==================== block 1
==> block_1/gate_families.png <==
Drawn at 2 px/micron.
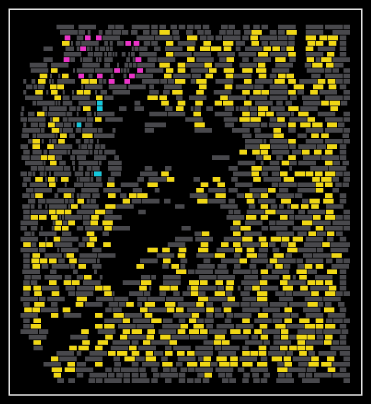

<file path="config.mk">
export PLATFORM = sky130hd
export DESIGN_NAME = pipe_stage_buf
export DESIGN_NICKNAME = d
export VERILOG_FILES = /design/src/rtl/pipe_stage_buf.sv
export SDC_FILE = /design/constraint.sdc
export NUM_CORES = 1
export LEC_CHECK = 0
export CORE_ASPECT_RATIO = 1.1
export CORE_MARGIN = 5
export CORE_UTILIZATION = 48
export CTS_BUF_LIST = sky130_fd_sc_hd__clkbuf_4 sky130_fd_sc_hd__clkbuf_8
export DETAILED_ROUTE_END_ITERATION = 7
export GPL_TIMING_DRIVEN = 0
export PLACE_DENSITY = 0.79
export SKIP_LAST_GASP = 1
export SYNTH_ARGS = -nofsm -noshare
export SYNTH_HDL_FRONTEND = slang
export SYNTH_SLANG_ARGS = --single-unit
</file>
<file path="constraint.sdc">
create_clock -name CLK -period 2.28 [get_ports CLK]
set_input_delay 0.342 -clock CLK [delete_from_list [all_inputs] [get_ports CLK]]
set_output_delay 0.342 -clock CLK [all_outputs]
set_load 0.05 [all_outputs]
</file>
<file path="src/rtl/pipe_stage_buf.sv">
// ---------------------------------------------------------------------------
// pipe_stage_buf
//
// Elastic pipeline stage register placed at every CPU stage boundary.
// It holds up to two beats: a main entry that drives the outputs and a skid
// entry that catches the one beat already in flight when downstream stalls.
// This keeps in_ready a purely registered signal, so there is no
// combinational ready chain across stages.
//
// Parameters
//   DW   payload width
//   CW   control-field width (zeroed on bubbles)
//   SCW  stall-counter width
//
// Ports
//   CLK, nRST              clock, asynchronous active-low reset
//   in_valid/in_ready      upstream handshake
//   in_data/in_ctrl/in_halt upstream beat
//   out_valid/out_ready    downstream handshake
//   out_data/out_ctrl/out_halt main-entry beat (ctrl/halt gated by valid)
//   hold                   global freeze (cache miss)
//   flush                  squash stage contents
//   halted                 sticky, set when a halt beat leaves the stage
//   stall_cnt              saturating count of downstream-blocked cycles
//   occupancy              number of entries held (0..2)
// ---------------------------------------------------------------------------
module pipe_stage_buf #(
    parameter int DW  = 128,
    parameter int CW  = 16,
    parameter int SCW = 16
) (
    input  logic           CLK,
    input  logic           nRST,
    input  logic           in_valid,
    output logic           in_ready,
    input  logic [DW-1:0]  in_data,
    input  logic [CW-1:0]  in_ctrl,
    input  logic           in_halt,
    output logic           out_valid,
    input  logic           out_ready,
    output logic [DW-1:0]  out_data,
    output logic [CW-1:0]  out_ctrl,
    output logic           out_halt,
    input  logic           hold,
    input  logic           flush,
    output logic           halted,
    output logic [SCW-1:0] stall_cnt,
    output logic [1:0]     occupancy
);

    // Occupancy encodings of {main_v, skid_v}; 2'b01 is illegal.
    localparam logic [1:0] ST_EMPTY = 2'b00;
    localparam logic [1:0] ST_ONE   = 2'b10;
    localparam logic [1:0] ST_FULL  = 2'b11;

    logic           main_v_q,    main_v_d;
    logic [DW-1:0]  main_data_q, main_data_d;
    logic [CW-1:0]  main_ctrl_q, main_ctrl_d;
    logic           main_halt_q, main_halt_d;
    logic           skid_v_q,    skid_v_d;
    logic [DW-1:0]  skid_data_q, skid_data_d;
    logic [CW-1:0]  skid_ctrl_q, skid_ctrl_d;
    logic           skid_halt_q, skid_halt_d;
    logic           halted_q,    halted_d;
    logic [SCW-1:0] stall_cnt_q, stall_cnt_d;

    logic in_fire;
    logic out_fire;

    assign in_ready = !skid_v_q && !hold && !halted_q;
    assign in_fire  = in_valid && in_ready;
    assign out_fire = main_v_q && out_ready && !hold;

    always_comb begin
        main_v_d    = main_v_q;
        main_data_d = main_data_q;
        main_ctrl_d = main_ctrl_q;
        main_halt_d = main_halt_q;
        skid_v_d    = skid_v_q;
        skid_data_d = skid_data_q;
        skid_ctrl_d = skid_ctrl_q;
        skid_halt_d = skid_halt_q;

        if (flush) begin
            // Flush wins over everything, including hold. A beat leaving
            // this cycle was still captured downstream; anything arriving
            // is dropped.
            main_v_d    = 1'b0;
            main_ctrl_d = '0;
            main_halt_d = 1'b0;
            skid_v_d    = 1'b0;
            skid_ctrl_d = '0;
            skid_halt_d = 1'b0;
        end else if (!hold) begin
            case ({main_v_q, skid_v_q})
                ST_EMPTY: begin
                    if (in_fire) begin
                        main_v_d    = 1'b1;
                        main_data_d = in_data;
                        main_ctrl_d = in_ctrl;
                        main_halt_d = in_halt;
                    end
                end
                ST_ONE: begin
                    if (in_fire && out_fire) begin
                        main_data_d = in_data;
                        main_ctrl_d = in_ctrl;
                        main_halt_d = in_halt;
                    end else if (in_fire) begin
                        // Downstream blocked: park the younger beat in skid.
                        skid_v_d    = 1'b1;
                        skid_data_d = in_data;
                        skid_ctrl_d = in_ctrl;
                        skid_halt_d = in_halt;
                    end else if (out_fire) begin
                        main_v_d = 1'b0;
                    end
                end
                ST_FULL: begin
                    // in_ready is low here, so only the drain path exists.
                    if (out_fire) begin
                        main_data_d = skid_data_q;
                        main_ctrl_d = skid_ctrl_q;
                        main_halt_d = skid_halt_q;
                        skid_v_d    = 1'b0;
                    end
                end
                default: begin
                    // Skid without main cannot be reached; fall back to empty.
                    main_v_d = 1'b0;
                    skid_v_d = 1'b0;
                end
            endcase
        end
    end

    assign halted_d = halted_q || (out_fire && main_halt_q);

    always_comb begin
        stall_cnt_d = stall_cnt_q;
        if (main_v_q && !out_ready && !hold && (stall_cnt_q != {SCW{1'b1}})) begin
            stall_cnt_d = stall_cnt_q + {{(SCW-1){1'b0}}, 1'b1};
        end
    end

    always_ff @(posedge CLK or negedge nRST) begin
        if (!nRST) begin
            main_v_q    <= 1'b0;
            main_data_q <= '0;
            main_ctrl_q <= '0;
            main_halt_q <= 1'b0;
            skid_v_q    <= 1'b0;
            skid_data_q <= '0;
            skid_ctrl_q <= '0;
            skid_halt_q <= 1'b0;
            halted_q    <= 1'b0;
            stall_cnt_q <= '0;
        end else begin
            main_v_q    <= main_v_d;
            main_data_q <= main_data_d;
            main_ctrl_q <= main_ctrl_d;
            main_halt_q <= main_halt_d;
            skid_v_q    <= skid_v_d;
            skid_data_q <= skid_data_d;
            skid_ctrl_q <= skid_ctrl_d;
            skid_halt_q <= skid_halt_d;
            halted_q    <= halted_d;
            stall_cnt_q <= stall_cnt_d;
        end
    end

    assign out_valid = main_v_q;
    assign out_data  = main_data_q;
    // Bubbles present an all-zero control word so downstream sees a NOP.
    assign out_ctrl  = main_v_q ? main_ctrl_q : '0;
    assign out_halt  = main_v_q && main_halt_q;
    assign halted    = halted_q;
    assign stall_cnt = stall_cnt_q;
    assign occupancy = {1'b0, main_v_q} + {1'b0, skid_v_q};

endmodule
</file>
==================== block 2
<file path="config.mk">
export PLATFORM = sky130hd
export DESIGN_NAME = multicycle_control_fsm_flat
export DESIGN_NICKNAME = d
export VERILOG_FILES = /design/src/rtl/multicycle_control_fsm_pkg.sv /design/src/rtl/multicycle_control_fsm_if.sv /design/src/rtl/multicycle_control_fsm_out_decode.sv /design/src/rtl/multicycle_control_fsm.sv /design/src/flat_wrapper.sv
export SDC_FILE = /design/constraint.sdc
export NUM_CORES = 1
export LEC_CHECK = 0
export CAP_MARGIN = 15
export CORE_MARGIN = 3
export CORE_UTILIZATION = 50
export DETAILED_ROUTE_END_ITERATION = 12
export PLACE_DENSITY = 0.8
export SYNTH_ARGS = -nofsm -noshare
export SYNTH_HDL_FRONTEND = slang
export SYNTH_HIERARCHICAL = 1
export SYNTH_SLANG_ARGS = --single-unit
</file>
<file path="constraint.sdc">
create_clock -name clk -period 4.47 [get_ports clk]
set_input_delay 1.341 -clock clk [delete_from_list [all_inputs] [get_ports clk]]
set_output_delay 1.341 -clock clk [all_outputs]
set_load 0.005 [all_outputs]
</file>
<file path="src/rtl/multicycle_control_fsm_pkg.sv">
// Shared definitions for the multicycle MIPS control path: state encodings,
// opcode constants, ALUOp codes and the control word with its per-state decode.
// Also imported by the ALU control unit, hence the generic package name.
package mips_pkg;

    typedef enum logic [3:0] {
        FETCH  = 4'd0,
        DECODE = 4'd1,
        MEMADR = 4'd2,
        MEMRD  = 4'd3,
        MEMWB  = 4'd4,
        MEMWR  = 4'd5,
        RTEXE  = 4'd6,
        RTWB   = 4'd7,
        BRANCH = 4'd8,
        ITEXE  = 4'd9,
        ITWB   = 4'd10,
        JUMP   = 4'd11,
        JAL    = 4'd12
    } state_t;

    localparam logic [5:0] OP_RTYPE = 6'b000000;
    localparam logic [5:0] OP_J     = 6'b000010;
    localparam logic [5:0] OP_JAL   = 6'b000011;
    localparam logic [5:0] OP_BEQ   = 6'b000100;
    localparam logic [5:0] OP_BNE   = 6'b000101;
    localparam logic [5:0] OP_LW    = 6'b100011;
    localparam logic [5:0] OP_SW    = 6'b101011;

    localparam logic [1:0] ALUOP_ADD   = 2'b00;
    localparam logic [1:0] ALUOP_SUB   = 2'b01;
    localparam logic [1:0] ALUOP_RTYPE = 2'b10;
    localparam logic [1:0] ALUOP_ITYPE = 2'b11;

    typedef struct packed {
        logic       ior_d;
        logic       mem_read;
        logic       mem_write;
        logic       ir_write;
        logic       reg_write;
        logic       mem_to_reg;
        logic       alu_src_a;
        logic       pc_write;
        logic       pc_write_cond;
        logic       branch_ne;
        logic [1:0] reg_dst;
        logic [1:0] alu_src_b;
        logic [1:0] alu_op;
        logic [1:0] pc_source;
    } ctrl_t;

    // Control word for a state; op_lsb distinguishes BNE from BEQ.
    function automatic ctrl_t ctrl_decode(input state_t st, input logic op_lsb);
        ctrl_t c;
        c = '0;
        case (st)
            FETCH: begin
                c.mem_read  = 1'b1;
                c.ir_write  = 1'b1;
                c.alu_src_b = 2'b01;
                c.alu_op    = ALUOP_ADD;
                c.pc_write  = 1'b1;
            end
            DECODE: begin
                c.alu_src_b = 2'b11;
                c.alu_op    = ALUOP_ADD;
            end
            MEMADR: begin
                c.alu_src_a = 1'b1;
                c.alu_src_b = 2'b10;
                c.alu_op    = ALUOP_ADD;
            end
            MEMRD: begin
                c.ior_d    = 1'b1;
                c.mem_read = 1'b1;
            end
            MEMWB: begin
                c.mem_to_reg = 1'b1;
                c.reg_write  = 1'b1;
            end
            MEMWR: begin
                c.ior_d     = 1'b1;
                c.mem_write = 1'b1;
            end
            RTEXE: begin
                c.alu_src_a = 1'b1;
                c.alu_op    = ALUOP_RTYPE;
            end
            RTWB: begin
                c.reg_dst   = 2'b01;
                c.reg_write = 1'b1;
            end
            BRANCH: begin
                c.alu_src_a     = 1'b1;
                c.alu_op        = ALUOP_SUB;
                c.pc_write_cond = 1'b1;
                c.pc_source     = 2'b01;
                c.branch_ne     = op_lsb;
            end
            ITEXE: begin
                c.alu_src_a = 1'b1;
                c.alu_src_b = 2'b10;
                c.alu_op    = ALUOP_ITYPE;
            end
            ITWB: begin
                c.reg_write = 1'b1;
            end
            JUMP: begin
                c.pc_write  = 1'b1;
                c.pc_source = 2'b10;
            end
            JAL: begin
                c.pc_write  = 1'b1;
                c.pc_source = 2'b10;
                c.reg_dst   = 2'b10;
                c.reg_write = 1'b1;
            end
            default: c = '0;
        endcase
        return c;
    endfunction

endpackage

</file>
<file path="src/rtl/multicycle_control_fsm_if.sv">
// Control-path bundle between the multicycle FSM and the datapath.
// master (FSM side): drives datapath strobes/selects, IllegalOp and State;
//                    samples Op, Zero and MemReady.
// slave (datapath side): the mirror image.
interface multicycle_control_fsm_if;
    logic [5:0] Op;
    logic       Zero;
    logic       MemReady;

    logic       IorD;
    logic       MemRead;
    logic       MemWrite;
    logic       IRWrite;
    logic       RegWrite;
    logic       MemtoReg;
    logic       ALUSrcA;
    logic       PCWrite;
    logic       PCWriteCond;
    logic       BranchNE;
    logic [1:0] RegDst;
    logic [1:0] ALUSrcB;
    logic [1:0] ALUOp;
    logic [1:0] PCSource;
    logic       IllegalOp;
    logic [3:0] State;

    modport master (
        input  Op, Zero, MemReady,
        output IorD, MemRead, MemWrite, IRWrite, RegWrite, MemtoReg, ALUSrcA,
               PCWrite, PCWriteCond, BranchNE, RegDst, ALUSrcB, ALUOp, PCSource,
               IllegalOp, State
    );

    modport slave (
        output Op, Zero, MemReady,
        input  IorD, MemRead, MemWrite, IRWrite, RegWrite, MemtoReg, ALUSrcA,
               PCWrite, PCWriteCond, BranchNE, RegDst, ALUSrcB, ALUOp, PCSource,
               IllegalOp, State
    );
endinterface

</file>
<file path="src/rtl/multicycle_control_fsm_out_decode.sv">
// mips_out_decode: state -> control word lookup.
// Ports: state (FSM state), op_lsb (Op[0], selects BNE vs BEQ), ctrl (control word).
module mips_out_decode
    import mips_pkg::*;
(
    input  state_t state,
    input  logic   op_lsb,
    output ctrl_t  ctrl
);
    always_comb begin
        ctrl = ctrl_decode(state, op_lsb);
    end
endmodule

</file>
<file path="src/rtl/multicycle_control_fsm.sv">
// Moore control FSM for a multicycle MIPS datapath.
// Ports: clk (rising edge), reset_n (async active-low),
//        bus (master side of multicycle_control_fsm_if: Op/Zero/MemReady in,
//        datapath controls, IllegalOp and debug State out).
// MEM_HANDSHAKE=1: FETCH/MEMRD/MEMWR wait for MemReady; 0: they take one cycle.
module multicycle_control_fsm
    import mips_pkg::*;
#(
    parameter int unsigned MEM_HANDSHAKE = 1
)
(
    input  logic                           clk,
    input  logic                           reset_n,
    multicycle_control_fsm_if.master       bus
);
    state_t state;
    state_t next_state;
    ctrl_t  ctrl_q;
    ctrl_t  next_ctrl;
    logic   illegal;
    logic   mem_go;
    logic   fetch_stall;
    logic   unused_zero;

    // Branch resolution on Zero belongs to the datapath.
    assign unused_zero = bus.Zero;

    assign mem_go = (MEM_HANDSHAKE == 0) || bus.MemReady;

    always_comb begin
        next_state = state;
        illegal    = 1'b0;
        case (state)
            FETCH:  if (mem_go) next_state = DECODE;
            DECODE: begin
                casez (bus.Op)
                    OP_LW, OP_SW:   next_state = MEMADR;
                    OP_RTYPE:       next_state = RTEXE;
                    OP_BEQ, OP_BNE: next_state = BRANCH;
                    6'b001???:      next_state = ITEXE;
                    OP_J:           next_state = JUMP;
                    OP_JAL:         next_state = JAL;
                    default: begin
                        next_state = FETCH;
                        illegal    = 1'b1;
                    end
                endcase
            end
            MEMADR: next_state = (bus.Op == OP_SW) ? MEMWR : MEMRD;
            MEMRD:  if (mem_go) next_state = MEMWB;
            MEMWR:  if (mem_go) next_state = FETCH;
            RTEXE:  next_state = RTWB;
            ITEXE:  next_state = ITWB;
            default: next_state = FETCH;
        endcase
    end

    mips_out_decode u_out_decode (
        .state  (next_state),
        .op_lsb (bus.Op[0]),
        .ctrl   (next_ctrl)
    );

    // The control word is registered alongside the state, so it is always the
    // decode of the current state (BranchNE captures Op[0] on entry to BRANCH).
    always_ff @(posedge clk or negedge reset_n) begin
        if (!reset_n) begin
            state  <= FETCH;
            ctrl_q <= ctrl_decode(FETCH, 1'b0);
        end else begin
            state  <= next_state;
            ctrl_q <= next_ctrl;
        end
    end

    // While FETCH waits for memory (or is held in reset) IR and PC must not load.
    assign fetch_stall = (state == FETCH) && !(mem_go && reset_n);

    assign bus.IorD        = ctrl_q.ior_d;
    assign bus.MemRead     = ctrl_q.mem_read;
    assign bus.MemWrite    = ctrl_q.mem_write;
    assign bus.IRWrite     = ctrl_q.ir_write && !fetch_stall;
    assign bus.RegWrite    = ctrl_q.reg_write;
    assign bus.MemtoReg    = ctrl_q.mem_to_reg;
    assign bus.ALUSrcA     = ctrl_q.alu_src_a;
    assign bus.PCWrite     = ctrl_q.pc_write && !fetch_stall;
    assign bus.PCWriteCond = ctrl_q.pc_write_cond;
    assign bus.BranchNE    = ctrl_q.branch_ne;
    assign bus.RegDst      = ctrl_q.reg_dst;
    assign bus.ALUSrcB     = ctrl_q.alu_src_b;
    assign bus.ALUOp       = ctrl_q.alu_op;
    assign bus.PCSource    = ctrl_q.pc_source;
    assign bus.IllegalOp   = illegal;
    assign bus.State       = state;
endmodule

</file>
<file path="src/flat_wrapper.sv">
// flat-port wrapper written by rule: the top's interface ports become plain ports
module multicycle_control_fsm_flat import mips_pkg::*;
#(
    parameter int unsigned MEM_HANDSHAKE = 1
)
  (clk, reset_n, bus_Op, bus_Zero, bus_MemReady, bus_IorD, bus_MemRead, bus_MemWrite, bus_IRWrite, bus_RegWrite, bus_MemtoReg, bus_ALUSrcA, bus_PCWrite, bus_PCWriteCond, bus_BranchNE, bus_RegDst, bus_ALUSrcB, bus_ALUOp, bus_PCSource, bus_IllegalOp, bus_State);
  multicycle_control_fsm_if bus_i ();
  input  logic clk;
  input  logic reset_n;
  input wire logic [$bits(bus_i.Op)-1:0] bus_Op;
  input wire logic [$bits(bus_i.Zero)-1:0] bus_Zero;
  input wire logic [$bits(bus_i.MemReady)-1:0] bus_MemReady;
  output wire logic [$bits(bus_i.IorD)-1:0] bus_IorD;
  output wire logic [$bits(bus_i.MemRead)-1:0] bus_MemRead;
  output wire logic [$bits(bus_i.MemWrite)-1:0] bus_MemWrite;
  output wire logic [$bits(bus_i.IRWrite)-1:0] bus_IRWrite;
  output wire logic [$bits(bus_i.RegWrite)-1:0] bus_RegWrite;
  output wire logic [$bits(bus_i.MemtoReg)-1:0] bus_MemtoReg;
  output wire logic [$bits(bus_i.ALUSrcA)-1:0] bus_ALUSrcA;
  output wire logic [$bits(bus_i.PCWrite)-1:0] bus_PCWrite;
  output wire logic [$bits(bus_i.PCWriteCond)-1:0] bus_PCWriteCond;
  output wire logic [$bits(bus_i.BranchNE)-1:0] bus_BranchNE;
  output wire logic [$bits(bus_i.RegDst)-1:0] bus_RegDst;
  output wire logic [$bits(bus_i.ALUSrcB)-1:0] bus_ALUSrcB;
  output wire logic [$bits(bus_i.ALUOp)-1:0] bus_ALUOp;
  output wire logic [$bits(bus_i.PCSource)-1:0] bus_PCSource;
  output wire logic [$bits(bus_i.IllegalOp)-1:0] bus_IllegalOp;
  output wire logic [$bits(bus_i.State)-1:0] bus_State;
  assign bus_i.Op = bus_Op;
  assign bus_i.Zero = bus_Zero;
  assign bus_i.MemReady = bus_MemReady;
  assign bus_IorD = bus_i.IorD;
  assign bus_MemRead = bus_i.MemRead;
  assign bus_MemWrite = bus_i.MemWrite;
  assign bus_IRWrite = bus_i.IRWrite;
  assign bus_RegWrite = bus_i.RegWrite;
  assign bus_MemtoReg = bus_i.MemtoReg;
  assign bus_ALUSrcA = bus_i.ALUSrcA;
  assign bus_PCWrite = bus_i.PCWrite;
  assign bus_PCWriteCond = bus_i.PCWriteCond;
  assign bus_BranchNE = bus_i.BranchNE;
  assign bus_RegDst = bus_i.RegDst;
  assign bus_ALUSrcB = bus_i.ALUSrcB;
  assign bus_ALUOp = bus_i.ALUOp;
  assign bus_PCSource = bus_i.PCSource;
  assign bus_IllegalOp = bus_i.IllegalOp;
  assign bus_State = bus_i.State;
  multicycle_control_fsm #(.MEM_HANDSHAKE(MEM_HANDSHAKE)) u_core (.clk(clk), .reset_n(reset_n), .bus(bus_i));
endmodule
</file>
==================== block 3
--- config.mk ---
export PLATFORM = sky130hd
export DESIGN_NAME = mem_port_arbiter
export DESIGN_NICKNAME = d
export VERILOG_FILES = /design/src/rtl/arm_mem_pkg.sv /design/src/rtl/mem_port_arbiter_toggle_sync.sv /design/src/rtl/mem_port_arbiter.sv
export SDC_FILE = /design/constraint.sdc
export NUM_CORES = 1
export LEC_CHECK = 0
export ABC_AREA = 1
export CAP_MARGIN = 20
export CORE_MARGIN = 3
export CORE_UTILIZATION = 50
export DETAILED_ROUTE_END_ITERATION = 8
export PLACE_DENSITY_LB_ADDON = 0.05
export SYNTH_ARGS = -nofsm -noshare
export SYNTH_HDL_FRONTEND = slang
export SYNTH_SLANG_ARGS = --single-unit
--- constraint.sdc ---
create_clock -name clk -period 7.5 [get_ports clk]
set_input_delay 1.5 -clock clk [delete_from_list [all_inputs] [get_ports clk]]
set_output_delay 1.5 -clock clk [all_outputs]
set_load 0.1 [all_outputs]
--- src/rtl/arm_mem_pkg.sv ---
// Shared types and constants for the fetch / load-store memory port arbiter.
package arm_mem_pkg;

    typedef enum logic [1:0] {
        IDLE,
        REQ,
        RELEASE,
        DONE
    } arb_state_t;

    typedef enum logic {
        REQ_FETCH = 1'b0,
        REQ_DATA  = 1'b1
    } req_id_t;

    localparam int BYTES_PER_WORD_DEF = 4;
    localparam int BYTE_W             = 8;

endpackage

--- src/rtl/mem_port_arbiter_toggle_sync.sv ---
// Two-flop synchroniser for a two-phase request toggle, plus the pending
// detector that compares the synced phase against the local ack phase.
module toggle_sync (
    input  logic clk,
    input  logic reset,
    input  logic trigger,
    input  logic ack_phase,
    output logic pending
);

    logic meta;
    logic synced;

    // NOTE: sequential state uses non-blocking assignments so each flop samples pre-edge values.
    always_ff @(posedge clk or posedge reset) begin
        if (reset) begin
            meta   <= 1'b0;
            synced <= 1'b0;
        end else begin
            meta   <= trigger;
            synced <= meta;
        end
    end

    assign pending = synced ^ ack_phase;

endmodule

--- src/rtl/mem_port_arbiter.sv ---
// Round-robin arbiter serialising 32-bit fetch and load/store accesses onto a
// byte-wide four-phase memory port. Optional watchdog: define ARB_TIMEOUT_EN.
module mem_port_arbiter
    import arm_mem_pkg::*;
#(
    parameter int ADDR_W         = 32,
    parameter int BYTES_PER_WORD = BYTES_PER_WORD_DEF,
    parameter int TIMEOUT_CYCLES = 255
) (
    input  logic                               clk,
    input  logic                               reset,
    input  logic                               fTriggerIn,
    input  logic [ADDR_W-1:0]                  fAddrIn,
    output logic                               fTriggerOut,
    output logic [BYTES_PER_WORD*BYTE_W-1:0]   fDataOut,
    input  logic                               dTriggerIn,
    input  logic [ADDR_W-1:0]                  dAddrIn,
    input  logic                               dWriteIn,
    input  logic [BYTES_PER_WORD*BYTE_W-1:0]   dDataIn,
    output logic                               dTriggerOut,
    output logic [BYTES_PER_WORD*BYTE_W-1:0]   dDataOut,
    output logic [ADDR_W-1:0]                  memAddrOut,
    output logic [BYTE_W-1:0]                  memDataOut,
    output logic                               memWriteOut,
    output logic                               memReqOut,
    input  logic [BYTE_W-1:0]                  memDataIn,
    input  logic                               memReadyIn,
    output logic [1:0]                         errOut
);

    localparam int WORD_W = BYTES_PER_WORD * BYTE_W;
    localparam int K_W    = $clog2(BYTES_PER_WORD + 1);
    localparam int LANE_W = $clog2(BYTES_PER_WORD);

    arb_state_t        state, state_next;
    req_id_t           grant, grant_next, last_grant;
    logic [1:0]        ack_phase;
    logic [1:0]        pending;
    logic [K_W-1:0]    k;
    logic [LANE_W-1:0] lane;
    logic [ADDR_W-1:0] base;
    logic              write;
    logic [WORD_W-1:0] wdata;
    logic [WORD_W-1:0] result;
    logic              start, capture, advance, finish, timeout;

    toggle_sync u_fetch_sync (
        .clk       (clk),
        .reset     (reset),
        .trigger   (fTriggerIn),
        .ack_phase (ack_phase[REQ_FETCH]),
        .pending   (pending[REQ_FETCH])
    );

    toggle_sync u_data_sync (
        .clk       (clk),
        .reset     (reset),
        .trigger   (dTriggerIn),
        .ack_phase (ack_phase[REQ_DATA]),
        .pending   (pending[REQ_DATA])
    );

    assign lane = k[LANE_W-1:0];

    always_ff @(posedge clk or posedge reset) begin
        if (reset) state <= IDLE;
        else       state <= state_next;
    end

    // NOTE: every signal written here gets a default first, so no path infers a latch.
    always_comb begin
        state_next = state;
        grant_next = grant;
        start      = 1'b0;
        capture    = 1'b0;
        advance    = 1'b0;
        finish     = 1'b0;
        case (state)
            IDLE: begin
                if (pending != 2'b00) begin
                    start      = 1'b1;
                    state_next = REQ;
                    if (pending == 2'b11)
                        grant_next = (last_grant == REQ_FETCH) ? REQ_DATA : REQ_FETCH;
                    else
                        grant_next = pending[REQ_DATA] ? REQ_DATA : REQ_FETCH;
                end
            end
            REQ: begin
                if (timeout) begin
                    state_next = DONE;
                end else if (memReadyIn) begin
                    capture    = !write;
                    state_next = RELEASE;
                end
            end
            RELEASE: begin
                if (timeout) begin
                    state_next = DONE;
                end else if (!memReadyIn) begin
                    advance    = 1'b1;
                    state_next = (k == K_W'(BYTES_PER_WORD - 1)) ? DONE : REQ;
                end
            end
            DONE: begin
                finish     = 1'b1;
                state_next = IDLE;
            end
            default: state_next = IDLE;
        endcase
    end

    // Memory-side outputs decode straight from state so reset drops the request at once.
    assign memReqOut   = (state == REQ);
    assign memWriteOut = (state == REQ) && write;
    assign memDataOut  = memWriteOut ? wdata[BYTE_W*lane +: BYTE_W] : '0;
    assign memAddrOut  = base + ADDR_W'(k);

    always_ff @(posedge clk or posedge reset) begin
        if (reset) begin
            grant       <= REQ_FETCH;
            last_grant  <= REQ_DATA;
            ack_phase   <= 2'b00;
            k           <= '0;
            base        <= '0;
            write       <= 1'b0;
            wdata       <= '0;
            result      <= '0;
            fTriggerOut <= 1'b0;
            dTriggerOut <= 1'b0;
            fDataOut    <= '0;
            dDataOut    <= '0;
        end else begin
            grant <= grant_next;
            if (start) begin
                base   <= (grant_next == REQ_FETCH) ? fAddrIn : dAddrIn;
                write  <= (grant_next == REQ_DATA) && dWriteIn;
                wdata  <= dDataIn;
                result <= '0;  // bytes never received (watchdog) read back as zero
                k      <= '0;
            end
            if (capture) result[BYTE_W*lane +: BYTE_W] <= memDataIn;
            if (advance) k <= k + 1'b1;
            if (finish) begin
                ack_phase[grant] <= ~ack_phase[grant];
                last_grant       <= grant;
                if (grant == REQ_FETCH) begin
                    fTriggerOut <= ~fTriggerOut;
                    fDataOut    <= result;
                end else begin
                    dTriggerOut <= ~dTriggerOut;
                    if (!write) dDataOut <= result;
                end
            end
        end
    end

`ifdef ARB_TIMEOUT_EN
    localparam int TIMER_W = $clog2(TIMEOUT_CYCLES + 1);

    logic [TIMER_W-1:0] timer;
    logic [1:0]         err;

    assign timeout = ((state == REQ) || (state == RELEASE)) &&
                     (timer == TIMER_W'(TIMEOUT_CYCLES - 1));

    always_ff @(posedge clk or posedge reset) begin
        if (reset) begin
            timer <= '0;
            err   <= 2'b00;
        end else begin
            if (state_next != state)
                timer <= '0;
            else if ((state == REQ) || (state == RELEASE))
                timer <= timer + 1'b1;
            if (timeout) err[grant] <= 1'b1;
        end
    end

    assign errOut = err;
`else
    assign timeout = 1'b0;
    assign errOut  = 2'b00;
`endif

endmodule

==================== block 4
### src/rtl/dm_pkg.sv
// Shared definitions for the data-memory access controller: op encodings,
// FSM states, default memory size and small decode helpers.
package dm_pkg;

    typedef enum logic [2:0] {
        OP_LB  = 3'b000,
        OP_LBU = 3'b001,
        OP_LH  = 3'b010,
        OP_LHU = 3'b011,
        OP_LW  = 3'b100,
        OP_SB  = 3'b101,
        OP_SH  = 3'b110,
        OP_SW  = 3'b111
    } op_e;

    typedef enum logic [1:0] {
        ST_IDLE   = 2'd0,
        ST_ACCESS = 2'd1,
        ST_WAIT   = 2'd2,
        ST_RESP   = 2'd3
    } state_e;

    localparam logic [31:0] ADDR_LIMIT_DEFAULT = 32'h0000_1000;

    function automatic logic is_store(input logic [2:0] op);
        return op[2] & (op != OP_LW);
    endfunction

    function automatic logic misaligned(input logic [2:0] op, input logic [1:0] addr_lo);
        logic bad;
        case (op)
            OP_LH, OP_LHU, OP_SH: bad = addr_lo[0];
            OP_LW, OP_SW:         bad = |addr_lo;
            default:              bad = 1'b0;
        endcase
        return bad;
    endfunction

endpackage

### src/rtl/dm_load_ext.sv
// Selects the addressed byte/half/word lane from a RAM word and applies
// sign or zero extension according to the load op.
module dm_load_ext
    import dm_pkg::*;
(
    input  logic [31:0] mem_rd,
    input  logic [2:0]  op,
    input  logic [1:0]  addr_lo,
    output logic [31:0] ext
);

    logic [7:0]  byte_sel;
    logic [15:0] half_sel;

    always_comb begin
        case (addr_lo)
            2'd0:    byte_sel = mem_rd[7:0];
            2'd1:    byte_sel = mem_rd[15:8];
            2'd2:    byte_sel = mem_rd[23:16];
            default: byte_sel = mem_rd[31:24];
        endcase
        half_sel = addr_lo[1] ? mem_rd[31:16] : mem_rd[15:0];

        case (op)
            OP_LB:   ext = {{24{byte_sel[7]}}, byte_sel};
            OP_LBU:  ext = {24'd0, byte_sel};
            OP_LH:   ext = {{16{half_sel[15]}}, half_sel};
            OP_LHU:  ext = {16'd0, half_sel};
            default: ext = mem_rd;
        endcase
    end

endmodule

### src/rtl/dm_access_ctrl.sv
// Load/store access controller in front of the 4 KB data RAM: checks each
// request, drives the RAM port for one cycle and returns extended load data.
module dm_access_ctrl
    import dm_pkg::*;
#(
    parameter logic [31:0] ADDR_LIMIT = ADDR_LIMIT_DEFAULT
) (
    input  logic        clk,
    input  logic        reset,
    input  logic        req,
    input  logic [2:0]  op,
    input  logic [31:0] addr,
    input  logic [31:0] wdata,
    output logic        busy,
    output logic        done,
    output logic [31:0] rdata,
    output logic        adel,
    output logic        ades,
    output logic [9:0]  mem_a,
    output logic [3:0]  mem_be,
    output logic [31:0] mem_wd,
    output logic        mem_we,
    input  logic [31:0] mem_rd
);

    state_e      state_q, state_d;
    logic [2:0]  op_q, op_d;
    logic [11:0] addr_q, addr_d;
    logic [31:0] wdata_q, wdata_d;
    logic        err_q, err_d;
    logic [31:0] rdata_q, rdata_d;

    logic        access_err;
    logic [31:0] load_ext;
    logic        store_q;

    // The range check uses the full incoming address, so only the
    // in-memory offset needs to be kept after accept.
    assign access_err = misaligned(op, addr[1:0]) | (addr >= ADDR_LIMIT);
    assign store_q    = is_store(op_q);

    dm_load_ext u_load_ext (
        .mem_rd  (mem_rd),
        .op      (op_q),
        .addr_lo (addr_q[1:0]),
        .ext     (load_ext)
    );

    always_ff @(posedge clk or posedge reset) begin
        if (reset) begin
            state_q <= ST_IDLE;
            op_q    <= 3'd0;
            addr_q  <= 12'd0;
            wdata_q <= 32'd0;
            err_q   <= 1'b0;
            rdata_q <= 32'd0;
        end else begin
            state_q <= state_d;
            op_q    <= op_d;
            addr_q  <= addr_d;
            wdata_q <= wdata_d;
            err_q   <= err_d;
            rdata_q <= rdata_d;
        end
    end

    always_comb begin
        state_d = state_q;
        op_d    = op_q;
        addr_d  = addr_q;
        wdata_d = wdata_q;
        err_d   = err_q;
        rdata_d = rdata_q;
        case (state_q)
            ST_IDLE: begin
                if (req) begin
                    op_d    = op;
                    addr_d  = addr[11:0];
                    wdata_d = wdata;
                    err_d   = access_err;
                    state_d = access_err ? ST_RESP : ST_ACCESS;
                end
            end
            ST_ACCESS: state_d = store_q ? ST_RESP : ST_WAIT;
            ST_WAIT: begin
                rdata_d = load_ext;
                state_d = ST_RESP;
            end
            ST_RESP:   state_d = ST_IDLE;
            default:   state_d = ST_IDLE;
        endcase
    end

    // RAM strobes decode straight from the state flop so reset kills a write at once.
    always_comb begin
        mem_we = (state_q == ST_ACCESS) & store_q;
        mem_be = 4'b0000;
        mem_wd = wdata_q;
        case (op_q)
            OP_SB: mem_wd = {4{wdata_q[7:0]}};
            OP_SH: mem_wd = {2{wdata_q[15:0]}};
            default: mem_wd = wdata_q;
        endcase
        if (mem_we) begin
            case (op_q)
                OP_SB:   mem_be = 4'b0001 << addr_q[1:0];
                OP_SH:   mem_be = addr_q[1] ? 4'b1100 : 4'b0011;
                default: mem_be = 4'b1111;
            endcase
        end
    end

    assign mem_a = addr_q[11:2];
    assign busy  = (state_q != ST_IDLE);
    assign done  = (state_q == ST_RESP);
    assign adel  = done & err_q & ~store_q;
    assign ades  = done & err_q & store_q;
    assign rdata = rdata_q;

endmodule

### config.mk
export PLATFORM = sky130hd
export DESIGN_NAME = dm_access_ctrl
export DESIGN_NICKNAME = d
export VERILOG_FILES = /design/src/rtl/dm_pkg.sv /design/src/rtl/dm_load_ext.sv /design/src/rtl/dm_access_ctrl.sv
export SDC_FILE = /design/constraint.sdc
export NUM_CORES = 1
export LEC_CHECK = 0
export CAP_MARGIN = 25
export CORE_UTILIZATION = 45
export CTS_CLUSTER_SIZE = 12
export DETAILED_ROUTE_END_ITERATION = 7
export GPL_ROUTABILITY_DRIVEN = 0
export HOLD_SLACK_MARGIN = 0.12
export PLACE_DENSITY = 0.82
export SYNTH_ARGS = -nofsm -noshare
export SYNTH_HDL_FRONTEND = slang
export SYNTH_HIERARCHICAL = 1
export SYNTH_SLANG_ARGS = --single-unit
### constraint.sdc
create_clock -name clk -period 4.2 [get_ports clk]
set_input_delay 0.42 -clock clk [delete_from_list [all_inputs] [get_ports clk]]
set_output_delay 0.42 -clock clk [all_outputs]
set_load 0.01 [all_outputs]
==> block_2/met1.png <==
Drawn at 6 px/micron. Supply wires on this layer in grey.
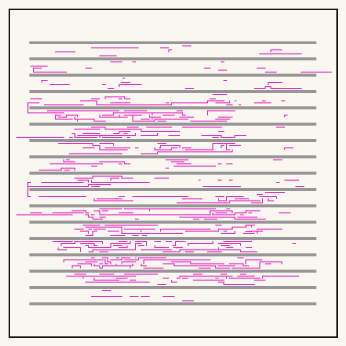
nets with wire on the layer: 131
wire length on this layer: 1040 microns
longest straight run: 18.4 microns

==> reports/metrics.csv, block 2 <==
stage,metric,value,unit
min_path,Worst Hold Launch,u_core/bus.State[3],
routing,metal3 WL,137,microns
routing,highest routed layer,met4,
final_timing,# setup viols final,0,
finish,Flops,22,
finish,Non-clock buffering overhead,0.232,
clocking,cts bufs inserted,3,
routing,WL per Instance,14.4,microns
global_routing,grt met3 use,0.0545,
run_status,outcome,"complete, no violations",
placed_design,Port Buffers,31,
clocking,CTS Hold Bufs,0,
global_routing,met1 Track Usage GR,0.243,
global_routing,Congestion Overflow GR,0,
final_timing,Period minus WS final,4.34,ns
final_timing,Slew HR,0.479,
finish,max FFs per register,4,
global_routing,GR peak layer,met2,
logic_synthesis,cell with the most instances after synthesis,dfrtp_1,
final_timing,setup ws final,0.133,ns
global_routing,met2 Track Usage GR,0.271,
finish,area growth from synthesis to layout,25.3,%
[block 2: tightest hold or removal path, cell delays in order (launching register included)]
cell and delay [ns]:
dfrtp_1 0.48, inv_2 0.12, a2111oi_2 0.07, buf_4 0.16
[block 2: metrics by stage]
step | cells | util
floorplan | 112 | -
global placement | 158 | 0.688
detailed placement | 158 | 0.688
CTS | 162 | 0.705
global route | 162 | 0.705
finish | 162 | 0.705
[block 2: report_power, final]
| group | internal, mW | switching [mW] |
|---|---|---|
| logic | 0.209 | 0.166 |
| clock network | 0.0497 | 0.0566 |
| registers | 0.262 | 0.0452 |
==> block_4/final_congestion.png <==
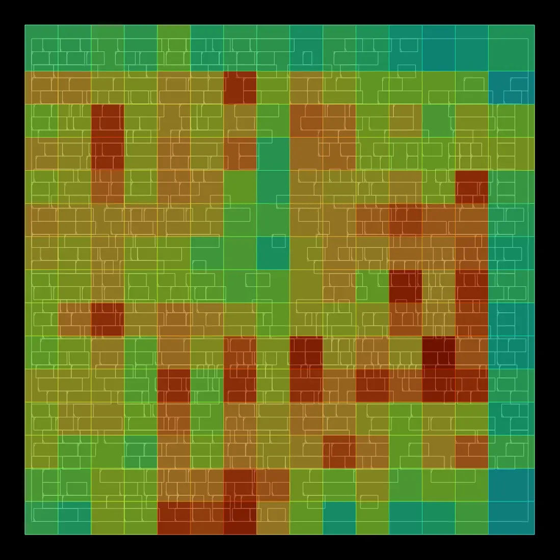
WL per Instance: 19.1 microns
Core Util, Final: 0.658
GR peak layer: met2

==> reports/metrics.csv, block 4 <==
stage,metric,value,unit
logic_synthesis,count of cell types in the netlist,40,
global_routing,Congestion Overflow GR,0,
placed_design,Area after DPL,0.00660,sq mm
clocking,# H-tree levels,3,
finish,Layout fillers,842,
logic_synthesis,Post-Synth XOR/XNOR Area,0.00179,
critical_path,CP Depth,4,
finish,Clock-cell share,0.0338,
global_routing,vias in the first global route,4117,
run_status,outcome,"complete, no violations",
critical_path,reg-to-reg startpoint,addr_q[0],
logic_synthesis,count of library flops with an enable pin,0,
logic_synthesis,synthesis area per yosys,0.00489,sq mm
routing,Initial DRC Count,147,
finish,Non-clock buffering overhead,0.279,
floorplan,chip area,0.0113,sq mm
placed_design,Port Buffers,184,
## block 4: sequential cells by signal (all words and copies together), names as in the netlist
name and flops:
addr_q 12, err_q 1, op_q 3, rdata 32, state_q 2, wdata_q 32
## block 4: layer usage
layer / routed length [microns] / vias up / part of all wire / GRT usage
met5: 0 / - / 0 / 0
met4: 261 / 0 / 0.019 / 0.0982
met3: 1170 / 20 / 0.086 / 0.0754
met2: 6720 / 181 / 0.49 / 0.407
met1: 5420 / 1954 / 0.40 / 0.304
li1: - / 1815 / - / -
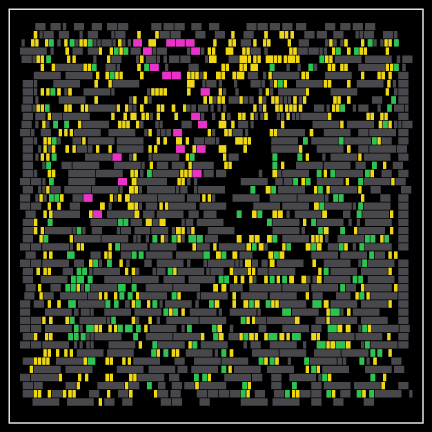
(block_3/gate_families.png)
Drawn at 3 px/micron.
| colour | family | cells | where |
|---|---|---|---|
| green | inverting AOI/OAI gates | 175 | spread over the die |
| yellow | NAND gates | 480 | spread over the die |
| magenta | XOR/XNOR gates | 20 | north |

==> block_3/final_congestion.png <==
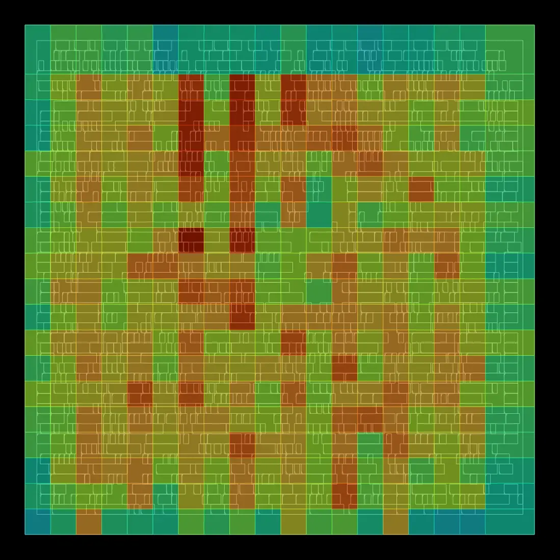
met2 Track Usage GR: 0.380
met1 Track Usage GR: 0.345
Core Util, Final: 0.689
total track usage: 0.243

==> reports/metrics.csv, block 3 <==
stage,metric,value,unit
run_status,outcome,"complete, no violations",
critical_path,crit-path leading delay family,buffers and inverters,
critical_path,worst r2r dst,k[0],
final_timing,setup ws final,2.33,ns
floorplan,CORE AREA,0.0168,sq mm
finish,Flops,176,
critical_path,crit path DAT,3.67,ns
final_timing,Slew @ Worst Pin,1.07,ns
floorplan,Die H,137,microns
critical_path,cell repeated most along the worst path,nand2_1,
placed_design,dpl hpwl,15.9,mm
min_path,Worst Hold Class,flop to flop,
logic_synthesis,count of cell types in the netlist,33,
logic_synthesis,Synth Seq Share,0.510,
global_routing,Congestion Overflow GR,0,
floorplan,I/O pin count,220,
final_timing,# setup viols final,0,
finish,flop share of the area,0.382,
pwr,leading power group,combinational logic,
global_routing,initial antenna violation count,0,
routing,Via density,4.97,
critical_path,R2R cell count,9,
placed_design,Setup WS pre-CTS,2.76,ns
final_timing,Final Hold Viols,0,
clocking,Resized cells post-CTS,0,
critical_path,CP Depth,10,
critical_path,CP Class,flop to output port,
critical_path,cell breakdown of the critical path,"fa_1, nand2_1, nand2_1, nand2_1, inv_1, nand2_1, nor2_1, nand3b_1, nand2_1, clkdlybuf4s50_1",
## block 3: Yosys cell counts, types with 5 or more instances
cell type  instances  area share
o21ai_0          104       0.060
inv_1            141       0.061
buf_4              6      0.0052
nor3_1             5      0.0029
buf_2              9      0.0052
o21ai_1            7      0.0041
nor2_1            54       0.023
xor2_1            16       0.016
o211ai_1           8      0.0070
clkbuf_1          27       0.012
nand2_1          414        0.18
ha_1               9       0.013
dfrtp_1          175        0.51
nand3b_1          12       0.010
nand3_1           48       0.028
o21ai_2            8      0.0081
a21oi_1           46       0.027
==> block_1/metal_stack.png <==
Drawn at 2 px/micron. Two of the layers only.
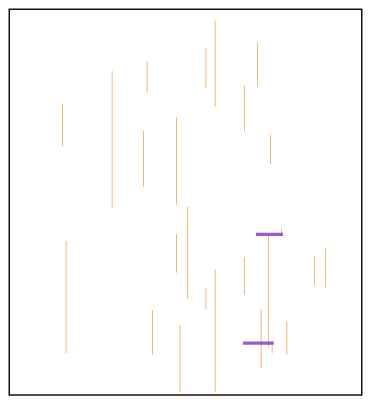
| colour | layer | wire length |
|---|---|---|
| purple | met5 | 25.8 microns |
| orange | met4 | 705 microns |

Notes on block_1/gate_families.png above:
| colour | family | cells |
|---|---|---|
| yellow | multiplexers | 435 |
| magenta | XOR/XNOR gates | 15 |
| cyan | AND-OR and OR-AND gates | 4 |

==> reports/metrics.csv, block 1 <==
stage,metric,value,unit
run_status,outcome,"complete, no violations",
finish,most used logic cell in the final layout,dfrtp_1,
routing,Initial DRC Count,383,
routing,highest routed layer,met5,
final_timing,Period minus WS final,2.25,ns
logic_synthesis,main area contributors,"dfrtp_1, mux2_1, mux2_4",
logic_synthesis,Post-Synthesis Cells,940,
finish,mi-comb count,571,
critical_path,CP max FO,10,
routing,metal2 WL,17.3,mm
routing,metal3 WL,2.74,mm
routing,DRT Wirelength,35.8,mm
clocking,CTS Hold Bufs,1,
critical_path,slowest CP cell,dfrtp_4,
final_timing,RSZ-0062 raised after global routing,yes,
block 1: cells by family after synthesis:
kind of cell,after synthesis,share of synthesized area
and+or+nand+nor,101,0.0383
xor gates and xnor gates,15,0.00908
muxes,435,0.367
AOI/OAI and AO/OA,15,0.0106
adders and majority gates,5,0.00432
DFF,309,0.534
buffers and inverters,60,0.0365
block 1: power by group:
part | switching (mW) | total, mW | internal, mW
registers | 1.14 | 8.58 | 7.44
clock network | 2.21 | 5.20 | 2.99
logic | 5.60 | 9.67 | 4.06

==================== block 5
==> block_5/gate_families.png <==
Drawn at 6 px/micron.
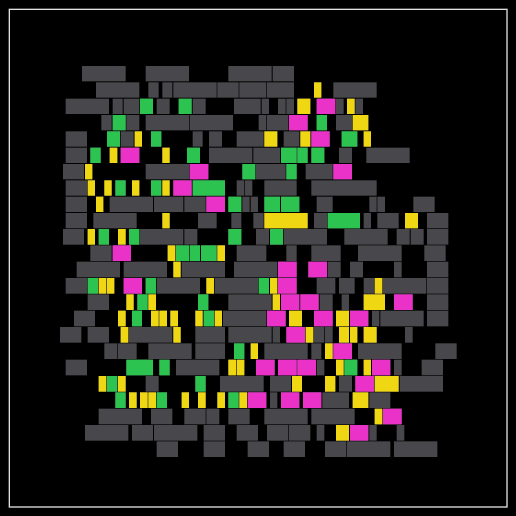

[config.mk]
export PLATFORM = sky130hd
export DESIGN_NAME = seq_detect_ctrl
export DESIGN_NICKNAME = d
export VERILOG_FILES = /design/src/rtl/seq_detect_pkg.sv /design/src/rtl/seq_match_core.sv /design/src/rtl/seq_detect_ctrl.sv
export SDC_FILE = /design/constraint.sdc
export NUM_CORES = 1
export LEC_CHECK = 0
export CAP_MARGIN = 20
export CORE_MARGIN = 8
export CORE_UTILIZATION = 50
export DETAILED_ROUTE_END_ITERATION = 7
export HOLD_SLACK_MARGIN = 0.06
export PLACE_DENSITY = 0.75
export SLEW_MARGIN = 10
export SYNTH_ARGS = -nofsm -noshare
export SYNTH_HDL_FRONTEND = slang
export SYNTH_HIERARCHICAL = 1
export SYNTH_SLANG_ARGS = --single-unit
[constraint.sdc]
create_clock -name clk -period 3.5 [get_ports clk]
set_clock_uncertainty 0.05 [all_clocks]
set_input_delay 0.525 -clock clk [delete_from_list [all_inputs] [get_ports clk]]
set_output_delay 0.525 -clock clk [all_outputs]
set_load 0.005 [all_outputs]
[src/rtl/seq_detect_pkg.sv]
// Shared types and default sizing for the serial pattern-detection run controller.
package seq_detect_pkg;

  localparam int DEF_MAX_LEN = 8;
  localparam int DEF_CNT_W   = 8;
  localparam int LEN_W       = $clog2(DEF_MAX_LEN + 1);

  typedef logic [LEN_W-1:0] len_t;

  typedef enum logic [1:0] {
    S_IDLE = 2'd0,
    S_SCAN = 2'd1,
    S_DONE = 2'd2
  } state_t;

endpackage

[src/rtl/seq_match_core.sv]
// History shift register, fill counter and length-masked compare producing the Mealy hit.
module seq_match_core
  import seq_detect_pkg::*;
#(
  parameter int MAX_LEN = DEF_MAX_LEN,
  parameter int LEN_W_P = $clog2(MAX_LEN + 1)
) (
  input  logic               clk,
  input  logic               rst,
  input  logic               clr,
  input  logic               qual,
  input  logic               overlap,
  input  logic               d,
  input  logic [MAX_LEN-1:0] pat,
  input  logic [LEN_W_P-1:0] len,
  output logic               hit
);

  logic [MAX_LEN-1:0] hist;
  logic [LEN_W_P-1:0] fill;
  logic [MAX_LEN-1:0] cand;
  logic [MAX_LEN-1:0] mask;
  logic [LEN_W_P:0]   fill_p1;
  logic               match;

  always_comb begin
    mask = '0;
    for (int i = 0; i < MAX_LEN; i++) begin
      mask[i] = (i < int'(len));
    end
    cand    = {hist[MAX_LEN-2:0], d};
    // fill >= len-1 written as fill+1 >= len so len=1 cannot underflow
    fill_p1 = {1'b0, fill} + (LEN_W_P + 1)'(1);
    match   = (((cand ^ pat) & mask) == '0) && (fill_p1 >= {1'b0, len});
    hit     = qual && match;
  end

  always_ff @(posedge clk) begin
    if (rst || clr) begin
      hist <= '0;
      fill <= '0;
    end else if (qual) begin
      if (hit && !overlap) begin
        hist <= '0;
        fill <= '0;
      end else begin
        hist <= cand;
        if (fill != LEN_W_P'(MAX_LEN)) fill <= fill + LEN_W_P'(1);
      end
    end
  end

endmodule

[src/rtl/seq_detect_ctrl.sv]
// Run controller: latches pattern configuration on start, scans qualified serial bits and
// counts matches until the target count is reached or the run is aborted.
module seq_detect_ctrl
  import seq_detect_pkg::*;
#(
  parameter int MAX_LEN = DEF_MAX_LEN,
  parameter int CNT_W   = DEF_CNT_W,
  parameter int LEN_W_P = $clog2(MAX_LEN + 1)
) (
  input  logic               clk,
  input  logic               rst,
  input  logic               start,
  input  logic               abort,
  input  logic [MAX_LEN-1:0] cfg_pattern,
  input  logic [LEN_W_P-1:0] cfg_len,
  input  logic               cfg_overlap,
  input  logic [CNT_W-1:0]   cfg_target,
  input  logic               d_valid,
  input  logic               d,
  output logic               z,
  output logic               busy,
  output logic               done,
  output logic               cfg_err,
  output logic [CNT_W-1:0]   match_cnt,
  output state_t             state_dbg
);

  // d_valid is a one-way qualifier with no back-pressure: a bit is consumed on any
  // rising edge where d_valid=1 and the FSM is in SCAN; at all other times d is ignored.

  state_t             state, state_n;
  logic [MAX_LEN-1:0] pat_q;
  logic [LEN_W_P-1:0] len_q;
  logic               ovl_q;
  logic [CNT_W-1:0]   tgt_q;
  logic               cfg_legal;
  logic               accept;
  logic               reject;
  logic               qual;
  logic               hit;
  logic               last_hit;

  seq_match_core #(
    .MAX_LEN (MAX_LEN),
    .LEN_W_P (LEN_W_P)
  ) u_core (
    .clk     (clk),
    .rst     (rst),
    .clr     (accept),
    .qual    (qual),
    .overlap (ovl_q),
    .d       (d),
    .pat     (pat_q),
    .len     (len_q),
    .hit     (hit)
  );

  always_comb begin
    cfg_legal = (cfg_len != '0) && (int'(cfg_len) <= MAX_LEN) && (cfg_target != '0);
    accept    = (state == S_IDLE) && start && cfg_legal;
    reject    = (state == S_IDLE) && start && !cfg_legal;
    // abort masks qualification, so a coincident hit neither shows on z nor counts
    qual      = (state == S_SCAN) && d_valid && !abort;
    last_hit  = hit && ((match_cnt + CNT_W'(1)) == tgt_q);
    z         = hit;
    busy      = (state == S_SCAN);
    done      = (state == S_DONE);
    state_dbg = state;
  end

  always_comb begin
    state_n = state;
    case (state)
      S_IDLE:  if (accept) state_n = S_SCAN;
      S_SCAN: begin
        if (abort)         state_n = S_IDLE;
        else if (last_hit) state_n = S_DONE;
      end
      S_DONE:  state_n = S_IDLE;
      default: state_n = S_IDLE;
    endcase
  end

  always_ff @(posedge clk) begin
    if (rst) begin
      state     <= S_IDLE;
      cfg_err   <= 1'b0;
      match_cnt <= '0;
      pat_q     <= '0;
      len_q     <= '0;
      ovl_q     <= 1'b0;
      tgt_q     <= '0;
    end else begin
      state   <= state_n;
      cfg_err <= reject;
      if (accept) begin
        pat_q     <= cfg_pattern;
        len_q     <= cfg_len;
        ovl_q     <= cfg_overlap;
        tgt_q     <= cfg_target;
        match_cnt <= '0;
      end else if (hit) begin
        match_cnt <= match_cnt + CNT_W'(1);
      end
    end
  end

endmodule

==================== block 6
===== config.mk =====
export PLATFORM = sky130hd
export DESIGN_NAME = hazard_scoreboard
export DESIGN_NICKNAME = d
export VERILOG_FILES = /design/src/rtl/hazard_scoreboard.sv
export SDC_FILE = /design/constraint.sdc
export NUM_CORES = 1
export LEC_CHECK = 0
export CAP_MARGIN = 20
export CORE_MARGIN = 4
export CORE_UTILIZATION = 56
export DETAILED_ROUTE_END_ITERATION = 8
export MAX_ROUTING_LAYER = met4
export PLACE_DENSITY = 0.77
export SYNTH_ARGS = -nofsm -noshare
export SYNTH_HDL_FRONTEND = slang
export SYNTH_SLANG_ARGS = --single-unit

===== constraint.sdc =====
create_clock -name clk -period 5.7 [get_ports clk]
set_input_delay 0.855 -clock clk [delete_from_list [all_inputs] [get_ports clk]]
set_output_delay 0.855 -clock clk [all_outputs]
set_load 0.005 [all_outputs]

===== src/rtl/hazard_scoreboard.sv =====
`default_nettype none
// +----------------------------------------------------------------------------------------+
// | hazard_scoreboard: per-register pending/ready scoreboard driving the ID-stage freeze.  |
// | Revision: 1.0                                                                          |
// +----------------------------------------------------------------------------------------+
module hazard_scoreboard #(
  parameter int REG_ADDR_W  = 5,
  parameter int LAT_W       = 3,
  parameter int ALU_LAT     = 1,
  parameter int LOAD_LAT    = 2,
  parameter int PEND_W      = 2,
  parameter int STALL_CNT_W = 16
) (
  input  logic                   clk,
  input  logic                   rst,
  input  logic                   forward_en,
  input  logic [REG_ADDR_W-1:0]  src1_id,
  input  logic [REG_ADDR_W-1:0]  src2_id,
  input  logic                   src2_valid,
  input  logic                   is_branch,
  input  logic                   issue_valid,
  input  logic                   issue_wb_en,
  input  logic [REG_ADDR_W-1:0]  issue_dest,
  input  logic                   issue_is_load,
  input  logic                   flush,
  input  logic                   wb_valid,
  input  logic [REG_ADDR_W-1:0]  wb_dest,
  output logic                   hazard_detected,
  output logic [STALL_CNT_W-1:0] stall_count
);

  localparam int                NUM_REGS = 2**REG_ADDR_W;
  localparam logic [LAT_W-1:0]  ALU_CNT  = LAT_W'(ALU_LAT - 1);
  localparam logic [LAT_W-1:0]  LOAD_CNT = LAT_W'(LOAD_LAT - 1);
  localparam logic [PEND_W-1:0] PEND_MAX = '1;

  logic [PEND_W-1:0]      pend_q [NUM_REGS];
  logic [PEND_W-1:0]      pend_d [NUM_REGS];
  logic [LAT_W-1:0]       cnt_q  [NUM_REGS];
  logic [LAT_W-1:0]       cnt_d  [NUM_REGS];
  logic [STALL_CNT_W-1:0] stall_q, stall_d;

  logic src1_busy, src2_busy;
  logic haz_src1, haz_src2, haz_struct, rec;

  // A register whose last outstanding write lands this cycle is readable through the regfile bypass.
  assign src1_busy = (pend_q[src1_id] != '0) &&
                     !(wb_valid && (wb_dest == src1_id) && (pend_q[src1_id] == PEND_W'(1)));
  assign src2_busy = (pend_q[src2_id] != '0) &&
                     !(wb_valid && (wb_dest == src2_id) && (pend_q[src2_id] == PEND_W'(1)));

  assign haz_src1 = (src1_id != '0) && src1_busy &&
                    (!forward_en || is_branch || (cnt_q[src1_id] != '0));
  assign haz_src2 = src2_valid && (src2_id != '0) && src2_busy &&
                    (!forward_en || is_branch || (cnt_q[src2_id] != '0));
  assign haz_struct = issue_valid && issue_wb_en && (issue_dest != '0) &&
                      (pend_q[issue_dest] == PEND_MAX);

  assign hazard_detected = !flush && (haz_src1 || haz_src2 || haz_struct);
  assign rec = issue_valid && issue_wb_en && (issue_dest != '0) && !flush && !hazard_detected;
  assign stall_count = stall_q;

  always_comb begin : p_next
    logic inc;
    logic dec;
    inc = 1'b0;
    dec = 1'b0;
    for (int r = 0; r < NUM_REGS; r++) begin
      pend_d[r] = pend_q[r];
      cnt_d[r]  = cnt_q[r];
      if (r != 0) begin
        inc = rec && (issue_dest == REG_ADDR_W'(r));
        dec = wb_valid && (wb_dest == REG_ADDR_W'(r)) && (pend_q[r] != '0);
        if (inc && !dec) begin
          pend_d[r] = pend_q[r] + PEND_W'(1);
        end else if (dec && !inc) begin
          pend_d[r] = pend_q[r] - PEND_W'(1);
        end
        if (inc) begin
          cnt_d[r] = issue_is_load ? LOAD_CNT : ALU_CNT;
        end else if (cnt_q[r] != '0) begin
          cnt_d[r] = cnt_q[r] - LAT_W'(1);
        end
      end
    end
    stall_d = (hazard_detected && (stall_q != '1)) ? stall_q + STALL_CNT_W'(1) : stall_q;
  end

  always_ff @(posedge clk or posedge rst) begin
    if (rst) begin
      for (int r = 0; r < NUM_REGS; r++) begin
        pend_q[r] <= '0;
        cnt_q[r]  <= '0;
      end
      stall_q <= '0;
    end else begin
      pend_q  <= pend_d;
      cnt_q   <= cnt_d;
      stall_q <= stall_d;
    end
  end

endmodule
`default_nettype wire


==================== block 7
File: src/rtl/sec32_corrector.sv
// Registered 32-bit single-error-correcting decoder (c1355 function class).
// Syndrome over an 8-bit H-matrix; the matching data bit is flipped when enabled.
module sec32_corrector (
  input  logic clock,
  input  logic reset,
  input  logic input_0,  input_1,  input_2,  input_3,  input_4,  input_5,  input_6,  input_7,
  input  logic input_8,  input_9,  input_10, input_11, input_12, input_13, input_14, input_15,
  input  logic input_16, input_17, input_18, input_19, input_20, input_21, input_22, input_23,
  input  logic input_24, input_25, input_26, input_27, input_28, input_29, input_30, input_31,
  input  logic input_32, input_33, input_34, input_35, input_36, input_37, input_38, input_39,
  input  logic input_40,
  output logic po0,  po1,  po2,  po3,  po4,  po5,  po6,  po7,
  output logic po8,  po9,  po10, po11, po12, po13, po14, po15,
  output logic po16, po17, po18, po19, po20, po21, po22, po23,
  output logic po24, po25, po26, po27, po28, po29, po30, po31
);

  logic [31:0] id;
  logic [7:0]  ic;
  logic        r;
  logic [7:0]  s;
  logic [31:0] c;
  logic [31:0] od;
  logic [31:0] po_q;

  assign id = {input_31, input_30, input_29, input_28, input_27, input_26, input_25, input_24,
               input_23, input_22, input_21, input_20, input_19, input_18, input_17, input_16,
               input_15, input_14, input_13, input_12, input_11, input_10, input_9,  input_8,
               input_7,  input_6,  input_5,  input_4,  input_3,  input_2,  input_1,  input_0};
  assign ic = {input_39, input_38, input_37, input_36, input_35, input_34, input_33, input_32};
  assign r  = input_40;

  // Column i: low nibble one-hot on i%4, high nibble is group number i/4 plus one.
  function automatic logic [7:0] col(input int unsigned i);
    logic [3:0] hi;
    logic [3:0] lo;
    hi  = 4'(i / 4 + 1);
    lo  = 4'(1 << (i % 4));
    col = {hi, lo};
  endfunction

  always_comb begin
    s = ic;
    for (int unsigned i = 0; i < 32; i++) begin
      if (id[i]) s = s ^ col(i);
    end
  end

  // Columns are distinct, so at most one c bit can match.
  always_comb begin
    c = '0;
    for (int unsigned i = 0; i < 32; i++) begin
      c[i] = r && (s == col(i));
    end
  end

  assign od = id ^ c;

  always_ff @(posedge clock or posedge reset) begin
    if (reset) po_q <= '0;
    else       po_q <= od;
  end

  assign {po31, po30, po29, po28, po27, po26, po25, po24,
          po23, po22, po21, po20, po19, po18, po17, po16,
          po15, po14, po13, po12, po11, po10, po9,  po8,
          po7,  po6,  po5,  po4,  po3,  po2,  po1,  po0} = po_q;

endmodule

File: config.mk
export PLATFORM = sky130hd
export DESIGN_NAME = sec32_corrector
export DESIGN_NICKNAME = d
export VERILOG_FILES = /design/src/rtl/sec32_corrector.sv
export SDC_FILE = /design/constraint.sdc
export NUM_CORES = 1
export LEC_CHECK = 0
export CORE_MARGIN = 10
export CORE_UTILIZATION = 35
export DETAILED_ROUTE_END_ITERATION = 10
export GPL_TIMING_DRIVEN = 0
export PLACE_DENSITY_LB_ADDON = 0.1
export SLEW_MARGIN = 20
export SYNTH_ARGS = -nofsm -noshare
export SYNTH_HDL_FRONTEND = slang
export SYNTH_SLANG_ARGS = --single-unit
File: constraint.sdc
create_clock -name clock -period 1.2 [get_ports clock]
set_clock_uncertainty 0.15 [all_clocks]
set_input_delay 0.24 -clock clock [delete_from_list [all_inputs] [get_ports clock]]
set_output_delay 0.24 -clock clock [all_outputs]
set_load 0.03 [all_outputs]
==================== block 8
**src/rtl/callctrl_pkg.sv**
```systemverilog
// Shared types and default constants for the call/return controller.
// The trap-on-fault option is enabled by defining CALLCTRL_TRAP_EN.
package callctrl_pkg;

    localparam int CALLCTRL_ADDR_WIDTH = 32;
    localparam int CALLCTRL_RET_OFFSET = 4;

    typedef enum logic [2:0] {
        IDLE  = 3'd0,
        PUSH  = 3'd1,
        POP   = 3'd2,
        WAIT  = 3'd3,
        FAULT = 3'd4
    } callctrl_state_e;

endpackage

```
**src/rtl/call_return_ctrl.sv**
```systemverilog
// Return-address controller: turns CALL/RET into stack push/pop and redirects fetch.
// Optional CALLCTRL_TRAP_EN: a fault loads TRAP_VECTOR into fetch and resumes instead of locking up.
//
//   state | meaning
//   IDLE  | sampling call/ret; the only state where requests are accepted
//   PUSH  | push strobe with the return address; call redirect pulse
//   POP   | pop strobe; stack read data arrives next cycle
//   WAIT  | capture stack read data as the redirect address
//   FAULT | overflow/underflow; terminal unless the trap option is built in
module call_return_ctrl
    import callctrl_pkg::*;
#(
    parameter int ADDR_WIDTH = CALLCTRL_ADDR_WIDTH,
    parameter int RET_OFFSET = CALLCTRL_RET_OFFSET
`ifdef CALLCTRL_TRAP_EN
    ,
    parameter logic [ADDR_WIDTH-1:0] TRAP_VECTOR = ADDR_WIDTH'(32'h0000_0100)
`endif
) (
    input  logic                  clk,
    input  logic                  reset,
    input  logic                  call,
    input  logic                  ret,
    input  logic [ADDR_WIDTH-1:0] pc,
    input  logic [ADDR_WIDTH-1:0] target,
    output logic                  stk_push,
    output logic                  stk_pop,
    output logic [ADDR_WIDTH-1:0] stk_data_in,
    input  logic [ADDR_WIDTH-1:0] stk_data_out,
    input  logic                  stk_full,
    input  logic                  stk_empty,
    output logic [ADDR_WIDTH-1:0] next_pc,
    output logic                  pc_load,
    output logic                  stall,
    output logic                  fault
);

    callctrl_state_e       state_q, state_d;
    logic [ADDR_WIDTH-1:0] stk_data_in_q, stk_data_in_d;
    logic [ADDR_WIDTH-1:0] next_pc_q, next_pc_d;
    logic                  pc_load_q, pc_load_d;
    logic                  fault_q, fault_d;
    logic                  take_fault;

    always_ff @(posedge clk) begin
        if (reset) begin
            state_q       <= IDLE;
            stk_data_in_q <= '0;
            next_pc_q     <= '0;
            pc_load_q     <= 1'b0;
            fault_q       <= 1'b0;
        end else begin
            state_q       <= state_d;
            stk_data_in_q <= stk_data_in_d;
            next_pc_q     <= next_pc_d;
            pc_load_q     <= pc_load_d;
            fault_q       <= fault_d;
        end
    end

    // call wins over ret, so ret only faults on underflow when call is low
    assign take_fault = (state_q == IDLE) &&
                        ((call && stk_full) || (!call && ret && stk_empty));

    always_comb begin
        state_d       = state_q;
        stk_data_in_d = stk_data_in_q;
        next_pc_d     = next_pc_q;
        pc_load_d     = 1'b0;
        fault_d       = fault_q;

        unique case (state_q)
            IDLE: begin
                if (take_fault) begin
                    state_d = FAULT;
                    fault_d = 1'b1;
`ifdef CALLCTRL_TRAP_EN
                    next_pc_d = TRAP_VECTOR;
                    pc_load_d = 1'b1;
`endif
                end else if (call) begin
                    state_d       = PUSH;
                    stk_data_in_d = pc + ADDR_WIDTH'(RET_OFFSET);
                    next_pc_d     = target;
                    pc_load_d     = 1'b1;
                end else if (ret) begin
                    state_d = POP;
                end
            end
            PUSH: state_d = IDLE;
            POP:  state_d = WAIT;
            WAIT: begin
                next_pc_d = stk_data_out;
                pc_load_d = 1'b1;
                state_d   = IDLE;
            end
            FAULT: begin
`ifdef CALLCTRL_TRAP_EN
                state_d = IDLE;
`else
                state_d = FAULT;
`endif
            end
            default: state_d = IDLE;
        endcase
    end

    assign stall       = (state_q != IDLE);
    assign stk_push    = (state_q == PUSH);
    assign stk_pop     = (state_q == POP);
    assign stk_data_in = stk_data_in_q;
    assign next_pc     = next_pc_q;
    assign pc_load     = pc_load_q;
    assign fault       = fault_q;

endmodule

```
**config.mk**
```make
export PLATFORM = sky130hd
export DESIGN_NAME = call_return_ctrl
export DESIGN_NICKNAME = d
export VERILOG_FILES = /design/src/rtl/callctrl_pkg.sv /design/src/rtl/call_return_ctrl.sv
export SDC_FILE = /design/constraint.sdc
export NUM_CORES = 1
export LEC_CHECK = 0
export CORE_ASPECT_RATIO = 1.4
export CORE_MARGIN = 4
export CORE_UTILIZATION = 36
export DETAILED_ROUTE_END_ITERATION = 7
export PLACE_DENSITY = 0.82
export SLEW_MARGIN = 20
export SYNTH_ARGS = -nofsm -noshare
export SYNTH_HDL_FRONTEND = slang
export SYNTH_SLANG_ARGS = --single-unit
```
**constraint.sdc**
```tcl
create_clock -name clk -period 1.41 [get_ports clk]
set_input_delay 0.2115 -clock clk [delete_from_list [all_inputs] [get_ports clk]]
set_output_delay 0.2115 -clock clk [all_outputs]
set_load 0.03 [all_outputs]
```
==> block_7/final_congestion.png <==
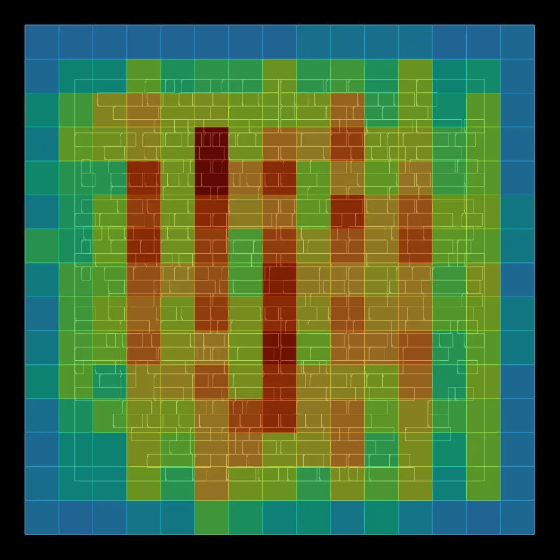
WL per Instance: 20.1 microns
GR peak layer: met2

==> reports/metrics.csv, block 7 <==
stage,metric,value,unit
clocking,CTS tree,done,
final_timing,# setup viols final,35,
run_status,failing checks,setup timing,
pwr,Internal,5.26,mW
placed_design,Port Buffers,74,
clocking,clk root buf,clkbuf_8,
global_routing,first-pass GRT wire length,13.3,mm
final_timing,Final Slew Violations,0,
final_timing,Min Hold Slack,0.00157,ns
routing,metal2 WL,4.59,mm
routing,via count,2023,
placed_design,RD Place Congestion,0.808,
logic_synthesis,number of cells in Yosys stat,185,
floorplan,I/O pin count,75,
pwr,Sw Share,0.441,
logic_synthesis,Synth Seq Share,0.328,
run_status,outcome,"complete, but fails checks",
logic_synthesis,count of library flops with an enable pin,0,
final_timing,setup ws final,-1.00,ns
routing,metal3 WL,324,microns
finish,Final Non-Filler Cells,423,
==> block 7: power by group through the flow <==
stage / combinational (mW) / clock [mW] / sequential, mW
after detailed placement: 3.84 / 0 / 1.19
final: 7.42 / 0.803 / 1.19
after global routing: 7.72 / 0.853 / 1.19
after floorplan: 2.85 / 0 / 1.35
after CTS: 6.96 / 0.826 / 1.18
after global placement: 3.81 / 0 / 1.19
==> block 7: critical path, cell delays in order <==
cell      delay, ns
clkbuf_2       0.12
xnor2_2        0.24
xnor3_2        0.43
xnor2_4        0.24
buf_6          0.15
xnor2_4        0.12
buf_4          0.18
nor4_4         0.26
xor2_1         0.25
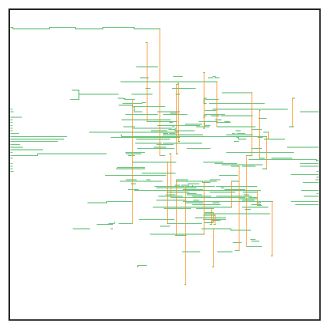
(block_6/metal_stack.png)
Drawn at 2 px/micron. Two of the layers only.
| colour | layer | wire length |
|---|---|---|
| green | met3 | 2300 microns |
| orange | met4 | 695 microns |

==> reports/metrics.csv, block 6 <==
stage,metric,value,unit
finish,Top Layout Cells,"nor2_1, dfrtp_1, xor2_1",
clocking,Worst-path clk slew,0.07,ns
clocking,Late-Pin Clk Latency,0.45,ns
logic_synthesis,Mapped Area,0.0120,sq mm
finish,Final Non-Filler Cells,1527,
finish,fin area,0.0132,sq mm
run_status,outcome,"complete, no violations",
logic_synthesis,Yosys top cell by area,dfrtp_1,
routing,DRT Wirelength,29.8,mm
logic_synthesis,top cells by count,"nor2_1, dfrtp_1, xor2_1",
placed_design,# placed instances,1493,
final_timing,setup ws final,0.683,ns
finish,max FFs per register,93,
logic_synthesis,Synth mux share,0.114,
routing,antenna-violating nets left,0,
final_timing,Period minus WS final,5.02,ns
## block 6: layout make-up
| class | instances | area (sq um) |
|---|---|---|
| diodes | 2 | 5.00 |
| fillers | 1699 | 7840 |
| clock buffers | 21 | 470 |
| clock inverters | 11 | 87.6 |
| inverters | 101 | 384 |
| repair buffers | 57 | 566 |
| multi-input cells | 889 | 7110 |
| well taps | 275 | 344 |
| flip-flops and latches | 171 | 4280 |
## block 6: through the flow
stage	hold slack, ns	util
final	0.498	0.628
after global routing	0.511	0.628
after CTS	0.499	0.628
after detailed placement	0.486	0.601
after global placement	0.484	0.601
after floorplan	0.481	-
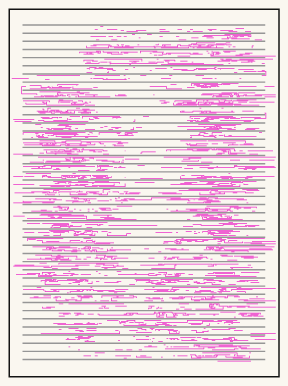
(block_8/met1.png)
Drawn at 3 px/micron. Supply wires on this layer in grey.
longest straight run: 37.3 microns
nets with wire on the layer: 646
share of all routed wire: 35%

==> reports/metrics.csv, block 8 <==
stage,metric,value,unit
final_timing,final setup skew,0.00465,ns
floorplan,CORE AREA,0.00903,sq mm
finish,Final Non-Filler Cells,724,
run_status,outcome,"complete, but fails checks",
global_routing,GR peak layer,met2,
critical_path,Critical Path Source,state_q[0],
clocking,postcts setup bufs,12,
finish,fin area,0.00654,sq mm
final_timing,# setup viols final,61,
final_timing,Slew HR,0.760,
critical_path,CP Class,flop to flop,
run_status,failing checks,setup timing,
global_routing,vias in the first global route,3815,
run,OpenROAD warning count,29,
routing,DRT Wirelength,14.1,mm
final_timing,setup ws final,-0.123,ns
pwr,comb pwr,1.82,mW
critical_path,CP max FO,6,
block 8: worst max-delay path, cell delays in order, from the launching register on:
cell,delay (ns)
dfxtp_4,0.37
buf_6,0.12
nand3b_1,0.10
buf_6,0.16
buf_12,0.12
clkbuf_16,0.14
mux2i_1,0.28
a211oi_2,0.11
block 8: final cells by class:
class / count / area share
flip-flops and latches: 69 / 0.212
well taps: 107 / 0.0205
repair buffers: 259 / 0.397
inverters: 5 / 0.00287
multi-input cells: 269 / 0.325
clock buffers: 14 / 0.0419
clock inverters: 1 / 0.000766
==> block_5/metal_stack.png <==
Drawn at 4 px/micron. Two of the layers only.
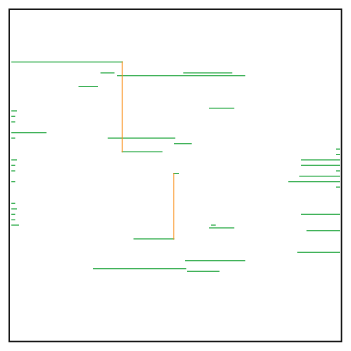
| colour | layer | wire length |
|---|---|---|
| orange | met4 | 38.8 microns |
| green | met3 | 271 microns |

## Picture notes: block_5/gate_families.png
| colour | family | cells |
|---|---|---|
| green | inverting AOI/OAI gates | 44 |
| magenta | XOR/XNOR gates | 31 |
| yellow | NAND gates | 68 |

==> reports/metrics.csv, block 5 <==
stage,metric,value,unit
routing,Initial DRC Count,141,
finish,Clock-cell share,0.0425,
run,OpenROAD warning count,27,
run_status,outcome,"complete, no violations",
final_timing,Final Slew Violations,0,
logic_synthesis,mean post-synth cell area,8.27,sq um
global_routing,vias in the first global route,1783,
finish,inverter count,7,
floorplan,I/O pin count,41,
routing,met1 wire length,2.45,mm
floorplan,Initial Util,0.514,
final_timing,Min Hold Slack,0.421,ns
logic_synthesis,ys flops,43,
critical_path,R2R setup slack,0.78,ns
logic_synthesis,Post-Synth XOR/XNOR Area,0.122,
floorplan,chip width,82.7,microns
critical_path,crit path DAT,2.66,ns
finish,Top Layout Cells,"nand2_1, dfxtp_1, clkdlybuf4s50_1",
final_timing,RSZ-0062 raised after global routing,no,
critical_path,CP startpoint kind,flop,
finish,"Core Util, Final",0.641,
routing,metal3 WL,270,microns
placed_design,Port Buffers,40,
logic_synthesis,Post-Synthesis Cells,269,
floorplan,CORE AREA,0.00432,sq mm
critical_path,R2R cell count,11,
pwr,Clk pwr share,0.383,
==> block 5: synth_stat cells, drive strengths merged <==
library cell	count
xnor2	14
a221oi	2
clkbuf	8
o21bai	1
nand3	5
or4b	1
nand3b	3
inv	7
nor3b	1
o221ai	1
nand4	4
ha	7
nor4	4
nand4bb	1
nand2b	3
nand2	52
o21ai	3
a211oi	3
o22ai	2
nor2b	10
a21oi	21
and3	4
nor4b	1
o211ai	1
or3b	1
xor2	17
mux2i	2
o211a	1
a31oi	10
nor3	10
buf	6
o31a	1
dfxtp	43
and4	1
nor2	18

==================== block 9
===== config.mk =====
export PLATFORM = sky130hd
export DESIGN_NAME = usb_slave_fifo_writer_flat
export DESIGN_NICKNAME = d
export VERILOG_FILES = /design/src/rtl/usb_slave_fifo_writer_if.sv /design/src/rtl/usb_slave_fifo_writer.sv /design/src/flat_wrapper.sv
export SDC_FILE = /design/constraint.sdc
export NUM_CORES = 1
export LEC_CHECK = 0
export ABC_AREA = 1
export CORE_MARGIN = 2
export CORE_UTILIZATION = 52
export DETAILED_ROUTE_END_ITERATION = 12
export HOLD_SLACK_MARGIN = 0.05
export PLACE_DENSITY = 0.7
export SYNTH_ARGS = -nofsm -noshare
export SYNTH_HDL_FRONTEND = slang
export SYNTH_SLANG_ARGS = --single-unit

===== constraint.sdc =====
create_clock -name clk -period 3.93 [get_ports clk]
set_clock_uncertainty 0.2 [all_clocks]
set_input_delay 0.393 -clock clk [delete_from_list [all_inputs] [get_ports clk]]
set_output_delay 0.393 -clock clk [all_outputs]
set_load 0.005 [all_outputs]

===== src/rtl/usb_slave_fifo_writer_if.sv =====
// Bundles the arbiter-side word stream and the USB slave-FIFO write pins.
interface usb_slave_fifo_writer_if;
  logic [15:0] in_din;
  logic        in_en;
  logic        in_almost_full;
  logic        usb_flagb_n;
  logic [15:0] usb_fd;
  logic        usb_slwr_n;
  logic        usb_pktend_n;
  logic [1:0]  usb_fifoadr;
  logic        usb_slcs_n;

  modport slave (
    input  in_din, in_en, usb_flagb_n,
    output in_almost_full, usb_fd, usb_slwr_n, usb_pktend_n, usb_fifoadr, usb_slcs_n
  );

  modport master (
    output in_din, in_en, usb_flagb_n,
    input  in_almost_full, usb_fd, usb_slwr_n, usb_pktend_n, usb_fifoadr, usb_slcs_n
  );
endinterface


===== src/rtl/usb_slave_fifo_writer.sv =====
// Elastic buffer between the channel arbiter and the USB slave FIFO; writes words
// out as the endpoint allows and commits short packets with PKTEND after idling.
module usb_slave_fifo_writer #(
  parameter int          BUF_AW        = 4,
  parameter int          PKT_WORDS     = 256,
  parameter int          FLUSH_TIMEOUT = 4096,
  parameter logic [1:0]  EP_ADDR       = 2'b10
) (
  input  logic                     clk,
  input  logic                     rst,
  usb_slave_fifo_writer_if.slave   bus,
  output logic                     overflow,
  output logic [15:0]              drop_cnt
);

  localparam int DEPTH = 2 ** BUF_AW;
  localparam int PW    = $clog2(PKT_WORDS);
  localparam int TW    = $clog2(FLUSH_TIMEOUT);
  localparam logic [BUF_AW:0] AF_LEVEL  = (BUF_AW + 1)'(DEPTH - 2);
  localparam logic [BUF_AW:0] PTR_ONE   = (BUF_AW + 1)'(1);
  localparam logic [PW-1:0]   PKT_LAST  = PW'(PKT_WORDS - 1);
  localparam logic [TW-1:0]   TIMER_MAX = TW'(FLUSH_TIMEOUT - 1);

  typedef enum logic [1:0] {IDLE, WRITE, PKTEND} state_t;

  state_t          state;
  logic [15:0]     mem [DEPTH];
  logic [BUF_AW:0] wr_ptr, rd_ptr, count, count_next;
  logic            empty, full, pop, push, drop, timeout;
  logic [PW-1:0]   pkt_cnt;
  logic [TW-1:0]   idle_timer;
  logic [15:0]     head;

  assign count   = wr_ptr - rd_ptr;
  assign empty   = (wr_ptr == rd_ptr);
  assign full    = (wr_ptr[BUF_AW] != rd_ptr[BUF_AW]) &&
                   (wr_ptr[BUF_AW-1:0] == rd_ptr[BUF_AW-1:0]);
  assign head    = mem[rd_ptr[BUF_AW-1:0]];

  // A pop in the same cycle frees a slot, so a push into a full buffer still lands.
  assign pop     = (state == WRITE) && !empty && bus.usb_flagb_n;
  assign push    = bus.in_en && (!full || pop);
  assign drop    = bus.in_en && full && !pop;
  assign count_next = count + (push ? PTR_ONE : '0) - (pop ? PTR_ONE : '0);

  // Incoming data on the timeout cycle takes priority over the flush.
  assign timeout = (state == IDLE) && empty && !bus.in_en && (pkt_cnt != '0) &&
                   (idle_timer == TIMER_MAX);

  assign bus.usb_fifoadr = EP_ADDR;
  assign bus.usb_slcs_n  = 1'b0;

  always_ff @(posedge clk) begin
    if (push)
      mem[wr_ptr[BUF_AW-1:0]] <= bus.in_din;
  end

  always_ff @(posedge clk or posedge rst) begin
    if (rst) begin
      wr_ptr             <= '0;
      rd_ptr             <= '0;
      overflow           <= 1'b0;
      drop_cnt           <= '0;
      bus.in_almost_full <= 1'b0;
    end else begin
      if (push)
        wr_ptr <= wr_ptr + PTR_ONE;
      if (pop)
        rd_ptr <= rd_ptr + PTR_ONE;
      if (drop) begin
        overflow <= 1'b1;
        if (drop_cnt != 16'hFFFF)
          drop_cnt <= drop_cnt + 16'd1;
      end
      bus.in_almost_full <= (count_next >= AF_LEVEL);
    end
  end

  always_ff @(posedge clk or posedge rst) begin
    if (rst) begin
      state            <= IDLE;
      bus.usb_slwr_n   <= 1'b1;
      bus.usb_pktend_n <= 1'b1;
      bus.usb_fd       <= '0;
      pkt_cnt          <= '0;
      idle_timer       <= '0;
    end else begin
      bus.usb_slwr_n   <= !pop;
      bus.usb_pktend_n <= 1'b1;
      if (pop) begin
        bus.usb_fd <= head;
        pkt_cnt    <= (pkt_cnt == PKT_LAST) ? '0 : pkt_cnt + PW'(1);
      end

      if ((state == IDLE) && empty && !bus.in_en && (pkt_cnt != '0))
        idle_timer <= (idle_timer == TIMER_MAX) ? idle_timer : idle_timer + TW'(1);
      else
        idle_timer <= '0;

      case (state)
        IDLE: begin
          if (!empty || bus.in_en)
            state <= WRITE;
          else if (timeout)
            state <= PKTEND;
        end
        WRITE: begin
          if (count_next == '0)
            state <= IDLE;
        end
        PKTEND: begin
          if (bus.usb_flagb_n) begin
            bus.usb_pktend_n <= 1'b0;
            pkt_cnt          <= '0;
            state            <= IDLE;
          end
        end
        default: state <= IDLE;
      endcase
    end
  end

endmodule


===== src/flat_wrapper.sv =====
// flat-port wrapper written by rule: the top's interface ports become plain ports
module usb_slave_fifo_writer_flat 
#(
  parameter int          BUF_AW        = 4,
  parameter int          PKT_WORDS     = 256,
  parameter int          FLUSH_TIMEOUT = 4096,
  parameter logic [1:0]  EP_ADDR       = 2'b10
)
  (clk, rst, overflow, drop_cnt, bus_in_din, bus_in_en, bus_usb_flagb_n, bus_in_almost_full, bus_usb_fd, bus_usb_slwr_n, bus_usb_pktend_n, bus_usb_fifoadr, bus_usb_slcs_n);
  usb_slave_fifo_writer_if bus_i ();
  input  logic clk;
  input  logic rst;
  output logic overflow;
  output logic [15:0] drop_cnt;
  input wire logic [$bits(bus_i.in_din)-1:0] bus_in_din;
  input wire logic [$bits(bus_i.in_en)-1:0] bus_in_en;
  input wire logic [$bits(bus_i.usb_flagb_n)-1:0] bus_usb_flagb_n;
  output wire logic [$bits(bus_i.in_almost_full)-1:0] bus_in_almost_full;
  output wire logic [$bits(bus_i.usb_fd)-1:0] bus_usb_fd;
  output wire logic [$bits(bus_i.usb_slwr_n)-1:0] bus_usb_slwr_n;
  output wire logic [$bits(bus_i.usb_pktend_n)-1:0] bus_usb_pktend_n;
  output wire logic [$bits(bus_i.usb_fifoadr)-1:0] bus_usb_fifoadr;
  output wire logic [$bits(bus_i.usb_slcs_n)-1:0] bus_usb_slcs_n;
  assign bus_i.in_din = bus_in_din;
  assign bus_i.in_en = bus_in_en;
  assign bus_i.usb_flagb_n = bus_usb_flagb_n;
  assign bus_in_almost_full = bus_i.in_almost_full;
  assign bus_usb_fd = bus_i.usb_fd;
  assign bus_usb_slwr_n = bus_i.usb_slwr_n;
  assign bus_usb_pktend_n = bus_i.usb_pktend_n;
  assign bus_usb_fifoadr = bus_i.usb_fifoadr;
  assign bus_usb_slcs_n = bus_i.usb_slcs_n;
  usb_slave_fifo_writer #(.BUF_AW(BUF_AW), .PKT_WORDS(PKT_WORDS), .FLUSH_TIMEOUT(FLUSH_TIMEOUT), .EP_ADDR(EP_ADDR)) u_core (.clk(clk), .rst(rst), .bus(bus_i), .overflow(overflow), .drop_cnt(drop_cnt));
endmodule

==================== block 10
`src/rtl/frame_ram_arbiter.sv`:
```
// ============================================================================
// Module   : frame_ram_arbiter
// Brief    : Single-port frame RAM owner. Video fetch has absolute priority,
//            then the clear-screen sweep, then round-robin game writes.
//            Optional FRAME_COLLISION_EN: head writes read-check-write the cell.
// Revision : 1.0  initial release
// ============================================================================
`default_nettype none

module frame_ram_arbiter #(
    parameter int ADDR_WIDTH = 13,
    parameter int DATA_WIDTH = 3,
    parameter int DEPTH      = 4800,
    parameter int NREQ       = 3
) (
    input  logic                       px_clk,
    input  logic                       rst,
    input  logic                       vid_req,
    input  logic [ADDR_WIDTH-1:0]      vid_addr,
    output logic [DATA_WIDTH-1:0]      vid_data,
    output logic                       vid_valid,
    input  logic [NREQ-1:0]            wr_req,
    input  logic [NREQ*ADDR_WIDTH-1:0] wr_addr,
    input  logic [NREQ*DATA_WIDTH-1:0] wr_data,
    output logic [NREQ-1:0]            wr_ack,
    input  logic                       clr_start,
    output logic                       clr_busy,
    output logic [ADDR_WIDTH-1:0]      ram_addr,
    output logic                       ram_write,
    output logic [DATA_WIDTH-1:0]      ram_wdata,
    input  logic [DATA_WIDTH-1:0]      ram_rdata,
    output logic                       collision
);

    localparam int c_PTR_W = (NREQ > 1) ? $clog2(NREQ) : 1;
    localparam logic [ADDR_WIDTH-1:0] c_LAST = ADDR_WIDTH'(DEPTH - 1);
    localparam logic [ADDR_WIDTH-1:0] c_ONE  = ADDR_WIDTH'(1);

    localparam logic [1:0] c_IDLE   = 2'd0;
    localparam logic [1:0] c_CLEAR  = 2'd1;
`ifdef FRAME_COLLISION_EN
    localparam logic [1:0] c_HWRITE = 2'd2;
`endif

    logic [1:0]            r_state;
    logic [c_PTR_W-1:0]    r_ptr;
    logic [ADDR_WIDTH-1:0] r_clr_cnt;
    logic                  r_vid_valid;

    logic [ADDR_WIDTH-1:0] w_addr_arr [NREQ];
    logic [DATA_WIDTH-1:0] w_data_arr [NREQ];
    logic                  w_any;
    logic [c_PTR_W-1:0]    w_gnt_idx;
    logic [c_PTR_W-1:0]    w_cand_idx;
    int                    w_sum;
    logic                  w_grant;

    genvar gi;
    generate
        for (gi = 0; gi < NREQ; gi++) begin : g_unpack
            assign w_addr_arr[gi] = wr_addr[gi*ADDR_WIDTH +: ADDR_WIDTH];
            assign w_data_arr[gi] = wr_data[gi*DATA_WIDTH +: DATA_WIDTH];
        end
    endgenerate

    // First requester at or after the pointer, wrapping modulo NREQ
    always_comb begin
        w_any      = 1'b0;
        w_gnt_idx  = '0;
        w_sum      = 0;
        w_cand_idx = '0;
        for (int i = 0; i < NREQ; i++) begin
            w_sum = int'(r_ptr) + i;
            if (w_sum >= NREQ) begin
                w_sum = w_sum - NREQ;
            end
            w_cand_idx = c_PTR_W'(w_sum);
            if (!w_any && wr_req[w_cand_idx]) begin
                w_any     = 1'b1;
                w_gnt_idx = w_cand_idx;
            end
        end
    end

`ifdef FRAME_COLLISION_EN
    logic r_fresh;
    logic r_hit;
    logic r_collision;
    logic w_hit;
    logic w_hread;
    logic w_hwrite;

    // Only the first HWRITE cycle sees the HREAD data; retries reuse r_hit
    assign w_hit = r_fresh ? (ram_rdata != '0) : r_hit;
`endif

    // Outputs are forced idle while reset is held so no write escapes it
    always_comb begin
        ram_addr  = vid_addr;
        ram_write = 1'b0;
        ram_wdata = '0;
        wr_ack    = '0;
        w_grant   = 1'b0;
`ifdef FRAME_COLLISION_EN
        w_hread   = 1'b0;
        w_hwrite  = 1'b0;
`endif
        if (rst || vid_req) begin
            ram_addr = vid_addr;
        end else if (r_state == c_CLEAR) begin
            ram_addr  = r_clr_cnt;
            ram_write = 1'b1;
`ifdef FRAME_COLLISION_EN
        end else if (r_state == c_HWRITE) begin
            ram_addr  = w_addr_arr[0];
            ram_write = 1'b1;
            ram_wdata = w_data_arr[0];
            wr_ack[0] = 1'b1;
            w_hwrite  = 1'b1;
`endif
        end else if (r_state == c_IDLE && !clr_start && w_any) begin
            ram_addr = w_addr_arr[w_gnt_idx];
`ifdef FRAME_COLLISION_EN
            // The head's arbitration cycle doubles as its read cycle
            if (w_gnt_idx == '0) begin
                w_hread = 1'b1;
            end else
`endif
            begin
                ram_write         = 1'b1;
                ram_wdata         = w_data_arr[w_gnt_idx];
                wr_ack[w_gnt_idx] = 1'b1;
                w_grant           = 1'b1;
            end
        end
    end

    always_ff @(posedge px_clk or posedge rst) begin
        if (rst) begin
            r_state     <= c_IDLE;
            r_ptr       <= '0;
            r_clr_cnt   <= '0;
            r_vid_valid <= 1'b0;
        end else begin
            r_vid_valid <= vid_req;
            case (r_state)
                c_IDLE: begin
                    if (clr_start) begin
                        r_state <= c_CLEAR;
                    end else if (w_grant) begin
                        r_ptr <= c_PTR_W'((int'(w_gnt_idx) + 1) % NREQ);
`ifdef FRAME_COLLISION_EN
                    end else if (w_hread) begin
                        r_state <= c_HWRITE;
`endif
                    end
                end
                c_CLEAR: begin
                    if (!vid_req) begin
                        if (r_clr_cnt == c_LAST) begin
                            r_state   <= c_IDLE;
                            r_clr_cnt <= '0;
                        end else begin
                            r_clr_cnt <= r_clr_cnt + c_ONE;
                        end
                    end
                end
`ifdef FRAME_COLLISION_EN
                c_HWRITE: begin
                    if (!vid_req) begin
                        r_state <= c_IDLE;
                        r_ptr   <= c_PTR_W'(1 % NREQ);
                    end
                end
`endif
                default: r_state <= c_IDLE;
            endcase
        end
    end

`ifdef FRAME_COLLISION_EN
    always_ff @(posedge px_clk or posedge rst) begin
        if (rst) begin
            r_fresh     <= 1'b0;
            r_hit       <= 1'b0;
            r_collision <= 1'b0;
        end else begin
            if (w_hread) begin
                r_fresh <= 1'b1;
            end else if (r_state == c_HWRITE) begin
                r_fresh <= 1'b0;
            end
            if (r_state == c_HWRITE) begin
                r_hit <= w_hit;
            end
            if (clr_start) begin
                r_collision <= 1'b0;
            end else if (w_hwrite && w_hit) begin
                r_collision <= 1'b1;
            end
        end
    end

    assign collision = r_collision;
`else
    assign collision = 1'b0;
`endif

    assign vid_data  = ram_rdata;
    assign vid_valid = r_vid_valid;
    assign clr_busy  = (r_state == c_CLEAR);

endmodule

`default_nettype wire

```
`config.mk`:
```
export PLATFORM = sky130hd
export DESIGN_NAME = frame_ram_arbiter
export DESIGN_NICKNAME = d
export VERILOG_FILES = /design/src/rtl/frame_ram_arbiter.sv
export SDC_FILE = /design/constraint.sdc
export NUM_CORES = 1
export LEC_CHECK = 0
export CORE_UTILIZATION = 41
export CTS_BUF_LIST = sky130_fd_sc_hd__clkbuf_4 sky130_fd_sc_hd__clkbuf_8
export CTS_CLUSTER_DIAMETER = 80
export DETAILED_ROUTE_END_ITERATION = 12
export GPL_TIMING_DRIVEN = 0
export PLACE_DENSITY = 0.83
export SLEW_MARGIN = 30
export SYNTH_ARGS = -nofsm -noshare
export SYNTH_HDL_FRONTEND = slang
export SYNTH_SLANG_ARGS = --single-unit
export TNS_END_PERCENT = 30
```
`constraint.sdc`:
```
create_clock -name px_clk -period 3.1 [get_ports px_clk]
set_input_delay 0.62 -clock px_clk [delete_from_list [all_inputs] [get_ports px_clk]]
set_output_delay 0.62 -clock px_clk [all_outputs]
set_load 0.01 [all_outputs]
```
==================== block 11
--- src/rtl/mac_operand_sequencer_if.sv ---
// Handshake and operand bus between a MAC operand source and the sequencer.
// Ports: control (start/abort/vec_len/prec_level), beat input with
// in_valid/in_ready, registered operands, MAC controls and status.
interface mac_operand_sequencer_if #(
   parameter int LEN_W = 8
);
   logic             start;
   logic             abort;
   logic [LEN_W-1:0] vec_len;
   logic [1:0]       prec_level;
   logic [7:0]       act_in;
   logic [7:0]       wgt_in;
   logic             in_valid;
   logic             in_ready;
   logic [7:0]       act_out;
   logic [7:0]       wgt_out;
   logic [1:0]       prec_out;
   logic             mac_en;
   logic             acc_clr;
   logic             busy;
   logic             done;
   logic             err;
   logic [LEN_W-1:0] beat_cnt;

   modport master (
      output start, abort, vec_len, prec_level,
      output act_in, wgt_in, in_valid,
      input  in_ready, act_out, wgt_out, prec_out,
      input  mac_en, acc_clr, busy, done, err, beat_cnt
   );

   modport slave (
      input  start, abort, vec_len, prec_level,
      input  act_in, wgt_in, in_valid,
      output in_ready, act_out, wgt_out, prec_out,
      output mac_en, acc_clr, busy, done, err, beat_cnt
   );
endinterface

--- src/rtl/mac_operand_sequencer.sv ---
// Feeds vec_len operand beats to a MAC, then waits out its pipeline.
// Ports: clk, rstn (async active-low), bus (slave side of the interface).
module mac_operand_sequencer #(
   parameter int DRAIN_CYCLES = 2,
   parameter int LEN_W        = 8
) (
   input logic                    clk,
   input logic                    rstn,
   mac_operand_sequencer_if.slave bus
);
   localparam int DW = (DRAIN_CYCLES > 1) ? $clog2(DRAIN_CYCLES) : 1;

   typedef enum logic [1:0] {
      IDLE,
      RUN,
      DRAIN,
      DONE
   } state_t;

   state_t           state_q, state_d;
   logic [LEN_W-1:0] len_q, len_d;
   logic [LEN_W-1:0] cnt_q, cnt_d;
   logic [1:0]       prec_q, prec_d;
   logic [7:0]       act_q, act_d;
   logic [7:0]       wgt_q, wgt_d;
   logic [DW-1:0]    drn_q, drn_d;
   logic             mac_en_q, mac_en_d;
   logic             first_q, first_d;
   logic             err_q, err_d;
   logic             rdy;
   logic             xfer;

   // RUN never sees cnt==len except for a zero-length vector.
   assign rdy  = (state_q == RUN) && (cnt_q != len_q);
   assign xfer = rdy && bus.in_valid && !bus.abort;

   always_comb begin
      state_d  = state_q;
      len_d    = len_q;
      cnt_d    = cnt_q;
      prec_d   = prec_q;
      act_d    = act_q;
      wgt_d    = wgt_q;
      drn_d    = drn_q;
      mac_en_d = xfer;
      first_d  = 1'b0;
      err_d    = 1'b0;

      if (xfer) begin
         act_d = bus.act_in;
         wgt_d = bus.wgt_in;
         cnt_d = cnt_q + LEN_W'(1);
      end

      unique case (state_q)
         IDLE: begin
            if (bus.start) begin
               len_d  = bus.vec_len;
               prec_d = bus.prec_level;
               cnt_d  = '0;
               if (bus.prec_level == 2'b11) begin
                  err_d   = 1'b1;
                  state_d = DONE;
               end else begin
                  first_d = 1'b1;
                  state_d = RUN;
               end
            end
         end
         RUN: begin
            if (len_q == '0) begin
               state_d = DONE;
            end else if (xfer && (cnt_q + LEN_W'(1) == len_q)) begin
               drn_d   = '0;
               state_d = DRAIN;
            end
         end
         DRAIN: begin
            // First DRAIN cycle coincides with the final mac_en.
            if (drn_q == DW'(DRAIN_CYCLES - 1)) begin
               state_d = DONE;
            end else begin
               drn_d = drn_q + DW'(1);
            end
         end
         DONE: begin
            state_d = IDLE;
         end
         default: begin
            state_d = IDLE;
         end
      endcase

      if (bus.abort) begin
         state_d = IDLE;
         len_d   = len_q;
         prec_d  = prec_q;
         cnt_d   = cnt_q;
         first_d = 1'b0;
         err_d   = 1'b0;
      end
   end

   always_ff @(posedge clk or negedge rstn) begin
      if (!rstn) begin
         state_q  <= IDLE;
         len_q    <= '0;
         cnt_q    <= '0;
         prec_q   <= '0;
         act_q    <= '0;
         wgt_q    <= '0;
         drn_q    <= '0;
         mac_en_q <= 1'b0;
         first_q  <= 1'b0;
         err_q    <= 1'b0;
      end else begin
         state_q  <= state_d;
         len_q    <= len_d;
         cnt_q    <= cnt_d;
         prec_q   <= prec_d;
         act_q    <= act_d;
         wgt_q    <= wgt_d;
         drn_q    <= drn_d;
         mac_en_q <= mac_en_d;
         first_q  <= first_d;
         err_q    <= err_d;
      end
   end

   assign bus.in_ready = rdy;
   assign bus.act_out  = act_q;
   assign bus.wgt_out  = wgt_q;
   assign bus.prec_out = prec_q;
   assign bus.mac_en   = mac_en_q;
   assign bus.acc_clr  = first_q;
   assign bus.busy     = (state_q != IDLE);
   assign bus.done     = (state_q == DONE);
   assign bus.err      = err_q;
   assign bus.beat_cnt = cnt_q;
endmodule

--- src/flat_wrapper.sv ---
// flat-port wrapper written by rule: the top's interface ports become plain ports
module mac_operand_sequencer_flat 
#(
   parameter int DRAIN_CYCLES = 2,
   parameter int LEN_W        = 8
)
  (clk, rstn, bus_start, bus_abort, bus_vec_len, bus_prec_level, bus_act_in, bus_wgt_in, bus_in_valid, bus_in_ready, bus_act_out, bus_wgt_out, bus_prec_out, bus_mac_en, bus_acc_clr, bus_busy, bus_done, bus_err, bus_beat_cnt);
  mac_operand_sequencer_if #(.LEN_W(LEN_W)) bus_i ();
  input logic clk;
  input logic rstn;
  input wire logic [$bits(bus_i.start)-1:0] bus_start;
  input wire logic [$bits(bus_i.abort)-1:0] bus_abort;
  input wire logic [$bits(bus_i.vec_len)-1:0] bus_vec_len;
  input wire logic [$bits(bus_i.prec_level)-1:0] bus_prec_level;
  input wire logic [$bits(bus_i.act_in)-1:0] bus_act_in;
  input wire logic [$bits(bus_i.wgt_in)-1:0] bus_wgt_in;
  input wire logic [$bits(bus_i.in_valid)-1:0] bus_in_valid;
  output wire logic [$bits(bus_i.in_ready)-1:0] bus_in_ready;
  output wire logic [$bits(bus_i.act_out)-1:0] bus_act_out;
  output wire logic [$bits(bus_i.wgt_out)-1:0] bus_wgt_out;
  output wire logic [$bits(bus_i.prec_out)-1:0] bus_prec_out;
  output wire logic [$bits(bus_i.mac_en)-1:0] bus_mac_en;
  output wire logic [$bits(bus_i.acc_clr)-1:0] bus_acc_clr;
  output wire logic [$bits(bus_i.busy)-1:0] bus_busy;
  output wire logic [$bits(bus_i.done)-1:0] bus_done;
  output wire logic [$bits(bus_i.err)-1:0] bus_err;
  output wire logic [$bits(bus_i.beat_cnt)-1:0] bus_beat_cnt;
  assign bus_i.start = bus_start;
  assign bus_i.abort = bus_abort;
  assign bus_i.vec_len = bus_vec_len;
  assign bus_i.prec_level = bus_prec_level;
  assign bus_i.act_in = bus_act_in;
  assign bus_i.wgt_in = bus_wgt_in;
  assign bus_i.in_valid = bus_in_valid;
  assign bus_in_ready = bus_i.in_ready;
  assign bus_act_out = bus_i.act_out;
  assign bus_wgt_out = bus_i.wgt_out;
  assign bus_prec_out = bus_i.prec_out;
  assign bus_mac_en = bus_i.mac_en;
  assign bus_acc_clr = bus_i.acc_clr;
  assign bus_busy = bus_i.busy;
  assign bus_done = bus_i.done;
  assign bus_err = bus_i.err;
  assign bus_beat_cnt = bus_i.beat_cnt;
  mac_operand_sequencer #(.DRAIN_CYCLES(DRAIN_CYCLES), .LEN_W(LEN_W)) u_core (.clk(clk), .rstn(rstn), .bus(bus_i));
endmodule
--- config.mk ---
export PLATFORM = sky130hd
export DESIGN_NAME = mac_operand_sequencer_flat
export DESIGN_NICKNAME = d
export VERILOG_FILES = /design/src/rtl/mac_operand_sequencer_if.sv /design/src/rtl/mac_operand_sequencer.sv /design/src/flat_wrapper.sv
export SDC_FILE = /design/constraint.sdc
export NUM_CORES = 1
export LEC_CHECK = 0
export CAP_MARGIN = 25
export CORE_ASPECT_RATIO = 2
export CORE_MARGIN = 2
export CORE_UTILIZATION = 50
export CTS_BUF_LIST = sky130_fd_sc_hd__clkbuf_2
export DETAILED_ROUTE_END_ITERATION = 7
export PLACE_DENSITY = 0.85
export RECOVER_POWER = 25
export REMOVE_ABC_BUFFERS = 1
export SLEW_MARGIN = 10
export SYNTH_ARGS = -nofsm -noshare
export SYNTH_HDL_FRONTEND = slang
export SYNTH_SLANG_ARGS = --single-unit
--- constraint.sdc ---
create_clock -name clk -period 3.25 [get_ports clk]
set_input_delay 0.325 -clock clk [delete_from_list [all_inputs] [get_ports clk]]
set_output_delay 0.325 -clock clk [all_outputs]
set_load 0.1 [all_outputs]
==> block_11/metal_stack.png <==
Drawn at 6 px/micron. Two of the layers only.
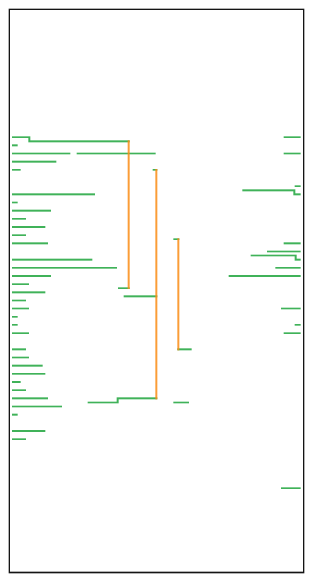
| colour | layer | wire length |
|---|---|---|
| orange | met4 | 80.9 microns |
| green | met3 | 261 microns |

==> reports/metrics.csv, block 11 <==
stage,metric,value,unit
critical_path,cell breakdown of the critical path,"ha_1, clkdlybuf4s50_1",
clocking,Worst-path clk slew,0.22,ns
placed_design,RD Place Congestion,0.799,
floorplan,chip width,48.8,microns
final_timing,Slew HR,-0.358,
final_timing,Final Slew Violations,41,
critical_path,crit-path leading delay family,buffers and inverters,
clocking,Resized cells post-CTS,0,
run_status,outcome,"complete, but fails checks",
run,MaxCap Viol Count,1,
critical_path,reg-to-reg startpoint,u_core.bus.beat_cnt[3],
critical_path,CP endpoint kind,output port,
floorplan,I/O pin count,63,
critical_path,Critical Path Source,u_core.state_q[0],
run_status,failing checks,"capacitance limit, slew limit",
global_routing,GR peak layer,met2,
==> block 11: cell families (layout without fill, tap and decap cells) <==
logic type,count (synthesis),count (layout),share of synthesized area
compound gates,24,24,0.0947
xor+xnor,16,16,0.0698
fa+ha+maj,6,6,0.0374
buf+inv,14,79,0.0305
flops,40,40,0.498
mux,28,28,0.156
simple gates,41,41,0.113
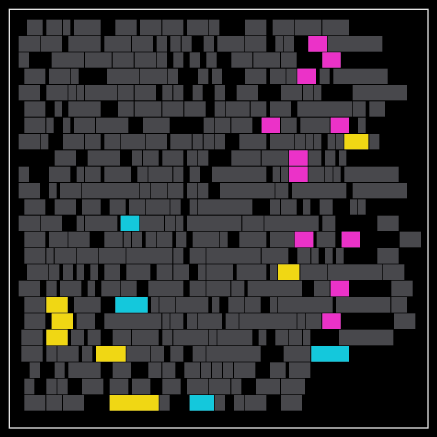
(block_10/gate_families.png)
Drawn at 6 px/micron.
| colour | family | cells |
|---|---|---|
| cyan | AND-OR and OR-AND gates | 4 |
| yellow | multiplexers | 7 |
| magenta | XOR/XNOR gates | 11 |

==> reports/metrics.csv, block 10 <==
stage,metric,value,unit
logic_synthesis,Synth Flop Type,dfrtp_1,
logic_synthesis,synthesis area per yosys,0.00187,sq mm
run_status,outcome,"complete, but fails checks",
placed_design,dpl hpwl,4.59,mm
final_timing,Final Slew Violations,0,
routing,met1 wire length,2.74,mm
routing,metal3 WL,358,microns
logic_synthesis,count of cell types in the netlist,49,
run_status,failing checks,setup timing,
final_timing,# setup viols final,14,
floorplan,chip area,0.00484,sq mm
placed_design,# placed instances,371,
clocking,Worst-path clk slew,0.07,ns
global_routing,GR peak layer,met2,
final_timing,setup ws final,-0.175,ns
clocking,postcts setup bufs,11,
[block 10: cells by family (layout without fill, tap and decap cells)]
family | Yosys count | in the layout | share of synthesized area
AND/OR/NAND/NOR | 55 | 55 | 0.160
other | 1 | 1 | 0.00200
adder cells (fa/ha/maj) | 7 | 7 | 0.0468
AND-OR/OR-AND | 88 | 88 | 0.359
buffers and inverters | 41 | 157 | 0.108
flip-flops | 17 | 17 | 0.227
multiplexers | 7 | 7 | 0.0448
XOR/XNOR | 11 | 11 | 0.0515
==> block_9/gate_families.png <==
Drawn at 3 px/micron.
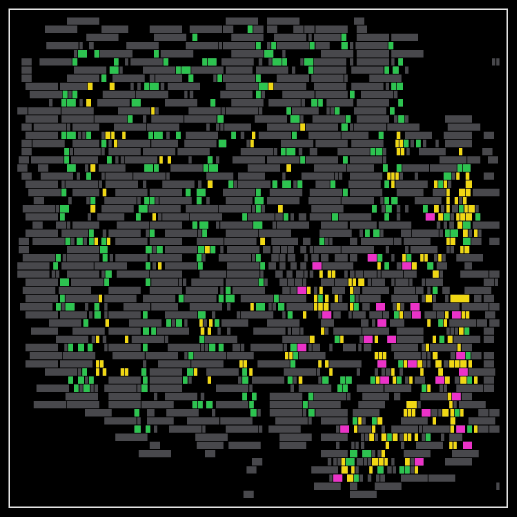
| colour | family | cells |
|---|---|---|
| yellow | NAND gates | 188 |
| green | inverting AOI/OAI gates | 255 |
| magenta | XOR/XNOR gates | 27 |

==> reports/metrics.csv, block 9 <==
stage,metric,value,unit
critical_path,R2R cell count,19,
run_status,outcome,"complete, no violations",
floorplan,Initial Util,0.525,
routing,DRT Wirelength,31.2,mm
routing,drt pass-1 iters,5,
logic_synthesis,synthesis area per yosys,0.0136,sq mm
final_timing,setup ws final,0.281,ns
clocking,Clock Tree Buf Depth,3,
routing,antenna-violating nets left,0,
final_timing,Max Fclk,274,MHz
run,OpenROAD warning count,32,
routing,metal3 WL,1.89,mm
routing,metal2 WL,14.7,mm
final_timing,post-layout period usage,0.929,
global_routing,first-pass GRT wire length,48.5,mm
routing,Via density,5.73,
logic_synthesis,Post-Synthesis Cells,1159,
critical_path,R2R setup slack,0.28,ns
final_timing,Slew HR,0.312,
logic_synthesis,share of the synthesized area in the top cell type,0.567,
logic_synthesis,Ys Warns,0,
## block 9: cell families (layout without fill, tap and decap cells)
family | count (synthesis) | count (layout)
AND-OR/OR-AND | 257 | 257
XOR/XNOR | 27 | 27
adder cells (fa/ha/maj) | 19 | 19
buffers and inverters | 117 | 212
flip-flops | 324 | 324
other | 2 | 3
AND/OR/NAND/NOR | 413 | 413
## block 9: how the worst max path moves through the flow
stage | to | depth (start not counted)
after global routing | u_core.state[0] | 19
after global placement | u_core.bus.in_almost_full | 15
final | u_core.state[0] | 19
after floorplan | u_core.state[0] | 21
after detailed placement | u_core.state[0] | 17
after CTS | u_core.state[0] | 19

==> notes/layouts.md <==
Pictures saved along the way, in no particular order.

Routing congestion map.
(a)
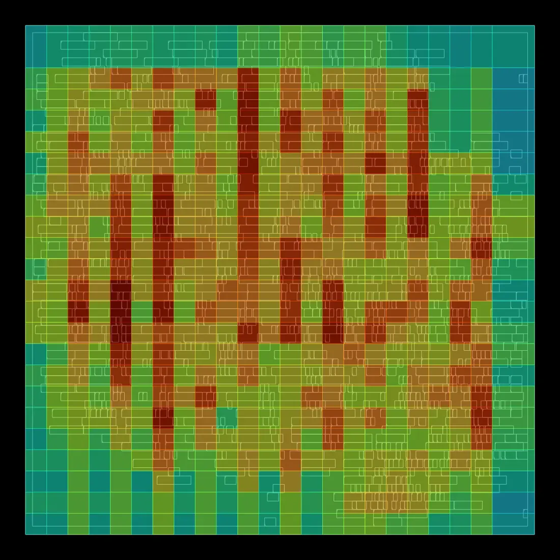
(b)
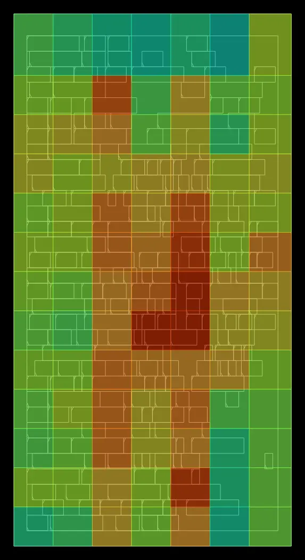
(c)
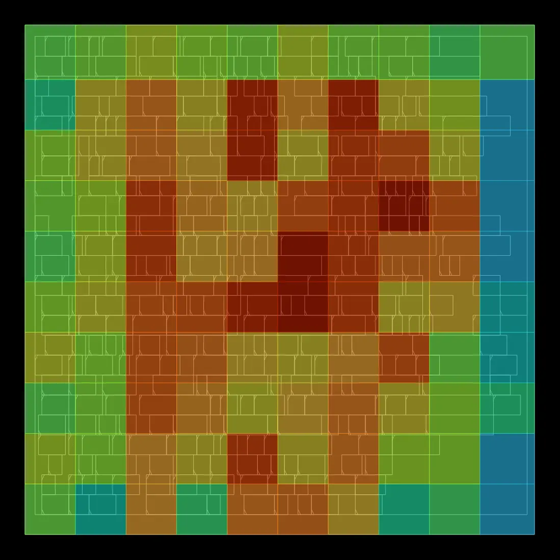
(c) -> block 10
(b) -> block 11
(a) -> block 9
Of these, most wire per cell: (a)
Of these, lowest utilization: (a)


==================== block 12
==> block_12/final_congestion.png <==
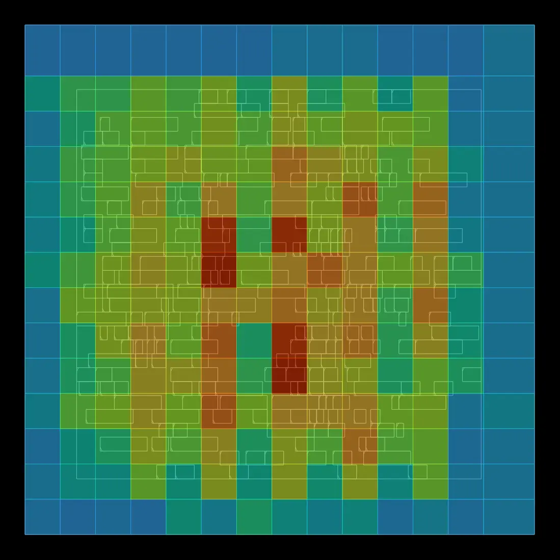

**src/rtl/irr_pkg.sv**
```systemverilog
// irr_pkg: shared types and constants for the irrigation zone scheduler.
package irr_pkg;

   typedef enum logic [2:0] {
      IDLE,
      OPEN,
      WATER,
      CLOSE,
      FAULT
   } irr_state_t;

   typedef enum logic [1:0] {
      ERR_NONE      = 2'b00,
      ERR_LOW_WATER = 2'b01,
      ERR_PRESSURE  = 2'b10,
      ERR_BAD_REQ   = 2'b11
   } irr_err_t;

   localparam logic [1:0] VALVE_A = 2'b01;
   localparam logic [1:0] VALVE_B = 2'b10;

endpackage

```
**src/rtl/irr_rr_arbiter.sv**
```systemverilog
// irr_rr_arbiter: combinational round-robin pick. Searches the pending
// vector starting at the zone after ptr_i, wrapping modulo N_ZONES.
module irr_rr_arbiter #(
   parameter int N_ZONES = 4,
   parameter int ZW      = $clog2(N_ZONES)
) (
   input  logic [N_ZONES-1:0] pending_i,
   input  logic [ZW-1:0]      ptr_i,
   output logic [ZW-1:0]      grant_o,
   output logic               any_o
);

   // first pending zone after the pointer wins
   always_comb begin
      logic [ZW-1:0] idx_v;
      grant_o = '0;
      any_o   = 1'b0;
      idx_v   = '0;
      for (int i = 1; i <= N_ZONES; i++) begin
         idx_v = ZW'((int'(ptr_i) + i) % N_ZONES);
         if (!any_o && pending_i[idx_v]) begin
            any_o   = 1'b1;
            grant_o = idx_v;
         end
      end
   end

endmodule

```
**src/rtl/irr_zone_sched.sv**
```systemverilog
// irr_zone_sched: round-robin multi-zone irrigation sequencer with
// water-level and line-pressure supervision and a latched fault.
// Optional build macro IRR_STRICT_REQ_EN: rejects dual-valve runs longer
// than half the run_time range with error code BAD_REQ.
//
// state | meaning
// IDLE  | waiting for a pending zone
// OPEN  | valves open, line settling, press_fault ignored
// WATER | timed watering run
// CLOSE | valves off, done pulse, zone retired, pointer advanced
// FAULT | latched error, valves off, waits for a valid err_clear
module irr_zone_sched
   import irr_pkg::*;
#(
   parameter int N_ZONES    = 4,
   parameter int RUN_W      = 8,
   parameter int SETTLE_CYC = 2
) (
   input  logic                       clk,
   input  logic                       reset,
   input  logic [2*N_ZONES-1:0]       req,
   input  logic [RUN_W-1:0]           run_time,
   input  logic                       tank_ok,
   input  logic                       press_fault,
   input  logic                       err_clear,
   output logic [2*N_ZONES-1:0]       valve_out,
   output logic [$clog2(N_ZONES)-1:0] active_zone,
   output logic                       busy,
   output logic                       done,
   output logic                       err,
   output logic [1:0]                 err_code
);

   localparam int ZW = $clog2(N_ZONES);
   localparam int SW = $clog2(SETTLE_CYC + 1);
   localparam int CW = (RUN_W > SW) ? RUN_W : SW;

   irr_state_t           state_q;
   irr_err_t             code_q;
   logic [N_ZONES-1:0]   pending_q, pending_d;
   logic [2*N_ZONES-1:0] mask_q, mask_d;
   logic [2*N_ZONES-1:0] valve_q, open_vec;
   logic [N_ZONES-1:0]   clr_vec;
   logic [ZW-1:0]        rr_q, zone_q, grant;
   logic [RUN_W-1:0]     run_q;
   logic [CW-1:0]        cnt_q;
   logic                 busy_q, done_q, err_q, any_pend;
   logic [1:0]           sel_mask;

   irr_rr_arbiter #(
      .N_ZONES (N_ZONES),
      .ZW      (ZW)
   ) u_arb (
      .pending_i (pending_q),
      .ptr_i     (rr_q),
      .grant_o   (grant),
      .any_o     (any_pend)
   );

   assign sel_mask = mask_q[{grant, 1'b0} +: 2];

`ifdef IRR_STRICT_REQ_EN
   localparam logic [RUN_W-1:0] HALF_RUN = {1'b1, {(RUN_W-1){1'b0}}};
   logic reject;
   assign reject = (sel_mask == (VALVE_A | VALVE_B)) && (run_time > HALF_RUN);
`endif

   // zones retired this cycle: the finished zone, or a rejected request
   always_comb begin
      clr_vec = '0;
      if (state_q == CLOSE) clr_vec[zone_q] = 1'b1;
`ifdef IRR_STRICT_REQ_EN
      if (state_q == IDLE && any_pend && tank_ok && reject) clr_vec[grant] = 1'b1;
`endif
   end

   // sticky request capture; a same-cycle request beats the retire clear
   always_comb begin
      pending_d = pending_q;
      mask_d    = mask_q;
      for (int z = 0; z < N_ZONES; z++) begin
         if (clr_vec[z]) begin
            pending_d[z]     = 1'b0;
            mask_d[2*z +: 2] = 2'b00;
         end
         if ((req[2*z +: 2] & (VALVE_A | VALVE_B)) != 2'b00) begin
            pending_d[z]     = 1'b1;
            mask_d[2*z +: 2] = mask_d[2*z +: 2] | req[2*z +: 2];
         end
      end
   end

   // valve pattern for the granted zone only
   always_comb begin
      open_vec = '0;
      open_vec[{grant, 1'b0} +: 2] = sel_mask;
   end

   // pending/mask storage
   always_ff @(posedge clk or posedge reset) begin
      if (reset) begin
         pending_q <= '0;
         mask_q    <= '0;
      end else begin
         pending_q <= pending_d;
         mask_q    <= mask_d;
      end
   end

   // sequencing FSM with registered Moore outputs
   always_ff @(posedge clk or posedge reset) begin
      if (reset) begin
         state_q <= IDLE;
         code_q  <= ERR_NONE;
         rr_q    <= ZW'(N_ZONES - 1);
         zone_q  <= '0;
         run_q   <= '0;
         cnt_q   <= '0;
         valve_q <= '0;
         busy_q  <= 1'b0;
         done_q  <= 1'b0;
         err_q   <= 1'b0;
      end else begin
         done_q <= 1'b0;
         case (state_q)
            IDLE: begin
               if (any_pend) begin
                  if (!tank_ok) begin
                     state_q <= FAULT;
                     err_q   <= 1'b1;
                     code_q  <= ERR_LOW_WATER;
                  end
`ifdef IRR_STRICT_REQ_EN
                  else if (reject) begin
                     state_q <= FAULT;
                     err_q   <= 1'b1;
                     code_q  <= ERR_BAD_REQ;
                  end
`endif
                  else begin
                     zone_q <= grant;
                     run_q  <= run_time;
                     busy_q <= 1'b1;
                     if (run_time == '0) begin
                        state_q <= CLOSE;
                        done_q  <= 1'b1;
                     end else begin
                        state_q <= OPEN;
                        cnt_q   <= CW'(SETTLE_CYC);
                        valve_q <= open_vec;
                     end
                  end
               end
            end
            OPEN: begin
               if (!tank_ok) begin
                  state_q <= FAULT;
                  valve_q <= '0;
                  busy_q  <= 1'b0;
                  err_q   <= 1'b1;
                  code_q  <= ERR_LOW_WATER;
               end else if (cnt_q == CW'(1)) begin
                  state_q <= WATER;
                  cnt_q   <= CW'(run_q);
               end else begin
                  cnt_q <= cnt_q - CW'(1);
               end
            end
            WATER: begin
               if (press_fault || !tank_ok) begin
                  state_q <= FAULT;
                  valve_q <= '0;
                  busy_q  <= 1'b0;
                  err_q   <= 1'b1;
                  code_q  <= press_fault ? ERR_PRESSURE : ERR_LOW_WATER;
               end else if (cnt_q == CW'(1)) begin
                  state_q <= CLOSE;
                  valve_q <= '0;
                  done_q  <= 1'b1;
               end else begin
                  cnt_q <= cnt_q - CW'(1);
               end
            end
            CLOSE: begin
               state_q <= IDLE;
               rr_q    <= zone_q;
               busy_q  <= 1'b0;
            end
            FAULT: begin
               if (err_clear && tank_ok && !press_fault) begin
                  state_q <= IDLE;
                  err_q   <= 1'b0;
                  code_q  <= ERR_NONE;
               end
            end
            default: begin
               state_q <= IDLE;
               valve_q <= '0;
               busy_q  <= 1'b0;
            end
         endcase
      end
   end

   assign valve_out   = valve_q;
   assign active_zone = zone_q;
   assign busy        = busy_q;
   assign done        = done_q;
   assign err         = err_q;
   assign err_code    = code_q;

endmodule

```
**config.mk**
```make
export PLATFORM = sky130hd
export DESIGN_NAME = irr_zone_sched
export DESIGN_NICKNAME = d
export VERILOG_FILES = /design/src/rtl/irr_pkg.sv /design/src/rtl/irr_rr_arbiter.sv /design/src/rtl/irr_zone_sched.sv
export SDC_FILE = /design/constraint.sdc
export NUM_CORES = 1
export LEC_CHECK = 0
export CORE_MARGIN = 10
export CORE_UTILIZATION = 38
export DETAILED_ROUTE_END_ITERATION = 6
export PLACE_DENSITY = 0.57
export SLEW_MARGIN = 20
export SYNTH_ARGS = -nofsm -noshare
export SYNTH_HDL_FRONTEND = slang
export SYNTH_SLANG_ARGS = --single-unit
```
**constraint.sdc**
```tcl
create_clock -name clk -period 6.9 [get_ports clk]
set_input_delay 1.035 -clock clk [delete_from_list [all_inputs] [get_ports clk]]
set_output_delay 1.035 -clock clk [all_outputs]
set_load 0.02 [all_outputs]
```
==================== block 13
--- src/rtl/instr_fetch_buffer_pkg.sv ---
// Shared widths, the NOP encoding and the fetch entry layout for the
// instruction fetch buffer.
package instr_fetch_buffer_pkg;

  localparam int ADDR_W_DEF  = 32;
  localparam int INSTR_W_DEF = 32;

  localparam logic [INSTR_W_DEF-1:0] NOP_INSTR = 32'h0000_0000;

  typedef struct packed {
    logic [ADDR_W_DEF-1:0]  pc;
    logic [INSTR_W_DEF-1:0] instr;
  } fetch_entry_t;

  // Occupancy counter width: must represent 0..depth inclusive.
  function automatic int occ_width(input int depth);
    return $clog2(depth) + 1;
  endfunction

endpackage

--- src/rtl/instr_fetch_buffer_if.sv ---
// PC, instruction-memory and decode signals of the fetch buffer. The slave
// modport is the buffer's view; master is the surrounding pipeline's view.
interface instr_fetch_buffer_if
  import instr_fetch_buffer_pkg::*;
#(
  parameter int DEPTH   = 4,
  parameter int ADDR_W  = ADDR_W_DEF,
  parameter int INSTR_W = INSTR_W_DEF
);

  logic [ADDR_W-1:0]           pc_in;
  logic                        pc_valid;
  logic                        redirect;
  logic                        fetch_stall;
  logic                        imem_rd_en;
  logic [ADDR_W-1:0]           imem_addr;
  logic [INSTR_W-1:0]          imem_rdata;
  logic                        dec_valid;
  logic                        dec_ready;
  logic [INSTR_W-1:0]          dec_instr;
  logic [ADDR_W-1:0]           dec_pc;
  logic [occ_width(DEPTH)-1:0] occupancy;

  modport slave (
    input  pc_in, pc_valid, redirect, imem_rdata, dec_ready,
    output fetch_stall, imem_rd_en, imem_addr, dec_valid, dec_instr, dec_pc, occupancy
  );

  modport master (
    output pc_in, pc_valid, redirect, imem_rdata, dec_ready,
    input  fetch_stall, imem_rd_en, imem_addr, dec_valid, dec_instr, dec_pc, occupancy
  );

endinterface

--- src/rtl/instr_fetch_buffer_sync_fifo.sv ---
// Power-of-two synchronous FIFO with a combinational head read and a flush
// that discards every entry and takes priority over push and pop.
module instr_fetch_buffer_sync_fifo #(
  parameter int DEPTH = 4,
  parameter int WIDTH = 64
) (
  input  logic                     i_clk,
  input  logic                     i_rst,
  input  logic                     i_push,
  input  logic                     i_pop,
  input  logic                     i_flush,
  input  logic [WIDTH-1:0]         i_din,
  output logic [WIDTH-1:0]         o_dout,
  output logic [$clog2(DEPTH):0]   o_count,
  output logic                     o_full,
  output logic                     o_empty
);

  localparam int PTR_W = $clog2(DEPTH);

  logic [WIDTH-1:0] r_mem [DEPTH];
  logic [PTR_W-1:0] r_wr_ptr;
  logic [PTR_W-1:0] r_rd_ptr;
  logic [PTR_W:0]   r_count;
  logic             w_do_push;
  logic             w_do_pop;

  assign w_do_push = i_push & ~i_flush;
  assign w_do_pop  = i_pop & ~o_empty & ~i_flush;

  // NOTE: sequential state uses non-blocking assignments so every register
  // samples the pre-edge values of the others, independent of block order.
  always_ff @(posedge i_clk) begin
    if (i_rst) begin
      r_wr_ptr <= '0;
      r_rd_ptr <= '0;
      r_count  <= '0;
    end else if (i_flush) begin
      r_rd_ptr <= r_wr_ptr;
      r_count  <= '0;
    end else begin
      if (w_do_push) r_wr_ptr <= r_wr_ptr + PTR_W'(1);
      if (w_do_pop)  r_rd_ptr <= r_rd_ptr + PTR_W'(1);
      if (w_do_push && !w_do_pop)      r_count <= r_count + (PTR_W+1)'(1);
      else if (w_do_pop && !w_do_push) r_count <= r_count - (PTR_W+1)'(1);
    end
  end

  // NOTE: the storage array is deliberately not reset; the count and pointers
  // decide validity, and leaving it unreset lets it map onto plain RAM/regfile.
  always_ff @(posedge i_clk) begin
    if (w_do_push) r_mem[r_wr_ptr] <= i_din;
  end

  assign o_dout  = r_mem[r_rd_ptr];
  assign o_count = r_count;
  assign o_full  = (r_count == (PTR_W+1)'(DEPTH));
  assign o_empty = (r_count == '0);

  // The fetch credit scheme must never let a response arrive with no room.
  a_no_push_when_full : assert property (@(posedge i_clk) disable iff (i_rst)
    !(i_push && o_full));

endmodule

--- src/rtl/instr_fetch_buffer.sv ---
// Fetch buffer: issues one imem read per cycle under registered credit, tags
// responses with their PC, queues them and presents them to decode.
module instr_fetch_buffer
  import instr_fetch_buffer_pkg::*;
#(
  parameter int DEPTH   = 4,
  parameter int ADDR_W  = ADDR_W_DEF,
  parameter int INSTR_W = INSTR_W_DEF
) (
  input  logic                 clk,
  input  logic                 rst,
  instr_fetch_buffer_if.slave  bus
);

  localparam int CNT_W   = occ_width(DEPTH);
  localparam int ENTRY_W = ADDR_W + INSTR_W;

  logic               r_inflight;
  logic               r_squash;
  logic [ADDR_W-1:0]  r_tag;

  logic               w_space;
  logic [CNT_W:0]     w_credit_used;
  logic               w_issue;
  logic               w_push;
  logic               w_pop;
  logic               w_full;
  logic               w_empty;
  logic [CNT_W-1:0]   w_count;
  logic [ENTRY_W-1:0] w_din;
  logic [ENTRY_W-1:0] w_dout;

  // Credit counts only registered state, so a pop never frees a slot in the
  // same cycle and dec_ready has no combinational path to fetch_stall.
  assign w_credit_used = {1'b0, w_count} + {{CNT_W{1'b0}}, r_inflight};
  assign w_space       = (w_credit_used < (CNT_W+1)'(DEPTH));
  assign w_issue       = bus.pc_valid & w_space & ~bus.redirect & ~rst;

  assign bus.fetch_stall = bus.pc_valid & ~w_space;
  assign bus.imem_rd_en  = w_issue;
  assign bus.imem_addr   = bus.pc_in;

  always_ff @(posedge clk) begin
    if (rst) begin
      r_inflight <= 1'b0;
      r_squash   <= 1'b0;
      r_tag      <= '0;
    end else begin
      r_inflight <= w_issue;
      r_squash   <= bus.redirect & r_inflight;
      if (w_issue) r_tag <= bus.pc_in;
    end
  end

  assign w_push = r_inflight & ~r_squash;
  assign w_din  = {r_tag, bus.imem_rdata};
  assign w_pop  = ~w_empty & bus.dec_ready;

  instr_fetch_buffer_sync_fifo #(
    .DEPTH (DEPTH),
    .WIDTH (ENTRY_W)
  ) u_fifo (
    .i_clk   (clk),
    .i_rst   (rst),
    .i_push  (w_push),
    .i_pop   (w_pop),
    .i_flush (bus.redirect),
    .i_din   (w_din),
    .o_dout  (w_dout),
    .o_count (w_count),
    .o_full  (w_full),
    .o_empty (w_empty)
  );

  // Head is masked when empty so decode sees a clean NOP/zero PC.
  assign bus.dec_valid = ~w_empty;
  assign bus.dec_pc    = w_empty ? '0 : w_dout[ENTRY_W-1 -: ADDR_W];
  assign bus.dec_instr = w_empty ? INSTR_W'(NOP_INSTR) : w_dout[INSTR_W-1:0];
  assign bus.occupancy = w_count;

  logic w_unused;
  assign w_unused = w_full;

endmodule

--- src/flat_wrapper.sv ---
// flat-port wrapper written by rule: the top's interface ports become plain ports
module instr_fetch_buffer_flat import instr_fetch_buffer_pkg::*;
#(
  parameter int DEPTH   = 4,
  parameter int ADDR_W  = ADDR_W_DEF,
  parameter int INSTR_W = INSTR_W_DEF
)
  (clk, rst, bus_pc_in, bus_pc_valid, bus_redirect, bus_imem_rdata, bus_dec_ready, bus_fetch_stall, bus_imem_rd_en, bus_imem_addr, bus_dec_valid, bus_dec_instr, bus_dec_pc, bus_occupancy);
  instr_fetch_buffer_if #(.DEPTH(DEPTH), .ADDR_W(ADDR_W), .INSTR_W(INSTR_W)) bus_i ();
  input  logic clk;
  input  logic rst;
  input wire logic [$bits(bus_i.pc_in)-1:0] bus_pc_in;
  input wire logic [$bits(bus_i.pc_valid)-1:0] bus_pc_valid;
  input wire logic [$bits(bus_i.redirect)-1:0] bus_redirect;
  input wire logic [$bits(bus_i.imem_rdata)-1:0] bus_imem_rdata;
  input wire logic [$bits(bus_i.dec_ready)-1:0] bus_dec_ready;
  output wire logic [$bits(bus_i.fetch_stall)-1:0] bus_fetch_stall;
  output wire logic [$bits(bus_i.imem_rd_en)-1:0] bus_imem_rd_en;
  output wire logic [$bits(bus_i.imem_addr)-1:0] bus_imem_addr;
  output wire logic [$bits(bus_i.dec_valid)-1:0] bus_dec_valid;
  output wire logic [$bits(bus_i.dec_instr)-1:0] bus_dec_instr;
  output wire logic [$bits(bus_i.dec_pc)-1:0] bus_dec_pc;
  output wire logic [$bits(bus_i.occupancy)-1:0] bus_occupancy;
  assign bus_i.pc_in = bus_pc_in;
  assign bus_i.pc_valid = bus_pc_valid;
  assign bus_i.redirect = bus_redirect;
  assign bus_i.imem_rdata = bus_imem_rdata;
  assign bus_i.dec_ready = bus_dec_ready;
  assign bus_fetch_stall = bus_i.fetch_stall;
  assign bus_imem_rd_en = bus_i.imem_rd_en;
  assign bus_imem_addr = bus_i.imem_addr;
  assign bus_dec_valid = bus_i.dec_valid;
  assign bus_dec_instr = bus_i.dec_instr;
  assign bus_dec_pc = bus_i.dec_pc;
  assign bus_occupancy = bus_i.occupancy;
  instr_fetch_buffer #(.DEPTH(DEPTH), .ADDR_W(ADDR_W), .INSTR_W(INSTR_W)) u_core (.clk(clk), .rst(rst), .bus(bus_i));
endmodule
--- config.mk ---
export PLATFORM = sky130hd
export DESIGN_NAME = instr_fetch_buffer_flat
export DESIGN_NICKNAME = d
export VERILOG_FILES = /design/src/rtl/instr_fetch_buffer_pkg.sv /design/src/rtl/instr_fetch_buffer_if.sv /design/src/rtl/instr_fetch_buffer_sync_fifo.sv /design/src/rtl/instr_fetch_buffer.sv /design/src/flat_wrapper.sv
export SDC_FILE = /design/constraint.sdc
export NUM_CORES = 1
export LEC_CHECK = 0
export CAP_MARGIN = 40
export CORE_ASPECT_RATIO = 0.5
export CORE_UTILIZATION = 34
export DETAILED_ROUTE_END_ITERATION = 6
export GPL_TIMING_DRIVEN = 0
export PLACE_DENSITY = 0.66
export SLEW_MARGIN = 20
export SYNTH_ARGS = -nofsm -noshare
export SYNTH_HDL_FRONTEND = slang
export SYNTH_HIERARCHICAL = 1
export SYNTH_SLANG_ARGS = --single-unit
--- constraint.sdc ---
create_clock -name clk -period 7.4 [get_ports clk]
set_input_delay 0.74 -clock clk [delete_from_list [all_inputs] [get_ports clk]]
set_output_delay 0.74 -clock clk [all_outputs]
set_load 0.05 [all_outputs]
==> block_13/met1.png <==
Drawn at 2 px/micron. Supply wires on this layer in grey.
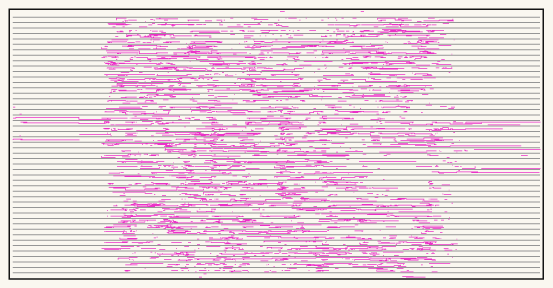
longest straight run: 50.1 microns
share of all routed wire: 39%
wire length on this layer: 9660 microns
nets with wire on the layer: 876

==> block_13/zoom.png <==
Region (118, 79) to (148, 109) microns. Cells in grey, sequential cells in the stronger grey; small squares are vias.
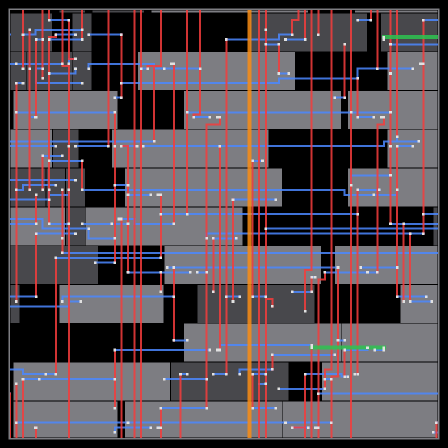
| colour | layer |
|---|---|
| blue | met1 |
| orange | met4 |
| red | met2 |
| green | met3 |
most frequent: edfxtp_1 (15), nand2_1 (5), dfxtp_1 (4)
netlist names of flops here include: u_core/u_fifo/r_mem (15), u_core/r_tag (4)
sequential cells in the window: 19
cells with their middle in the window: 33

==> reports/metrics.csv, block 13 <==
stage,metric,value,unit
finish,largest class,flip-flops and latches,
critical_path,CP required,6.66,ns
global_routing,Congestion Overflow GR,0,
finish,logic area,0.00276,sq mm
placed_design,# placed instances,1276,
routing,Via density,4.63,
critical_path,worst r2r dst,u_core/u_fifo/o_count[2],
final_timing,# setup viols final,0,
clocking,clk root buf,clkbuf_16,
final_timing,Max Fclk,257,MHz
finish,Clock-cell share,0.0633,
finish,Repair and plain buffers,242,
critical_path,CP Class,flop to output port,
run_status,outcome,"complete, no violations",
critical_path,CP endpoint kind,output port,
min_path,Worst Hold Launch,u_core/r_tag[22],
finish,Top Layout Cells,"edfxtp_1, clkdlybuf4s50_1, nor2b_1",
routing,DRC Markers,0,
critical_path,crit path DAT,3.15,ns
min_path,Worst Hold Class,flop to flop,
min_path,Hold Path Cell Cnt,0,
routing,antenna-violating nets left,0,
critical_path,buffer and inverter count on the worst path,3,
finish,"Core Util, Final",0.451,
final_timing,Slew @ Worst Pin,0.698,ns
finish,Flops,299,
global_routing,pin count of the biggest net entering global routing,40,
routing,via count,6159,
placed_design,Setup WS pre-CTS,3.53,ns
[block 13: per-layer routing]
layer  wire length, microns  vias to the layer above  GRT usage
li1                       -                     2846          -
met1                   9660                     3178      0.171
met2                  13700                      102      0.267
met3                    888                       33     0.0198
met4                    482                        0     0.0310
met5                      0                        -          0
[block 13: worst reg2reg max path, delay by kind of cell (launching register included)]
family / cells / cell delay, ns
AOI/OAI and AO/OA: 2 / 0.33
adders and majority gates: 2 / 0.54
DFF: 1 / 0.40
buffers and inverters: 2 / 0.46
and+or+nand+nor: 4 / 1.03
xor gates and xnor gates: 1 / 0.18
==> block_12/zoom.png <==
Region (35, 55) to (65, 85) microns. Cells in grey, sequential cells in the stronger grey; small squares are vias.
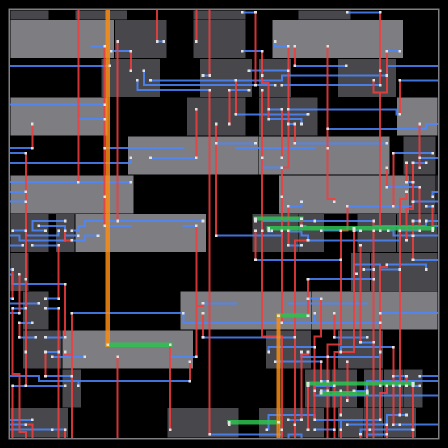
| colour | layer |
|---|---|
| orange | met4 |
| red | met2 |
| blue | met1 |
| green | met3 |
sequential cells in the window: 11
netlist names of flops here include: run_q (4), valve_out (4), cnt_q (3)
cells with their middle in the window: 47
most frequent: dfrtp_1 (11), mux2_2 (4)

Notes on block_12/final_congestion.png above:
grt met3 use: 0.0346
total track usage: 0.118
met2 Track Usage GR: 0.200
Core Util, Final: 0.484

==> reports/metrics.csv, block 12 <==
stage,metric,value,unit
run_status,outcome,"complete, no violations",
routing,highest routed layer,met4,
final_timing,Final Hold Viols,0,
pwr,pwr/cell area,278,mW/mm^2
critical_path,crit-path leading delay family,AND-OR/OR-AND gates,
finish,most used logic cell in the final layout,dfrtp_1,
final_timing,Max Fclk,314,MHz
routing,DRC Markers,0,
critical_path,Worst path max stage delay,0.59,ns
pwr,Sw Share,0.350,
final_timing,Sum Neg Setup Slack,0,ns
pwr,Internal,0.527,mW
clocking,Resized cells post-CTS,0,
finish,Clock-cell share,0.0279,
critical_path,CP endpoint kind,flop,
logic_synthesis,Synth Flop Type,dfrtp_1,
routing,Initial DRC Count,54,
critical_path,reg-to-reg startpoint,cnt_q[1],
pwr,Sequential Power Share,0.471,
global_routing,GR peak layer,met2,
critical_path,buffer and inverter count on the worst path,1,
placed_design,dpl hpwl,4.32,mm
final_timing,setup ws final,3.72,ns
critical_path,CP startpoint kind,primary input,
critical_path,CP Depth,6,
floorplan,chip width,99.7,microns
logic_synthesis,count of library flops with an enable pin,0,
placed_design,RD Place Congestion,0.804,
logic_synthesis,Synth mux share,0.0804,
[block 12: power by group through the flow]
stage	clock, mW	sequential, mW	combinational (mW)
after floorplan	0	0.382	0.181
after CTS	0.172	0.383	0.263
after global placement	0	0.387	0.262
final	0.167	0.382	0.262
after detailed placement	0	0.387	0.263
after global routing	0.184	0.391	0.291
[block 12: sequential cells by signal (all words and copies together), names as in the netlist]
signal and flops:
cnt_q 8, mask_q 8, run_q 8, valve_out 8, pending_q 4, state_q 3, active_zone 2, err_code 2
rr_q 2, busy 1, done 1, err 1

==================== block 14
==> block_14/metal_stack.png <==
Drawn at 4 px/micron. Two of the layers only.
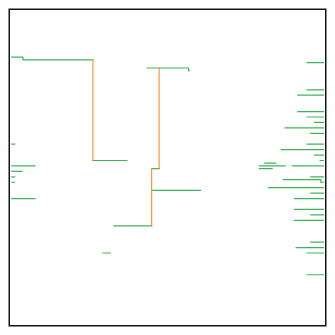

File: config.mk
export PLATFORM = sky130hd
export DESIGN_NAME = fir_coef_sched
export DESIGN_NICKNAME = d
export VERILOG_FILES = /design/src/rtl/fir_sched_pkg.sv /design/src/rtl/sam_en_gen.sv /design/src/rtl/fir_coef_sched.sv
export SDC_FILE = /design/constraint.sdc
export NUM_CORES = 1
export LEC_CHECK = 0
export ABC_AREA = 1
export CAP_MARGIN = 30
export CORE_MARGIN = 2
export CORE_UTILIZATION = 40
export CTS_CLUSTER_SIZE = 14
export DETAILED_ROUTE_END_ITERATION = 12
export MAX_ROUTING_LAYER = met4
export PLACE_DENSITY_LB_ADDON = 0.3
export SYNTH_ARGS = -nofsm -noshare
export SYNTH_HDL_FRONTEND = slang
export SYNTH_HIERARCHICAL = 1
export SYNTH_SLANG_ARGS = --single-unit
File: constraint.sdc
create_clock -name sys_clk -period 1.98 [get_ports sys_clk]
set_clock_uncertainty 0.05 [all_clocks]
set_input_delay 0.594 -clock sys_clk [delete_from_list [all_inputs] [get_ports sys_clk]]
set_output_delay 0.594 -clock sys_clk [all_outputs]
set_load 0.02 [all_outputs]
File: src/rtl/fir_sched_pkg.sv
// Shared constants and state encoding for the FIR coefficient scheduler.
package fir_sched_pkg;

    localparam int WIDTH         = 18;
    localparam int NTAPS         = 61;
    localparam int ADDR_W        = 6;
    localparam int FLUSH_SAMPLES = 128;
    localparam int FLUSH_W       = $clog2(FLUSH_SAMPLES + 1);

    typedef enum logic [1:0] {
        IDLE  = 2'd0,
        LOAD  = 2'd1,
        ARMED = 2'd2,
        FLUSH = 2'd3
    } sched_state_t;

endpackage

File: src/rtl/sam_en_gen.sv
// Free-running sample-rate divider: one registered enable pulse every DIV
// sys_clk cycles, independent of any scheduler state.
module sam_en_gen #(
    parameter int DIV = 4
) (
    input  logic sys_clk,
    input  logic reset,
    output logic sam_clk_en
);

    localparam int CW = (DIV > 2) ? $clog2(DIV) : 1;
    localparam logic [CW-1:0] LAST = CW'(DIV - 1);

    logic [CW-1:0] div_cnt;

    always_ff @(posedge sys_clk or negedge reset) begin
        if (!reset) begin
            div_cnt    <= '0;
            sam_clk_en <= 1'b0;
        end else begin
            sam_clk_en <= (div_cnt == LAST);
            div_cnt    <= (div_cnt == LAST) ? '0 : div_cnt + 1'b1;
        end
    end

endmodule

File: src/rtl/fir_coef_sched.sv
// Coefficient loader and bank-swap controller for the folded 121-tap FIR:
// streams a set into the shadow bank, swaps on a sample boundary, then
// masks out_valid until the pipeline has flushed.
module fir_coef_sched #(
    parameter int WIDTH         = fir_sched_pkg::WIDTH,
    parameter int NTAPS         = fir_sched_pkg::NTAPS,
    parameter int ADDR_W        = fir_sched_pkg::ADDR_W,
    parameter int DIV           = 4,
    parameter int FLUSH_SAMPLES = fir_sched_pkg::FLUSH_SAMPLES
) (
    input  logic              sys_clk,
    input  logic              reset,
    input  logic              cfg_valid,
    output logic              cfg_ready,
    input  logic [ADDR_W-1:0] cfg_addr,
    input  logic [WIDTH-1:0]  cfg_data,
    input  logic              cfg_last,
    output logic              sam_clk_en,
    output logic              coef_wr_en,
    output logic [ADDR_W-1:0] coef_wr_addr,
    output logic [WIDTH-1:0]  coef_wr_data,
    output logic              bank_sel,
    output logic              out_valid,
    output logic              busy,
    output logic              cfg_err
);

    import fir_sched_pkg::*;

    localparam int FW_MIN = $clog2(FLUSH_SAMPLES + 1);
    localparam int FW     = (FLUSH_W > FW_MIN) ? FLUSH_W : FW_MIN;
    localparam logic [FW-1:0]     FLUSH_INIT = FW'(FLUSH_SAMPLES);
    localparam logic [ADDR_W-1:0] LAST_ADDR  = ADDR_W'(NTAPS - 1);

    sched_state_t      state;
    logic [ADDR_W-1:0] beat_cnt;
    logic [FW-1:0]     flush_cnt;
    logic              accept;
    logic              beat_ok;

    sam_en_gen #(.DIV(DIV)) u_sam_en (
        .sys_clk    (sys_clk),
        .reset      (reset),
        .sam_clk_en (sam_clk_en)
    );

    assign cfg_ready = (state == IDLE) || (state == LOAD);
    assign busy      = (state != IDLE);
    assign accept    = cfg_valid && cfg_ready;

    // A set must start at 0, arrive in order, and carry last exactly on the final tap.
    always_comb begin
        beat_ok = 1'b0;
        if (state == IDLE) begin
            beat_ok = (cfg_addr == '0);
        end else begin
            beat_ok = (cfg_addr == beat_cnt) && (cfg_last == (cfg_addr == LAST_ADDR));
        end
    end

    always_ff @(posedge sys_clk or negedge reset) begin
        if (!reset) begin
            state        <= FLUSH;
            flush_cnt    <= FLUSH_INIT;
            beat_cnt     <= '0;
            bank_sel     <= 1'b0;
            out_valid    <= 1'b0;
            cfg_err      <= 1'b0;
            coef_wr_en   <= 1'b0;
            coef_wr_addr <= '0;
            coef_wr_data <= '0;
        end else begin
            coef_wr_en <= accept && beat_ok;
            cfg_err    <= accept && !beat_ok;
            if (accept && beat_ok) begin
                coef_wr_addr <= cfg_addr;
                coef_wr_data <= cfg_data;
            end

            case (state)
                IDLE: begin
                    if (accept && beat_ok) begin
                        state    <= LOAD;
                        beat_cnt <= ADDR_W'(1);
                    end
                end
                LOAD: begin
                    if (accept) begin
                        if (!beat_ok) begin
                            state <= IDLE;
                        end else if (cfg_last) begin
                            state <= ARMED;
                        end else begin
                            beat_cnt <= beat_cnt + 1'b1;
                        end
                    end
                end
                // Swapping on the enable edge means the very next sample uses the new set.
                ARMED: begin
                    if (sam_clk_en) begin
                        bank_sel  <= ~bank_sel;
                        out_valid <= 1'b0;
                        flush_cnt <= FLUSH_INIT;
                        state     <= FLUSH;
                    end
                end
                FLUSH: begin
                    if (sam_clk_en) begin
                        flush_cnt <= flush_cnt - 1'b1;
                        if (flush_cnt == FW'(1)) begin
                            out_valid <= 1'b1;
                            state     <= IDLE;
                        end
                    end
                end
                default: state <= IDLE;
            endcase
        end
    end

endmodule

==================== block 15
==> src/rtl/spi_cmd_master_if.sv <==
// Host-side request/response bundle for spi_cmd_master.
//   start   : host request, accepted when ready is high
//   cmd     : 2-bit command (00 wr addr, 01 wr data, 10 rd addr, 11 rd data)
//   payload : address or data byte shifted out after the command
//   ready   : master idle, a request may be accepted
//   done    : one-cycle pulse at the end of every frame
//   rd_data : byte captured on MISO by the last read-data frame
// master modport = host side, slave modport = spi_cmd_master side.
interface spi_cmd_master_if;
  logic       start;
  logic [1:0] cmd;
  logic [7:0] payload;
  logic       ready;
  logic       done;
  logic [7:0] rd_data;

  modport master (output start, cmd, payload, input ready, done, rd_data);
  modport slave  (input start, cmd, payload, output ready, done, rd_data);
endinterface

==> src/rtl/spi_cmd_master.sv <==
// SPI command master: serialises {cmd, payload} as one SS_n-framed burst on
// MOSI and, for read-data commands, captures an 8-bit MISO response.
// Ports:
//   clk, rst : clock and asynchronous active-high reset
//   host     : request/response bundle (slave modport of spi_cmd_master_if)
//   MOSI     : serial data out, MSB first, changes on rising edges
//   MISO     : serial data in, sampled on the rising edge ending each RECV cycle
//   SS_n     : slave select, active low
// Parameters:
//   READ_GAP : cycles between last command bit and first MISO sample (0..15)
//   IDLE_GAP : minimum SS_n-high cycles between frames (1..15)
module spi_cmd_master #(
  parameter int unsigned READ_GAP = 2,
  parameter int unsigned IDLE_GAP = 1
) (
  input  logic                    clk,
  input  logic                    rst,
  spi_cmd_master_if.slave         host,
  output logic                    MOSI,
  input  logic                    MISO,
  output logic                    SS_n
);

  localparam int unsigned CNT_W   = 4;
  localparam int unsigned FRAME_W = 10;
  localparam int unsigned DATA_W  = 8;

  typedef enum logic [2:0] {
    S_IDLE,
    S_PRE,
    S_SHIFT,
    S_GAP,
    S_RECV,
    S_END
  } state_t;

  state_t              state;
  logic [FRAME_W-1:0]  frame;    // outgoing bits, consumed from the top
  logic                is_read;  // frame is a read-data command
  logic [DATA_W-1:0]   rx;
  logic [CNT_W-1:0]    cnt;

  // Single-process FSM; every output is a register updated on the edge that
  // enters the state in which it must be visible.
  always_ff @(posedge clk or posedge rst) begin
    if (rst) begin
      state        <= S_IDLE;
      frame        <= '0;
      is_read      <= 1'b0;
      rx           <= '0;
      cnt          <= '0;
      SS_n         <= 1'b1;
      MOSI         <= 1'b0;
      host.ready   <= 1'b1;
      host.done    <= 1'b0;
      host.rd_data <= '0;
    end else begin
      host.done <= 1'b0;
      case (state)
        S_IDLE: begin
          // ready is high throughout IDLE, so start alone means acceptance
          if (host.start) begin
            frame      <= {host.cmd, host.payload};
            is_read    <= (host.cmd == 2'b11);
            state      <= S_PRE;
            SS_n       <= 1'b0;
            MOSI       <= host.cmd[1];
            host.ready <= 1'b0;
          end
        end

        S_PRE: begin
          state <= S_SHIFT;
          MOSI  <= frame[FRAME_W-1];
          frame <= {frame[FRAME_W-2:0], 1'b0};
          cnt   <= '0;
        end

        S_SHIFT: begin
          if (cnt == CNT_W'(FRAME_W - 1)) begin
            MOSI <= 1'b0;
            cnt  <= '0;
            if (!is_read) begin
              state     <= S_END;
              SS_n      <= 1'b1;
              host.done <= 1'b1;
            end else if (READ_GAP == 0) begin
              state <= S_RECV;
            end else begin
              state <= S_GAP;
            end
          end else begin
            MOSI  <= frame[FRAME_W-1];
            frame <= {frame[FRAME_W-2:0], 1'b0};
            cnt   <= cnt + CNT_W'(1);
          end
        end

        S_GAP: begin
          if (cnt == CNT_W'(READ_GAP - 1)) begin
            state <= S_RECV;
            cnt   <= '0;
          end else begin
            cnt <= cnt + CNT_W'(1);
          end
        end

        S_RECV: begin
          rx <= {rx[DATA_W-2:0], MISO};
          if (cnt == CNT_W'(DATA_W - 1)) begin
            // publish the byte together with done
            host.rd_data <= {rx[DATA_W-2:0], MISO};
            host.done    <= 1'b1;
            state        <= S_END;
            SS_n         <= 1'b1;
            cnt          <= '0;
          end else begin
            cnt <= cnt + CNT_W'(1);
          end
        end

        S_END: begin
          if (cnt == CNT_W'(IDLE_GAP - 1)) begin
            state      <= S_IDLE;
            host.ready <= 1'b1;
            cnt        <= '0;
          end else begin
            cnt <= cnt + CNT_W'(1);
          end
        end

        default: begin
          state      <= S_IDLE;
          SS_n       <= 1'b1;
          MOSI       <= 1'b0;
          host.ready <= 1'b1;
          cnt        <= '0;
        end
      endcase
    end
  end

endmodule
==> src/flat_wrapper.sv <==
// flat-port wrapper written by rule: the top's interface ports become plain ports
module spi_cmd_master_flat 
#(
  parameter int unsigned READ_GAP = 2,
  parameter int unsigned IDLE_GAP = 1
)
  (clk, rst, MOSI, MISO, SS_n, host_start, host_cmd, host_payload, host_ready, host_done, host_rd_data);
  spi_cmd_master_if host_i ();
  input  logic clk;
  input  logic rst;
  output logic MOSI;
  input  logic MISO;
  output logic SS_n;
  input wire logic [$bits(host_i.start)-1:0] host_start;
  input wire logic [$bits(host_i.cmd)-1:0] host_cmd;
  input wire logic [$bits(host_i.payload)-1:0] host_payload;
  output wire logic [$bits(host_i.ready)-1:0] host_ready;
  output wire logic [$bits(host_i.done)-1:0] host_done;
  output wire logic [$bits(host_i.rd_data)-1:0] host_rd_data;
  assign host_i.start = host_start;
  assign host_i.cmd = host_cmd;
  assign host_i.payload = host_payload;
  assign host_ready = host_i.ready;
  assign host_done = host_i.done;
  assign host_rd_data = host_i.rd_data;
  spi_cmd_master #(.READ_GAP(READ_GAP), .IDLE_GAP(IDLE_GAP)) u_core (.clk(clk), .rst(rst), .host(host_i), .MOSI(MOSI), .MISO(MISO), .SS_n(SS_n));
endmodule
==> config.mk <==
export PLATFORM = sky130hd
export DESIGN_NAME = spi_cmd_master_flat
export DESIGN_NICKNAME = d
export VERILOG_FILES = /design/src/rtl/spi_cmd_master_if.sv /design/src/rtl/spi_cmd_master.sv /design/src/flat_wrapper.sv
export SDC_FILE = /design/constraint.sdc
export NUM_CORES = 1
export LEC_CHECK = 0
export ABC_AREA = 1
export CAP_MARGIN = 20
export CORE_UTILIZATION = 54
export CTS_CLUSTER_DIAMETER = 80
export DETAILED_ROUTE_END_ITERATION = 8
export PLACE_DENSITY = 0.79
export SETUP_SLACK_MARGIN = 0.2
export SYNTH_ARGS = -nofsm -noshare
export SYNTH_HDL_FRONTEND = slang
export SYNTH_SLANG_ARGS = --single-unit
==> constraint.sdc <==
create_clock -name clk -period 2.2 [get_ports clk]
set_clock_uncertainty 0.15 [all_clocks]
set_input_delay 0.44 -clock clk [delete_from_list [all_inputs] [get_ports clk]]
set_output_delay 0.44 -clock clk [all_outputs]
set_load 0.02 [all_outputs]
==================== block 16
===== config.mk =====
export PLATFORM = sky130hd
export DESIGN_NAME = cp0_int_ctrl
export DESIGN_NICKNAME = d
export VERILOG_FILES = /design/src/rtl/cp0_pkg.sv /design/src/rtl/cp0_prio_enc.sv /design/src/rtl/cp0_int_ctrl.sv
export SDC_FILE = /design/constraint.sdc
export NUM_CORES = 1
export LEC_CHECK = 0
export CORE_AREA = 2 2 86 88
export DETAILED_ROUTE_END_ITERATION = 8
export DIE_AREA = 0 0 88 90
export PLACE_DENSITY = 0.76
export RECOVER_POWER = 100
export SYNTH_ARGS = -nofsm -noshare
export SYNTH_HDL_FRONTEND = slang
export SYNTH_SLANG_ARGS = --single-unit

===== constraint.sdc =====
create_clock -name clk -period 1.6 [get_ports clk]
set_input_delay 0.16 -clock clk [delete_from_list [all_inputs] [get_ports clk]]
set_output_delay 0.16 -clock clk [all_outputs]
set_load 0.02 [all_outputs]

===== src/rtl/cp0_pkg.sv =====
// Shared CP0 interrupt-controller definitions: sequencer states, the cause
// register location and the bit offset of the per-source cause flags.
package cp0_pkg;

    typedef enum logic [2:0] {
        ST_IDLE,
        ST_SAVE,
        ST_CAUSE,
        ST_JUMP,
        ST_HANDLER,
        ST_RETURN
    } cp0_state_e;

    localparam int          NUM_SRC       = 3;
    localparam logic [4:0]  CAUSE_ADDR    = 5'd13;
    localparam logic [2:0]  CAUSE_SEL     = 3'd0;
    localparam int          CAUSE_BIT_OFS = 8;
    localparam logic [1:0]  SRC_NONE      = 2'd3;

endpackage


===== src/rtl/cp0_prio_enc.sv =====
// Fixed-priority encoder: the lowest set request bit wins.
module cp0_prio_enc (
    input  logic [2:0] req_i,
    output logic [1:0] idx_o,
    output logic       valid_o
);

    always_comb begin
        idx_o = 2'd3;
        if (req_i[2]) idx_o = 2'd2;
        if (req_i[1]) idx_o = 2'd1;
        if (req_i[0]) idx_o = 2'd0;
    end

    assign valid_o = |req_i;

endmodule


===== src/rtl/cp0_int_ctrl.sv =====
// CP0 interrupt sequencer: latches requests, saves EPC, writes the cause
// register, redirects to the per-source vector and handles the return.
module cp0_int_ctrl
    import cp0_pkg::*;
#(
    parameter logic [31:0] VEC_BASE   = 32'h0000_0800,
    parameter logic [31:0] VEC_STRIDE = 32'h0000_0100
) (
    input  logic        clk,
    input  logic        clr,
    input  logic [2:0]  irq,
    input  logic [2:0]  mask,
    input  logic        ie,
    input  logic [31:0] pc_next,
    input  logic        eret,
    input  logic [31:0] epc_rd,
    output logic        epc_we,
    output logic [31:0] epc_din,
    output logic        cp0_we,
    output logic [4:0]  cp0_waddr,
    output logic [2:0]  cp0_sel,
    output logic [31:0] cp0_din,
    output logic        take_int,
    output logic [31:0] vector,
    output logic        ret_valid,
    output logic [31:0] ret_pc,
    output logic        in_handler,
    output logic [2:0]  pending,
    output logic [1:0]  cur_src
);

    cp0_state_e  state_q, state_d;
    logic [1:0]  src_q, src_d;
    logic [2:0]  pend_q, pend_d;
    logic [2:0]  clr_bits;
    logic [1:0]  hit_idx;
    logic        hit_vld;

    cp0_prio_enc u_prio (
        .req_i   (pend_q & mask),
        .idx_o   (hit_idx),
        .valid_o (hit_vld)
    );

    always_ff @(posedge clk or posedge clr) begin
        if (clr) begin
            state_q <= ST_IDLE;
            src_q   <= SRC_NONE;
            pend_q  <= '0;
        end else begin
            state_q <= state_d;
            src_q   <= src_d;
            pend_q  <= pend_d;
        end
    end

    always_comb begin
        state_d  = state_q;
        src_d    = src_q;
        clr_bits = '0;
        case (state_q)
            ST_IDLE: if (ie && hit_vld) begin
                state_d  = ST_SAVE;
                src_d    = hit_idx;
                clr_bits = 3'b001 << hit_idx;
            end
            ST_SAVE:    state_d = ST_CAUSE;
            ST_CAUSE:   state_d = ST_JUMP;
            ST_JUMP:    state_d = ST_HANDLER;
            ST_HANDLER: if (eret) state_d = ST_RETURN;
            ST_RETURN: begin
                state_d = ST_IDLE;
                src_d   = SRC_NONE;
            end
            default:    state_d = ST_IDLE;
        endcase
        // A new request on the same edge as the service clear keeps its bit.
        pend_d = (pend_q & ~clr_bits) | irq;
    end

    always_comb begin
        epc_we     = 1'b0;
        epc_din    = '0;
        cp0_we     = 1'b0;
        cp0_waddr  = '0;
        cp0_sel    = '0;
        cp0_din    = '0;
        take_int   = 1'b0;
        vector     = '0;
        ret_valid  = 1'b0;
        ret_pc     = '0;
        in_handler = 1'b0;
        case (state_q)
            ST_SAVE: begin
                epc_we  = 1'b1;
                epc_din = pc_next;
            end
            ST_CAUSE: begin
                cp0_we    = 1'b1;
                cp0_waddr = CAUSE_ADDR;
                cp0_sel   = CAUSE_SEL;
                cp0_din   = 32'd1 << (CAUSE_BIT_OFS + int'(src_q));
            end
            ST_JUMP: begin
                take_int = 1'b1;
                vector   = VEC_BASE + {30'd0, src_q} * VEC_STRIDE;
            end
            ST_HANDLER: in_handler = 1'b1;
            ST_RETURN: begin
                ret_valid = 1'b1;
                ret_pc    = epc_rd;
            end
            default: ;
        endcase
    end

    assign pending = pend_q;
    assign cur_src = src_q;

endmodule


==> block_15/final_congestion.png <==
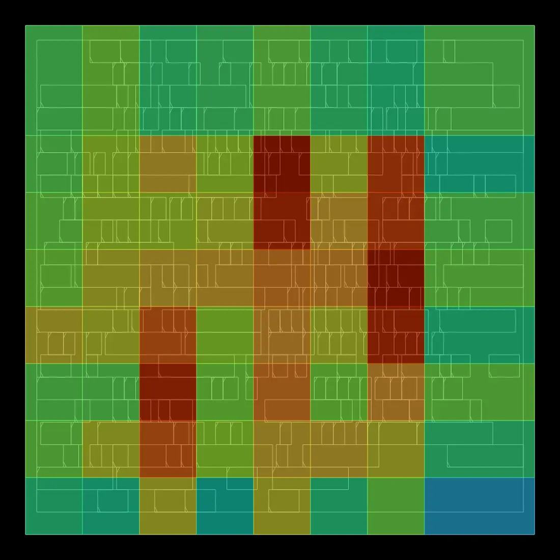
grt met3 use: 0.0546
GR peak layer: met2
met2 Track Usage GR: 0.347
total track usage: 0.220
Core Util, Final: 0.679

==> reports/metrics.csv, block 15 <==
stage,metric,value,unit
floorplan,CORE AREA,0.00336,sq mm
final_timing,Slew HR,0.688,
global_routing,pin count of the biggest net entering global routing,38,
logic_synthesis,Synth mux share,0,
finish,layout cell share with drive strength beyond 1,0.0964,
clocking,Clock Tree Buf Depth,2,
final_timing,Period minus WS final,1.95,ns
finish,area growth from synthesis to layout,18.9,%
logic_synthesis,share of the synthesized area in the top cell type,0.456,
clocking,# H-tree levels,2,
final_timing,Max Fclk,514,MHz
clocking,CTS tree,done,
finish,fin area,0.00228,sq mm
critical_path,R2R setup slack,0.39,ns
critical_path,crit-path leading delay family,buffers and inverters,
clocking,Late-Pin Clk Latency,0.35,ns
logic_synthesis,Top logic family,simple AND/OR/NAND/NOR gates,
logic_synthesis,Adder Area Share,0.0261,
critical_path,CP startpoint kind,flop,
finish,Final Non-Filler Cells,326,
finish,Top Layout Cells,"nand2_1, dfrtp_1, inv_1",
run_status,outcome,"complete, no violations",
final_timing,# setup viols final,0,
logic_synthesis,ys flops,37,
finish,most used logic cell in the final layout,nand2_1,
global_routing,Congestion Overflow GR,0,
logic_synthesis,Synth Seq Share,0.484,
logic_synthesis,top cells by count,"nand2_1, dfrtp_1, inv_1",
routing,Initial DRC Count,117,
logic_synthesis,Post-Synthesis Cells,248,
-- block 15: area by class of cell --
type	instances	area, sq um	area share
Clock buffer	6	41.3	0.0181
Clock inverter	2	15.0	0.00658
Inverter	35	131	0.0576
Multi-Input combinational cell	171	831	0.364
Sequential cell	37	928	0.407
Tap cell	46	57.6	0.0252
Timing Repair Buffer	29	278	0.122
-- block 15: sequential cells by signal, indices dropped and copies added, names as in the netlist --
signal and flops:
u_core.frame 10, u_core.host.ready 1, u_core.rx 7, u_core.state 3, u_core.MOSI 1, u_core.SS_n 1, u_core.host.rd_data 8, u_core.is_read 1
u_core.cnt 4, u_core.host.done 1
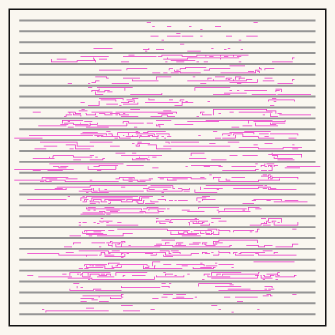
(block_14/met1.png)
Drawn at 4 px/micron. Supply wires on this layer in grey.
wire length on this layer: 2250 microns
nets with wire on the layer: 338
main direction: horizontal
longest straight run: 18.4 microns

About block_14/metal_stack.png:
| colour | layer | wire length |
|---|---|---|
| orange | met4 | 64.6 microns |
| green | met3 | 234 microns |

==> reports/metrics.csv, block 14 <==
stage,metric,value,unit
pwr,Sequential Power Share,0.418,
logic_synthesis,number of cells in Yosys stat,272,
clocking,cts bufs inserted,5,
routing,antenna-violating nets left,0,
global_routing,first-pass GRT wire length,8.71,mm
finish,ant diodes,0,
critical_path,R2R setup slack,0.21,ns
critical_path,CP required,1.34,ns
floorplan,# rows,27,
logic_synthesis,Adder Area Share,0.0224,
run_status,outcome,"complete, no violations",
routing,DRT Wirelength,5.03,mm
pwr,Final Power,3.31,mW
global_routing,Congestion Overflow GR,0,
floorplan,Die H,78.8,microns
finish,Non-clock buffering overhead,0.238,
critical_path,CP Class,flop to output port,
logic_synthesis,synthesis area per yosys,0.00224,sq mm
critical_path,Worst setup endpoint,coef_wr_addr[5],
routing,WL per Instance,11.8,microns
pwr,pwr/cell area,1050,mW/mm^2
floorplan,Tap Count,72,
[block 14: through the flow]
step                hold slack (ns)  setup TNS [ns]
floorplan                     0.248               0
global placement              0.364          -11.95
detailed placement            0.382          -13.46
CTS                           0.203               0
global route                  0.217               0
finish                        0.192               0
[block 14: flip-flops by register name, indices dropped and copies added (netlist names), named ones only]
signal,cells
state,1
cfg_err,1
u_sam_en/div_cnt,2
u_sam_en/sam_clk_en,1
coef_wr_data,18
flush_cnt,8
coef_wr_en,1
out_valid,1
bank_sel,1
coef_wr_addr,6
beat_cnt,6
==> block_16/metal_stack.png <==
Drawn at 4 px/micron. Two of the layers only.
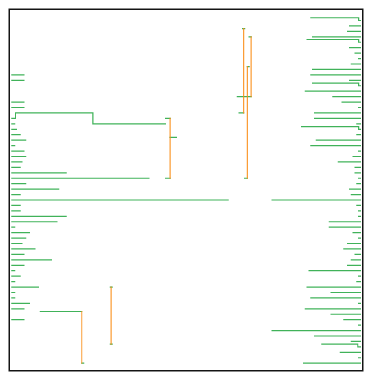
| colour | layer | wire length |
|---|---|---|
| green | met3 | 689 microns |
| orange | met4 | 106 microns |

==> reports/metrics.csv, block 16 <==
stage,metric,value,unit
floorplan,CORE AREA,0.00702,sq mm
finish,Top Layout Cells,"buf_6, clkdlybuf4s50_1, conb_1",
logic_synthesis,Synth Flop Type,dfrtp_1,
critical_path,crit-path leading delay family,buffers and inverters,
routing,Via density,3.72,
pwr,combinational share of power,0.858,
finish,Comb area share,0.302,
run_status,failing checks,setup timing,
routing,Initial DRC Count,10,
finish,FF/Latch Area,203,sq um
placed_design,Port Buffers,157,
final_timing,# setup viols final,55,
logic_synthesis,main area contributors,"buf_4, and2_1, dfrtp_1",
pwr,P_clk,0.239,mW
run_status,outcome,"complete, but fails checks",
clocking,Resized cells post-CTS,463,
critical_path,crit path DAT,1.63,ns
critical_path,slowest CP cell,dfrtp_1,
finish,flop share of the area,0.0582,
finish,logic area,0.00105,sq mm
logic_synthesis,Adder Area Share,0,
floorplan,Tap Count,99,
global_routing,vias in the first global route,1711,
global_routing,initial antenna violation count,0,
final_timing,setup ws final,-0.192,ns
final_timing,final setup skew,0.000625,ns
routing,metal3 WL,689,microns
global_routing,met1 Track Usage GR,0.125,
-- block 16: through the flow --
step | power, mW | setup WS, ns | util | setup TNS (ns)
floorplan | 1.91 | 0.0970 | - | 0
global placement | 3.15 | -0.227 | 0.414 | -9.92
detailed placement | 3.18 | -0.253 | 0.414 | -12.41
CTS | 4.36 | -0.204 | 0.481 | -5.57
global route | 4.70 | -0.265 | 0.496 | -8.77
finish | 4.43 | -0.192 | 0.496 | -5.49
-- block 16: flip-flops by register name (all words and copies together) (netlist names) --
name / cells
cur_src: 2
state_q: 3
pending: 3

==================== block 17
==> block_17/met1.png <==
Drawn at 2 px/micron. Supply wires on this layer in grey.
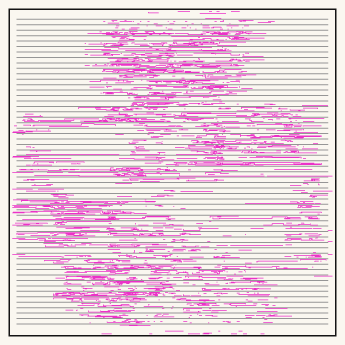

$ cat src/rtl/rv32_lsu.sv
// RV32I load/store unit: one outstanding data-bus access with lane
// steering, load extension, misalignment/illegal-op and timeout errors.
module rv32_lsu #(
    parameter int unsigned TIMEOUT_CYCLES = 64
) (
    input  logic        clk,
    input  logic        rst_n,
    input  logic        req_valid,
    output logic        req_ready,
    input  logic        req_is_store,
    input  logic [2:0]  req_funct3,
    input  logic [31:0] req_addr,
    input  logic [31:0] req_wdata,
    input  logic [4:0]  req_rd,
    output logic        mem_valid,
    input  logic        mem_ready,
    output logic        mem_we,
    output logic [31:0] mem_addr,
    output logic [3:0]  mem_wstrb,
    output logic [31:0] mem_wdata,
    input  logic [31:0] mem_rdata,
    output logic        resp_valid,
    output logic [31:0] resp_data,
    output logic [4:0]  resp_rd,
    output logic        resp_err
);

    localparam logic [1:0] S_IDLE = 2'd0;
    localparam logic [1:0] S_BUS  = 2'd1;
    localparam logic [1:0] S_RESP = 2'd2;

    localparam int unsigned CW = (TIMEOUT_CYCLES > 1) ? $clog2(TIMEOUT_CYCLES) : 1;
    localparam logic [CW-1:0] CNT_LAST = CW'(TIMEOUT_CYCLES - 1);

    logic [1:0]    state_q, state_d;
    logic [CW-1:0] cnt_q, cnt_d;
    logic          we_q, we_d;
    logic [2:0]    f3_q, f3_d;
    logic [1:0]    lo_q, lo_d;
    logic [4:0]    rd_q, rd_d;
    logic [31:0]   addr_q, addr_d;
    logic [3:0]    wstrb_q, wstrb_d;
    logic [31:0]   wdata_q, wdata_d;
    logic [31:0]   rdata_q, rdata_d;
    logic [4:0]    rrd_q, rrd_d;
    logic          rerr_q, rerr_d;

    logic          legal;
    logic          aligned;
    logic [3:0]    lane_strb;
    logic [31:0]   lane_data;

    function automatic logic [31:0] load_ext(input logic [2:0]  f3,
                                             input logic [1:0]  lo,
                                             input logic [31:0] w);
        logic [7:0]  b;
        logic [15:0] h;
        b = 8'(w >> {lo, 3'b000});
        h = 16'(w >> {lo[1], 4'b0000});
        case (f3)
            3'b000:  load_ext = {{24{b[7]}}, b};
            3'b001:  load_ext = {{16{h[15]}}, h};
            3'b100:  load_ext = {24'b0, b};
            3'b101:  load_ext = {16'b0, h};
            default: load_ext = w;
        endcase
    endfunction

    always_comb begin
        if (req_is_store) begin
            legal = (req_funct3 == 3'b000) || (req_funct3 == 3'b001) ||
                    (req_funct3 == 3'b010);
        end else begin
            legal = (req_funct3 == 3'b000) || (req_funct3 == 3'b001) ||
                    (req_funct3 == 3'b010) || (req_funct3 == 3'b100) ||
                    (req_funct3 == 3'b101);
        end
        case (req_funct3[1:0])
            2'b01: begin
                aligned   = ~req_addr[0];
                lane_strb = req_addr[1] ? 4'b1100 : 4'b0011;
                lane_data = {2{req_wdata[15:0]}};
            end
            2'b10: begin
                aligned   = (req_addr[1:0] == 2'b00);
                lane_strb = 4'b1111;
                lane_data = req_wdata;
            end
            default: begin
                aligned   = 1'b1;
                lane_strb = 4'b0001 << req_addr[1:0];
                lane_data = {4{req_wdata[7:0]}};
            end
        endcase
    end

    always_comb begin
        state_d = state_q;
        cnt_d   = cnt_q;
        we_d    = we_q;
        f3_d    = f3_q;
        lo_d    = lo_q;
        rd_d    = rd_q;
        addr_d  = addr_q;
        wstrb_d = wstrb_q;
        wdata_d = wdata_q;
        rdata_d = rdata_q;
        rrd_d   = rrd_q;
        rerr_d  = rerr_q;
        case (state_q)
            S_IDLE: begin
                if (req_valid) begin
                    we_d = req_is_store;
                    f3_d = req_funct3;
                    lo_d = req_addr[1:0];
                    rd_d = req_rd;
                    if (legal && aligned) begin
                        state_d = S_BUS;
                        cnt_d   = '0;
                        addr_d  = {req_addr[31:2], 2'b00};
                        wstrb_d = req_is_store ? lane_strb : 4'b0000;
                        wdata_d = req_is_store ? lane_data : 32'b0;
                    end else begin
                        // Rejected at accept: respond without touching the bus.
                        state_d = S_RESP;
                        rdata_d = '0;
                        rrd_d   = req_is_store ? 5'd0 : req_rd;
                        rerr_d  = 1'b1;
                    end
                end
            end
            S_BUS: begin
                if (mem_ready) begin
                    state_d = S_RESP;
                    rdata_d = we_q ? 32'b0 : load_ext(f3_q, lo_q, mem_rdata);
                    rrd_d   = we_q ? 5'd0 : rd_q;
                    rerr_d  = 1'b0;
                end else if (cnt_q == CNT_LAST) begin
                    state_d = S_RESP;
                    rdata_d = '0;
                    rrd_d   = we_q ? 5'd0 : rd_q;
                    rerr_d  = 1'b1;
                end else begin
                    cnt_d = cnt_q + CW'(1);
                end
            end
            S_RESP:  state_d = S_IDLE;
            default: state_d = S_IDLE;
        endcase
    end

    always_ff @(posedge clk or negedge rst_n) begin
        if (!rst_n) begin
            state_q <= S_IDLE;
            cnt_q   <= '0;
            we_q    <= 1'b0;
            f3_q    <= '0;
            lo_q    <= '0;
            rd_q    <= '0;
            addr_q  <= '0;
            wstrb_q <= '0;
            wdata_q <= '0;
            rdata_q <= '0;
            rrd_q   <= '0;
            rerr_q  <= 1'b0;
        end else begin
            state_q <= state_d;
            cnt_q   <= cnt_d;
            we_q    <= we_d;
            f3_q    <= f3_d;
            lo_q    <= lo_d;
            rd_q    <= rd_d;
            addr_q  <= addr_d;
            wstrb_q <= wstrb_d;
            wdata_q <= wdata_d;
            rdata_q <= rdata_d;
            rrd_q   <= rrd_d;
            rerr_q  <= rerr_d;
        end
    end

    assign req_ready  = (state_q == S_IDLE);
    assign mem_valid  = (state_q == S_BUS);
    assign mem_we     = (state_q == S_BUS) && we_q;
    assign mem_addr   = addr_q;
    assign mem_wstrb  = wstrb_q;
    assign mem_wdata  = wdata_q;
    assign resp_valid = (state_q == S_RESP);
    assign resp_data  = rdata_q;
    assign resp_rd    = rrd_q;
    assign resp_err   = rerr_q;

endmodule

$ cat config.mk
export PLATFORM = sky130hd
export DESIGN_NAME = rv32_lsu
export DESIGN_NICKNAME = d
export VERILOG_FILES = /design/src/rtl/rv32_lsu.sv
export SDC_FILE = /design/constraint.sdc
export NUM_CORES = 1
export LEC_CHECK = 0
export CORE_MARGIN = 3
export CORE_UTILIZATION = 25
export CTS_CLUSTER_SIZE = 40
export DETAILED_ROUTE_END_ITERATION = 16
export SYNTH_ARGS = -nofsm -noshare
export SYNTH_HDL_FRONTEND = slang
export SYNTH_SLANG_ARGS = --single-unit
$ cat constraint.sdc
create_clock -name clk -period 2.6 [get_ports clk]
set_clock_uncertainty 0.1 [all_clocks]
set_input_delay 0.26 -clock clk [delete_from_list [all_inputs] [get_ports clk]]
set_output_delay 0.26 -clock clk [all_outputs]
set_load 0.005 [all_outputs]
==================== block 18
**src/rtl/lfsr_pkg.sv**
```systemverilog
// Shared types and helpers for the LFSR pseudo-random word generator.
package lfsr_pkg;

   typedef enum logic [1:0] {
      IDLE,
      SHIFT,
      HOLD
   } fsm_e;

   // Fibonacci step: shift towards the MSB, feedback parity enters at bit 0.
   function automatic logic [31:0] lfsr_next(input logic [31:0] state, input logic [31:0] taps);
      return {state[30:0], ^(state & taps)};
   endfunction

   // Maximal-length feedback masks for widths 3..32; bit i set taps state[i].
   function automatic logic [31:0] default_taps(input int unsigned width);
      logic [31:0] t;
      case (width)
         3:       t = 32'h0000_0006;
         4:       t = 32'h0000_000C;
         5:       t = 32'h0000_0014;
         6:       t = 32'h0000_0030;
         7:       t = 32'h0000_0060;
         8:       t = 32'h0000_00B8;
         9:       t = 32'h0000_0110;
         10:      t = 32'h0000_0240;
         11:      t = 32'h0000_0500;
         12:      t = 32'h0000_0829;
         13:      t = 32'h0000_100D;
         14:      t = 32'h0000_2015;
         15:      t = 32'h0000_6000;
         16:      t = 32'h0000_D008;
         17:      t = 32'h0001_2000;
         18:      t = 32'h0002_0400;
         19:      t = 32'h0004_0023;
         20:      t = 32'h0009_0000;
         21:      t = 32'h0014_0000;
         22:      t = 32'h0030_0000;
         23:      t = 32'h0042_0000;
         24:      t = 32'h00E1_0000;
         25:      t = 32'h0120_0000;
         26:      t = 32'h0200_0023;
         27:      t = 32'h0400_0013;
         28:      t = 32'h0900_0000;
         29:      t = 32'h1400_0000;
         30:      t = 32'h2000_0029;
         31:      t = 32'h4800_0000;
         32:      t = 32'h8020_0003;
         default: t = 32'h0000_0000;
      endcase
      return t;
   endfunction

endpackage

```
**src/rtl/lfsr_core.sv**
```systemverilog
// LFSR state register with seed loading, zero-state recovery and period-wrap detection.
module lfsr_core
   import lfsr_pkg::*;
#(
   parameter int unsigned      WIDTH = 6,
   parameter logic [WIDTH-1:0] TAPS  = WIDTH'(default_taps(WIDTH)),
   parameter logic [WIDTH-1:0] SEED  = WIDTH'(1)
) (
   input  logic             clk_i,
   input  logic             rst_ni,
   input  logic             shift_i,
   input  logic             seed_load_i,
   input  logic [WIDTH-1:0] seed_in_i,
   output logic             msb_o,
   output logic             abort_o,
   output logic             seed_err_o,
   output logic             lockup_o,
   output logic             wrap_o
);

   logic [WIDTH-1:0] state_q, state_d;
   logic [WIDTH-1:0] last_seed_q, last_seed_d;
   logic [WIDTH-1:0] shifted;
   logic             seed_err_q, seed_err_d;
   logic             lockup_q, lockup_d;
   logic             wrap_q, wrap_d;
   logic             zero_state;

   if (SEED == '0) begin : g_seed_check
      $error("lfsr_core: SEED must be nonzero");
   end

   assign shifted    = WIDTH'(lfsr_next(32'(state_q), 32'(TAPS)));
   assign zero_state = (state_q == '0);

   // A seed load outranks zero-state recovery, which outranks a normal shift.
   always_comb begin
      state_d     = state_q;
      last_seed_d = last_seed_q;
      seed_err_d  = 1'b0;
      lockup_d    = 1'b0;
      wrap_d      = 1'b0;
      if (seed_load_i) begin
         if (seed_in_i == '0) begin
            state_d     = SEED;
            last_seed_d = SEED;
            seed_err_d  = 1'b1;
         end else begin
            state_d     = seed_in_i;
            last_seed_d = seed_in_i;
         end
      end else if (zero_state) begin
         state_d     = SEED;
         last_seed_d = SEED;
         lockup_d    = 1'b1;
      end else if (shift_i) begin
         state_d = shifted;
         wrap_d  = (shifted == last_seed_q);
      end
   end

   always_ff @(posedge clk_i or negedge rst_ni) begin
      if (!rst_ni) begin
         state_q     <= SEED;
         last_seed_q <= SEED;
         seed_err_q  <= 1'b0;
         lockup_q    <= 1'b0;
         wrap_q      <= 1'b0;
      end else begin
         state_q     <= state_d;
         last_seed_q <= last_seed_d;
         seed_err_q  <= seed_err_d;
         lockup_q    <= lockup_d;
         wrap_q      <= wrap_d;
      end
   end

   assign msb_o      = state_q[WIDTH-1];
   assign abort_o    = seed_load_i | zero_state;
   assign seed_err_o = seed_err_q;
   assign lockup_o   = lockup_q;
   assign wrap_o     = wrap_q;

endmodule

```
**src/rtl/lfsr_prng_gen.sv**
```systemverilog
// Request-driven pseudo-random word generator: collects OUT_W LFSR bits per request.
module lfsr_prng_gen
   import lfsr_pkg::*;
#(
   parameter int unsigned      WIDTH = 6,
   parameter logic [WIDTH-1:0] TAPS  = WIDTH'(default_taps(WIDTH)),
   parameter int unsigned      OUT_W = 3,
   parameter logic [WIDTH-1:0] SEED  = WIDTH'(1)
) (
   input  logic             clk_i,
   input  logic             rst_ni,
   input  logic             req_valid_i,
   output logic             req_ready_o,
   output logic [OUT_W-1:0] out_data_o,
   output logic             out_valid_o,
   input  logic             out_ready_i,
   input  logic             seed_load_i,
   input  logic [WIDTH-1:0] seed_in_i,
   output logic             seed_err_o,
   output logic             lockup_o,
   output logic             wrap_o
);

   localparam int unsigned      CNT_W    = $clog2(OUT_W + 1);
   localparam logic [CNT_W-1:0] CNT_DONE = CNT_W'(OUT_W);

   if (WIDTH < 3 || WIDTH > 32) begin : g_width_check
      $error("lfsr_prng_gen: WIDTH must be within 3..32");
   end
   if (OUT_W < 1 || OUT_W > WIDTH) begin : g_outw_check
      $error("lfsr_prng_gen: OUT_W must be within 1..WIDTH");
   end

   fsm_e             fsm_q;
   logic [CNT_W-1:0] cnt_q;
   logic [OUT_W-1:0] capture_q, capture_d;
   logic [OUT_W-1:0] out_data_q;
   logic             out_valid_q;
   logic             req_ready_q;
   logic             shift_en;
   logic             core_msb;
   logic             core_abort;

   assign shift_en = (fsm_q == SHIFT) && (cnt_q != CNT_DONE);

   // The first captured bit travels up to the MSB of the finished word.
   always_comb begin
      capture_d    = capture_q << 1;
      capture_d[0] = core_msb;
   end

   lfsr_core #(
      .WIDTH (WIDTH),
      .TAPS  (TAPS),
      .SEED  (SEED)
   ) u_core (
      .clk_i       (clk_i),
      .rst_ni      (rst_ni),
      .shift_i     (shift_en),
      .seed_load_i (seed_load_i),
      .seed_in_i   (seed_in_i),
      .msb_o       (core_msb),
      .abort_o     (core_abort),
      .seed_err_o  (seed_err_o),
      .lockup_o    (lockup_o),
      .wrap_o      (wrap_o)
   );

   // The cycle after the last shift publishes the word, so valid lags acceptance by OUT_W+1.
   always_ff @(posedge clk_i or negedge rst_ni) begin
      if (!rst_ni) begin
         fsm_q       <= IDLE;
         cnt_q       <= '0;
         capture_q   <= '0;
         out_data_q  <= '0;
         out_valid_q <= 1'b0;
         req_ready_q <= 1'b1;
      end else if (core_abort) begin
         fsm_q       <= IDLE;
         cnt_q       <= '0;
         capture_q   <= '0;
         out_valid_q <= 1'b0;
         req_ready_q <= 1'b1;
      end else begin
         case (fsm_q)
            IDLE: begin
               if (req_valid_i) begin
                  fsm_q       <= SHIFT;
                  cnt_q       <= '0;
                  capture_q   <= '0;
                  req_ready_q <= 1'b0;
               end
            end
            SHIFT: begin
               if (cnt_q != CNT_DONE) begin
                  cnt_q     <= cnt_q + 1'b1;
                  capture_q <= capture_d;
               end else begin
                  fsm_q       <= HOLD;
                  out_data_q  <= capture_q;
                  out_valid_q <= 1'b1;
               end
            end
            HOLD: begin
               if (out_ready_i) begin
                  fsm_q       <= IDLE;
                  out_valid_q <= 1'b0;
                  req_ready_q <= 1'b1;
               end
            end
            default: begin
               fsm_q       <= IDLE;
               out_valid_q <= 1'b0;
               req_ready_q <= 1'b1;
            end
         endcase
      end
   end

   assign req_ready_o = req_ready_q;
   assign out_data_o  = out_data_q;
   assign out_valid_o = out_valid_q;

endmodule

```
**config.mk**
```make
export PLATFORM = sky130hd
export DESIGN_NAME = lfsr_prng_gen
export DESIGN_NICKNAME = d
export VERILOG_FILES = /design/src/rtl/lfsr_pkg.sv /design/src/rtl/lfsr_core.sv /design/src/rtl/lfsr_prng_gen.sv
export SDC_FILE = /design/constraint.sdc
export NUM_CORES = 1
export LEC_CHECK = 0
export CAP_MARGIN = 5
export CORE_MARGIN = 2
export CORE_UTILIZATION = 45
export CTS_BUF_LIST = sky130_fd_sc_hd__clkbuf_16
export CTS_CLUSTER_SIZE = 12
export DETAILED_ROUTE_END_ITERATION = 10
export PLACE_DENSITY_LB_ADDON = 0.2
export SLEW_MARGIN = 30
export SYNTH_ARGS = -nofsm -noshare
export SYNTH_HDL_FRONTEND = slang
export SYNTH_SLANG_ARGS = --single-unit
```
**constraint.sdc**
```tcl
create_clock -name clk_i -period 2.05 [get_ports clk_i]
set_input_delay 0.41 -clock clk_i [delete_from_list [all_inputs] [get_ports clk_i]]
set_output_delay 0.41 -clock clk_i [all_outputs]
set_load 0.01 [all_outputs]
```
==================== block 19
<file path="config.mk">
export PLATFORM = sky130hd
export DESIGN_NAME = bus_arbiter_mux_flat
export DESIGN_NICKNAME = d
export VERILOG_FILES = /design/src/rtl/bus_arbiter_mux_if.sv /design/src/rtl/bus_arbiter_mux.sv /design/src/flat_wrapper.sv
export SDC_FILE = /design/constraint.sdc
export NUM_CORES = 1
export LEC_CHECK = 0
export CORE_AREA = 2 2 337 339
export DETAILED_ROUTE_END_ITERATION = 7
export DIE_AREA = 0 0 339 341
export GPL_TIMING_DRIVEN = 0
export SYNTH_ARGS = -nofsm -noshare
export SYNTH_HDL_FRONTEND = slang
export SYNTH_SLANG_ARGS = --single-unit
</file>
<file path="constraint.sdc">
create_clock -name clk -period 7.75 [get_ports clk]
set_clock_uncertainty 0.2 [all_clocks]
set_input_delay 0.775 -clock clk [delete_from_list [all_inputs] [get_ports clk]]
set_output_delay 0.775 -clock clk [all_outputs]
set_load 0.01 [all_outputs]
</file>
<file path="src/rtl/bus_arbiter_mux_if.sv">
// Bus source request/data bundle and registered bus result of bus_arbiter_mux.
// master: request side (control unit); slave: the arbiter itself.
interface bus_arbiter_mux_if #(
    parameter int WIDTH = 32,
    parameter int NSRC  = 24,
    parameter int SELW  = 5,
    parameter int CNTW  = 16
) ();
    logic [NSRC*WIDTH-1:0] src_data;
    logic [NSRC-1:0]       src_req;
    logic                  lock;
    logic                  cnt_clr;
    logic [WIDTH-1:0]      bus_out;
    logic                  bus_valid;
    logic [SELW-1:0]       bus_sel;
    logic [NSRC-1:0]       grant;
    logic                  conflict;
    logic [CNTW-1:0]       conflict_cnt;

    modport master (
        output src_data, src_req, lock, cnt_clr,
        input  bus_out, bus_valid, bus_sel,
        input  grant, conflict, conflict_cnt
    );

    modport slave (
        input  src_data, src_req, lock, cnt_clr,
        output bus_out, bus_valid, bus_sel,
        output grant, conflict, conflict_cnt
    );
endinterface

</file>
<file path="src/rtl/bus_arbiter_mux.sv">
// Registered bus source arbiter/mux with grant locking and conflict counting.
// Define BUS_ARB_RR_EN for round-robin arbitration (default: lowest index wins).
module bus_arbiter_mux #(
    parameter int WIDTH = 32,
    parameter int NSRC  = 24,
    parameter int SELW  = 5,
    parameter int CNTW  = 16
) (
    input logic              clk,
    input logic              clr,
    bus_arbiter_mux_if.slave bus
);
    logic [NSRC-1:0]  req;
    logic [NSRC-1:0]  grant_q, grant_d;
    logic [SELW-1:0]  sel_q, sel_d;
    logic [WIDTH-1:0] bus_q, bus_d;
    logic             valid_q, valid_d;
    logic             conf_q, conf_d;
    logic [CNTW-1:0]  cnt_q, cnt_d;
    logic [SELW-1:0]  win;
    logic             hold;
    logic             arb;
    logic             multi;

    assign req   = bus.src_req;
    assign hold  = valid_q & bus.lock & req[sel_q];
    assign arb   = ~hold & (|req);
    // more than one bit set <=> clearing the lowest set bit leaves something
    assign multi = |(req & (req - NSRC'(1)));

`ifdef BUS_ARB_RR_EN
    logic [SELW-1:0] ptr_q, ptr_d;

    // search starts just after the last winner and wraps at NSRC-1
    always_comb begin
        int   idx;
        logic found;
        win   = '0;
        found = 1'b0;
        idx   = 0;
        for (int k = 1; k <= NSRC; k++) begin
            idx = int'(ptr_q) + k;
            if (idx >= NSRC) idx = idx - NSRC;
            if (!found && req[idx]) begin
                win   = SELW'(idx);
                found = 1'b1;
            end
        end
    end

    assign ptr_d = arb ? win : ptr_q;

    always_ff @(posedge clk or negedge clr) begin
        if (!clr) ptr_q <= SELW'(NSRC - 1);
        else      ptr_q <= ptr_d;
    end
`else
    always_comb begin
        win = '0;
        for (int i = NSRC - 1; i >= 0; i--)
            if (req[i]) win = SELW'(i);
    end
`endif

    always_comb begin
        grant_d = grant_q;
        sel_d   = sel_q;
        bus_d   = bus_q;
        valid_d = valid_q;
        conf_d  = 1'b0;
        unique case (1'b1)
            hold: begin
                bus_d = bus.src_data[int'(sel_q)*WIDTH +: WIDTH];
            end
            arb: begin
                grant_d      = '0;
                grant_d[win] = 1'b1;
                sel_d        = win;
                bus_d        = bus.src_data[int'(win)*WIDTH +: WIDTH];
                valid_d      = 1'b1;
                conf_d       = multi;
            end
            default: begin
                grant_d = '0;
                valid_d = 1'b0;
            end
        endcase
        if (bus.cnt_clr)
            cnt_d = '0;
        else if (conf_d && cnt_q != '1)
            cnt_d = cnt_q + CNTW'(1);
        else
            cnt_d = cnt_q;
    end

    always_ff @(posedge clk or negedge clr) begin
        if (!clr) begin
            grant_q <= '0;
            sel_q   <= '0;
            bus_q   <= '0;
            valid_q <= 1'b0;
            conf_q  <= 1'b0;
            cnt_q   <= '0;
        end else begin
            grant_q <= grant_d;
            sel_q   <= sel_d;
            bus_q   <= bus_d;
            valid_q <= valid_d;
            conf_q  <= conf_d;
            cnt_q   <= cnt_d;
        end
    end

    assign bus.bus_out      = bus_q;
    assign bus.bus_valid    = valid_q;
    assign bus.bus_sel      = sel_q;
    assign bus.grant        = grant_q;
    assign bus.conflict     = conf_q;
    assign bus.conflict_cnt = cnt_q;
endmodule

</file>
<file path="src/flat_wrapper.sv">
// flat-port wrapper written by rule: the top's interface ports become plain ports
module bus_arbiter_mux_flat 
#(
    parameter int WIDTH = 32,
    parameter int NSRC  = 24,
    parameter int SELW  = 5,
    parameter int CNTW  = 16
)
  (clk, clr, bus_src_data, bus_src_req, bus_lock, bus_cnt_clr, bus_bus_out, bus_bus_valid, bus_bus_sel, bus_grant, bus_conflict, bus_conflict_cnt);
  bus_arbiter_mux_if #(.WIDTH(WIDTH), .NSRC(NSRC), .SELW(SELW), .CNTW(CNTW)) bus_i ();
  input logic clk;
  input logic clr;
  input wire logic [$bits(bus_i.src_data)-1:0] bus_src_data;
  input wire logic [$bits(bus_i.src_req)-1:0] bus_src_req;
  input wire logic [$bits(bus_i.lock)-1:0] bus_lock;
  input wire logic [$bits(bus_i.cnt_clr)-1:0] bus_cnt_clr;
  output wire logic [$bits(bus_i.bus_out)-1:0] bus_bus_out;
  output wire logic [$bits(bus_i.bus_valid)-1:0] bus_bus_valid;
  output wire logic [$bits(bus_i.bus_sel)-1:0] bus_bus_sel;
  output wire logic [$bits(bus_i.grant)-1:0] bus_grant;
  output wire logic [$bits(bus_i.conflict)-1:0] bus_conflict;
  output wire logic [$bits(bus_i.conflict_cnt)-1:0] bus_conflict_cnt;
  assign bus_i.src_data = bus_src_data;
  assign bus_i.src_req = bus_src_req;
  assign bus_i.lock = bus_lock;
  assign bus_i.cnt_clr = bus_cnt_clr;
  assign bus_bus_out = bus_i.bus_out;
  assign bus_bus_valid = bus_i.bus_valid;
  assign bus_bus_sel = bus_i.bus_sel;
  assign bus_grant = bus_i.grant;
  assign bus_conflict = bus_i.conflict;
  assign bus_conflict_cnt = bus_i.conflict_cnt;
  bus_arbiter_mux #(.WIDTH(WIDTH), .NSRC(NSRC), .SELW(SELW), .CNTW(CNTW)) u_core (.clk(clk), .clr(clr), .bus(bus_i));
endmodule
</file>
==================== block 20
===== src/rtl/uart_tx_if.sv =====
// uart_tx_if: AXI-Stream byte channel feeding the UART transmitter.
interface uart_tx_if;
   logic [7:0] tdata;
   logic       tvalid;
   logic       tready;
   modport master (output tdata, output tvalid, input tready);
   modport slave (input tdata, input tvalid, output tready);
endinterface


===== src/rtl/uart_tx.sv =====
// uart_tx: serialises one AXI-Stream byte per frame as start, LSB-first data, optional check and stop bits.
// Bit periods end on tx_clk ticks from an external baud generator enabled by tx_clk_en.
module uart_tx #(
   parameter int data_bits  = 8,
   parameter int check_mode = 1,
   parameter int stop_bits  = 1
) (
   input  logic     clk,
   input  logic     rst_n,
   input  logic     tx_en,
   input  logic     tx_clk,
   uart_tx_if.slave s_axis,
   output logic     tx,
   output logic     tx_clk_en,
   output logic     busy
);
   typedef enum logic [4:0] {
      idle  = 5'b00001,
      start = 5'b00010,
      data  = 5'b00100,
      check = 5'b01000,
      stop  = 5'b10000
   } state_t;
   localparam logic [7:0] msk = 8'((1 << data_bits) - 1);
   localparam logic [2:0] last = 3'(data_bits - 1);
   localparam logic stop_last = 1'(stop_bits - 1);
   state_t st, st_nxt;
   logic [7:0] sh, sh_nxt, din;
   logic [2:0] cnt, cnt_nxt;
   logic stp, stp_nxt, chk, chk_nxt, rdy, rdy_nxt, tx_nxt, hs, tick;
   // tx_en gates tready combinationally so a handshake is never offered while disabled
   assign s_axis.tready = rdy & tx_en;
   assign hs = s_axis.tvalid & s_axis.tready;
   assign tick = tx_clk & tx_clk_en;
   assign din = s_axis.tdata & msk;
   always_ff @(posedge clk or negedge rst_n)
      if (!rst_n) begin
         st <= idle;
         sh <= '0;
         cnt <= '0;
         stp <= 1'b0;
         chk <= 1'b0;
         rdy <= 1'b0;
         tx <= 1'b1;
         tx_clk_en <= 1'b0;
         busy <= 1'b0;
      end else begin
         st <= st_nxt;
         sh <= sh_nxt;
         cnt <= cnt_nxt;
         stp <= stp_nxt;
         chk <= chk_nxt;
         rdy <= rdy_nxt;
         tx <= tx_nxt;
         tx_clk_en <= st_nxt != idle;
         busy <= st_nxt != idle;
      end
   always_comb begin
      st_nxt = st;
      sh_nxt = sh;
      cnt_nxt = cnt;
      stp_nxt = stp;
      chk_nxt = chk;
      if (st != idle && !tx_en) begin
         st_nxt = idle;
         cnt_nxt = '0;
         stp_nxt = 1'b0;
      end else if (hs) begin
         st_nxt = start;
         sh_nxt = din;
         chk_nxt = check_mode == 1 ? ^din : check_mode == 2 ? ~^din : check_mode == 4;
      end else if (tick)
         case (st)
            start: st_nxt = data;
            data: begin
               sh_nxt = sh >> 1;
               cnt_nxt = cnt == last ? 3'd0 : cnt + 3'd1;
               st_nxt = cnt != last ? data : check_mode != 0 ? check : stop;
            end
            check: st_nxt = stop;
            stop: begin
               stp_nxt = stp == stop_last ? 1'b0 : stp + 1'b1;
               st_nxt = stp == stop_last ? idle : stop;
            end
            default: st_nxt = idle;
         endcase
   end
   // outputs are decoded from the next state so every pin comes straight from a flop
   always_comb begin
      tx_nxt = st_nxt == data ? sh_nxt[0] : st_nxt == check ? chk_nxt : st_nxt != start;
      rdy_nxt = st_nxt == idle && tx_en;
   end
endmodule


===== src/flat_wrapper.sv =====
// flat-port wrapper written by rule: the top's interface ports become plain ports
module uart_tx_flat 
#(
   parameter int data_bits  = 8,
   parameter int check_mode = 1,
   parameter int stop_bits  = 1
)
  (clk, rst_n, tx_en, tx_clk, tx, tx_clk_en, busy, s_axis_tdata, s_axis_tvalid, s_axis_tready);
  uart_tx_if s_axis_i ();
  input  logic clk;
  input  logic rst_n;
  input  logic tx_en;
  input  logic tx_clk;
  output logic tx;
  output logic tx_clk_en;
  output logic busy;
  input wire logic [$bits(s_axis_i.tdata)-1:0] s_axis_tdata;
  input wire logic [$bits(s_axis_i.tvalid)-1:0] s_axis_tvalid;
  output wire logic [$bits(s_axis_i.tready)-1:0] s_axis_tready;
  assign s_axis_i.tdata = s_axis_tdata;
  assign s_axis_i.tvalid = s_axis_tvalid;
  assign s_axis_tready = s_axis_i.tready;
  uart_tx #(.data_bits(data_bits), .check_mode(check_mode), .stop_bits(stop_bits)) u_core (.clk(clk), .rst_n(rst_n), .tx_en(tx_en), .tx_clk(tx_clk), .s_axis(s_axis_i), .tx(tx), .tx_clk_en(tx_clk_en), .busy(busy));
endmodule

===== config.mk =====
export PLATFORM = sky130hd
export DESIGN_NAME = uart_tx_flat
export DESIGN_NICKNAME = d
export VERILOG_FILES = /design/src/rtl/uart_tx_if.sv /design/src/rtl/uart_tx.sv /design/src/flat_wrapper.sv
export SDC_FILE = /design/constraint.sdc
export NUM_CORES = 1
export LEC_CHECK = 0
export ABC_CLOCK_PERIOD_IN_PS = 2000
export CAP_MARGIN = 20
export CORE_UTILIZATION = 40
export DETAILED_ROUTE_END_ITERATION = 12
export GPL_TIMING_DRIVEN = 0
export PLACE_DENSITY_LB_ADDON = 0.3
export SLEW_MARGIN = 15
export SYNTH_ARGS = -nofsm -noshare
export SYNTH_HDL_FRONTEND = slang
export SYNTH_SLANG_ARGS = --single-unit
export TNS_END_PERCENT = 30

===== constraint.sdc =====
create_clock -name clk -period 2 [get_ports clk]
set_input_delay 0.3 -clock clk [delete_from_list [all_inputs] [get_ports clk]]
set_output_delay 0.3 -clock clk [all_outputs]
set_load 0.01 [all_outputs]

==> block_19/metal_stack.png <==
Drawn at 1 px/micron. Two of the layers only.
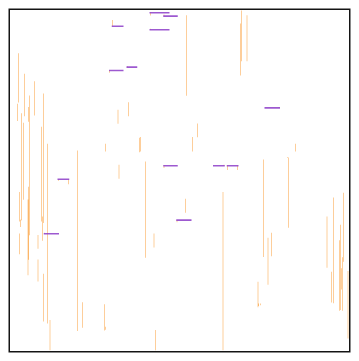
| colour | layer | wire length |
|---|---|---|
| orange | met4 | 2950 microns |
| purple | met5 | 167 microns |

==> reports/metrics.csv, block 19 <==
stage,metric,value,unit
run_status,outcome,"complete, but fails checks",
run_status,failing checks,"capacitance limit, slew limit",
pwr,Clk pwr share,0.129,
min_path,Worst Hold Class,primary input to async pin,
pwr,Sw Share,0.542,
finish,most used logic cell in the final layout,clkdlybuf4s50_1,
run,MaxCap Viol Count,1,
logic_synthesis,Adder Area Share,0.00414,
final_timing,Max Fclk,150,MHz
pwr,Internal,1.80,mW
clocking,CTS Hold Bufs,0,
floorplan,# rows,123,
finish,largest class,non-clock buffers,
final_timing,Final Slew Violations,2,
logic_synthesis,simple share,0.375,
finish,Layout fillers,12700,
clocking,clk root buf,clkbuf_16,
finish,inverter count,15,
logic_synthesis,Post-Synth XOR/XNOR Area,0.0111,
clocking,Worst-path clk slew,0.10,ns
logic_synthesis,main area contributors,"nand2_1, dfrtp_1, mux2i_1",
global_routing,pin count of the biggest net entering global routing,50,
critical_path,CP Class,primary input to flop,
routing,Via density,4.22,
block 19: metal layers:
metal | routed length (microns) | part of all wire | vias to the layer above
met5 | 166 | 0.0012 | -
met4 | 2950 | 0.022 | 26
met3 | 9640 | 0.070 | 152
met2 | 65800 | 0.48 | 958
met1 | 58600 | 0.43 | 8128
li1 | - | - | 7406
block 19: metrics by stage:
| stage | area, sq um | hold WS [ns] |
|---|---|---|
| after global routing | 21300 | 0.163 |
| final | 21300 | 0.150 |
| after detailed placement | 21000 | 0.271 |
| after CTS | 21300 | 0.159 |
| after floorplan | 10300 | 0.279 |
| after global placement | 20900 | 0.263 |
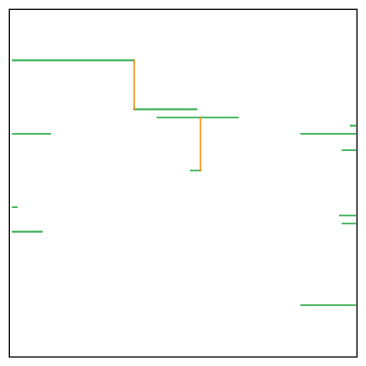
(block_18/metal_stack.png)
Drawn at 6 px/micron. Two of the layers only.
| colour | layer | wire length |
|---|---|---|
| green | met3 | 82.6 microns |
| orange | met4 | 17.0 microns |

==> reports/metrics.csv, block 18 <==
stage,metric,value,unit
min_path,Worst Hold Launch,out_data_o[1],
pwr,Net Sw Power,0.357,mW
pwr,combinational share of power,0.187,
finish,largest class,flip-flops and latches,
logic_synthesis,count of library flops with an enable pin,0,
logic_synthesis,Post-Synth AOI/OAI Area,0.171,
floorplan,Initial Util,0.471,
pwr,comb pwr,0.252,mW
final_timing,final setup skew,0.00449,ns
routing,DRT Wirelength,2.46,mm
finish,mi-comb count,69,
critical_path,Worst path max stage delay,0.58,ns
global_routing,Congestion Overflow GR,0,
logic_synthesis,Synth mux share,0.101,
finish,Repair and plain buffers,23,
global_routing,GR peak layer,met2,
min_path,Hold Path Cell Cnt,1,
finish,Flops,27,
final_timing,RSZ-0062 raised after global routing,no,
run_status,outcome,"complete, no violations",
final_timing,Min Hold Slack,0.507,ns
logic_synthesis,main area contributors,"dfrtp_1, mux2_2, dfstp_2",
floorplan,Die H,57.7,microns
routing,antenna-violating nets left,0,
final_timing,Slew @ Worst Pin,0.505,ns
-- block 18: cell usage in the layout (no fill, tap or decap), types with 3 or more instances in the layout --
| cell | count |
|---|---|
| a21oi_1 | 3 |
| a22o_1 | 4 |
| a32o_1 | 4 |
| buf_4 | 5 |
| clkbuf_16 | 3 |
| clkdlybuf4s50_1 | 18 |
| dfrtp_1 | 24 |
| dfstp_2 | 3 |
| inv_1 | 6 |
| mux2_2 | 9 |
| mux2i_1 | 3 |
| nand2_1 | 4 |
| nand2b_1 | 3 |
| nor2_1 | 4 |
| o21ai_0 | 3 |
| xor2_1 | 4 |
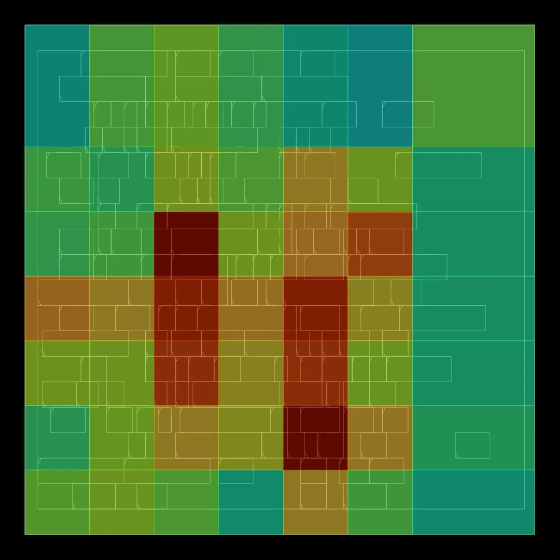
(block_20/final_congestion.png)
GR peak layer: met2
met2 Track Usage GR: 0.301

==> block_20/metal_stack.png <==
Drawn at 6 px/micron. Two of the layers only.
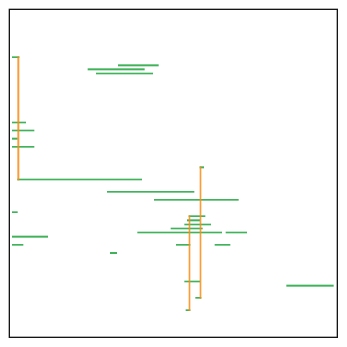
| colour | layer | wire length |
|---|---|---|
| orange | met4 | 57.8 microns |
| green | met3 | 139 microns |

==> reports/metrics.csv, block 20 <==
stage,metric,value,unit
clocking,CTS tree,done,
floorplan,I/O pin count,17,
pwr,Net Sw Power,0.479,mW
critical_path,CP startpoint kind,flop,
finish,Final Non-Filler Cells,173,
final_timing,Period minus WS final,1.97,ns
routing,Initial DRC Count,36,
critical_path,reg-to-reg startpoint,u_core.st[3],
critical_path,buffer and inverter count on the worst path,0,
finish,most used logic cell in the final layout,dfrtp_1,
logic_synthesis,top cells by count,"dfrtp_1, nor2_1, a21oi_1",
logic_synthesis,Mapped Area,0.00110,sq mm
run_status,outcome,"complete, no violations",
routing,drt pass-1 iters,4,
finish,fin area,0.00144,sq mm
critical_path,Worst path max stage delay,0.44,ns
critical_path,R2R cell count,5,
clocking,cts bufs inserted,3,
final_timing,Slew HR,0.392,
final_timing,Final Hold Viols,0,
finish,ant diodes,0,
logic_synthesis,Post-Synth AOI/OAI Area,0.205,
run,OpenROAD warning count,27,
pwr,comb pwr,0.552,mW
critical_path,Worst setup endpoint,u_core.tx,
global_routing,first-pass GRT wire length,4.02,mm
block 20: area by class of cell:
| cell class | count | area, sq um |
|---|---|---|
| Fill cell | 234 | 1100 |
| Multi-Input combinational cell | 86 | 601 |
| Sequential cell | 20 | 504 |
| Timing Repair Buffer | 25 | 233 |
| Tap cell | 30 | 37.5 |
| Buffer | 4 | 27.5 |
| Clock buffer | 4 | 26.3 |
| Inverter | 4 | 15.0 |
block 20: layer usage:
metal / track usage / part of all wire
met5: 0 / 0
met4: 0.107 / 0.022
met1: 0.259 / 0.44
met2: 0.301 / 0.49
met3: 0.0389 / 0.053
==> block_17/final_congestion.png <==
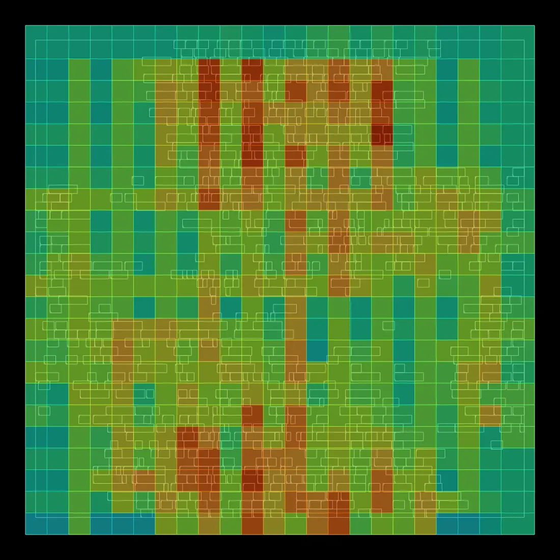
WL per Instance: 18.4 microns
GR peak layer: met2
total track usage: 0.147
met2 Track Usage GR: 0.234

==> block_17/metal_stack.png <==
Drawn at 2 px/micron. Two of the layers only.
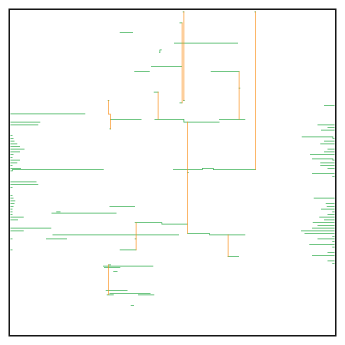
| colour | layer | wire length |
|---|---|---|
| green | met3 | 930 microns |
| orange | met4 | 311 microns |

## Picture notes: block_17/met1.png
longest straight run: 46.5 microns
wire length on this layer: 8570 microns
main direction: horizontal
share of all routed wire: 44%

==> reports/metrics.csv, block 17 <==
stage,metric,value,unit
run_status,outcome,"complete, no violations",
logic_synthesis,Post-Synth XOR/XNOR Area,0.00143,
finish,inverter count,28,
final_timing,Min Hold Slack,0.270,ns
finish,most used logic cell in the final layout,clkdlybuf4s50_1,
routing,Initial DRC Count,212,
floorplan,# rows,56,
logic_synthesis,Ys Warns,0,
floorplan,chip area,0.0264,sq mm
clocking,Clock Tree Buf Depth,2,
clocking,cts bufs inserted,17,
logic_synthesis,top cells by count,"dfrtp_1, mux2_4, mux2i_1",
finish,"Core Util, Final",0.394,
floorplan,Tap Count,319,
logic_synthesis,share of the synthesized area in the top cell type,0.503,
global_routing,vias in the first global route,5009,
logic_synthesis,count of library flops with an enable pin,0,
pwr,pwr/cell area,901,mW/mm^2
global_routing,first-pass GRT wire length,30.2,mm
finish,mi-comb count,307,
logic_synthesis,number of cells in Yosys stat,495,
global_routing,met1 Track Usage GR,0.199,
final_timing,Final Hold Viols,0,
routing,DRC Markers,0,
logic_synthesis,Synth mux share,0.199,
final_timing,Sum Neg Setup Slack,0,ns
global_routing,initial antenna violation count,1,
critical_path,R2R cell count,6,
logic_synthesis,count of cell types in the netlist,51,
==> block 17: worst max-delay path: stages (launching register included) <==
cell and delay (ns):
dfrtp_1 0.46, nor2b_1 0.37, and2_1 0.18, clkdlybuf4s50_1 0.50
==> block 17: per-layer routing <==
metal	wire length (microns)	vias up
met3	929	25
met1	8570	2395
met2	9470	139
li1	-	2240
met4	311	0
met5	0	-

==================== block 21
==> block_21/final_congestion.png <==
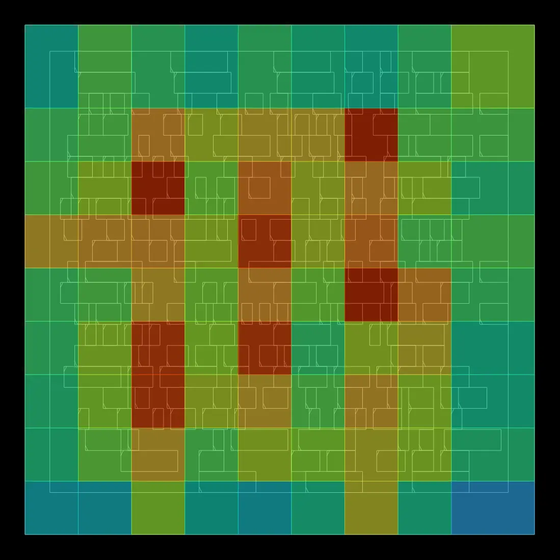

## src/rtl/clock_supervisor_pkg.sv

```systemverilog
// Shared types and helpers for the PLL/DCM lock supervisor.
// Holds the supervisor state encoding and the counter-width helper.
package clock_supervisor_pkg;

  typedef enum logic [2:0] {
    RESET,
    WAIT_LOCK,
    STABLE,
    RUN,
    FAIL
  } state_e;

  // Counter must be able to hold the largest of the three cycle counts.
  function automatic int cnt_width(input int rst_cycles,
                                   input int lock_timeout,
                                   input int stable_cycles);
    int m;
    m = rst_cycles;
    if (lock_timeout > m) m = lock_timeout;
    if (stable_cycles > m) m = stable_cycles;
    return $clog2(m + 1);
  endfunction

endpackage

```

## src/rtl/sync_2ff.sv

```systemverilog
// Generic two-flop synchronizer for a single-bit level crossing into clk.
module sync_2ff #(
  parameter logic RST_VAL = 1'b0
) (
  input  logic clk,
  input  logic rst,
  input  logic d,
  output logic q
);

  logic meta_q, meta_d;
  logic sync_q, sync_d;

  always_comb begin
    meta_d = d;
    sync_d = meta_q;
  end

  always_ff @(posedge clk) begin
    if (rst) begin
      meta_q <= RST_VAL;
      sync_q <= RST_VAL;
    end else begin
      meta_q <= meta_d;
      sync_q <= sync_d;
    end
  end

  assign q = sync_q;

endmodule

```

## src/rtl/clock_lock_supervisor.sv

```systemverilog
// Drives the clock controller reset, waits for a stable lock, qualifies
// clocks_ready and retries (optionally bounded) on timeout or lock loss.
module clock_lock_supervisor
  import clock_supervisor_pkg::*;
#(
  parameter int RST_CYCLES    = 16,
  parameter int LOCK_TIMEOUT  = 65536,
  parameter int STABLE_CYCLES = 1024,
  parameter int MAX_RETRIES   = 0,
  parameter int CNT_W         = cnt_width(RST_CYCLES, LOCK_TIMEOUT, STABLE_CYCLES),
  parameter int RETRY_W       = 8
) (
  input  logic               clk,
  input  logic               rst,
  input  logic               locked_async,
  output logic               pll_rst,
  output logic               clocks_ready,
  output logic               lock_lost,
  output logic [RETRY_W-1:0] retry_count,
  output logic               fail
);

  localparam logic [CNT_W-1:0] RST_LAST     = CNT_W'(RST_CYCLES - 1);
  localparam logic [CNT_W-1:0] TIMEOUT_LAST = CNT_W'(LOCK_TIMEOUT - 1);
  localparam logic [CNT_W-1:0] STABLE_LAST  = CNT_W'(STABLE_CYCLES - 1);

  logic locked_s;

  sync_2ff #(.RST_VAL(1'b0)) u_lock_sync (
    .clk (clk),
    .rst (rst),
    .d   (locked_async),
    .q   (locked_s)
  );

  state_e             state_q, state_d;
  logic [CNT_W-1:0]   cnt_q, cnt_d;
  logic [RETRY_W-1:0] retry_q, retry_d, retry_inc;
  logic               pll_rst_q, pll_rst_d;
  logic               clocks_ready_q, clocks_ready_d;
  logic               lock_lost_q, lock_lost_d;
  logic               fail_q, fail_d;
  logic               retry_req;

  always_comb begin
    state_d     = state_q;
    cnt_d       = cnt_q;
    retry_d     = retry_q;
    lock_lost_d = 1'b0;
    retry_req   = 1'b0;
    retry_inc   = (&retry_q) ? retry_q : retry_q + 1'b1;

    case (state_q)
      RESET: begin
        if (cnt_q == RST_LAST) begin
          state_d = WAIT_LOCK;
          cnt_d   = '0;
        end else begin
          cnt_d = cnt_q + 1'b1;
        end
      end
      // Lock seen on the timeout cycle takes priority over the retry.
      WAIT_LOCK: begin
        if (locked_s) begin
          state_d = STABLE;
          cnt_d   = '0;
        end else if (cnt_q == TIMEOUT_LAST) begin
          retry_req = 1'b1;
        end else begin
          cnt_d = cnt_q + 1'b1;
        end
      end
      STABLE: begin
        if (!locked_s) begin
          retry_req = 1'b1;
        end else if (cnt_q == STABLE_LAST) begin
          state_d = RUN;
          cnt_d   = '0;
        end else begin
          cnt_d = cnt_q + 1'b1;
        end
      end
      RUN: begin
        if (!locked_s) begin
          lock_lost_d = 1'b1;
          retry_req   = 1'b1;
        end
      end
      FAIL: begin
        state_d = FAIL;
      end
      default: begin
        state_d = RESET;
        cnt_d   = '0;
      end
    endcase

    if (retry_req) begin
      retry_d = retry_inc;
      cnt_d   = '0;
      if (MAX_RETRIES != 0 && int'(retry_inc) >= MAX_RETRIES) state_d = FAIL;
      else                                                   state_d = RESET;
    end

    // Outputs are registered from the next state so they align with it.
    pll_rst_d      = (state_d == RESET) || (state_d == FAIL);
    clocks_ready_d = (state_d == RUN);
    fail_d         = (state_d == FAIL);
  end

  always_ff @(posedge clk) begin
    if (rst) begin
      state_q        <= RESET;
      cnt_q          <= '0;
      retry_q        <= '0;
      pll_rst_q      <= 1'b1;
      clocks_ready_q <= 1'b0;
      lock_lost_q    <= 1'b0;
      fail_q         <= 1'b0;
    end else begin
      state_q        <= state_d;
      cnt_q          <= cnt_d;
      retry_q        <= retry_d;
      pll_rst_q      <= pll_rst_d;
      clocks_ready_q <= clocks_ready_d;
      lock_lost_q    <= lock_lost_d;
      fail_q         <= fail_d;
    end
  end

  assign pll_rst      = pll_rst_q;
  assign clocks_ready = clocks_ready_q;
  assign lock_lost    = lock_lost_q;
  assign retry_count  = retry_q;
  assign fail         = fail_q;

endmodule

```

## config.mk

```make
export PLATFORM = sky130hd
export DESIGN_NAME = clock_lock_supervisor
export DESIGN_NICKNAME = d
export VERILOG_FILES = /design/src/rtl/clock_supervisor_pkg.sv /design/src/rtl/sync_2ff.sv /design/src/rtl/clock_lock_supervisor.sv
export SDC_FILE = /design/constraint.sdc
export NUM_CORES = 1
export LEC_CHECK = 0
export CELL_PAD_IN_SITES_DETAIL_PLACEMENT = 1
export CELL_PAD_IN_SITES_GLOBAL_PLACEMENT = 1
export CORE_MARGIN = 3
export CORE_UTILIZATION = 46
export DETAILED_ROUTE_END_ITERATION = 6
export PLACE_DENSITY_LB_ADDON = 0.1
export RECOVER_POWER = 100
export SYNTH_ARGS = -nofsm -noshare
export SYNTH_HDL_FRONTEND = slang
export SYNTH_SLANG_ARGS = --single-unit
```

## constraint.sdc

```tcl
create_clock -name clk -period 6.1 [get_ports clk]
set_input_delay 1.22 -clock clk [delete_from_list [all_inputs] [get_ports clk]]
set_output_delay 1.22 -clock clk [all_outputs]
set_load 0.03 [all_outputs]
```

==================== block 22
--- config.mk ---
export PLATFORM = sky130hd
export DESIGN_NAME = pipelined_adder
export DESIGN_NICKNAME = d
export VERILOG_FILES = /design/src/rtl/arith_pkg.sv /design/src/rtl/pipe_add_stage.sv /design/src/rtl/pipelined_adder.sv
export SDC_FILE = /design/constraint.sdc
export NUM_CORES = 1
export LEC_CHECK = 0
export CORE_ASPECT_RATIO = 0.75
export CORE_UTILIZATION = 51
export CTS_BUF_LIST = sky130_fd_sc_hd__clkbuf_4 sky130_fd_sc_hd__clkbuf_8
export CTS_CLUSTER_DIAMETER = 30
export DETAILED_ROUTE_END_ITERATION = 8
export GPL_ROUTABILITY_DRIVEN = 0
export PLACE_DENSITY = 0.77
export SYNTH_ARGS = -nofsm -noshare
export SYNTH_HDL_FRONTEND = slang
export SYNTH_SLANG_ARGS = --single-unit
export TNS_END_PERCENT = 30
--- constraint.sdc ---
create_clock -name clk_i -period 7.15 [get_ports clk_i]
set_clock_uncertainty 0.15 [all_clocks]
set_input_delay 1.43 -clock clk_i [delete_from_list [all_inputs] [get_ports clk_i]]
set_output_delay 1.43 -clock clk_i [all_outputs]
set_load 0.02 [all_outputs]
--- src/rtl/arith_pkg.sv ---
// Shared arithmetic definitions: adder-mode encoding and pipeline depth helper.
package arith_pkg;

    localparam logic ADD = 1'b0;
    localparam logic SUB = 1'b1;

    function automatic int unsigned stages_f(input int unsigned n, input int unsigned seg);
        return n / seg;
    endfunction

endpackage

--- src/rtl/pipe_add_stage.sv ---
// One pipeline stage: SEG-bit ripple-carry add of one operand segment plus its
// registered valid, carry-out, running all-zero flag and segment sum.
module pipe_add_stage #(
    parameter int unsigned SEG = 8
) (
    input  logic           clk_i,
    input  logic           rst_i,
    input  logic           en_i,
    input  logic           valid_i,
    input  logic           carry_i,
    input  logic           zero_i,
    input  logic [SEG-1:0] a_i,
    input  logic [SEG-1:0] b_i,
    output logic           valid_o,
    output logic           carry_o,
    output logic           zero_o,
    output logic [SEG-1:0] sum_o
);

    logic [SEG:0]   c;
    logic [SEG-1:0] sum_d;
    logic           valid_d, carry_d, zero_d;
    logic           valid_q, carry_q, zero_q;
    logic [SEG-1:0] sum_q;

    always_comb begin
        c     = '0;
        sum_d = '0;
        c[0]  = carry_i;
        for (int unsigned i = 0; i < SEG; i++) begin
            sum_d[i] = a_i[i] ^ b_i[i] ^ c[i];
            c[i+1]   = (a_i[i] & b_i[i]) | (c[i] & (a_i[i] ^ b_i[i]));
        end
        valid_d = valid_i;
        carry_d = c[SEG];
        // zero_i says every lower segment of this beat was zero
        zero_d  = zero_i && (sum_d == '0);
    end

    always_ff @(posedge clk_i) begin
        if (rst_i) begin
            valid_q <= 1'b0;
            carry_q <= 1'b0;
            zero_q  <= 1'b0;
            sum_q   <= '0;
        end else if (en_i) begin
            valid_q <= valid_d;
            carry_q <= carry_d;
            zero_q  <= zero_d;
            sum_q   <= sum_d;
        end
    end

    assign valid_o = valid_q;
    assign carry_o = carry_q;
    assign zero_o  = zero_q;
    assign sum_o   = sum_q;

endmodule

--- src/rtl/pipelined_adder.sv ---
// N-bit add/subtract split into N/SEG carry-registered segments, one per stage,
// with valid/ready handshake and full backpressure via a global stage enable.
module pipelined_adder
    import arith_pkg::*;
#(
    parameter int unsigned N   = 32,
    parameter int unsigned SEG = 8
) (
    input  logic         clk_i,
    input  logic         rst_i,
    input  logic         valid_i,
    output logic         ready_o,
    input  logic [N-1:0] a_i,
    input  logic [N-1:0] b_i,
    input  logic         c_i,
    input  logic         sub_i,
    output logic         valid_o,
    input  logic         ready_i,
    output logic [N-1:0] s_o,
    output logic         c_o,
    output logic         v_o,
    output logic         z_o
);

    localparam int unsigned STAGES = stages_f(N, SEG);

    if ((N % SEG) != 0) begin : g_bad_width
        $error("pipelined_adder: N (%0d) must be a multiple of SEG (%0d)", N, SEG);
    end

    logic           en;
    logic [N-1:0]   b_eff;
    logic           cin;
    logic [STAGES:0] valid_c, carry_c, zero_c;
    logic [SEG-1:0] a_seg   [STAGES];
    logic [SEG-1:0] b_seg   [STAGES];
    logic [SEG-1:0] sum_seg [STAGES];
    logic [SEG-1:0] out_seg [STAGES];
    logic           am_q, bm_q;

    assign en         = !valid_c[STAGES] || ready_i;
    assign ready_o    = en;
    assign b_eff      = (sub_i == SUB) ? ~b_i : b_i;
    assign cin        = c_i ^ sub_i;
    assign valid_c[0] = valid_i;
    assign carry_c[0] = cin;
    assign zero_c[0]  = 1'b1;

    for (genvar k = 0; k < STAGES; k++) begin : g_stage
        localparam int unsigned KU  = k;
        localparam int unsigned LSB = KU * SEG;
        localparam int unsigned DLY = STAGES - 1 - KU;

        // Segment k of the operands waits k cycles so it meets the carry from stage k-1
        if (KU == 0) begin : g_head
            assign a_seg[k] = a_i[SEG-1:0];
            assign b_seg[k] = b_eff[SEG-1:0];
        end else begin : g_skew
            logic [SEG-1:0] sa_q [KU];
            logic [SEG-1:0] sb_q [KU];
            always_ff @(posedge clk_i) begin
                if (rst_i) begin
                    for (int unsigned d = 0; d < KU; d++) begin
                        sa_q[d] <= '0;
                        sb_q[d] <= '0;
                    end
                end else if (en) begin
                    sa_q[0] <= a_i[LSB +: SEG];
                    sb_q[0] <= b_eff[LSB +: SEG];
                    for (int unsigned d = 1; d < KU; d++) begin
                        sa_q[d] <= sa_q[d-1];
                        sb_q[d] <= sb_q[d-1];
                    end
                end
            end
            assign a_seg[k] = sa_q[KU-1];
            assign b_seg[k] = sb_q[KU-1];
        end

        pipe_add_stage #(.SEG(SEG)) u_stage (
            .clk_i   (clk_i),
            .rst_i   (rst_i),
            .en_i    (en),
            .valid_i (valid_c[k]),
            .carry_i (carry_c[k]),
            .zero_i  (zero_c[k]),
            .a_i     (a_seg[k]),
            .b_i     (b_seg[k]),
            .valid_o (valid_c[k+1]),
            .carry_o (carry_c[k+1]),
            .zero_o  (zero_c[k+1]),
            .sum_o   (sum_seg[k])
        );

        if (DLY == 0) begin : g_tail
            assign out_seg[k] = sum_seg[k];
        end else begin : g_deskew
            logic [SEG-1:0] ds_q [DLY];
            always_ff @(posedge clk_i) begin
                if (rst_i) begin
                    for (int unsigned d = 0; d < DLY; d++) begin
                        ds_q[d] <= '0;
                    end
                end else if (en) begin
                    ds_q[0] <= sum_seg[k];
                    for (int unsigned d = 1; d < DLY; d++) begin
                        ds_q[d] <= ds_q[d-1];
                    end
                end
            end
            assign out_seg[k] = ds_q[DLY-1];
        end
    end

    always_comb begin
        s_o = '0;
        for (int unsigned k = 0; k < STAGES; k++) begin
            s_o[k*SEG +: SEG] = out_seg[k];
        end
    end

    // Operand MSBs travel with the top segment; with the result MSB they give
    // the carry into bit N-1, so overflow = same-sign operands, different-sign result.
    always_ff @(posedge clk_i) begin
        if (rst_i) begin
            am_q <= 1'b0;
            bm_q <= 1'b0;
        end else if (en) begin
            am_q <= a_seg[STAGES-1][SEG-1];
            bm_q <= b_seg[STAGES-1][SEG-1];
        end
    end

    assign valid_o = valid_c[STAGES];
    assign c_o     = carry_c[STAGES];
    assign z_o     = zero_c[STAGES];
    assign v_o     = (am_q == bm_q) && (s_o[N-1] != am_q);

endmodule

==================== block 23
--- src/rtl/half_band_interp_2.sv ---
// Half-band interpolate-by-2: even phase copies the delay-line centre tap, odd phase is a
// two-tap symmetric polyphase sum. Define HB_INTERP_SAT_EN to saturate the odd phase.
module half_band_interp_2 #(
    parameter logic signed [17:0] C1 = 18'sd78643,
    parameter logic signed [17:0] C3 = -18'sd13107
) (
    input  logic               clk,
    input  logic               reset,
    input  logic signed [17:0] x_in,
    input  logic               x_valid,
    output logic               x_ready,
    output logic signed [17:0] y,
    output logic               y_valid
);

    typedef enum logic [1:0] {
        IDLE = 2'd0,
        PH0  = 2'd1,
        PH1  = 2'd2
    } state_t;

    localparam logic signed [37:0] C1_X = {{20{C1[17]}}, C1};
    localparam logic signed [37:0] C3_X = {{20{C3[17]}}, C3};

    state_t             state_r;
    state_t             state_nxt_s;
    logic               accept_s;
    logic signed [17:0] d0_r, d1_r, d2_r, d3_r;
    logic signed [18:0] s1_s, s3_s;
    logic signed [37:0] p_s, r_s;
    logic signed [17:0] odd_s;

    // Reduce the rounded product to the 18-bit output range.
    function automatic logic signed [17:0] reduce_odd(input logic signed [37:0] r);
`ifdef HB_INTERP_SAT_EN
        if (r > 38'sd131071) begin
            reduce_odd = 18'sd131071;
        end else if (r < -38'sd131072) begin
            reduce_odd = -18'sd131072;
        end else begin
            reduce_odd = r[17:0];
        end
`else
        reduce_odd = r[17:0];
`endif
    endfunction

    // Handshake and next-state decode.
    always_comb begin
        x_ready     = (state_r != PH0);
        accept_s    = x_valid && x_ready;
        state_nxt_s = state_r;
        case (state_r)
            IDLE: begin
                if (accept_s) begin
                    state_nxt_s = PH0;
                end else begin
                    state_nxt_s = IDLE;
                end
            end
            PH0: state_nxt_s = PH1;
            PH1: begin
                if (accept_s) begin
                    state_nxt_s = PH0;
                end else begin
                    state_nxt_s = IDLE;
                end
            end
            default: state_nxt_s = IDLE;
        endcase
    end

    // Odd-phase datapath from the current (pre-shift) delay line, round half up.
    always_comb begin
        s1_s  = {d1_r[17], d1_r} + {d2_r[17], d2_r};
        s3_s  = {d0_r[17], d0_r} + {d3_r[17], d3_r};
        p_s   = C1_X * {{19{s1_s[18]}}, s1_s} + C3_X * {{19{s3_s[18]}}, s3_s};
        r_s   = (p_s + 38'sd65536) >>> 5'd17;
        odd_s = reduce_odd(r_s);
    end

    // Phase state register.
    always_ff @(posedge clk or negedge reset) begin
        if (!reset) begin
            state_r <= IDLE;
        end else begin
            state_r <= state_nxt_s;
        end
    end

    // Delay line shifts only on an accepted sample; history persists across idle gaps.
    always_ff @(posedge clk or negedge reset) begin
        if (!reset) begin
            d0_r <= 18'sd0;
            d1_r <= 18'sd0;
            d2_r <= 18'sd0;
            d3_r <= 18'sd0;
        end else if (accept_s) begin
            d0_r <= x_in;
            d1_r <= d0_r;
            d2_r <= d1_r;
            d3_r <= d2_r;
        end else begin
            d0_r <= d0_r;
            d1_r <= d1_r;
            d2_r <= d2_r;
            d3_r <= d3_r;
        end
    end

    // Output register: even sample in PH0, odd sample in PH1, y holds otherwise.
    always_ff @(posedge clk or negedge reset) begin
        if (!reset) begin
            y       <= 18'sd0;
            y_valid <= 1'b0;
        end else begin
            case (state_r)
                PH0: begin
                    y       <= d2_r;
                    y_valid <= 1'b1;
                end
                PH1: begin
                    y       <= odd_s;
                    y_valid <= 1'b1;
                end
                default: begin
                    y       <= y;
                    y_valid <= 1'b0;
                end
            endcase
        end
    end

endmodule

--- config.mk ---
export PLATFORM = sky130hd
export DESIGN_NAME = half_band_interp_2
export DESIGN_NICKNAME = d
export VERILOG_FILES = /design/src/rtl/half_band_interp_2.sv
export SDC_FILE = /design/constraint.sdc
export NUM_CORES = 1
export LEC_CHECK = 0
export CORE_MARGIN = 2
export CORE_UTILIZATION = 35
export DETAILED_ROUTE_END_ITERATION = 8
export HOLD_SLACK_MARGIN = 0.06
export PLACE_DENSITY = 0.61
export SYNTH_ARGS = -nofsm -noshare
export SYNTH_HDL_FRONTEND = slang
export SYNTH_SLANG_ARGS = --single-unit
export TNS_END_PERCENT = 10
--- constraint.sdc ---
create_clock -name clk -period 11 [get_ports clk]
set_input_delay 2.2 -clock clk [delete_from_list [all_inputs] [get_ports clk]]
set_output_delay 2.2 -clock clk [all_outputs]
set_load 0.05 [all_outputs]

==> gallery <==
M1 wires.
image #1
Drawn at 2 px/micron. Supply wires on this layer in grey.
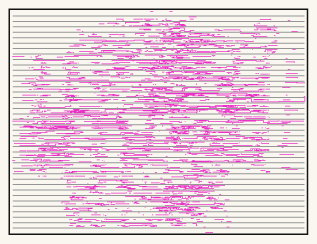
image #2
Drawn at 6 px/micron. Supply wires on this layer in grey.
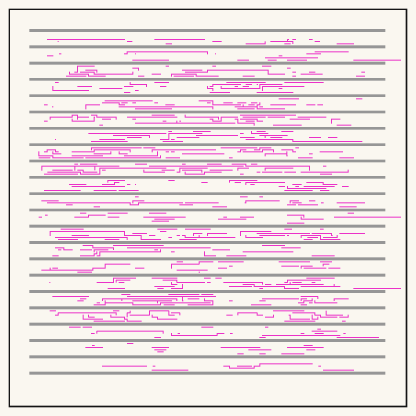
image #3
Drawn at 1.5 px/micron. Supply wires on this layer in grey.
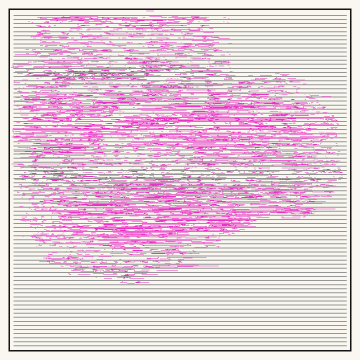
image #3: block 23
image #2: block 21
image #1: block 22
- largest die: image #3
- smallest die: image #2

==> block_21/gate_families.png <==
Drawn at 8 px/micron.
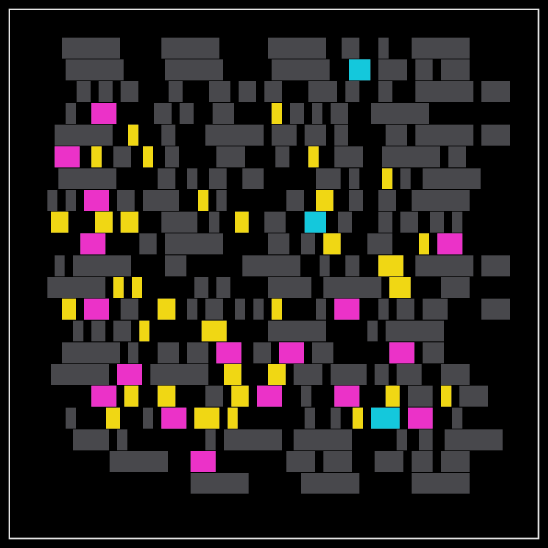
| colour | family | cells |
|---|---|---|
| magenta | XOR/XNOR gates | 17 |
| cyan | AND-OR and OR-AND gates | 3 |
| yellow | NAND gates | 34 |

## Picture notes: block_21/final_congestion.png
total track usage: 0.190
Core Util, Final: 0.542
GR peak layer: met2

==> reports/metrics.csv, block 21 <==
stage,metric,value,unit
run_status,outcome,"complete, but fails checks",
run_status,failing checks,"capacitance limit, slew limit",
placed_design,Setup WS pre-CTS,2.81,ns
finish,NumNets Final,209,
placed_design,RD Place Congestion,0.781,
run,MaxCap Viol Count,1,
logic_synthesis,cell with the most instances after synthesis,dfxtp_1,
logic_synthesis,Post-Synth XOR/XNOR Area,0.0900,
floorplan,CORE AREA,0.00339,sq mm
global_routing,Congestion Overflow GR,0,
floorplan,chip width,66.0,microns
finish,most used logic cell in the final layout,dfxtp_1,
final_timing,Final Slew Violations,18,
floorplan,I/O pin count,15,
finish,Top Layout Cells,"dfxtp_1, nor2_1, nand2_1",
-- block 21: flip-flops by register name (all words and copies together), names as in the netlist --
signal              count
retry_count             8
lock_lost               1
clocks_ready            1
state_q                 3
u_lock_sync.q           1
pll_rst                 1
cnt_q                  17
u_lock_sync.meta_q      1
fail                    1
-- block 21: cell type report --
| class | count | area share |
|---|---|---|
| well taps | 46 | 0.0314 |
| repair buffers | 14 | 0.0763 |
| flip-flops and latches | 34 | 0.371 |
| clock buffers | 7 | 0.0245 |
| multi-input cells | 145 | 0.491 |
| inverters | 3 | 0.00613 |
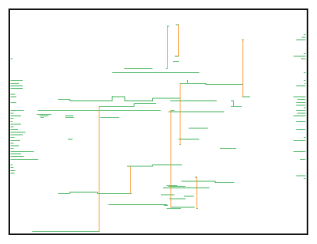
(block_22/metal_stack.png)
Drawn at 2 px/micron. Two of the layers only.
| colour | layer | wire length |
|---|---|---|
| green | met3 | 812 microns |
| orange | met4 | 236 microns |

==> reports/metrics.csv, block 22 <==
stage,metric,value,unit
clocking,postcts setup bufs,0,
critical_path,cell repeated most along the worst path,fa_1,
routing,metal2 WL,5.97,mm
run_status,outcome,"complete, no violations",
logic_synthesis,mean post-synth cell area,13.2,sq um
logic_synthesis,Mapped Area,0.00820,sq mm
finish,mi-comb count,351,
logic_synthesis,Top logic family,simple AND/OR/NAND/NOR gates,
logic_synthesis,Adder Area Share,0.0782,
finish,inverter count,31,
critical_path,reg-to-reg startpoint,g_stage[2].g_skew.sa_q[0][8],
finish,layout cell share with drive strength beyond 1,0.0670,
min_path,Hold Path Cell Cnt,2,
critical_path,slowest CP cell,clkdlybuf4s50_1,
-- block 22: worst register-to-register path: stages (launching register included) --
cell,delay (ns)
edfxtp_1,0.41
fa_1,0.45
fa_1,0.39
fa_1,0.41
fa_1,0.38
inv_1,0.08
fa_1,0.16
inv_1,0.05
fa_1,0.38
fa_1,0.50
nor4_1,0.32
nand3_1,0.15
o31ai_1,0.23
==> block_23/final_congestion.png <==
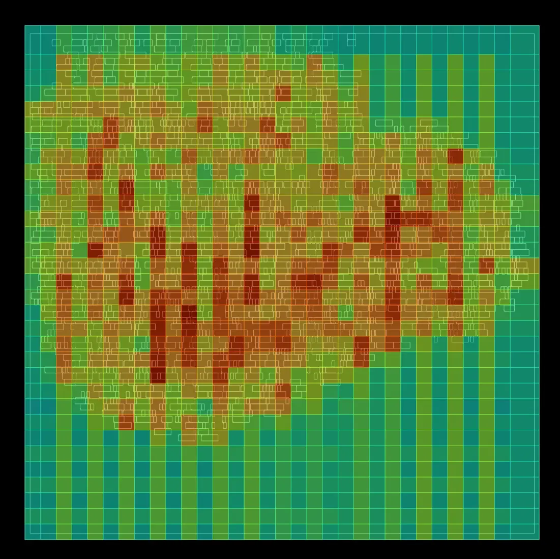
WL per Instance: 17.7 microns
grt met3 use: 0.0223
met1 Track Usage GR: 0.238
total track usage: 0.176

==> reports/metrics.csv, block 23 <==
stage,metric,value,unit
finish,Top Layout Cells,"inv_1, ha_1, fa_1",
critical_path,Worst setup endpoint,y[13],
logic_synthesis,cell with the most instances after synthesis,inv_1,
placed_design,RD Place Congestion,0.927,
placed_design,dpl hpwl,37.5,mm
placed_design,Area after DPL,0.0187,sq mm
finish,Non-clock buffering overhead,0.0307,
critical_path,CP Class,flop to flop,
finish,area growth from synthesis to layout,9.80,%
critical_path,Worst path max stage delay,0.53,ns
clocking,# clock sinks,93,
finish,logic area,0.0130,sq mm
logic_synthesis,Post-Synthesis Cells,1683,
clocking,Clock Tree Buf Depth,2,
critical_path,Critical Path Source,d2_r[0],
run_status,outcome,"complete, no violations",
finish,FF/Latch Area,0.00233,sq mm
logic_synthesis,Yosys top cell by area,fa_1,
final_timing,post-layout period usage,0.896,
critical_path,worst r2r dst,y[13],
critical_path,CP max FO,6,
logic_synthesis,synthesis area per yosys,0.0173,sq mm
min_path,Worst Hold Class,flop to flop,
logic_synthesis,main area contributors,"fa_1, ha_1, dfrtp_1",
critical_path,slowest CP cell,fa_1,
finish,flop share of the area,0.122,
[block 23: flip-flops by register name (all words and copies together), names as in the netlist]
| name | cells |
|---|---|
| d0_r | 18 |
| d1_r | 18 |
| d2_r | 18 |
| d3_r | 18 |
| y | 18 |
| state_r | 2 |
| y_valid | 1 |

==================== block 24
File: config.mk
export PLATFORM = sky130hd
export DESIGN_NAME = ps2_key_decoder
export DESIGN_NICKNAME = d
export VERILOG_FILES = /design/src/rtl/ps2_pkg.sv /design/src/rtl/ps2_evt_fifo.sv /design/src/rtl/ps2_key_decoder.sv
export SDC_FILE = /design/constraint.sdc
export NUM_CORES = 1
export LEC_CHECK = 0
export CORE_UTILIZATION = 33
export DETAILED_ROUTE_END_ITERATION = 6
export PLACE_DENSITY = 0.6
export SYNTH_ARGS = -nofsm -noshare
export SYNTH_HDL_FRONTEND = slang
export SYNTH_SLANG_ARGS = --single-unit
File: constraint.sdc
create_clock -name clk -period 5.42 [get_ports clk]
set_input_delay 1.626 -clock clk [delete_from_list [all_inputs] [get_ports clk]]
set_output_delay 1.626 -clock clk [all_outputs]
set_load 0.02 [all_outputs]
File: src/rtl/ps2_pkg.sv
// Shared PS/2 constants, prefix-decoder state encoding and the key event record
// used by the decoder and its event FIFO.
package ps2_pkg;

    localparam logic [7:0] PS2_EXT   = 8'hE0;
    localparam logic [7:0] PS2_BRK   = 8'hF0;
    localparam logic [7:0] KEY_LEFT  = 8'h6B;
    localparam logic [7:0] KEY_RIGHT = 8'h74;

    typedef struct packed {
        logic       ext;
        logic       brk;
        logic [7:0] code;
    } key_evt_t;

    typedef enum logic [1:0] {
        ST_IDLE,
        ST_EXT,
        ST_BRK,
        ST_EXT_BRK
    } prefix_state_t;

    function automatic logic is_prefix(input logic [7:0] b);
        return (b == PS2_EXT) || (b == PS2_BRK);
    endfunction

endpackage

File: src/rtl/ps2_evt_fifo.sv
// Key event FIFO: push/full on the write side, valid/ready on the read side.
// A push that finds the FIFO full with no same-cycle pop is dropped and flagged.
module ps2_evt_fifo
    import ps2_pkg::*;
#(
    parameter int unsigned DEPTH = 4
) (
    input  logic     clk,
    input  logic     rst_n,
    input  logic     push,
    input  key_evt_t push_data,
    output logic     full,
    output logic     out_valid,
    input  logic     out_ready,
    output key_evt_t out_data,
    output logic     overflow
);

    localparam int unsigned AW = $clog2(DEPTH);
    localparam logic [AW:0] PTR_INC = (AW + 1)'(1);

    logic [AW:0] wr_ptr;
    logic [AW:0] rd_ptr;
    key_evt_t    mem [DEPTH];
    logic        empty;
    logic        pop;
    logic        wr_en;

    // Extra pointer MSB distinguishes full from empty when the index bits match.
    assign empty     = (wr_ptr == rd_ptr);
    assign full      = (wr_ptr[AW] != rd_ptr[AW]) && (wr_ptr[AW-1:0] == rd_ptr[AW-1:0]);
    assign out_valid = ~empty;
    assign pop       = out_valid & out_ready;
    assign wr_en     = push & (~full | pop);
    assign out_data  = empty ? '0 : mem[rd_ptr[AW-1:0]];

    always_ff @(posedge clk or negedge rst_n) begin
        if (!rst_n) begin
            wr_ptr   <= '0;
            rd_ptr   <= '0;
            overflow <= 1'b0;
        end else begin
            if (wr_en) begin
                wr_ptr <= wr_ptr + PTR_INC;
            end
            if (pop) begin
                rd_ptr <= rd_ptr + PTR_INC;
            end
            overflow <= push & full & ~pop;
        end
    end

    always_ff @(posedge clk) begin
        if (wr_en) begin
            mem[wr_ptr[AW-1:0]] <= push_data;
        end
    end

endmodule

File: src/rtl/ps2_key_decoder.sv
// PS/2 scan-code decoder: folds E0/F0 prefixes into key events, queues them in
// a small FIFO and tracks the held state of the left/right arrow keys.
module ps2_key_decoder
    import ps2_pkg::*;
#(
    parameter int unsigned FIFO_DEPTH = 4
) (
    input  logic       clk,
    input  logic       rst_n,
    input  logic       code_valid,
    input  logic [7:0] code_data,
    input  logic       code_error,
    output logic       evt_valid,
    input  logic       evt_ready,
    output logic [7:0] evt_code,
    output logic       evt_ext,
    output logic       evt_break,
    output logic       left_held,
    output logic       right_held,
    output logic       overflow
);

    prefix_state_t state;
    key_evt_t      evt_new;
    key_evt_t      head;
    logic          evt_done;
    logic          fifo_full;

    always_comb begin
        evt_new      = '0;
        evt_new.ext  = (state == ST_EXT) || (state == ST_EXT_BRK);
        evt_new.brk  = (state == ST_BRK) || (state == ST_EXT_BRK);
        evt_new.code = code_data;
        evt_done     = code_valid & ~code_error & ~is_prefix(code_data);
    end

    always_ff @(posedge clk or negedge rst_n) begin
        if (!rst_n) begin
            state      <= ST_IDLE;
            left_held  <= 1'b0;
            right_held <= 1'b0;
        end else if (code_valid) begin
            if (code_error) begin
                state <= ST_IDLE;
            end else if (code_data == PS2_EXT) begin
                state <= ST_EXT;
            end else if (code_data == PS2_BRK) begin
                case (state)
                    ST_IDLE: state <= ST_BRK;
                    ST_EXT:  state <= ST_EXT_BRK;
                    default: state <= state;
                endcase
            end else begin
                state <= ST_IDLE;
                if (code_data == KEY_LEFT) begin
                    left_held <= ~evt_new.brk;
                end
                if (code_data == KEY_RIGHT) begin
                    right_held <= ~evt_new.brk;
                end
            end
        end
    end

    ps2_evt_fifo #(
        .DEPTH(FIFO_DEPTH)
    ) u_fifo (
        .clk      (clk),
        .rst_n    (rst_n),
        .push     (evt_done),
        .push_data(evt_new),
        .full     (fifo_full),
        .out_valid(evt_valid),
        .out_ready(evt_ready),
        .out_data (head),
        .overflow (overflow)
    );

    assign evt_code  = head.code;
    assign evt_ext   = head.ext;
    assign evt_break = head.brk;

endmodule

==================== block 25
## config.mk

```make
export PLATFORM = sky130hd
export DESIGN_NAME = way_select_decoder
export DESIGN_NICKNAME = d
export VERILOG_FILES = /design/src/rtl/way_select_decoder.sv
export SDC_FILE = /design/constraint.sdc
export NUM_CORES = 1
export LEC_CHECK = 0
export CORE_UTILIZATION = 25
export CTS_BUF_LIST = sky130_fd_sc_hd__clkbuf_8 sky130_fd_sc_hd__clkbuf_16
export DETAILED_ROUTE_END_ITERATION = 10
export PLACE_DENSITY = 0.47
export SLEW_MARGIN = 20
export SYNTH_ARGS = -nofsm -noshare
export SYNTH_HDL_FRONTEND = slang
export SYNTH_SLANG_ARGS = --single-unit
export TNS_END_PERCENT = 100
```

## constraint.sdc

```tcl
create_clock -name clk -period 1.12 [get_ports clk]
set_input_delay 0.224 -clock clk [delete_from_list [all_inputs] [get_ports clk]]
set_output_delay 0.224 -clock clk [all_outputs]
set_load 0.01 [all_outputs]
```

## src/rtl/way_select_decoder.sv

```systemverilog
// Registered way-index to one-hot decoder for the L2 way arrays. A legal index
// drives its way enable for HOLD_CYCLES cycles; an illegal one pulses err.
module way_select_decoder #(
  parameter int IDX_W       = 3,
  parameter int NUM_WAYS    = 8,
  parameter int HOLD_CYCLES = 1
) (
  input  logic                clk,
  input  logic                reset,
  input  logic                req_valid,
  input  logic [IDX_W-1:0]    req_way,
  output logic                req_ready,
  output logic [NUM_WAYS-1:0] way_en,
  output logic                busy,
  output logic                done,
  output logic                err
);

  localparam int CNT_W = (HOLD_CYCLES > 1) ? $clog2(HOLD_CYCLES) : 1;
  localparam logic [CNT_W-1:0] CNT_LOAD = CNT_W'(HOLD_CYCLES - 1);

  typedef enum logic {IDLE, DRIVE} state_t;

  state_t              state_q, state_d;
  logic [CNT_W-1:0]    cnt_q, cnt_d;
  logic [NUM_WAYS-1:0] way_en_q, way_en_d, way_dec;
  logic                err_q, err_d;
  logic                accept, legal, last;

  // One extra bit so NUM_WAYS == 2**IDX_W is representable.
  assign legal  = {1'b0, req_way} < (IDX_W+1)'(NUM_WAYS);
  assign last   = (state_q == DRIVE) && (cnt_q == '0);
  assign accept = req_valid && req_ready;

  for (genvar i = 0; i < NUM_WAYS; i++) begin : g_dec
    assign way_dec[i] = (req_way == IDX_W'(i));
  end

  always_comb begin
    state_d  = state_q;
    cnt_d    = cnt_q;
    way_en_d = way_en_q;
    err_d    = 1'b0;
    unique case (state_q)
      IDLE: begin
        if (accept) begin
          if (legal) begin
            state_d  = DRIVE;
            way_en_d = way_dec;
            cnt_d    = CNT_LOAD;
          end else begin
            err_d = 1'b1;
          end
        end
      end
      DRIVE: begin
        if (!last) begin
          cnt_d = cnt_q - 1'b1;
        end else if (accept && legal) begin
          // Reload in the done cycle so back-to-back requests have no bubble.
          way_en_d = way_dec;
          cnt_d    = CNT_LOAD;
        end else begin
          state_d  = IDLE;
          way_en_d = '0;
          err_d    = accept;
        end
      end
      default: state_d = IDLE;
    endcase
  end

  always_ff @(posedge clk or posedge reset) begin
    if (reset) begin
      state_q  <= IDLE;
      cnt_q    <= '0;
      way_en_q <= '0;
      err_q    <= 1'b0;
    end else begin
      state_q  <= state_d;
      cnt_q    <= cnt_d;
      way_en_q <= way_en_d;
      err_q    <= err_d;
    end
  end

  assign req_ready = !reset && ((state_q == IDLE) || last);
  assign way_en    = way_en_q;
  assign busy      = (state_q == DRIVE);
  assign done      = last;
  assign err       = err_q;

endmodule
```

==================== block 26
## src/rtl/serial_conv_top_if.sv

```systemverilog
// Handshake bundle for the serial 3x3 convolution engine.
// The master requests work (en/base); the slave returns the result and a done pulse.
interface serial_conv_top_if;
  logic       en;
  logic [7:0] feature_baseaddr;
  logic       is_done_o;
  logic [7:0] out;

  modport master (
    output en,
    output feature_baseaddr,
    input  is_done_o,
    input  out
  );

  modport slave (
    input  en,
    input  feature_baseaddr,
    output is_done_o,
    output out
  );
endinterface

```

## src/rtl/serial_conv_top.sv

```systemverilog
// Serial 3x3 Gaussian convolution: one MAC per clock over an internal identity feature ROM.
// Optional macro SERIAL_ROUND_EN selects round-half-up with saturation instead of truncation.
module serial_conv_top #(
  parameter int ROW_STRIDE = 4
) (
  input logic             clk,
  input logic             rst,
  serial_conv_top_if.slave bus
);
  typedef enum logic [1:0] {IDLE, RUN, DONE} state_t;

  state_t      state_reg, state_next;
  logic [3:0]  k_reg, k_next;
  logic [15:0] acc_reg, acc_next;
  logic [7:0]  base_reg, base_next;
  logic [7:0]  out_reg, out_next;
  logic        done_reg, done_next;

  logic [7:0]  rom [256];
  logic [7:0]  tap_addr [9];
  logic [7:0]  feature;
  logic [2:0]  weight;
  logic [15:0] product;
  logic [15:0] sum;
  logic [7:0]  result;

  genvar gi;

  generate
    for (gi = 0; gi < 256; gi++) begin : g_rom
      assign rom[gi] = 8'(gi);
    end

    // Per-tap address offsets are constants; the 8-bit add wraps modulo 256.
    for (gi = 0; gi < 9; gi++) begin : g_tap
      localparam logic [7:0] OFFSET = 8'((gi / 3) * ROW_STRIDE + (gi % 3));
      assign tap_addr[gi] = base_reg + OFFSET;
    end
  endgenerate

  assign feature = rom[tap_addr[k_reg]];

  always_comb begin
    weight = 3'd2;
    case (k_reg)
      4'd0, 4'd2, 4'd6, 4'd8: weight = 3'd1;
      4'd4:                   weight = 3'd4;
      default:                weight = 3'd2;
    endcase
  end

  assign product = 16'(feature) * 16'(weight);
  assign sum     = acc_reg + product;

`ifdef SERIAL_ROUND_EN
  logic [15:0] rounded;
  assign rounded = (sum + 16'd8) >> 4;
  assign result  = (rounded > 16'd255) ? 8'hFF : 8'(rounded);
`else
  assign result  = 8'(sum >> 4);
`endif

  always_comb begin
    state_next = state_reg;
    k_next     = k_reg;
    acc_next   = acc_reg;
    base_next  = base_reg;
    out_next   = out_reg;
    done_next  = 1'b0;
    case (state_reg)
      IDLE: begin
        if (bus.en) begin
          base_next  = bus.feature_baseaddr;
          acc_next   = 16'd0;
          k_next     = 4'd0;
          state_next = RUN;
        end
      end
      RUN: begin
        acc_next = sum;
        k_next   = k_reg + 4'd1;
        // The last tap's product goes straight into the result, bypassing the accumulator.
        if (k_reg == 4'd8) begin
          out_next   = result;
          done_next  = 1'b1;
          state_next = DONE;
        end
      end
      DONE: state_next = IDLE;
      default: state_next = IDLE;
    endcase
  end

  always_ff @(posedge clk) begin
    if (rst) begin
      state_reg <= IDLE;
      k_reg     <= 4'd0;
      acc_reg   <= 16'd0;
      base_reg  <= 8'd0;
      out_reg   <= 8'd0;
      done_reg  <= 1'b0;
    end else begin
      state_reg <= state_next;
      k_reg     <= k_next;
      acc_reg   <= acc_next;
      base_reg  <= base_next;
      out_reg   <= out_next;
      done_reg  <= done_next;
    end
  end

  assign bus.out       = out_reg;
  assign bus.is_done_o = done_reg;
endmodule

```

## src/flat_wrapper.sv

```systemverilog
// flat-port wrapper written by rule: the top's interface ports become plain ports
module serial_conv_top_flat 
#(
  parameter int ROW_STRIDE = 4
)
  (clk, rst, bus_en, bus_feature_baseaddr, bus_is_done_o, bus_out);
  serial_conv_top_if bus_i ();
  input logic clk;
  input logic rst;
  input wire logic [$bits(bus_i.en)-1:0] bus_en;
  input wire logic [$bits(bus_i.feature_baseaddr)-1:0] bus_feature_baseaddr;
  output wire logic [$bits(bus_i.is_done_o)-1:0] bus_is_done_o;
  output wire logic [$bits(bus_i.out)-1:0] bus_out;
  assign bus_i.en = bus_en;
  assign bus_i.feature_baseaddr = bus_feature_baseaddr;
  assign bus_is_done_o = bus_i.is_done_o;
  assign bus_out = bus_i.out;
  serial_conv_top #(.ROW_STRIDE(ROW_STRIDE)) u_core (.clk(clk), .rst(rst), .bus(bus_i));
endmodule
```

## config.mk

```make
export PLATFORM = sky130hd
export DESIGN_NAME = serial_conv_top_flat
export DESIGN_NICKNAME = d
export VERILOG_FILES = /design/src/rtl/serial_conv_top_if.sv /design/src/rtl/serial_conv_top.sv /design/src/flat_wrapper.sv
export SDC_FILE = /design/constraint.sdc
export NUM_CORES = 1
export LEC_CHECK = 0
export CORE_MARGIN = 4
export CORE_UTILIZATION = 55
export DETAILED_ROUTE_END_ITERATION = 7
export PLACE_DENSITY = 0.89
export SYNTH_ARGS = -nofsm -noshare
export SYNTH_HDL_FRONTEND = slang
export SYNTH_SLANG_ARGS = --single-unit
```

## constraint.sdc

```tcl
create_clock -name clk -period 3.9 [get_ports clk]
set_input_delay 0.78 -clock clk [delete_from_list [all_inputs] [get_ports clk]]
set_output_delay 0.78 -clock clk [all_outputs]
set_load 0.01 [all_outputs]
```

==================== block 27
<file path="src/rtl/jbi_ncio_mrqq_pkg.sv">
// Shared MRQQ sizing constants for the NCIO mondo/request queue.
package jbi_ncio_mrqq_pkg;

    localparam int JBI_MRQQ_ADDR_WIDTH = 4;
    localparam int JBI_MRQQ_AFULL_LVL  = 13;

endpackage

</file>
<file path="src/rtl/jbi_ncio_mrqq_ptr.sv">
// Wrapping array pointer: increments on enable, clears on synchronous reset.
module jbi_ncio_mrqq_ptr
    import jbi_ncio_mrqq_pkg::*;
#(
    parameter int W = JBI_MRQQ_ADDR_WIDTH
) (
    input  logic         clk,
    input  logic         rst,
    input  logic         i_inc,
    output logic [W-1:0] o_ptr
);

    logic [W-1:0] r_ptr;

    // Pointer register with natural power-of-two wrap
    always_ff @(posedge clk) begin
        if (rst) begin
            r_ptr <= {W{1'b0}};
        end else if (i_inc) begin
            r_ptr <= r_ptr + {{(W-1){1'b0}}, 1'b1};
        end else begin
            r_ptr <= r_ptr;
        end
    end

    assign o_ptr = r_ptr;

endmodule

</file>
<file path="src/rtl/jbi_ncio_mrqq_ctl.sv">
// MRQQ controller: turns enqueue strobes and a valid/ready dequeue into array
// enables/addresses, tracking occupancy around the array's registered read.
module jbi_ncio_mrqq_ctl
    import jbi_ncio_mrqq_pkg::*;
#(
    parameter int ADDR_WIDTH = JBI_MRQQ_ADDR_WIDTH,
    parameter int AFULL_LVL  = JBI_MRQQ_AFULL_LVL
) (
    input  logic                  clk,
    input  logic                  rst,
    input  logic                  mrqq_enq,
    input  logic                  mrqq_deq_rdy,
    output logic                  mrqq_wr_en,
    output logic [ADDR_WIDTH-1:0] mrqq_waddr,
    output logic                  mrqq_rd_en,
    output logic [ADDR_WIDTH-1:0] mrqq_raddr,
    output logic                  mrqq_deq_vld,
    output logic                  mrqq_full,
    output logic                  mrqq_afull,
    output logic [ADDR_WIDTH:0]   mrqq_cnt,
    output logic                  mrqq_ovf_err
);

    localparam int CW = ADDR_WIDTH + 1;
    localparam logic [CW-1:0] DEPTH     = CW'(1) << ADDR_WIDTH;
    localparam logic [CW-1:0] AFULL_CNT = CW'(AFULL_LVL);

    logic [CW-1:0] r_cnt;
    logic          r_vld;
    logic          r_full;
    logic          r_afull;
    logic          r_ovf;
    logic          w_wr_en;
    logic          w_rd_en;
    logic          w_out_free;
    logic [CW-1:0] w_cnt_nxt;

    // The output register is free when empty or being consumed this cycle;
    // the count only covers entries not yet moved into it.
    assign w_out_free = ~r_vld | mrqq_deq_rdy;
    assign w_wr_en    = mrqq_enq & ~r_full;
    assign w_rd_en    = (r_cnt != {CW{1'b0}}) & w_out_free;
    assign w_cnt_nxt  = r_cnt + CW'(w_wr_en) - CW'(w_rd_en);

    // Occupancy, flow-control flags, head-valid and sticky overflow
    always_ff @(posedge clk) begin
        if (rst) begin
            r_cnt   <= {CW{1'b0}};
            r_vld   <= 1'b0;
            r_full  <= 1'b0;
            r_afull <= 1'b0;
            r_ovf   <= 1'b0;
        end else begin
            r_cnt   <= w_cnt_nxt;
            r_full  <= (w_cnt_nxt == DEPTH);
            r_afull <= (w_cnt_nxt >= AFULL_CNT);
            r_vld   <= w_out_free ? w_rd_en : 1'b1;
            r_ovf   <= r_ovf | (mrqq_enq & r_full);
        end
    end

    jbi_ncio_mrqq_ptr #(.W(ADDR_WIDTH)) u_wptr (
        .clk   (clk),
        .rst   (rst),
        .i_inc (w_wr_en),
        .o_ptr (mrqq_waddr)
    );

    jbi_ncio_mrqq_ptr #(.W(ADDR_WIDTH)) u_rptr (
        .clk   (clk),
        .rst   (rst),
        .i_inc (w_rd_en),
        .o_ptr (mrqq_raddr)
    );

    assign mrqq_wr_en   = w_wr_en;
    assign mrqq_rd_en   = w_rd_en;
    assign mrqq_deq_vld = r_vld;
    assign mrqq_full    = r_full;
    assign mrqq_afull   = r_afull;
    assign mrqq_cnt     = r_cnt;
    assign mrqq_ovf_err = r_ovf;

endmodule
</file>
<file path="config.mk">
export PLATFORM = sky130hd
export DESIGN_NAME = jbi_ncio_mrqq_ctl
export DESIGN_NICKNAME = d
export VERILOG_FILES = /design/src/rtl/jbi_ncio_mrqq_pkg.sv /design/src/rtl/jbi_ncio_mrqq_ptr.sv /design/src/rtl/jbi_ncio_mrqq_ctl.sv
export SDC_FILE = /design/constraint.sdc
export NUM_CORES = 1
export LEC_CHECK = 0
export CORE_AREA = 2 2 48 46
export DETAILED_ROUTE_END_ITERATION = 16
export DIE_AREA = 0 0 50 48
export GPL_TIMING_DRIVEN = 0
export PLACE_DENSITY = 0.72
export SLEW_MARGIN = 5
export SYNTH_ARGS = -nofsm -noshare
export SYNTH_HDL_FRONTEND = slang
export SYNTH_SLANG_ARGS = --single-unit
</file>
<file path="constraint.sdc">
create_clock -name clk -period 2.8 [get_ports clk]
set_input_delay 0.42 -clock clk [delete_from_list [all_inputs] [get_ports clk]]
set_output_delay 0.42 -clock clk [all_outputs]
set_load 0.03 [all_outputs]
</file>
==> block_26/met1.png <==
Drawn at 4 px/micron. Supply wires on this layer in grey.
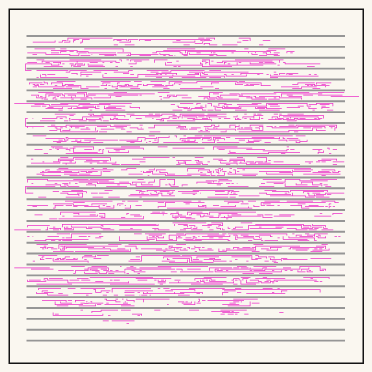
share of all routed wire: 37%
nets with wire on the layer: 539
longest straight run: 24.4 microns
wire length on this layer: 4410 microns
main direction: horizontal

==> reports/metrics.csv, block 26 <==
stage,metric,value,unit
final_timing,setup ws final,-0.354,ns
logic_synthesis,Yosys top cell by area,dfxtp_1,
global_routing,initial antenna violation count,0,
clocking,Resized cells post-CTS,15,
finish,logic area,0.00291,sq mm
pwr,Final Power,1.07,mW
placed_design,# placed instances,585,
placed_design,Setup WS pre-CTS,-0.304,ns
logic_synthesis,simple share,0.213,
clocking,# H-tree levels,2,
finish,max FFs per register,12,
final_timing,# setup viols final,14,
routing,metal3 WL,941,microns
critical_path,cell repeated most along the worst path,fa_2,
run_status,failing checks,setup timing,
finish,Top Layout Cells,"buf_4, nand2_1, nor2_1",
pwr,leading power group,registers,
clocking,CTS Hold Bufs,0,
run,MaxCap Viol Count,0,
logic_synthesis,Adder Area Share,0.187,
routing,metal2 WL,5.82,mm
routing,met1 wire length,4.41,mm
run_status,outcome,"complete, but fails checks",
pwr,pwr/cell area,225,mW/mm^2
global_routing,met2 Track Usage GR,0.505,
==> block 26: worst paths after layout <==
path,startpoint,endpoint,slack (ns),cells past startpoint
max,u_core.base_reg[1],u_core.bus.out[6],-0.35,16
max reg2reg,u_core.base_reg[1],u_core.bus.out[6],-0.35,16
min,u_core.bus.out[0],u_core.bus.out[0],0.47,2
min reg2reg,u_core.bus.out[0],u_core.bus.out[0],0.47,2
==> block_25/final_congestion.png <==
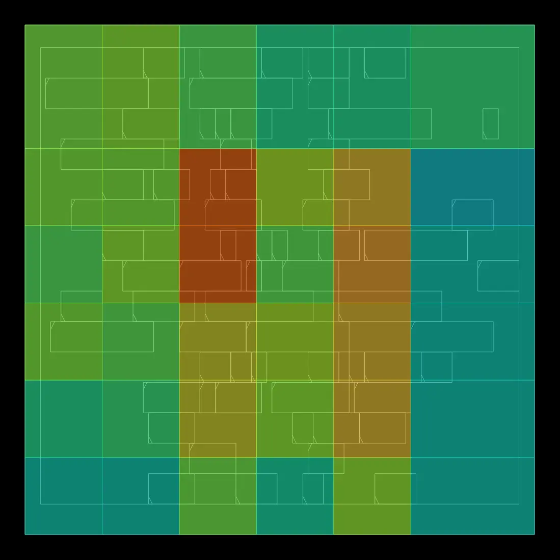
met2 Track Usage GR: 0.157
total track usage: 0.118
WL per Instance: 11.2 microns
Core Util, Final: 0.476

==> reports/metrics.csv, block 25 <==
stage,metric,value,unit
final_timing,setup ws final,-0.154,ns
finish,logic area,223,sq um
placed_design,Setup WS pre-CTS,-0.416,ns
finish,FF/Latch Area,251,sq um
finish,Final Non-Filler Cells,92,
clocking,# clock sinks,10,
final_timing,Final Hold Viols,0,
clocking,postcts setup bufs,2,
logic_synthesis,Synth Flop Type,dfrtp_1,
run,OpenROAD warning count,28,
final_timing,# setup viols final,10,
finish,mi-comb count,23,
critical_path,crit-path leading delay family,AND-OR/OR-AND gates,
run_status,outcome,"complete, but fails checks",
final_timing,Min Hold Slack,0.263,ns
critical_path,CP max FO,8,
run_status,failing checks,setup timing,
finish,Flops,10,
routing,Initial DRC Count,1,
clocking,clk root buf,clkbuf_8,
pwr,Final Power,1.01,mW
block 25: power by group through the flow:
| stage | logic, mW | registers [mW] | clock network, mW |
|---|---|---|---|
| final | 0.177 | 0.389 | 0.444 |
| after floorplan | 0.0601 | 0.402 | 0 |
| after detailed placement | 0.171 | 0.394 | 0 |
| after CTS | 0.178 | 0.388 | 0.458 |
| after global placement | 0.171 | 0.393 | 0 |
| after global routing | 0.192 | 0.391 | 0.482 |
block 25: per-layer routing:
layer	vias to the layer above	global-route usage
met2	9	0.157
met3	0	0.0476
li1	190	-
met4	0	0.0364
met5	-	0
met1	185	0.172
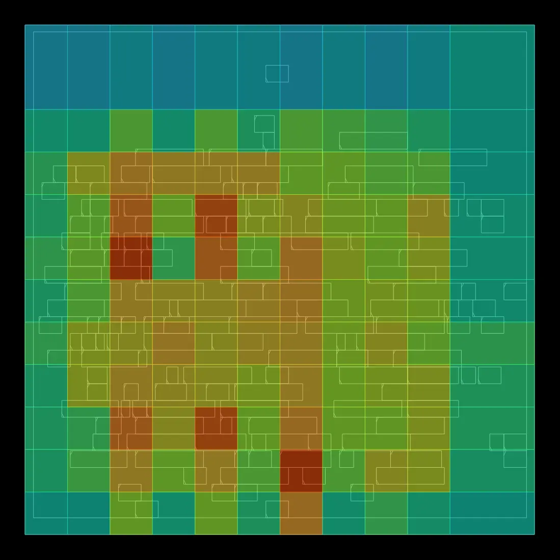
(block_24/final_congestion.png)
GR peak layer: met2
WL per Instance: 17.1 microns
grt met3 use: 0.0330

==> reports/metrics.csv, block 24 <==
stage,metric,value,unit
final_timing,RSZ-0062 raised after global routing,no,
placed_design,RD Place Congestion,0.690,
clocking,CTS tree,done,
routing,DRT Wirelength,3.87,mm
pwr,pwr/cell area,511,mW/mm^2
pwr,comb pwr,0.548,mW
logic_synthesis,share of the synthesized area in the top cell type,0.559,
floorplan,# rows,29,
logic_synthesis,Mapped Area,0.00215,sq mm
finish,logic area,636,sq um
run_status,outcome,"complete, no violations",
placed_design,Area after DPL,0.00248,sq mm
critical_path,crit-path leading delay family,flip-flops,
global_routing,first-pass GRT wire length,6.05,mm
finish,Flops,51,
routing,antenna-violating nets left,0,
clocking,Resized cells post-CTS,0,
critical_path,buffer and inverter count on the worst path,1,
critical_path,R2R cell count,4,
critical_path,worst r2r dst,u_fifo.rd_ptr[1],
## block 24: layer usage
metal,vias up,part of all wire
li1,511,-
met1,558,0.44
met2,29,0.49
met3,8,0.051
met4,0,0.017
met5,-,0
## block 24: cells by family (layout without fill, tap and decap cells)
family / Yosys count / in the layout
AND/OR/NAND/NOR: 31 / 31
XOR/XNOR: 7 / 7
AND-OR/OR-AND: 4 / 4
multiplexers: 14 / 14
buffers and inverters: 9 / 37
flip-flops: 51 / 51
adder cells (fa/ha/maj): 5 / 5
==> block_27/gate_families.png <==
Drawn at 10 px/micron.
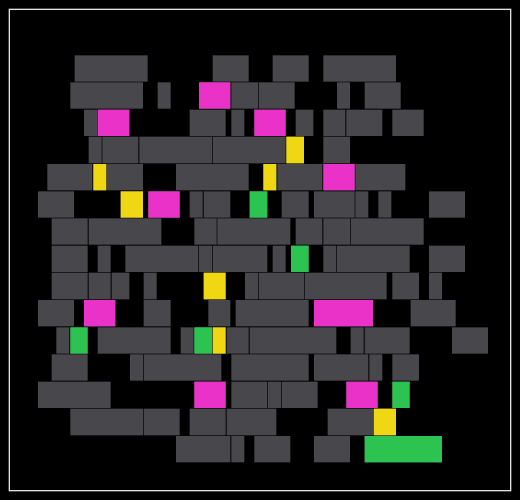
| colour | family | cells |
|---|---|---|
| yellow | NAND gates | 7 |
| green | inverting AOI/OAI gates | 6 |
| magenta | XOR/XNOR gates | 9 |

==> reports/metrics.csv, block 27 <==
stage,metric,value,unit
routing,metal2 WL,817,microns
logic_synthesis,Floorplan Nets,98,
final_timing,# setup viols final,0,
logic_synthesis,Post-Synth AOI/OAI Area,0.0642,
pwr,Internal,0.887,mW
finish,largest class,combinational gates,
logic_synthesis,synthesis area per yosys,838,sq um
logic_synthesis,ys flops,17,
floorplan,I/O pin count,23,
critical_path,R2R setup slack,0.17,ns
pwr,comb pwr,1.06,mW
placed_design,Port Buffers,22,
critical_path,Worst path max stage delay,0.40,ns
critical_path,CP max FO,4,
run_status,outcome,"complete, no violations",
critical_path,crit path DAT,2.82,ns
clocking,CTS Hold Bufs,0,
clocking,Clock Tree Buf Depth,2,
finish,max FFs per register,5,
global_routing,initial antenna violation count,0,
clocking,postcts setup bufs,1,
logic_synthesis,Yosys top cell by area,dfxtp_1,
clocking,# clock sinks,17,
[block 27: through the flow]
stage | TNS (ns) | std cells | hold slack, ns | setup slack, ns
floorplan | 0 | 85 | 0.489 | 0.0906
global placement | -0.672 | 132 | 0.453 | -0.248
detailed placement | -0.819 | 132 | 0.474 | -0.282
CTS | 0 | 137 | 0.500 | 0.00380
global route | -0.00429 | 140 | 0.536 | -0.00429
finish | 0 | 140 | 0.490 | 0.168

==================== block 28
===== config.mk =====
export PLATFORM = sky130hd
export DESIGN_NAME = endian_block_packer
export DESIGN_NICKNAME = d
export VERILOG_FILES = /design/src/rtl/endian_block_packer_pkg.sv /design/src/rtl/rev_bytes.sv /design/src/rtl/endian_block_packer.sv
export SDC_FILE = /design/constraint.sdc
export NUM_CORES = 1
export LEC_CHECK = 0
export ABC_AREA = 1
export CAP_MARGIN = 10
export CORE_AREA = 10 10 230 166
export DETAILED_ROUTE_END_ITERATION = 10
export DIE_AREA = 0 0 240 176
export GPL_ROUTABILITY_DRIVEN = 0
export GPL_TIMING_DRIVEN = 0
export PLACE_DENSITY = 0.54
export SETUP_SLACK_MARGIN = 0.5
export SLEW_MARGIN = 20
export SYNTH_ARGS = -nofsm -noshare
export SYNTH_HDL_FRONTEND = slang
export SYNTH_SLANG_ARGS = --single-unit

===== constraint.sdc =====
create_clock -name clk -period 1.5 [get_ports clk]
set_clock_uncertainty 0.15 [all_clocks]
set_input_delay 0.15 -clock clk [delete_from_list [all_inputs] [get_ports clk]]
set_output_delay 0.15 -clock clk [all_outputs]
set_load 0.005 [all_outputs]

===== src/rtl/endian_block_packer_pkg.sv =====
// Shared constants for the block packer: default word/block widths and byte width.
package endian_block_packer_pkg;
  localparam int IN_W_DEF  = 64;
  localparam int BLK_W_DEF = 128;
  localparam int BYTE_W    = 8;
endpackage


===== src/rtl/rev_bytes.sv =====
// Full-width byte-order reversal: byte i of din lands on byte NB-1-i of dout.
module rev_bytes
  import endian_block_packer_pkg::*;
#(
  parameter int SIZE = BLK_W_DEF
) (
  input  logic [SIZE-1:0] din,
  output logic [SIZE-1:0] dout
);
  localparam int NB = SIZE / BYTE_W;

  for (genvar i = 0; i < NB; i++) begin : g_byte
    assign dout[i*BYTE_W +: BYTE_W] = din[(NB-1-i)*BYTE_W +: BYTE_W];
  end
endmodule


===== src/rtl/endian_block_packer.sv =====
// Packs IN_W-bit host words into BLK_W-bit blocks (first word at the MSBs), with
// optional per-block byte reversal, double-buffered behind a valid/ready output.
module endian_block_packer
  import endian_block_packer_pkg::*;
#(
  parameter int IN_W  = IN_W_DEF,
  parameter int BLK_W = BLK_W_DEF
) (
  input  logic             clk,
  input  logic             rst_n,
  input  logic [IN_W-1:0]  in_data,
  input  logic             in_valid,
  input  logic             in_last,
  output logic             in_ready,
  input  logic             swap_en,
  output logic [BLK_W-1:0] out_data,
  output logic             out_valid,
  output logic             out_last,
  input  logic             out_ready,
  output logic             busy
);
  localparam int N  = BLK_W / IN_W;
  localparam int CW = $clog2(N);

  if ((IN_W % BYTE_W) != 0 || (BLK_W % BYTE_W) != 0 || (BLK_W % IN_W) != 0 || N < 2) begin : g_bad_cfg
    $error("endian_block_packer: illegal IN_W/BLK_W combination");
  end

  logic [CW-1:0]    cnt;
  logic [BLK_W-1:0] fill;
  logic [BLK_W-1:0] fill_nxt;
  logic [BLK_W-1:0] fill_rev;
  logic             fill_full;
  logic             fill_last;
  logic             swap_q;
  logic             accept;
  logic             xfer;
  logic             closing;

  // The output register frees up either when it is empty or is being drained
  // this cycle; in_ready deliberately follows out_ready combinationally.
  assign xfer     = fill_full & (~out_valid | out_ready);
  assign in_ready = ~fill_full | xfer;
  assign accept   = in_valid & in_ready;
  assign closing  = accept & (in_last | (cnt == CW'(N - 1)));
  assign busy     = fill_full | out_valid | (cnt != '0);

  rev_bytes #(.SIZE(BLK_W)) u_rev (
    .din  (fill),
    .dout (fill_rev)
  );

  // A first word wipes the whole buffer so short blocks carry zero padding and
  // nothing stale from the block being transferred on the same edge survives.
  always_comb begin
    fill_nxt = fill;
    if (accept) begin
      if (cnt == '0) begin
        fill_nxt = '0;
      end
      for (int w = 0; w < N; w++) begin
        if (int'(cnt) == w) begin
          fill_nxt[BLK_W-1-w*IN_W -: IN_W] = in_data;
        end
      end
    end
  end

  // Fill stage: word gathering and block close
  always_ff @(posedge clk or negedge rst_n) begin
    if (!rst_n) begin
      cnt       <= '0;
      fill      <= '0;
      fill_full <= 1'b0;
      fill_last <= 1'b0;
      swap_q    <= 1'b0;
    end else begin
      if (accept) begin
        fill <= fill_nxt;
        if (cnt == '0) begin
          swap_q <= swap_en;
        end
        cnt <= closing ? '0 : cnt + CW'(1);
      end
      // A one-word block closing on the transfer edge keeps fill occupied.
      if (closing) begin
        fill_full <= 1'b1;
        fill_last <= in_last;
      end else if (xfer) begin
        fill_full <= 1'b0;
      end
    end
  end

  // Output stage: transfer with optional reversal, held until accepted
  always_ff @(posedge clk or negedge rst_n) begin
    if (!rst_n) begin
      out_data  <= '0;
      out_last  <= 1'b0;
      out_valid <= 1'b0;
    end else begin
      if (xfer) begin
        out_data  <= swap_q ? fill_rev : fill;
        out_last  <= fill_last;
        out_valid <= 1'b1;
      end else if (out_valid & out_ready) begin
        out_valid <= 1'b0;
      end
    end
  end
endmodule


==> block_28/final_congestion.png <==
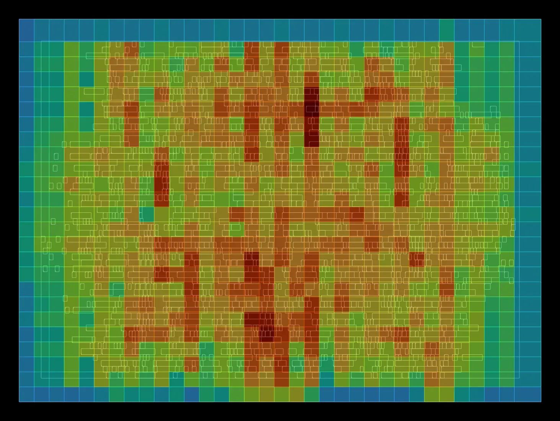
grt met3 use: 0.0483
total track usage: 0.201
met1 Track Usage GR: 0.296
GR peak layer: met1
met2 Track Usage GR: 0.290

==> reports/metrics.csv <==
stage,metric,value,unit
logic_synthesis,Floorplan Nets,1554,
routing,Initial DRC Count,941,
critical_path,crit path DAT,1.34,ns
final_timing,setup ws final,-0.137,ns
pwr,leading power group,combinational logic,
logic_synthesis,Mapped Area,0.0117,sq mm
pwr,worst vdd rail ir drop,969,uV
final_timing,# setup viols final,199,
placed_design,Port Buffers,200,
final_timing,Min Hold Slack,-0.601,ns
run_status,outcome,"complete, but fails checks",
finish,final-layout clock buffer total,46,
finish,mi-comb count,1047,
run_status,failing checks,"hold timing, setup timing",
critical_path,CP required,1.20,ns
final_timing,Final Hold Viols,113,
finish,Layout fillers,3172,
[Yosys cell counts]
master and instances:
a21oi_1 64, buf_1 3, dfrtp_1 262, o21ai_0 118
nor2_1 65, inv_1 69, clkbuf_1 29, nand2_1 720
nand3_1 3, nand4_1 66, buf_6 1, o21ai_1 10
buf_4 18, nand3_2 1, buf_2 55
[what timing repair did]
item,in CTS,in global routing
resized,661,448
setup endpoints to repair,393,394
pin swaps,11,37
hold endpoints to repair,120,113
buffers inserted,59,13
gates cloned,13,28
[routing by layer]
layer	track usage	wire, microns
met5	0	0
met4	0.0494	1140
met3	0.0483	3180
met2	0.290	20000
met1	0.296	21500


==> layout pictures side by side <==
M1 wires.
shot_01.png
Drawn at 4 px/micron. Supply wires on this layer in grey.
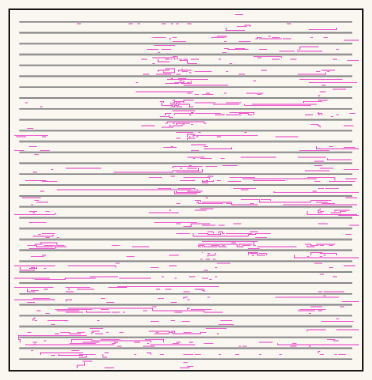
shot_02.png
Drawn at 2 px/micron. Supply wires on this layer in grey.
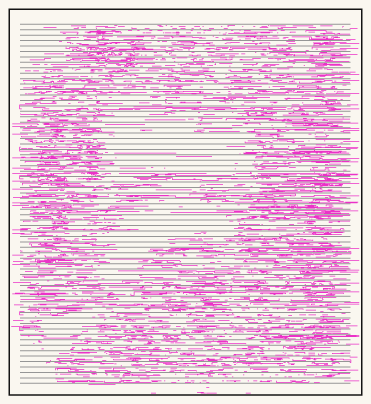
shot_03.png
Drawn at 6 px/micron. Supply wires on this layer in grey.
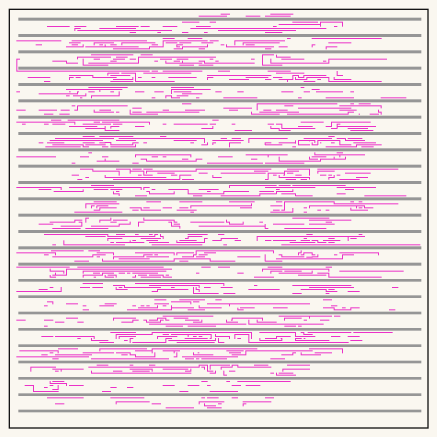
shot_04.png
Drawn at 2 px/micron. Supply wires on this layer in grey.
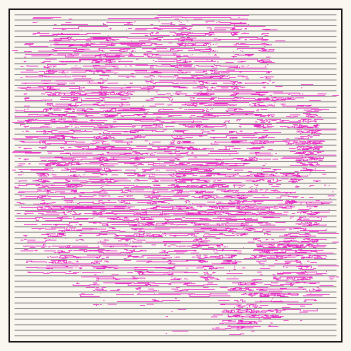
shot_05.png
Drawn at 4 px/micron. Supply wires on this layer in grey.
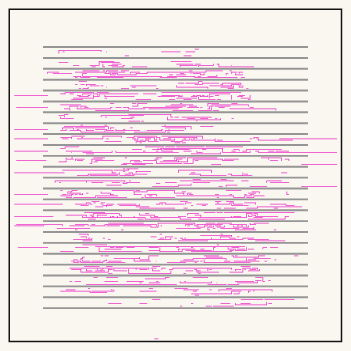
shot_06.png
Drawn at 4 px/micron. Supply wires on this layer in grey.
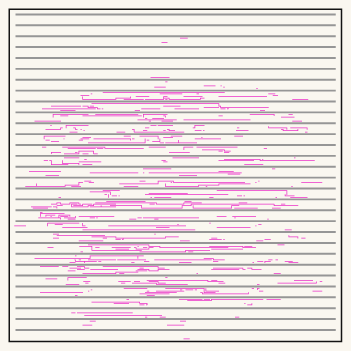
| picture | from |
|---|---|
| shot_01.png | block 16 |
| shot_05.png | block 5 |
| shot_02.png | block 1 |
| shot_04.png | block 9 |
| shot_06.png | block 24 |
| shot_03.png | block 10 |
The one with the smallest die is shot_03.png.
The one with the largest die is shot_02.png.

Key to shot_04.png:
share of all routed wire: 44%
main direction: horizontal


==> notes/layouts.md <==
Pictures saved along the way, in no particular order.

Routing congestion map.
panel A
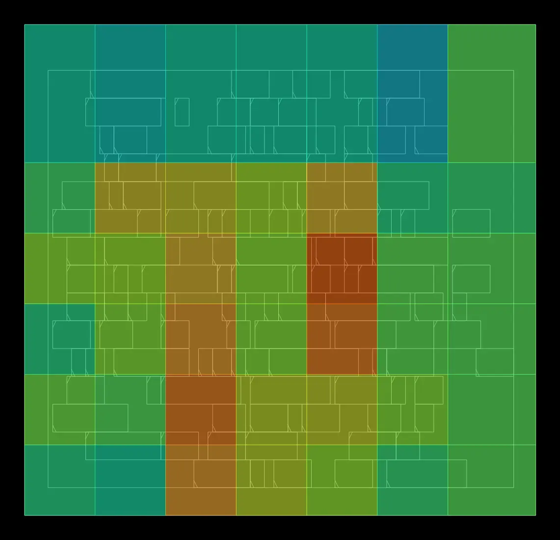
panel B
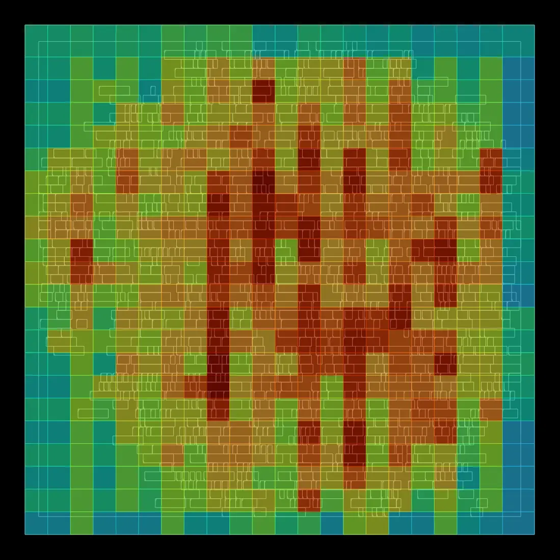
panel C
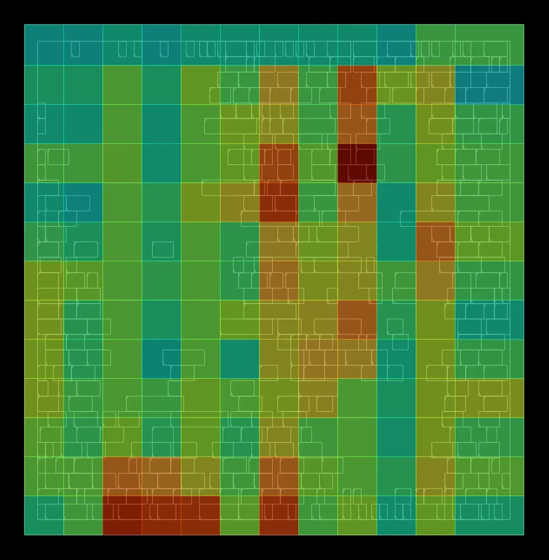
panel D
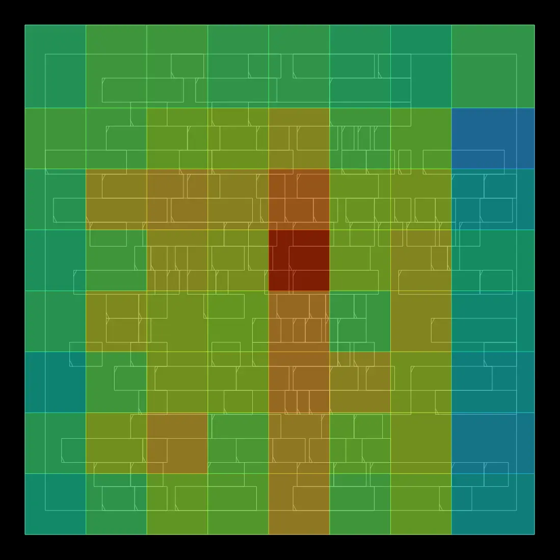
panel E
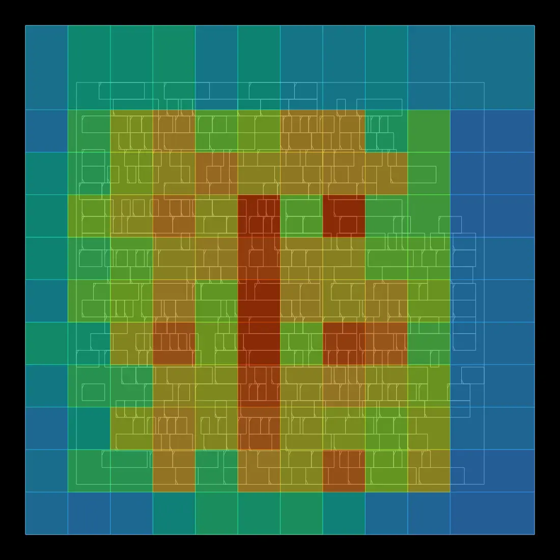
panel F
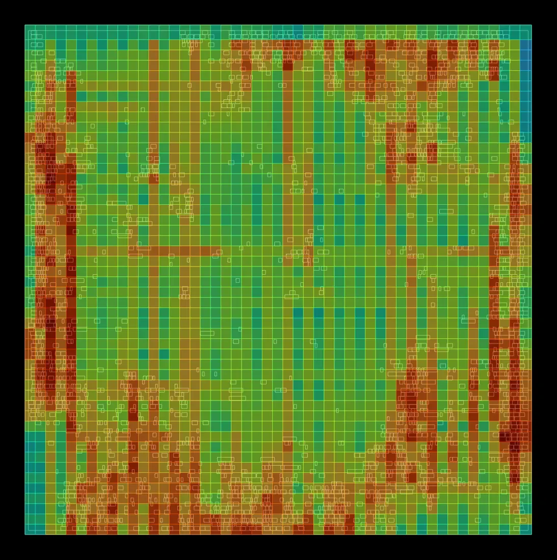
- highest track usage: panel B
block 27: panel A
block 5: panel E
block 18: panel D
block 6: panel B
block 19: panel F
block 16: panel C

Power and IR drop assume default switching activity.
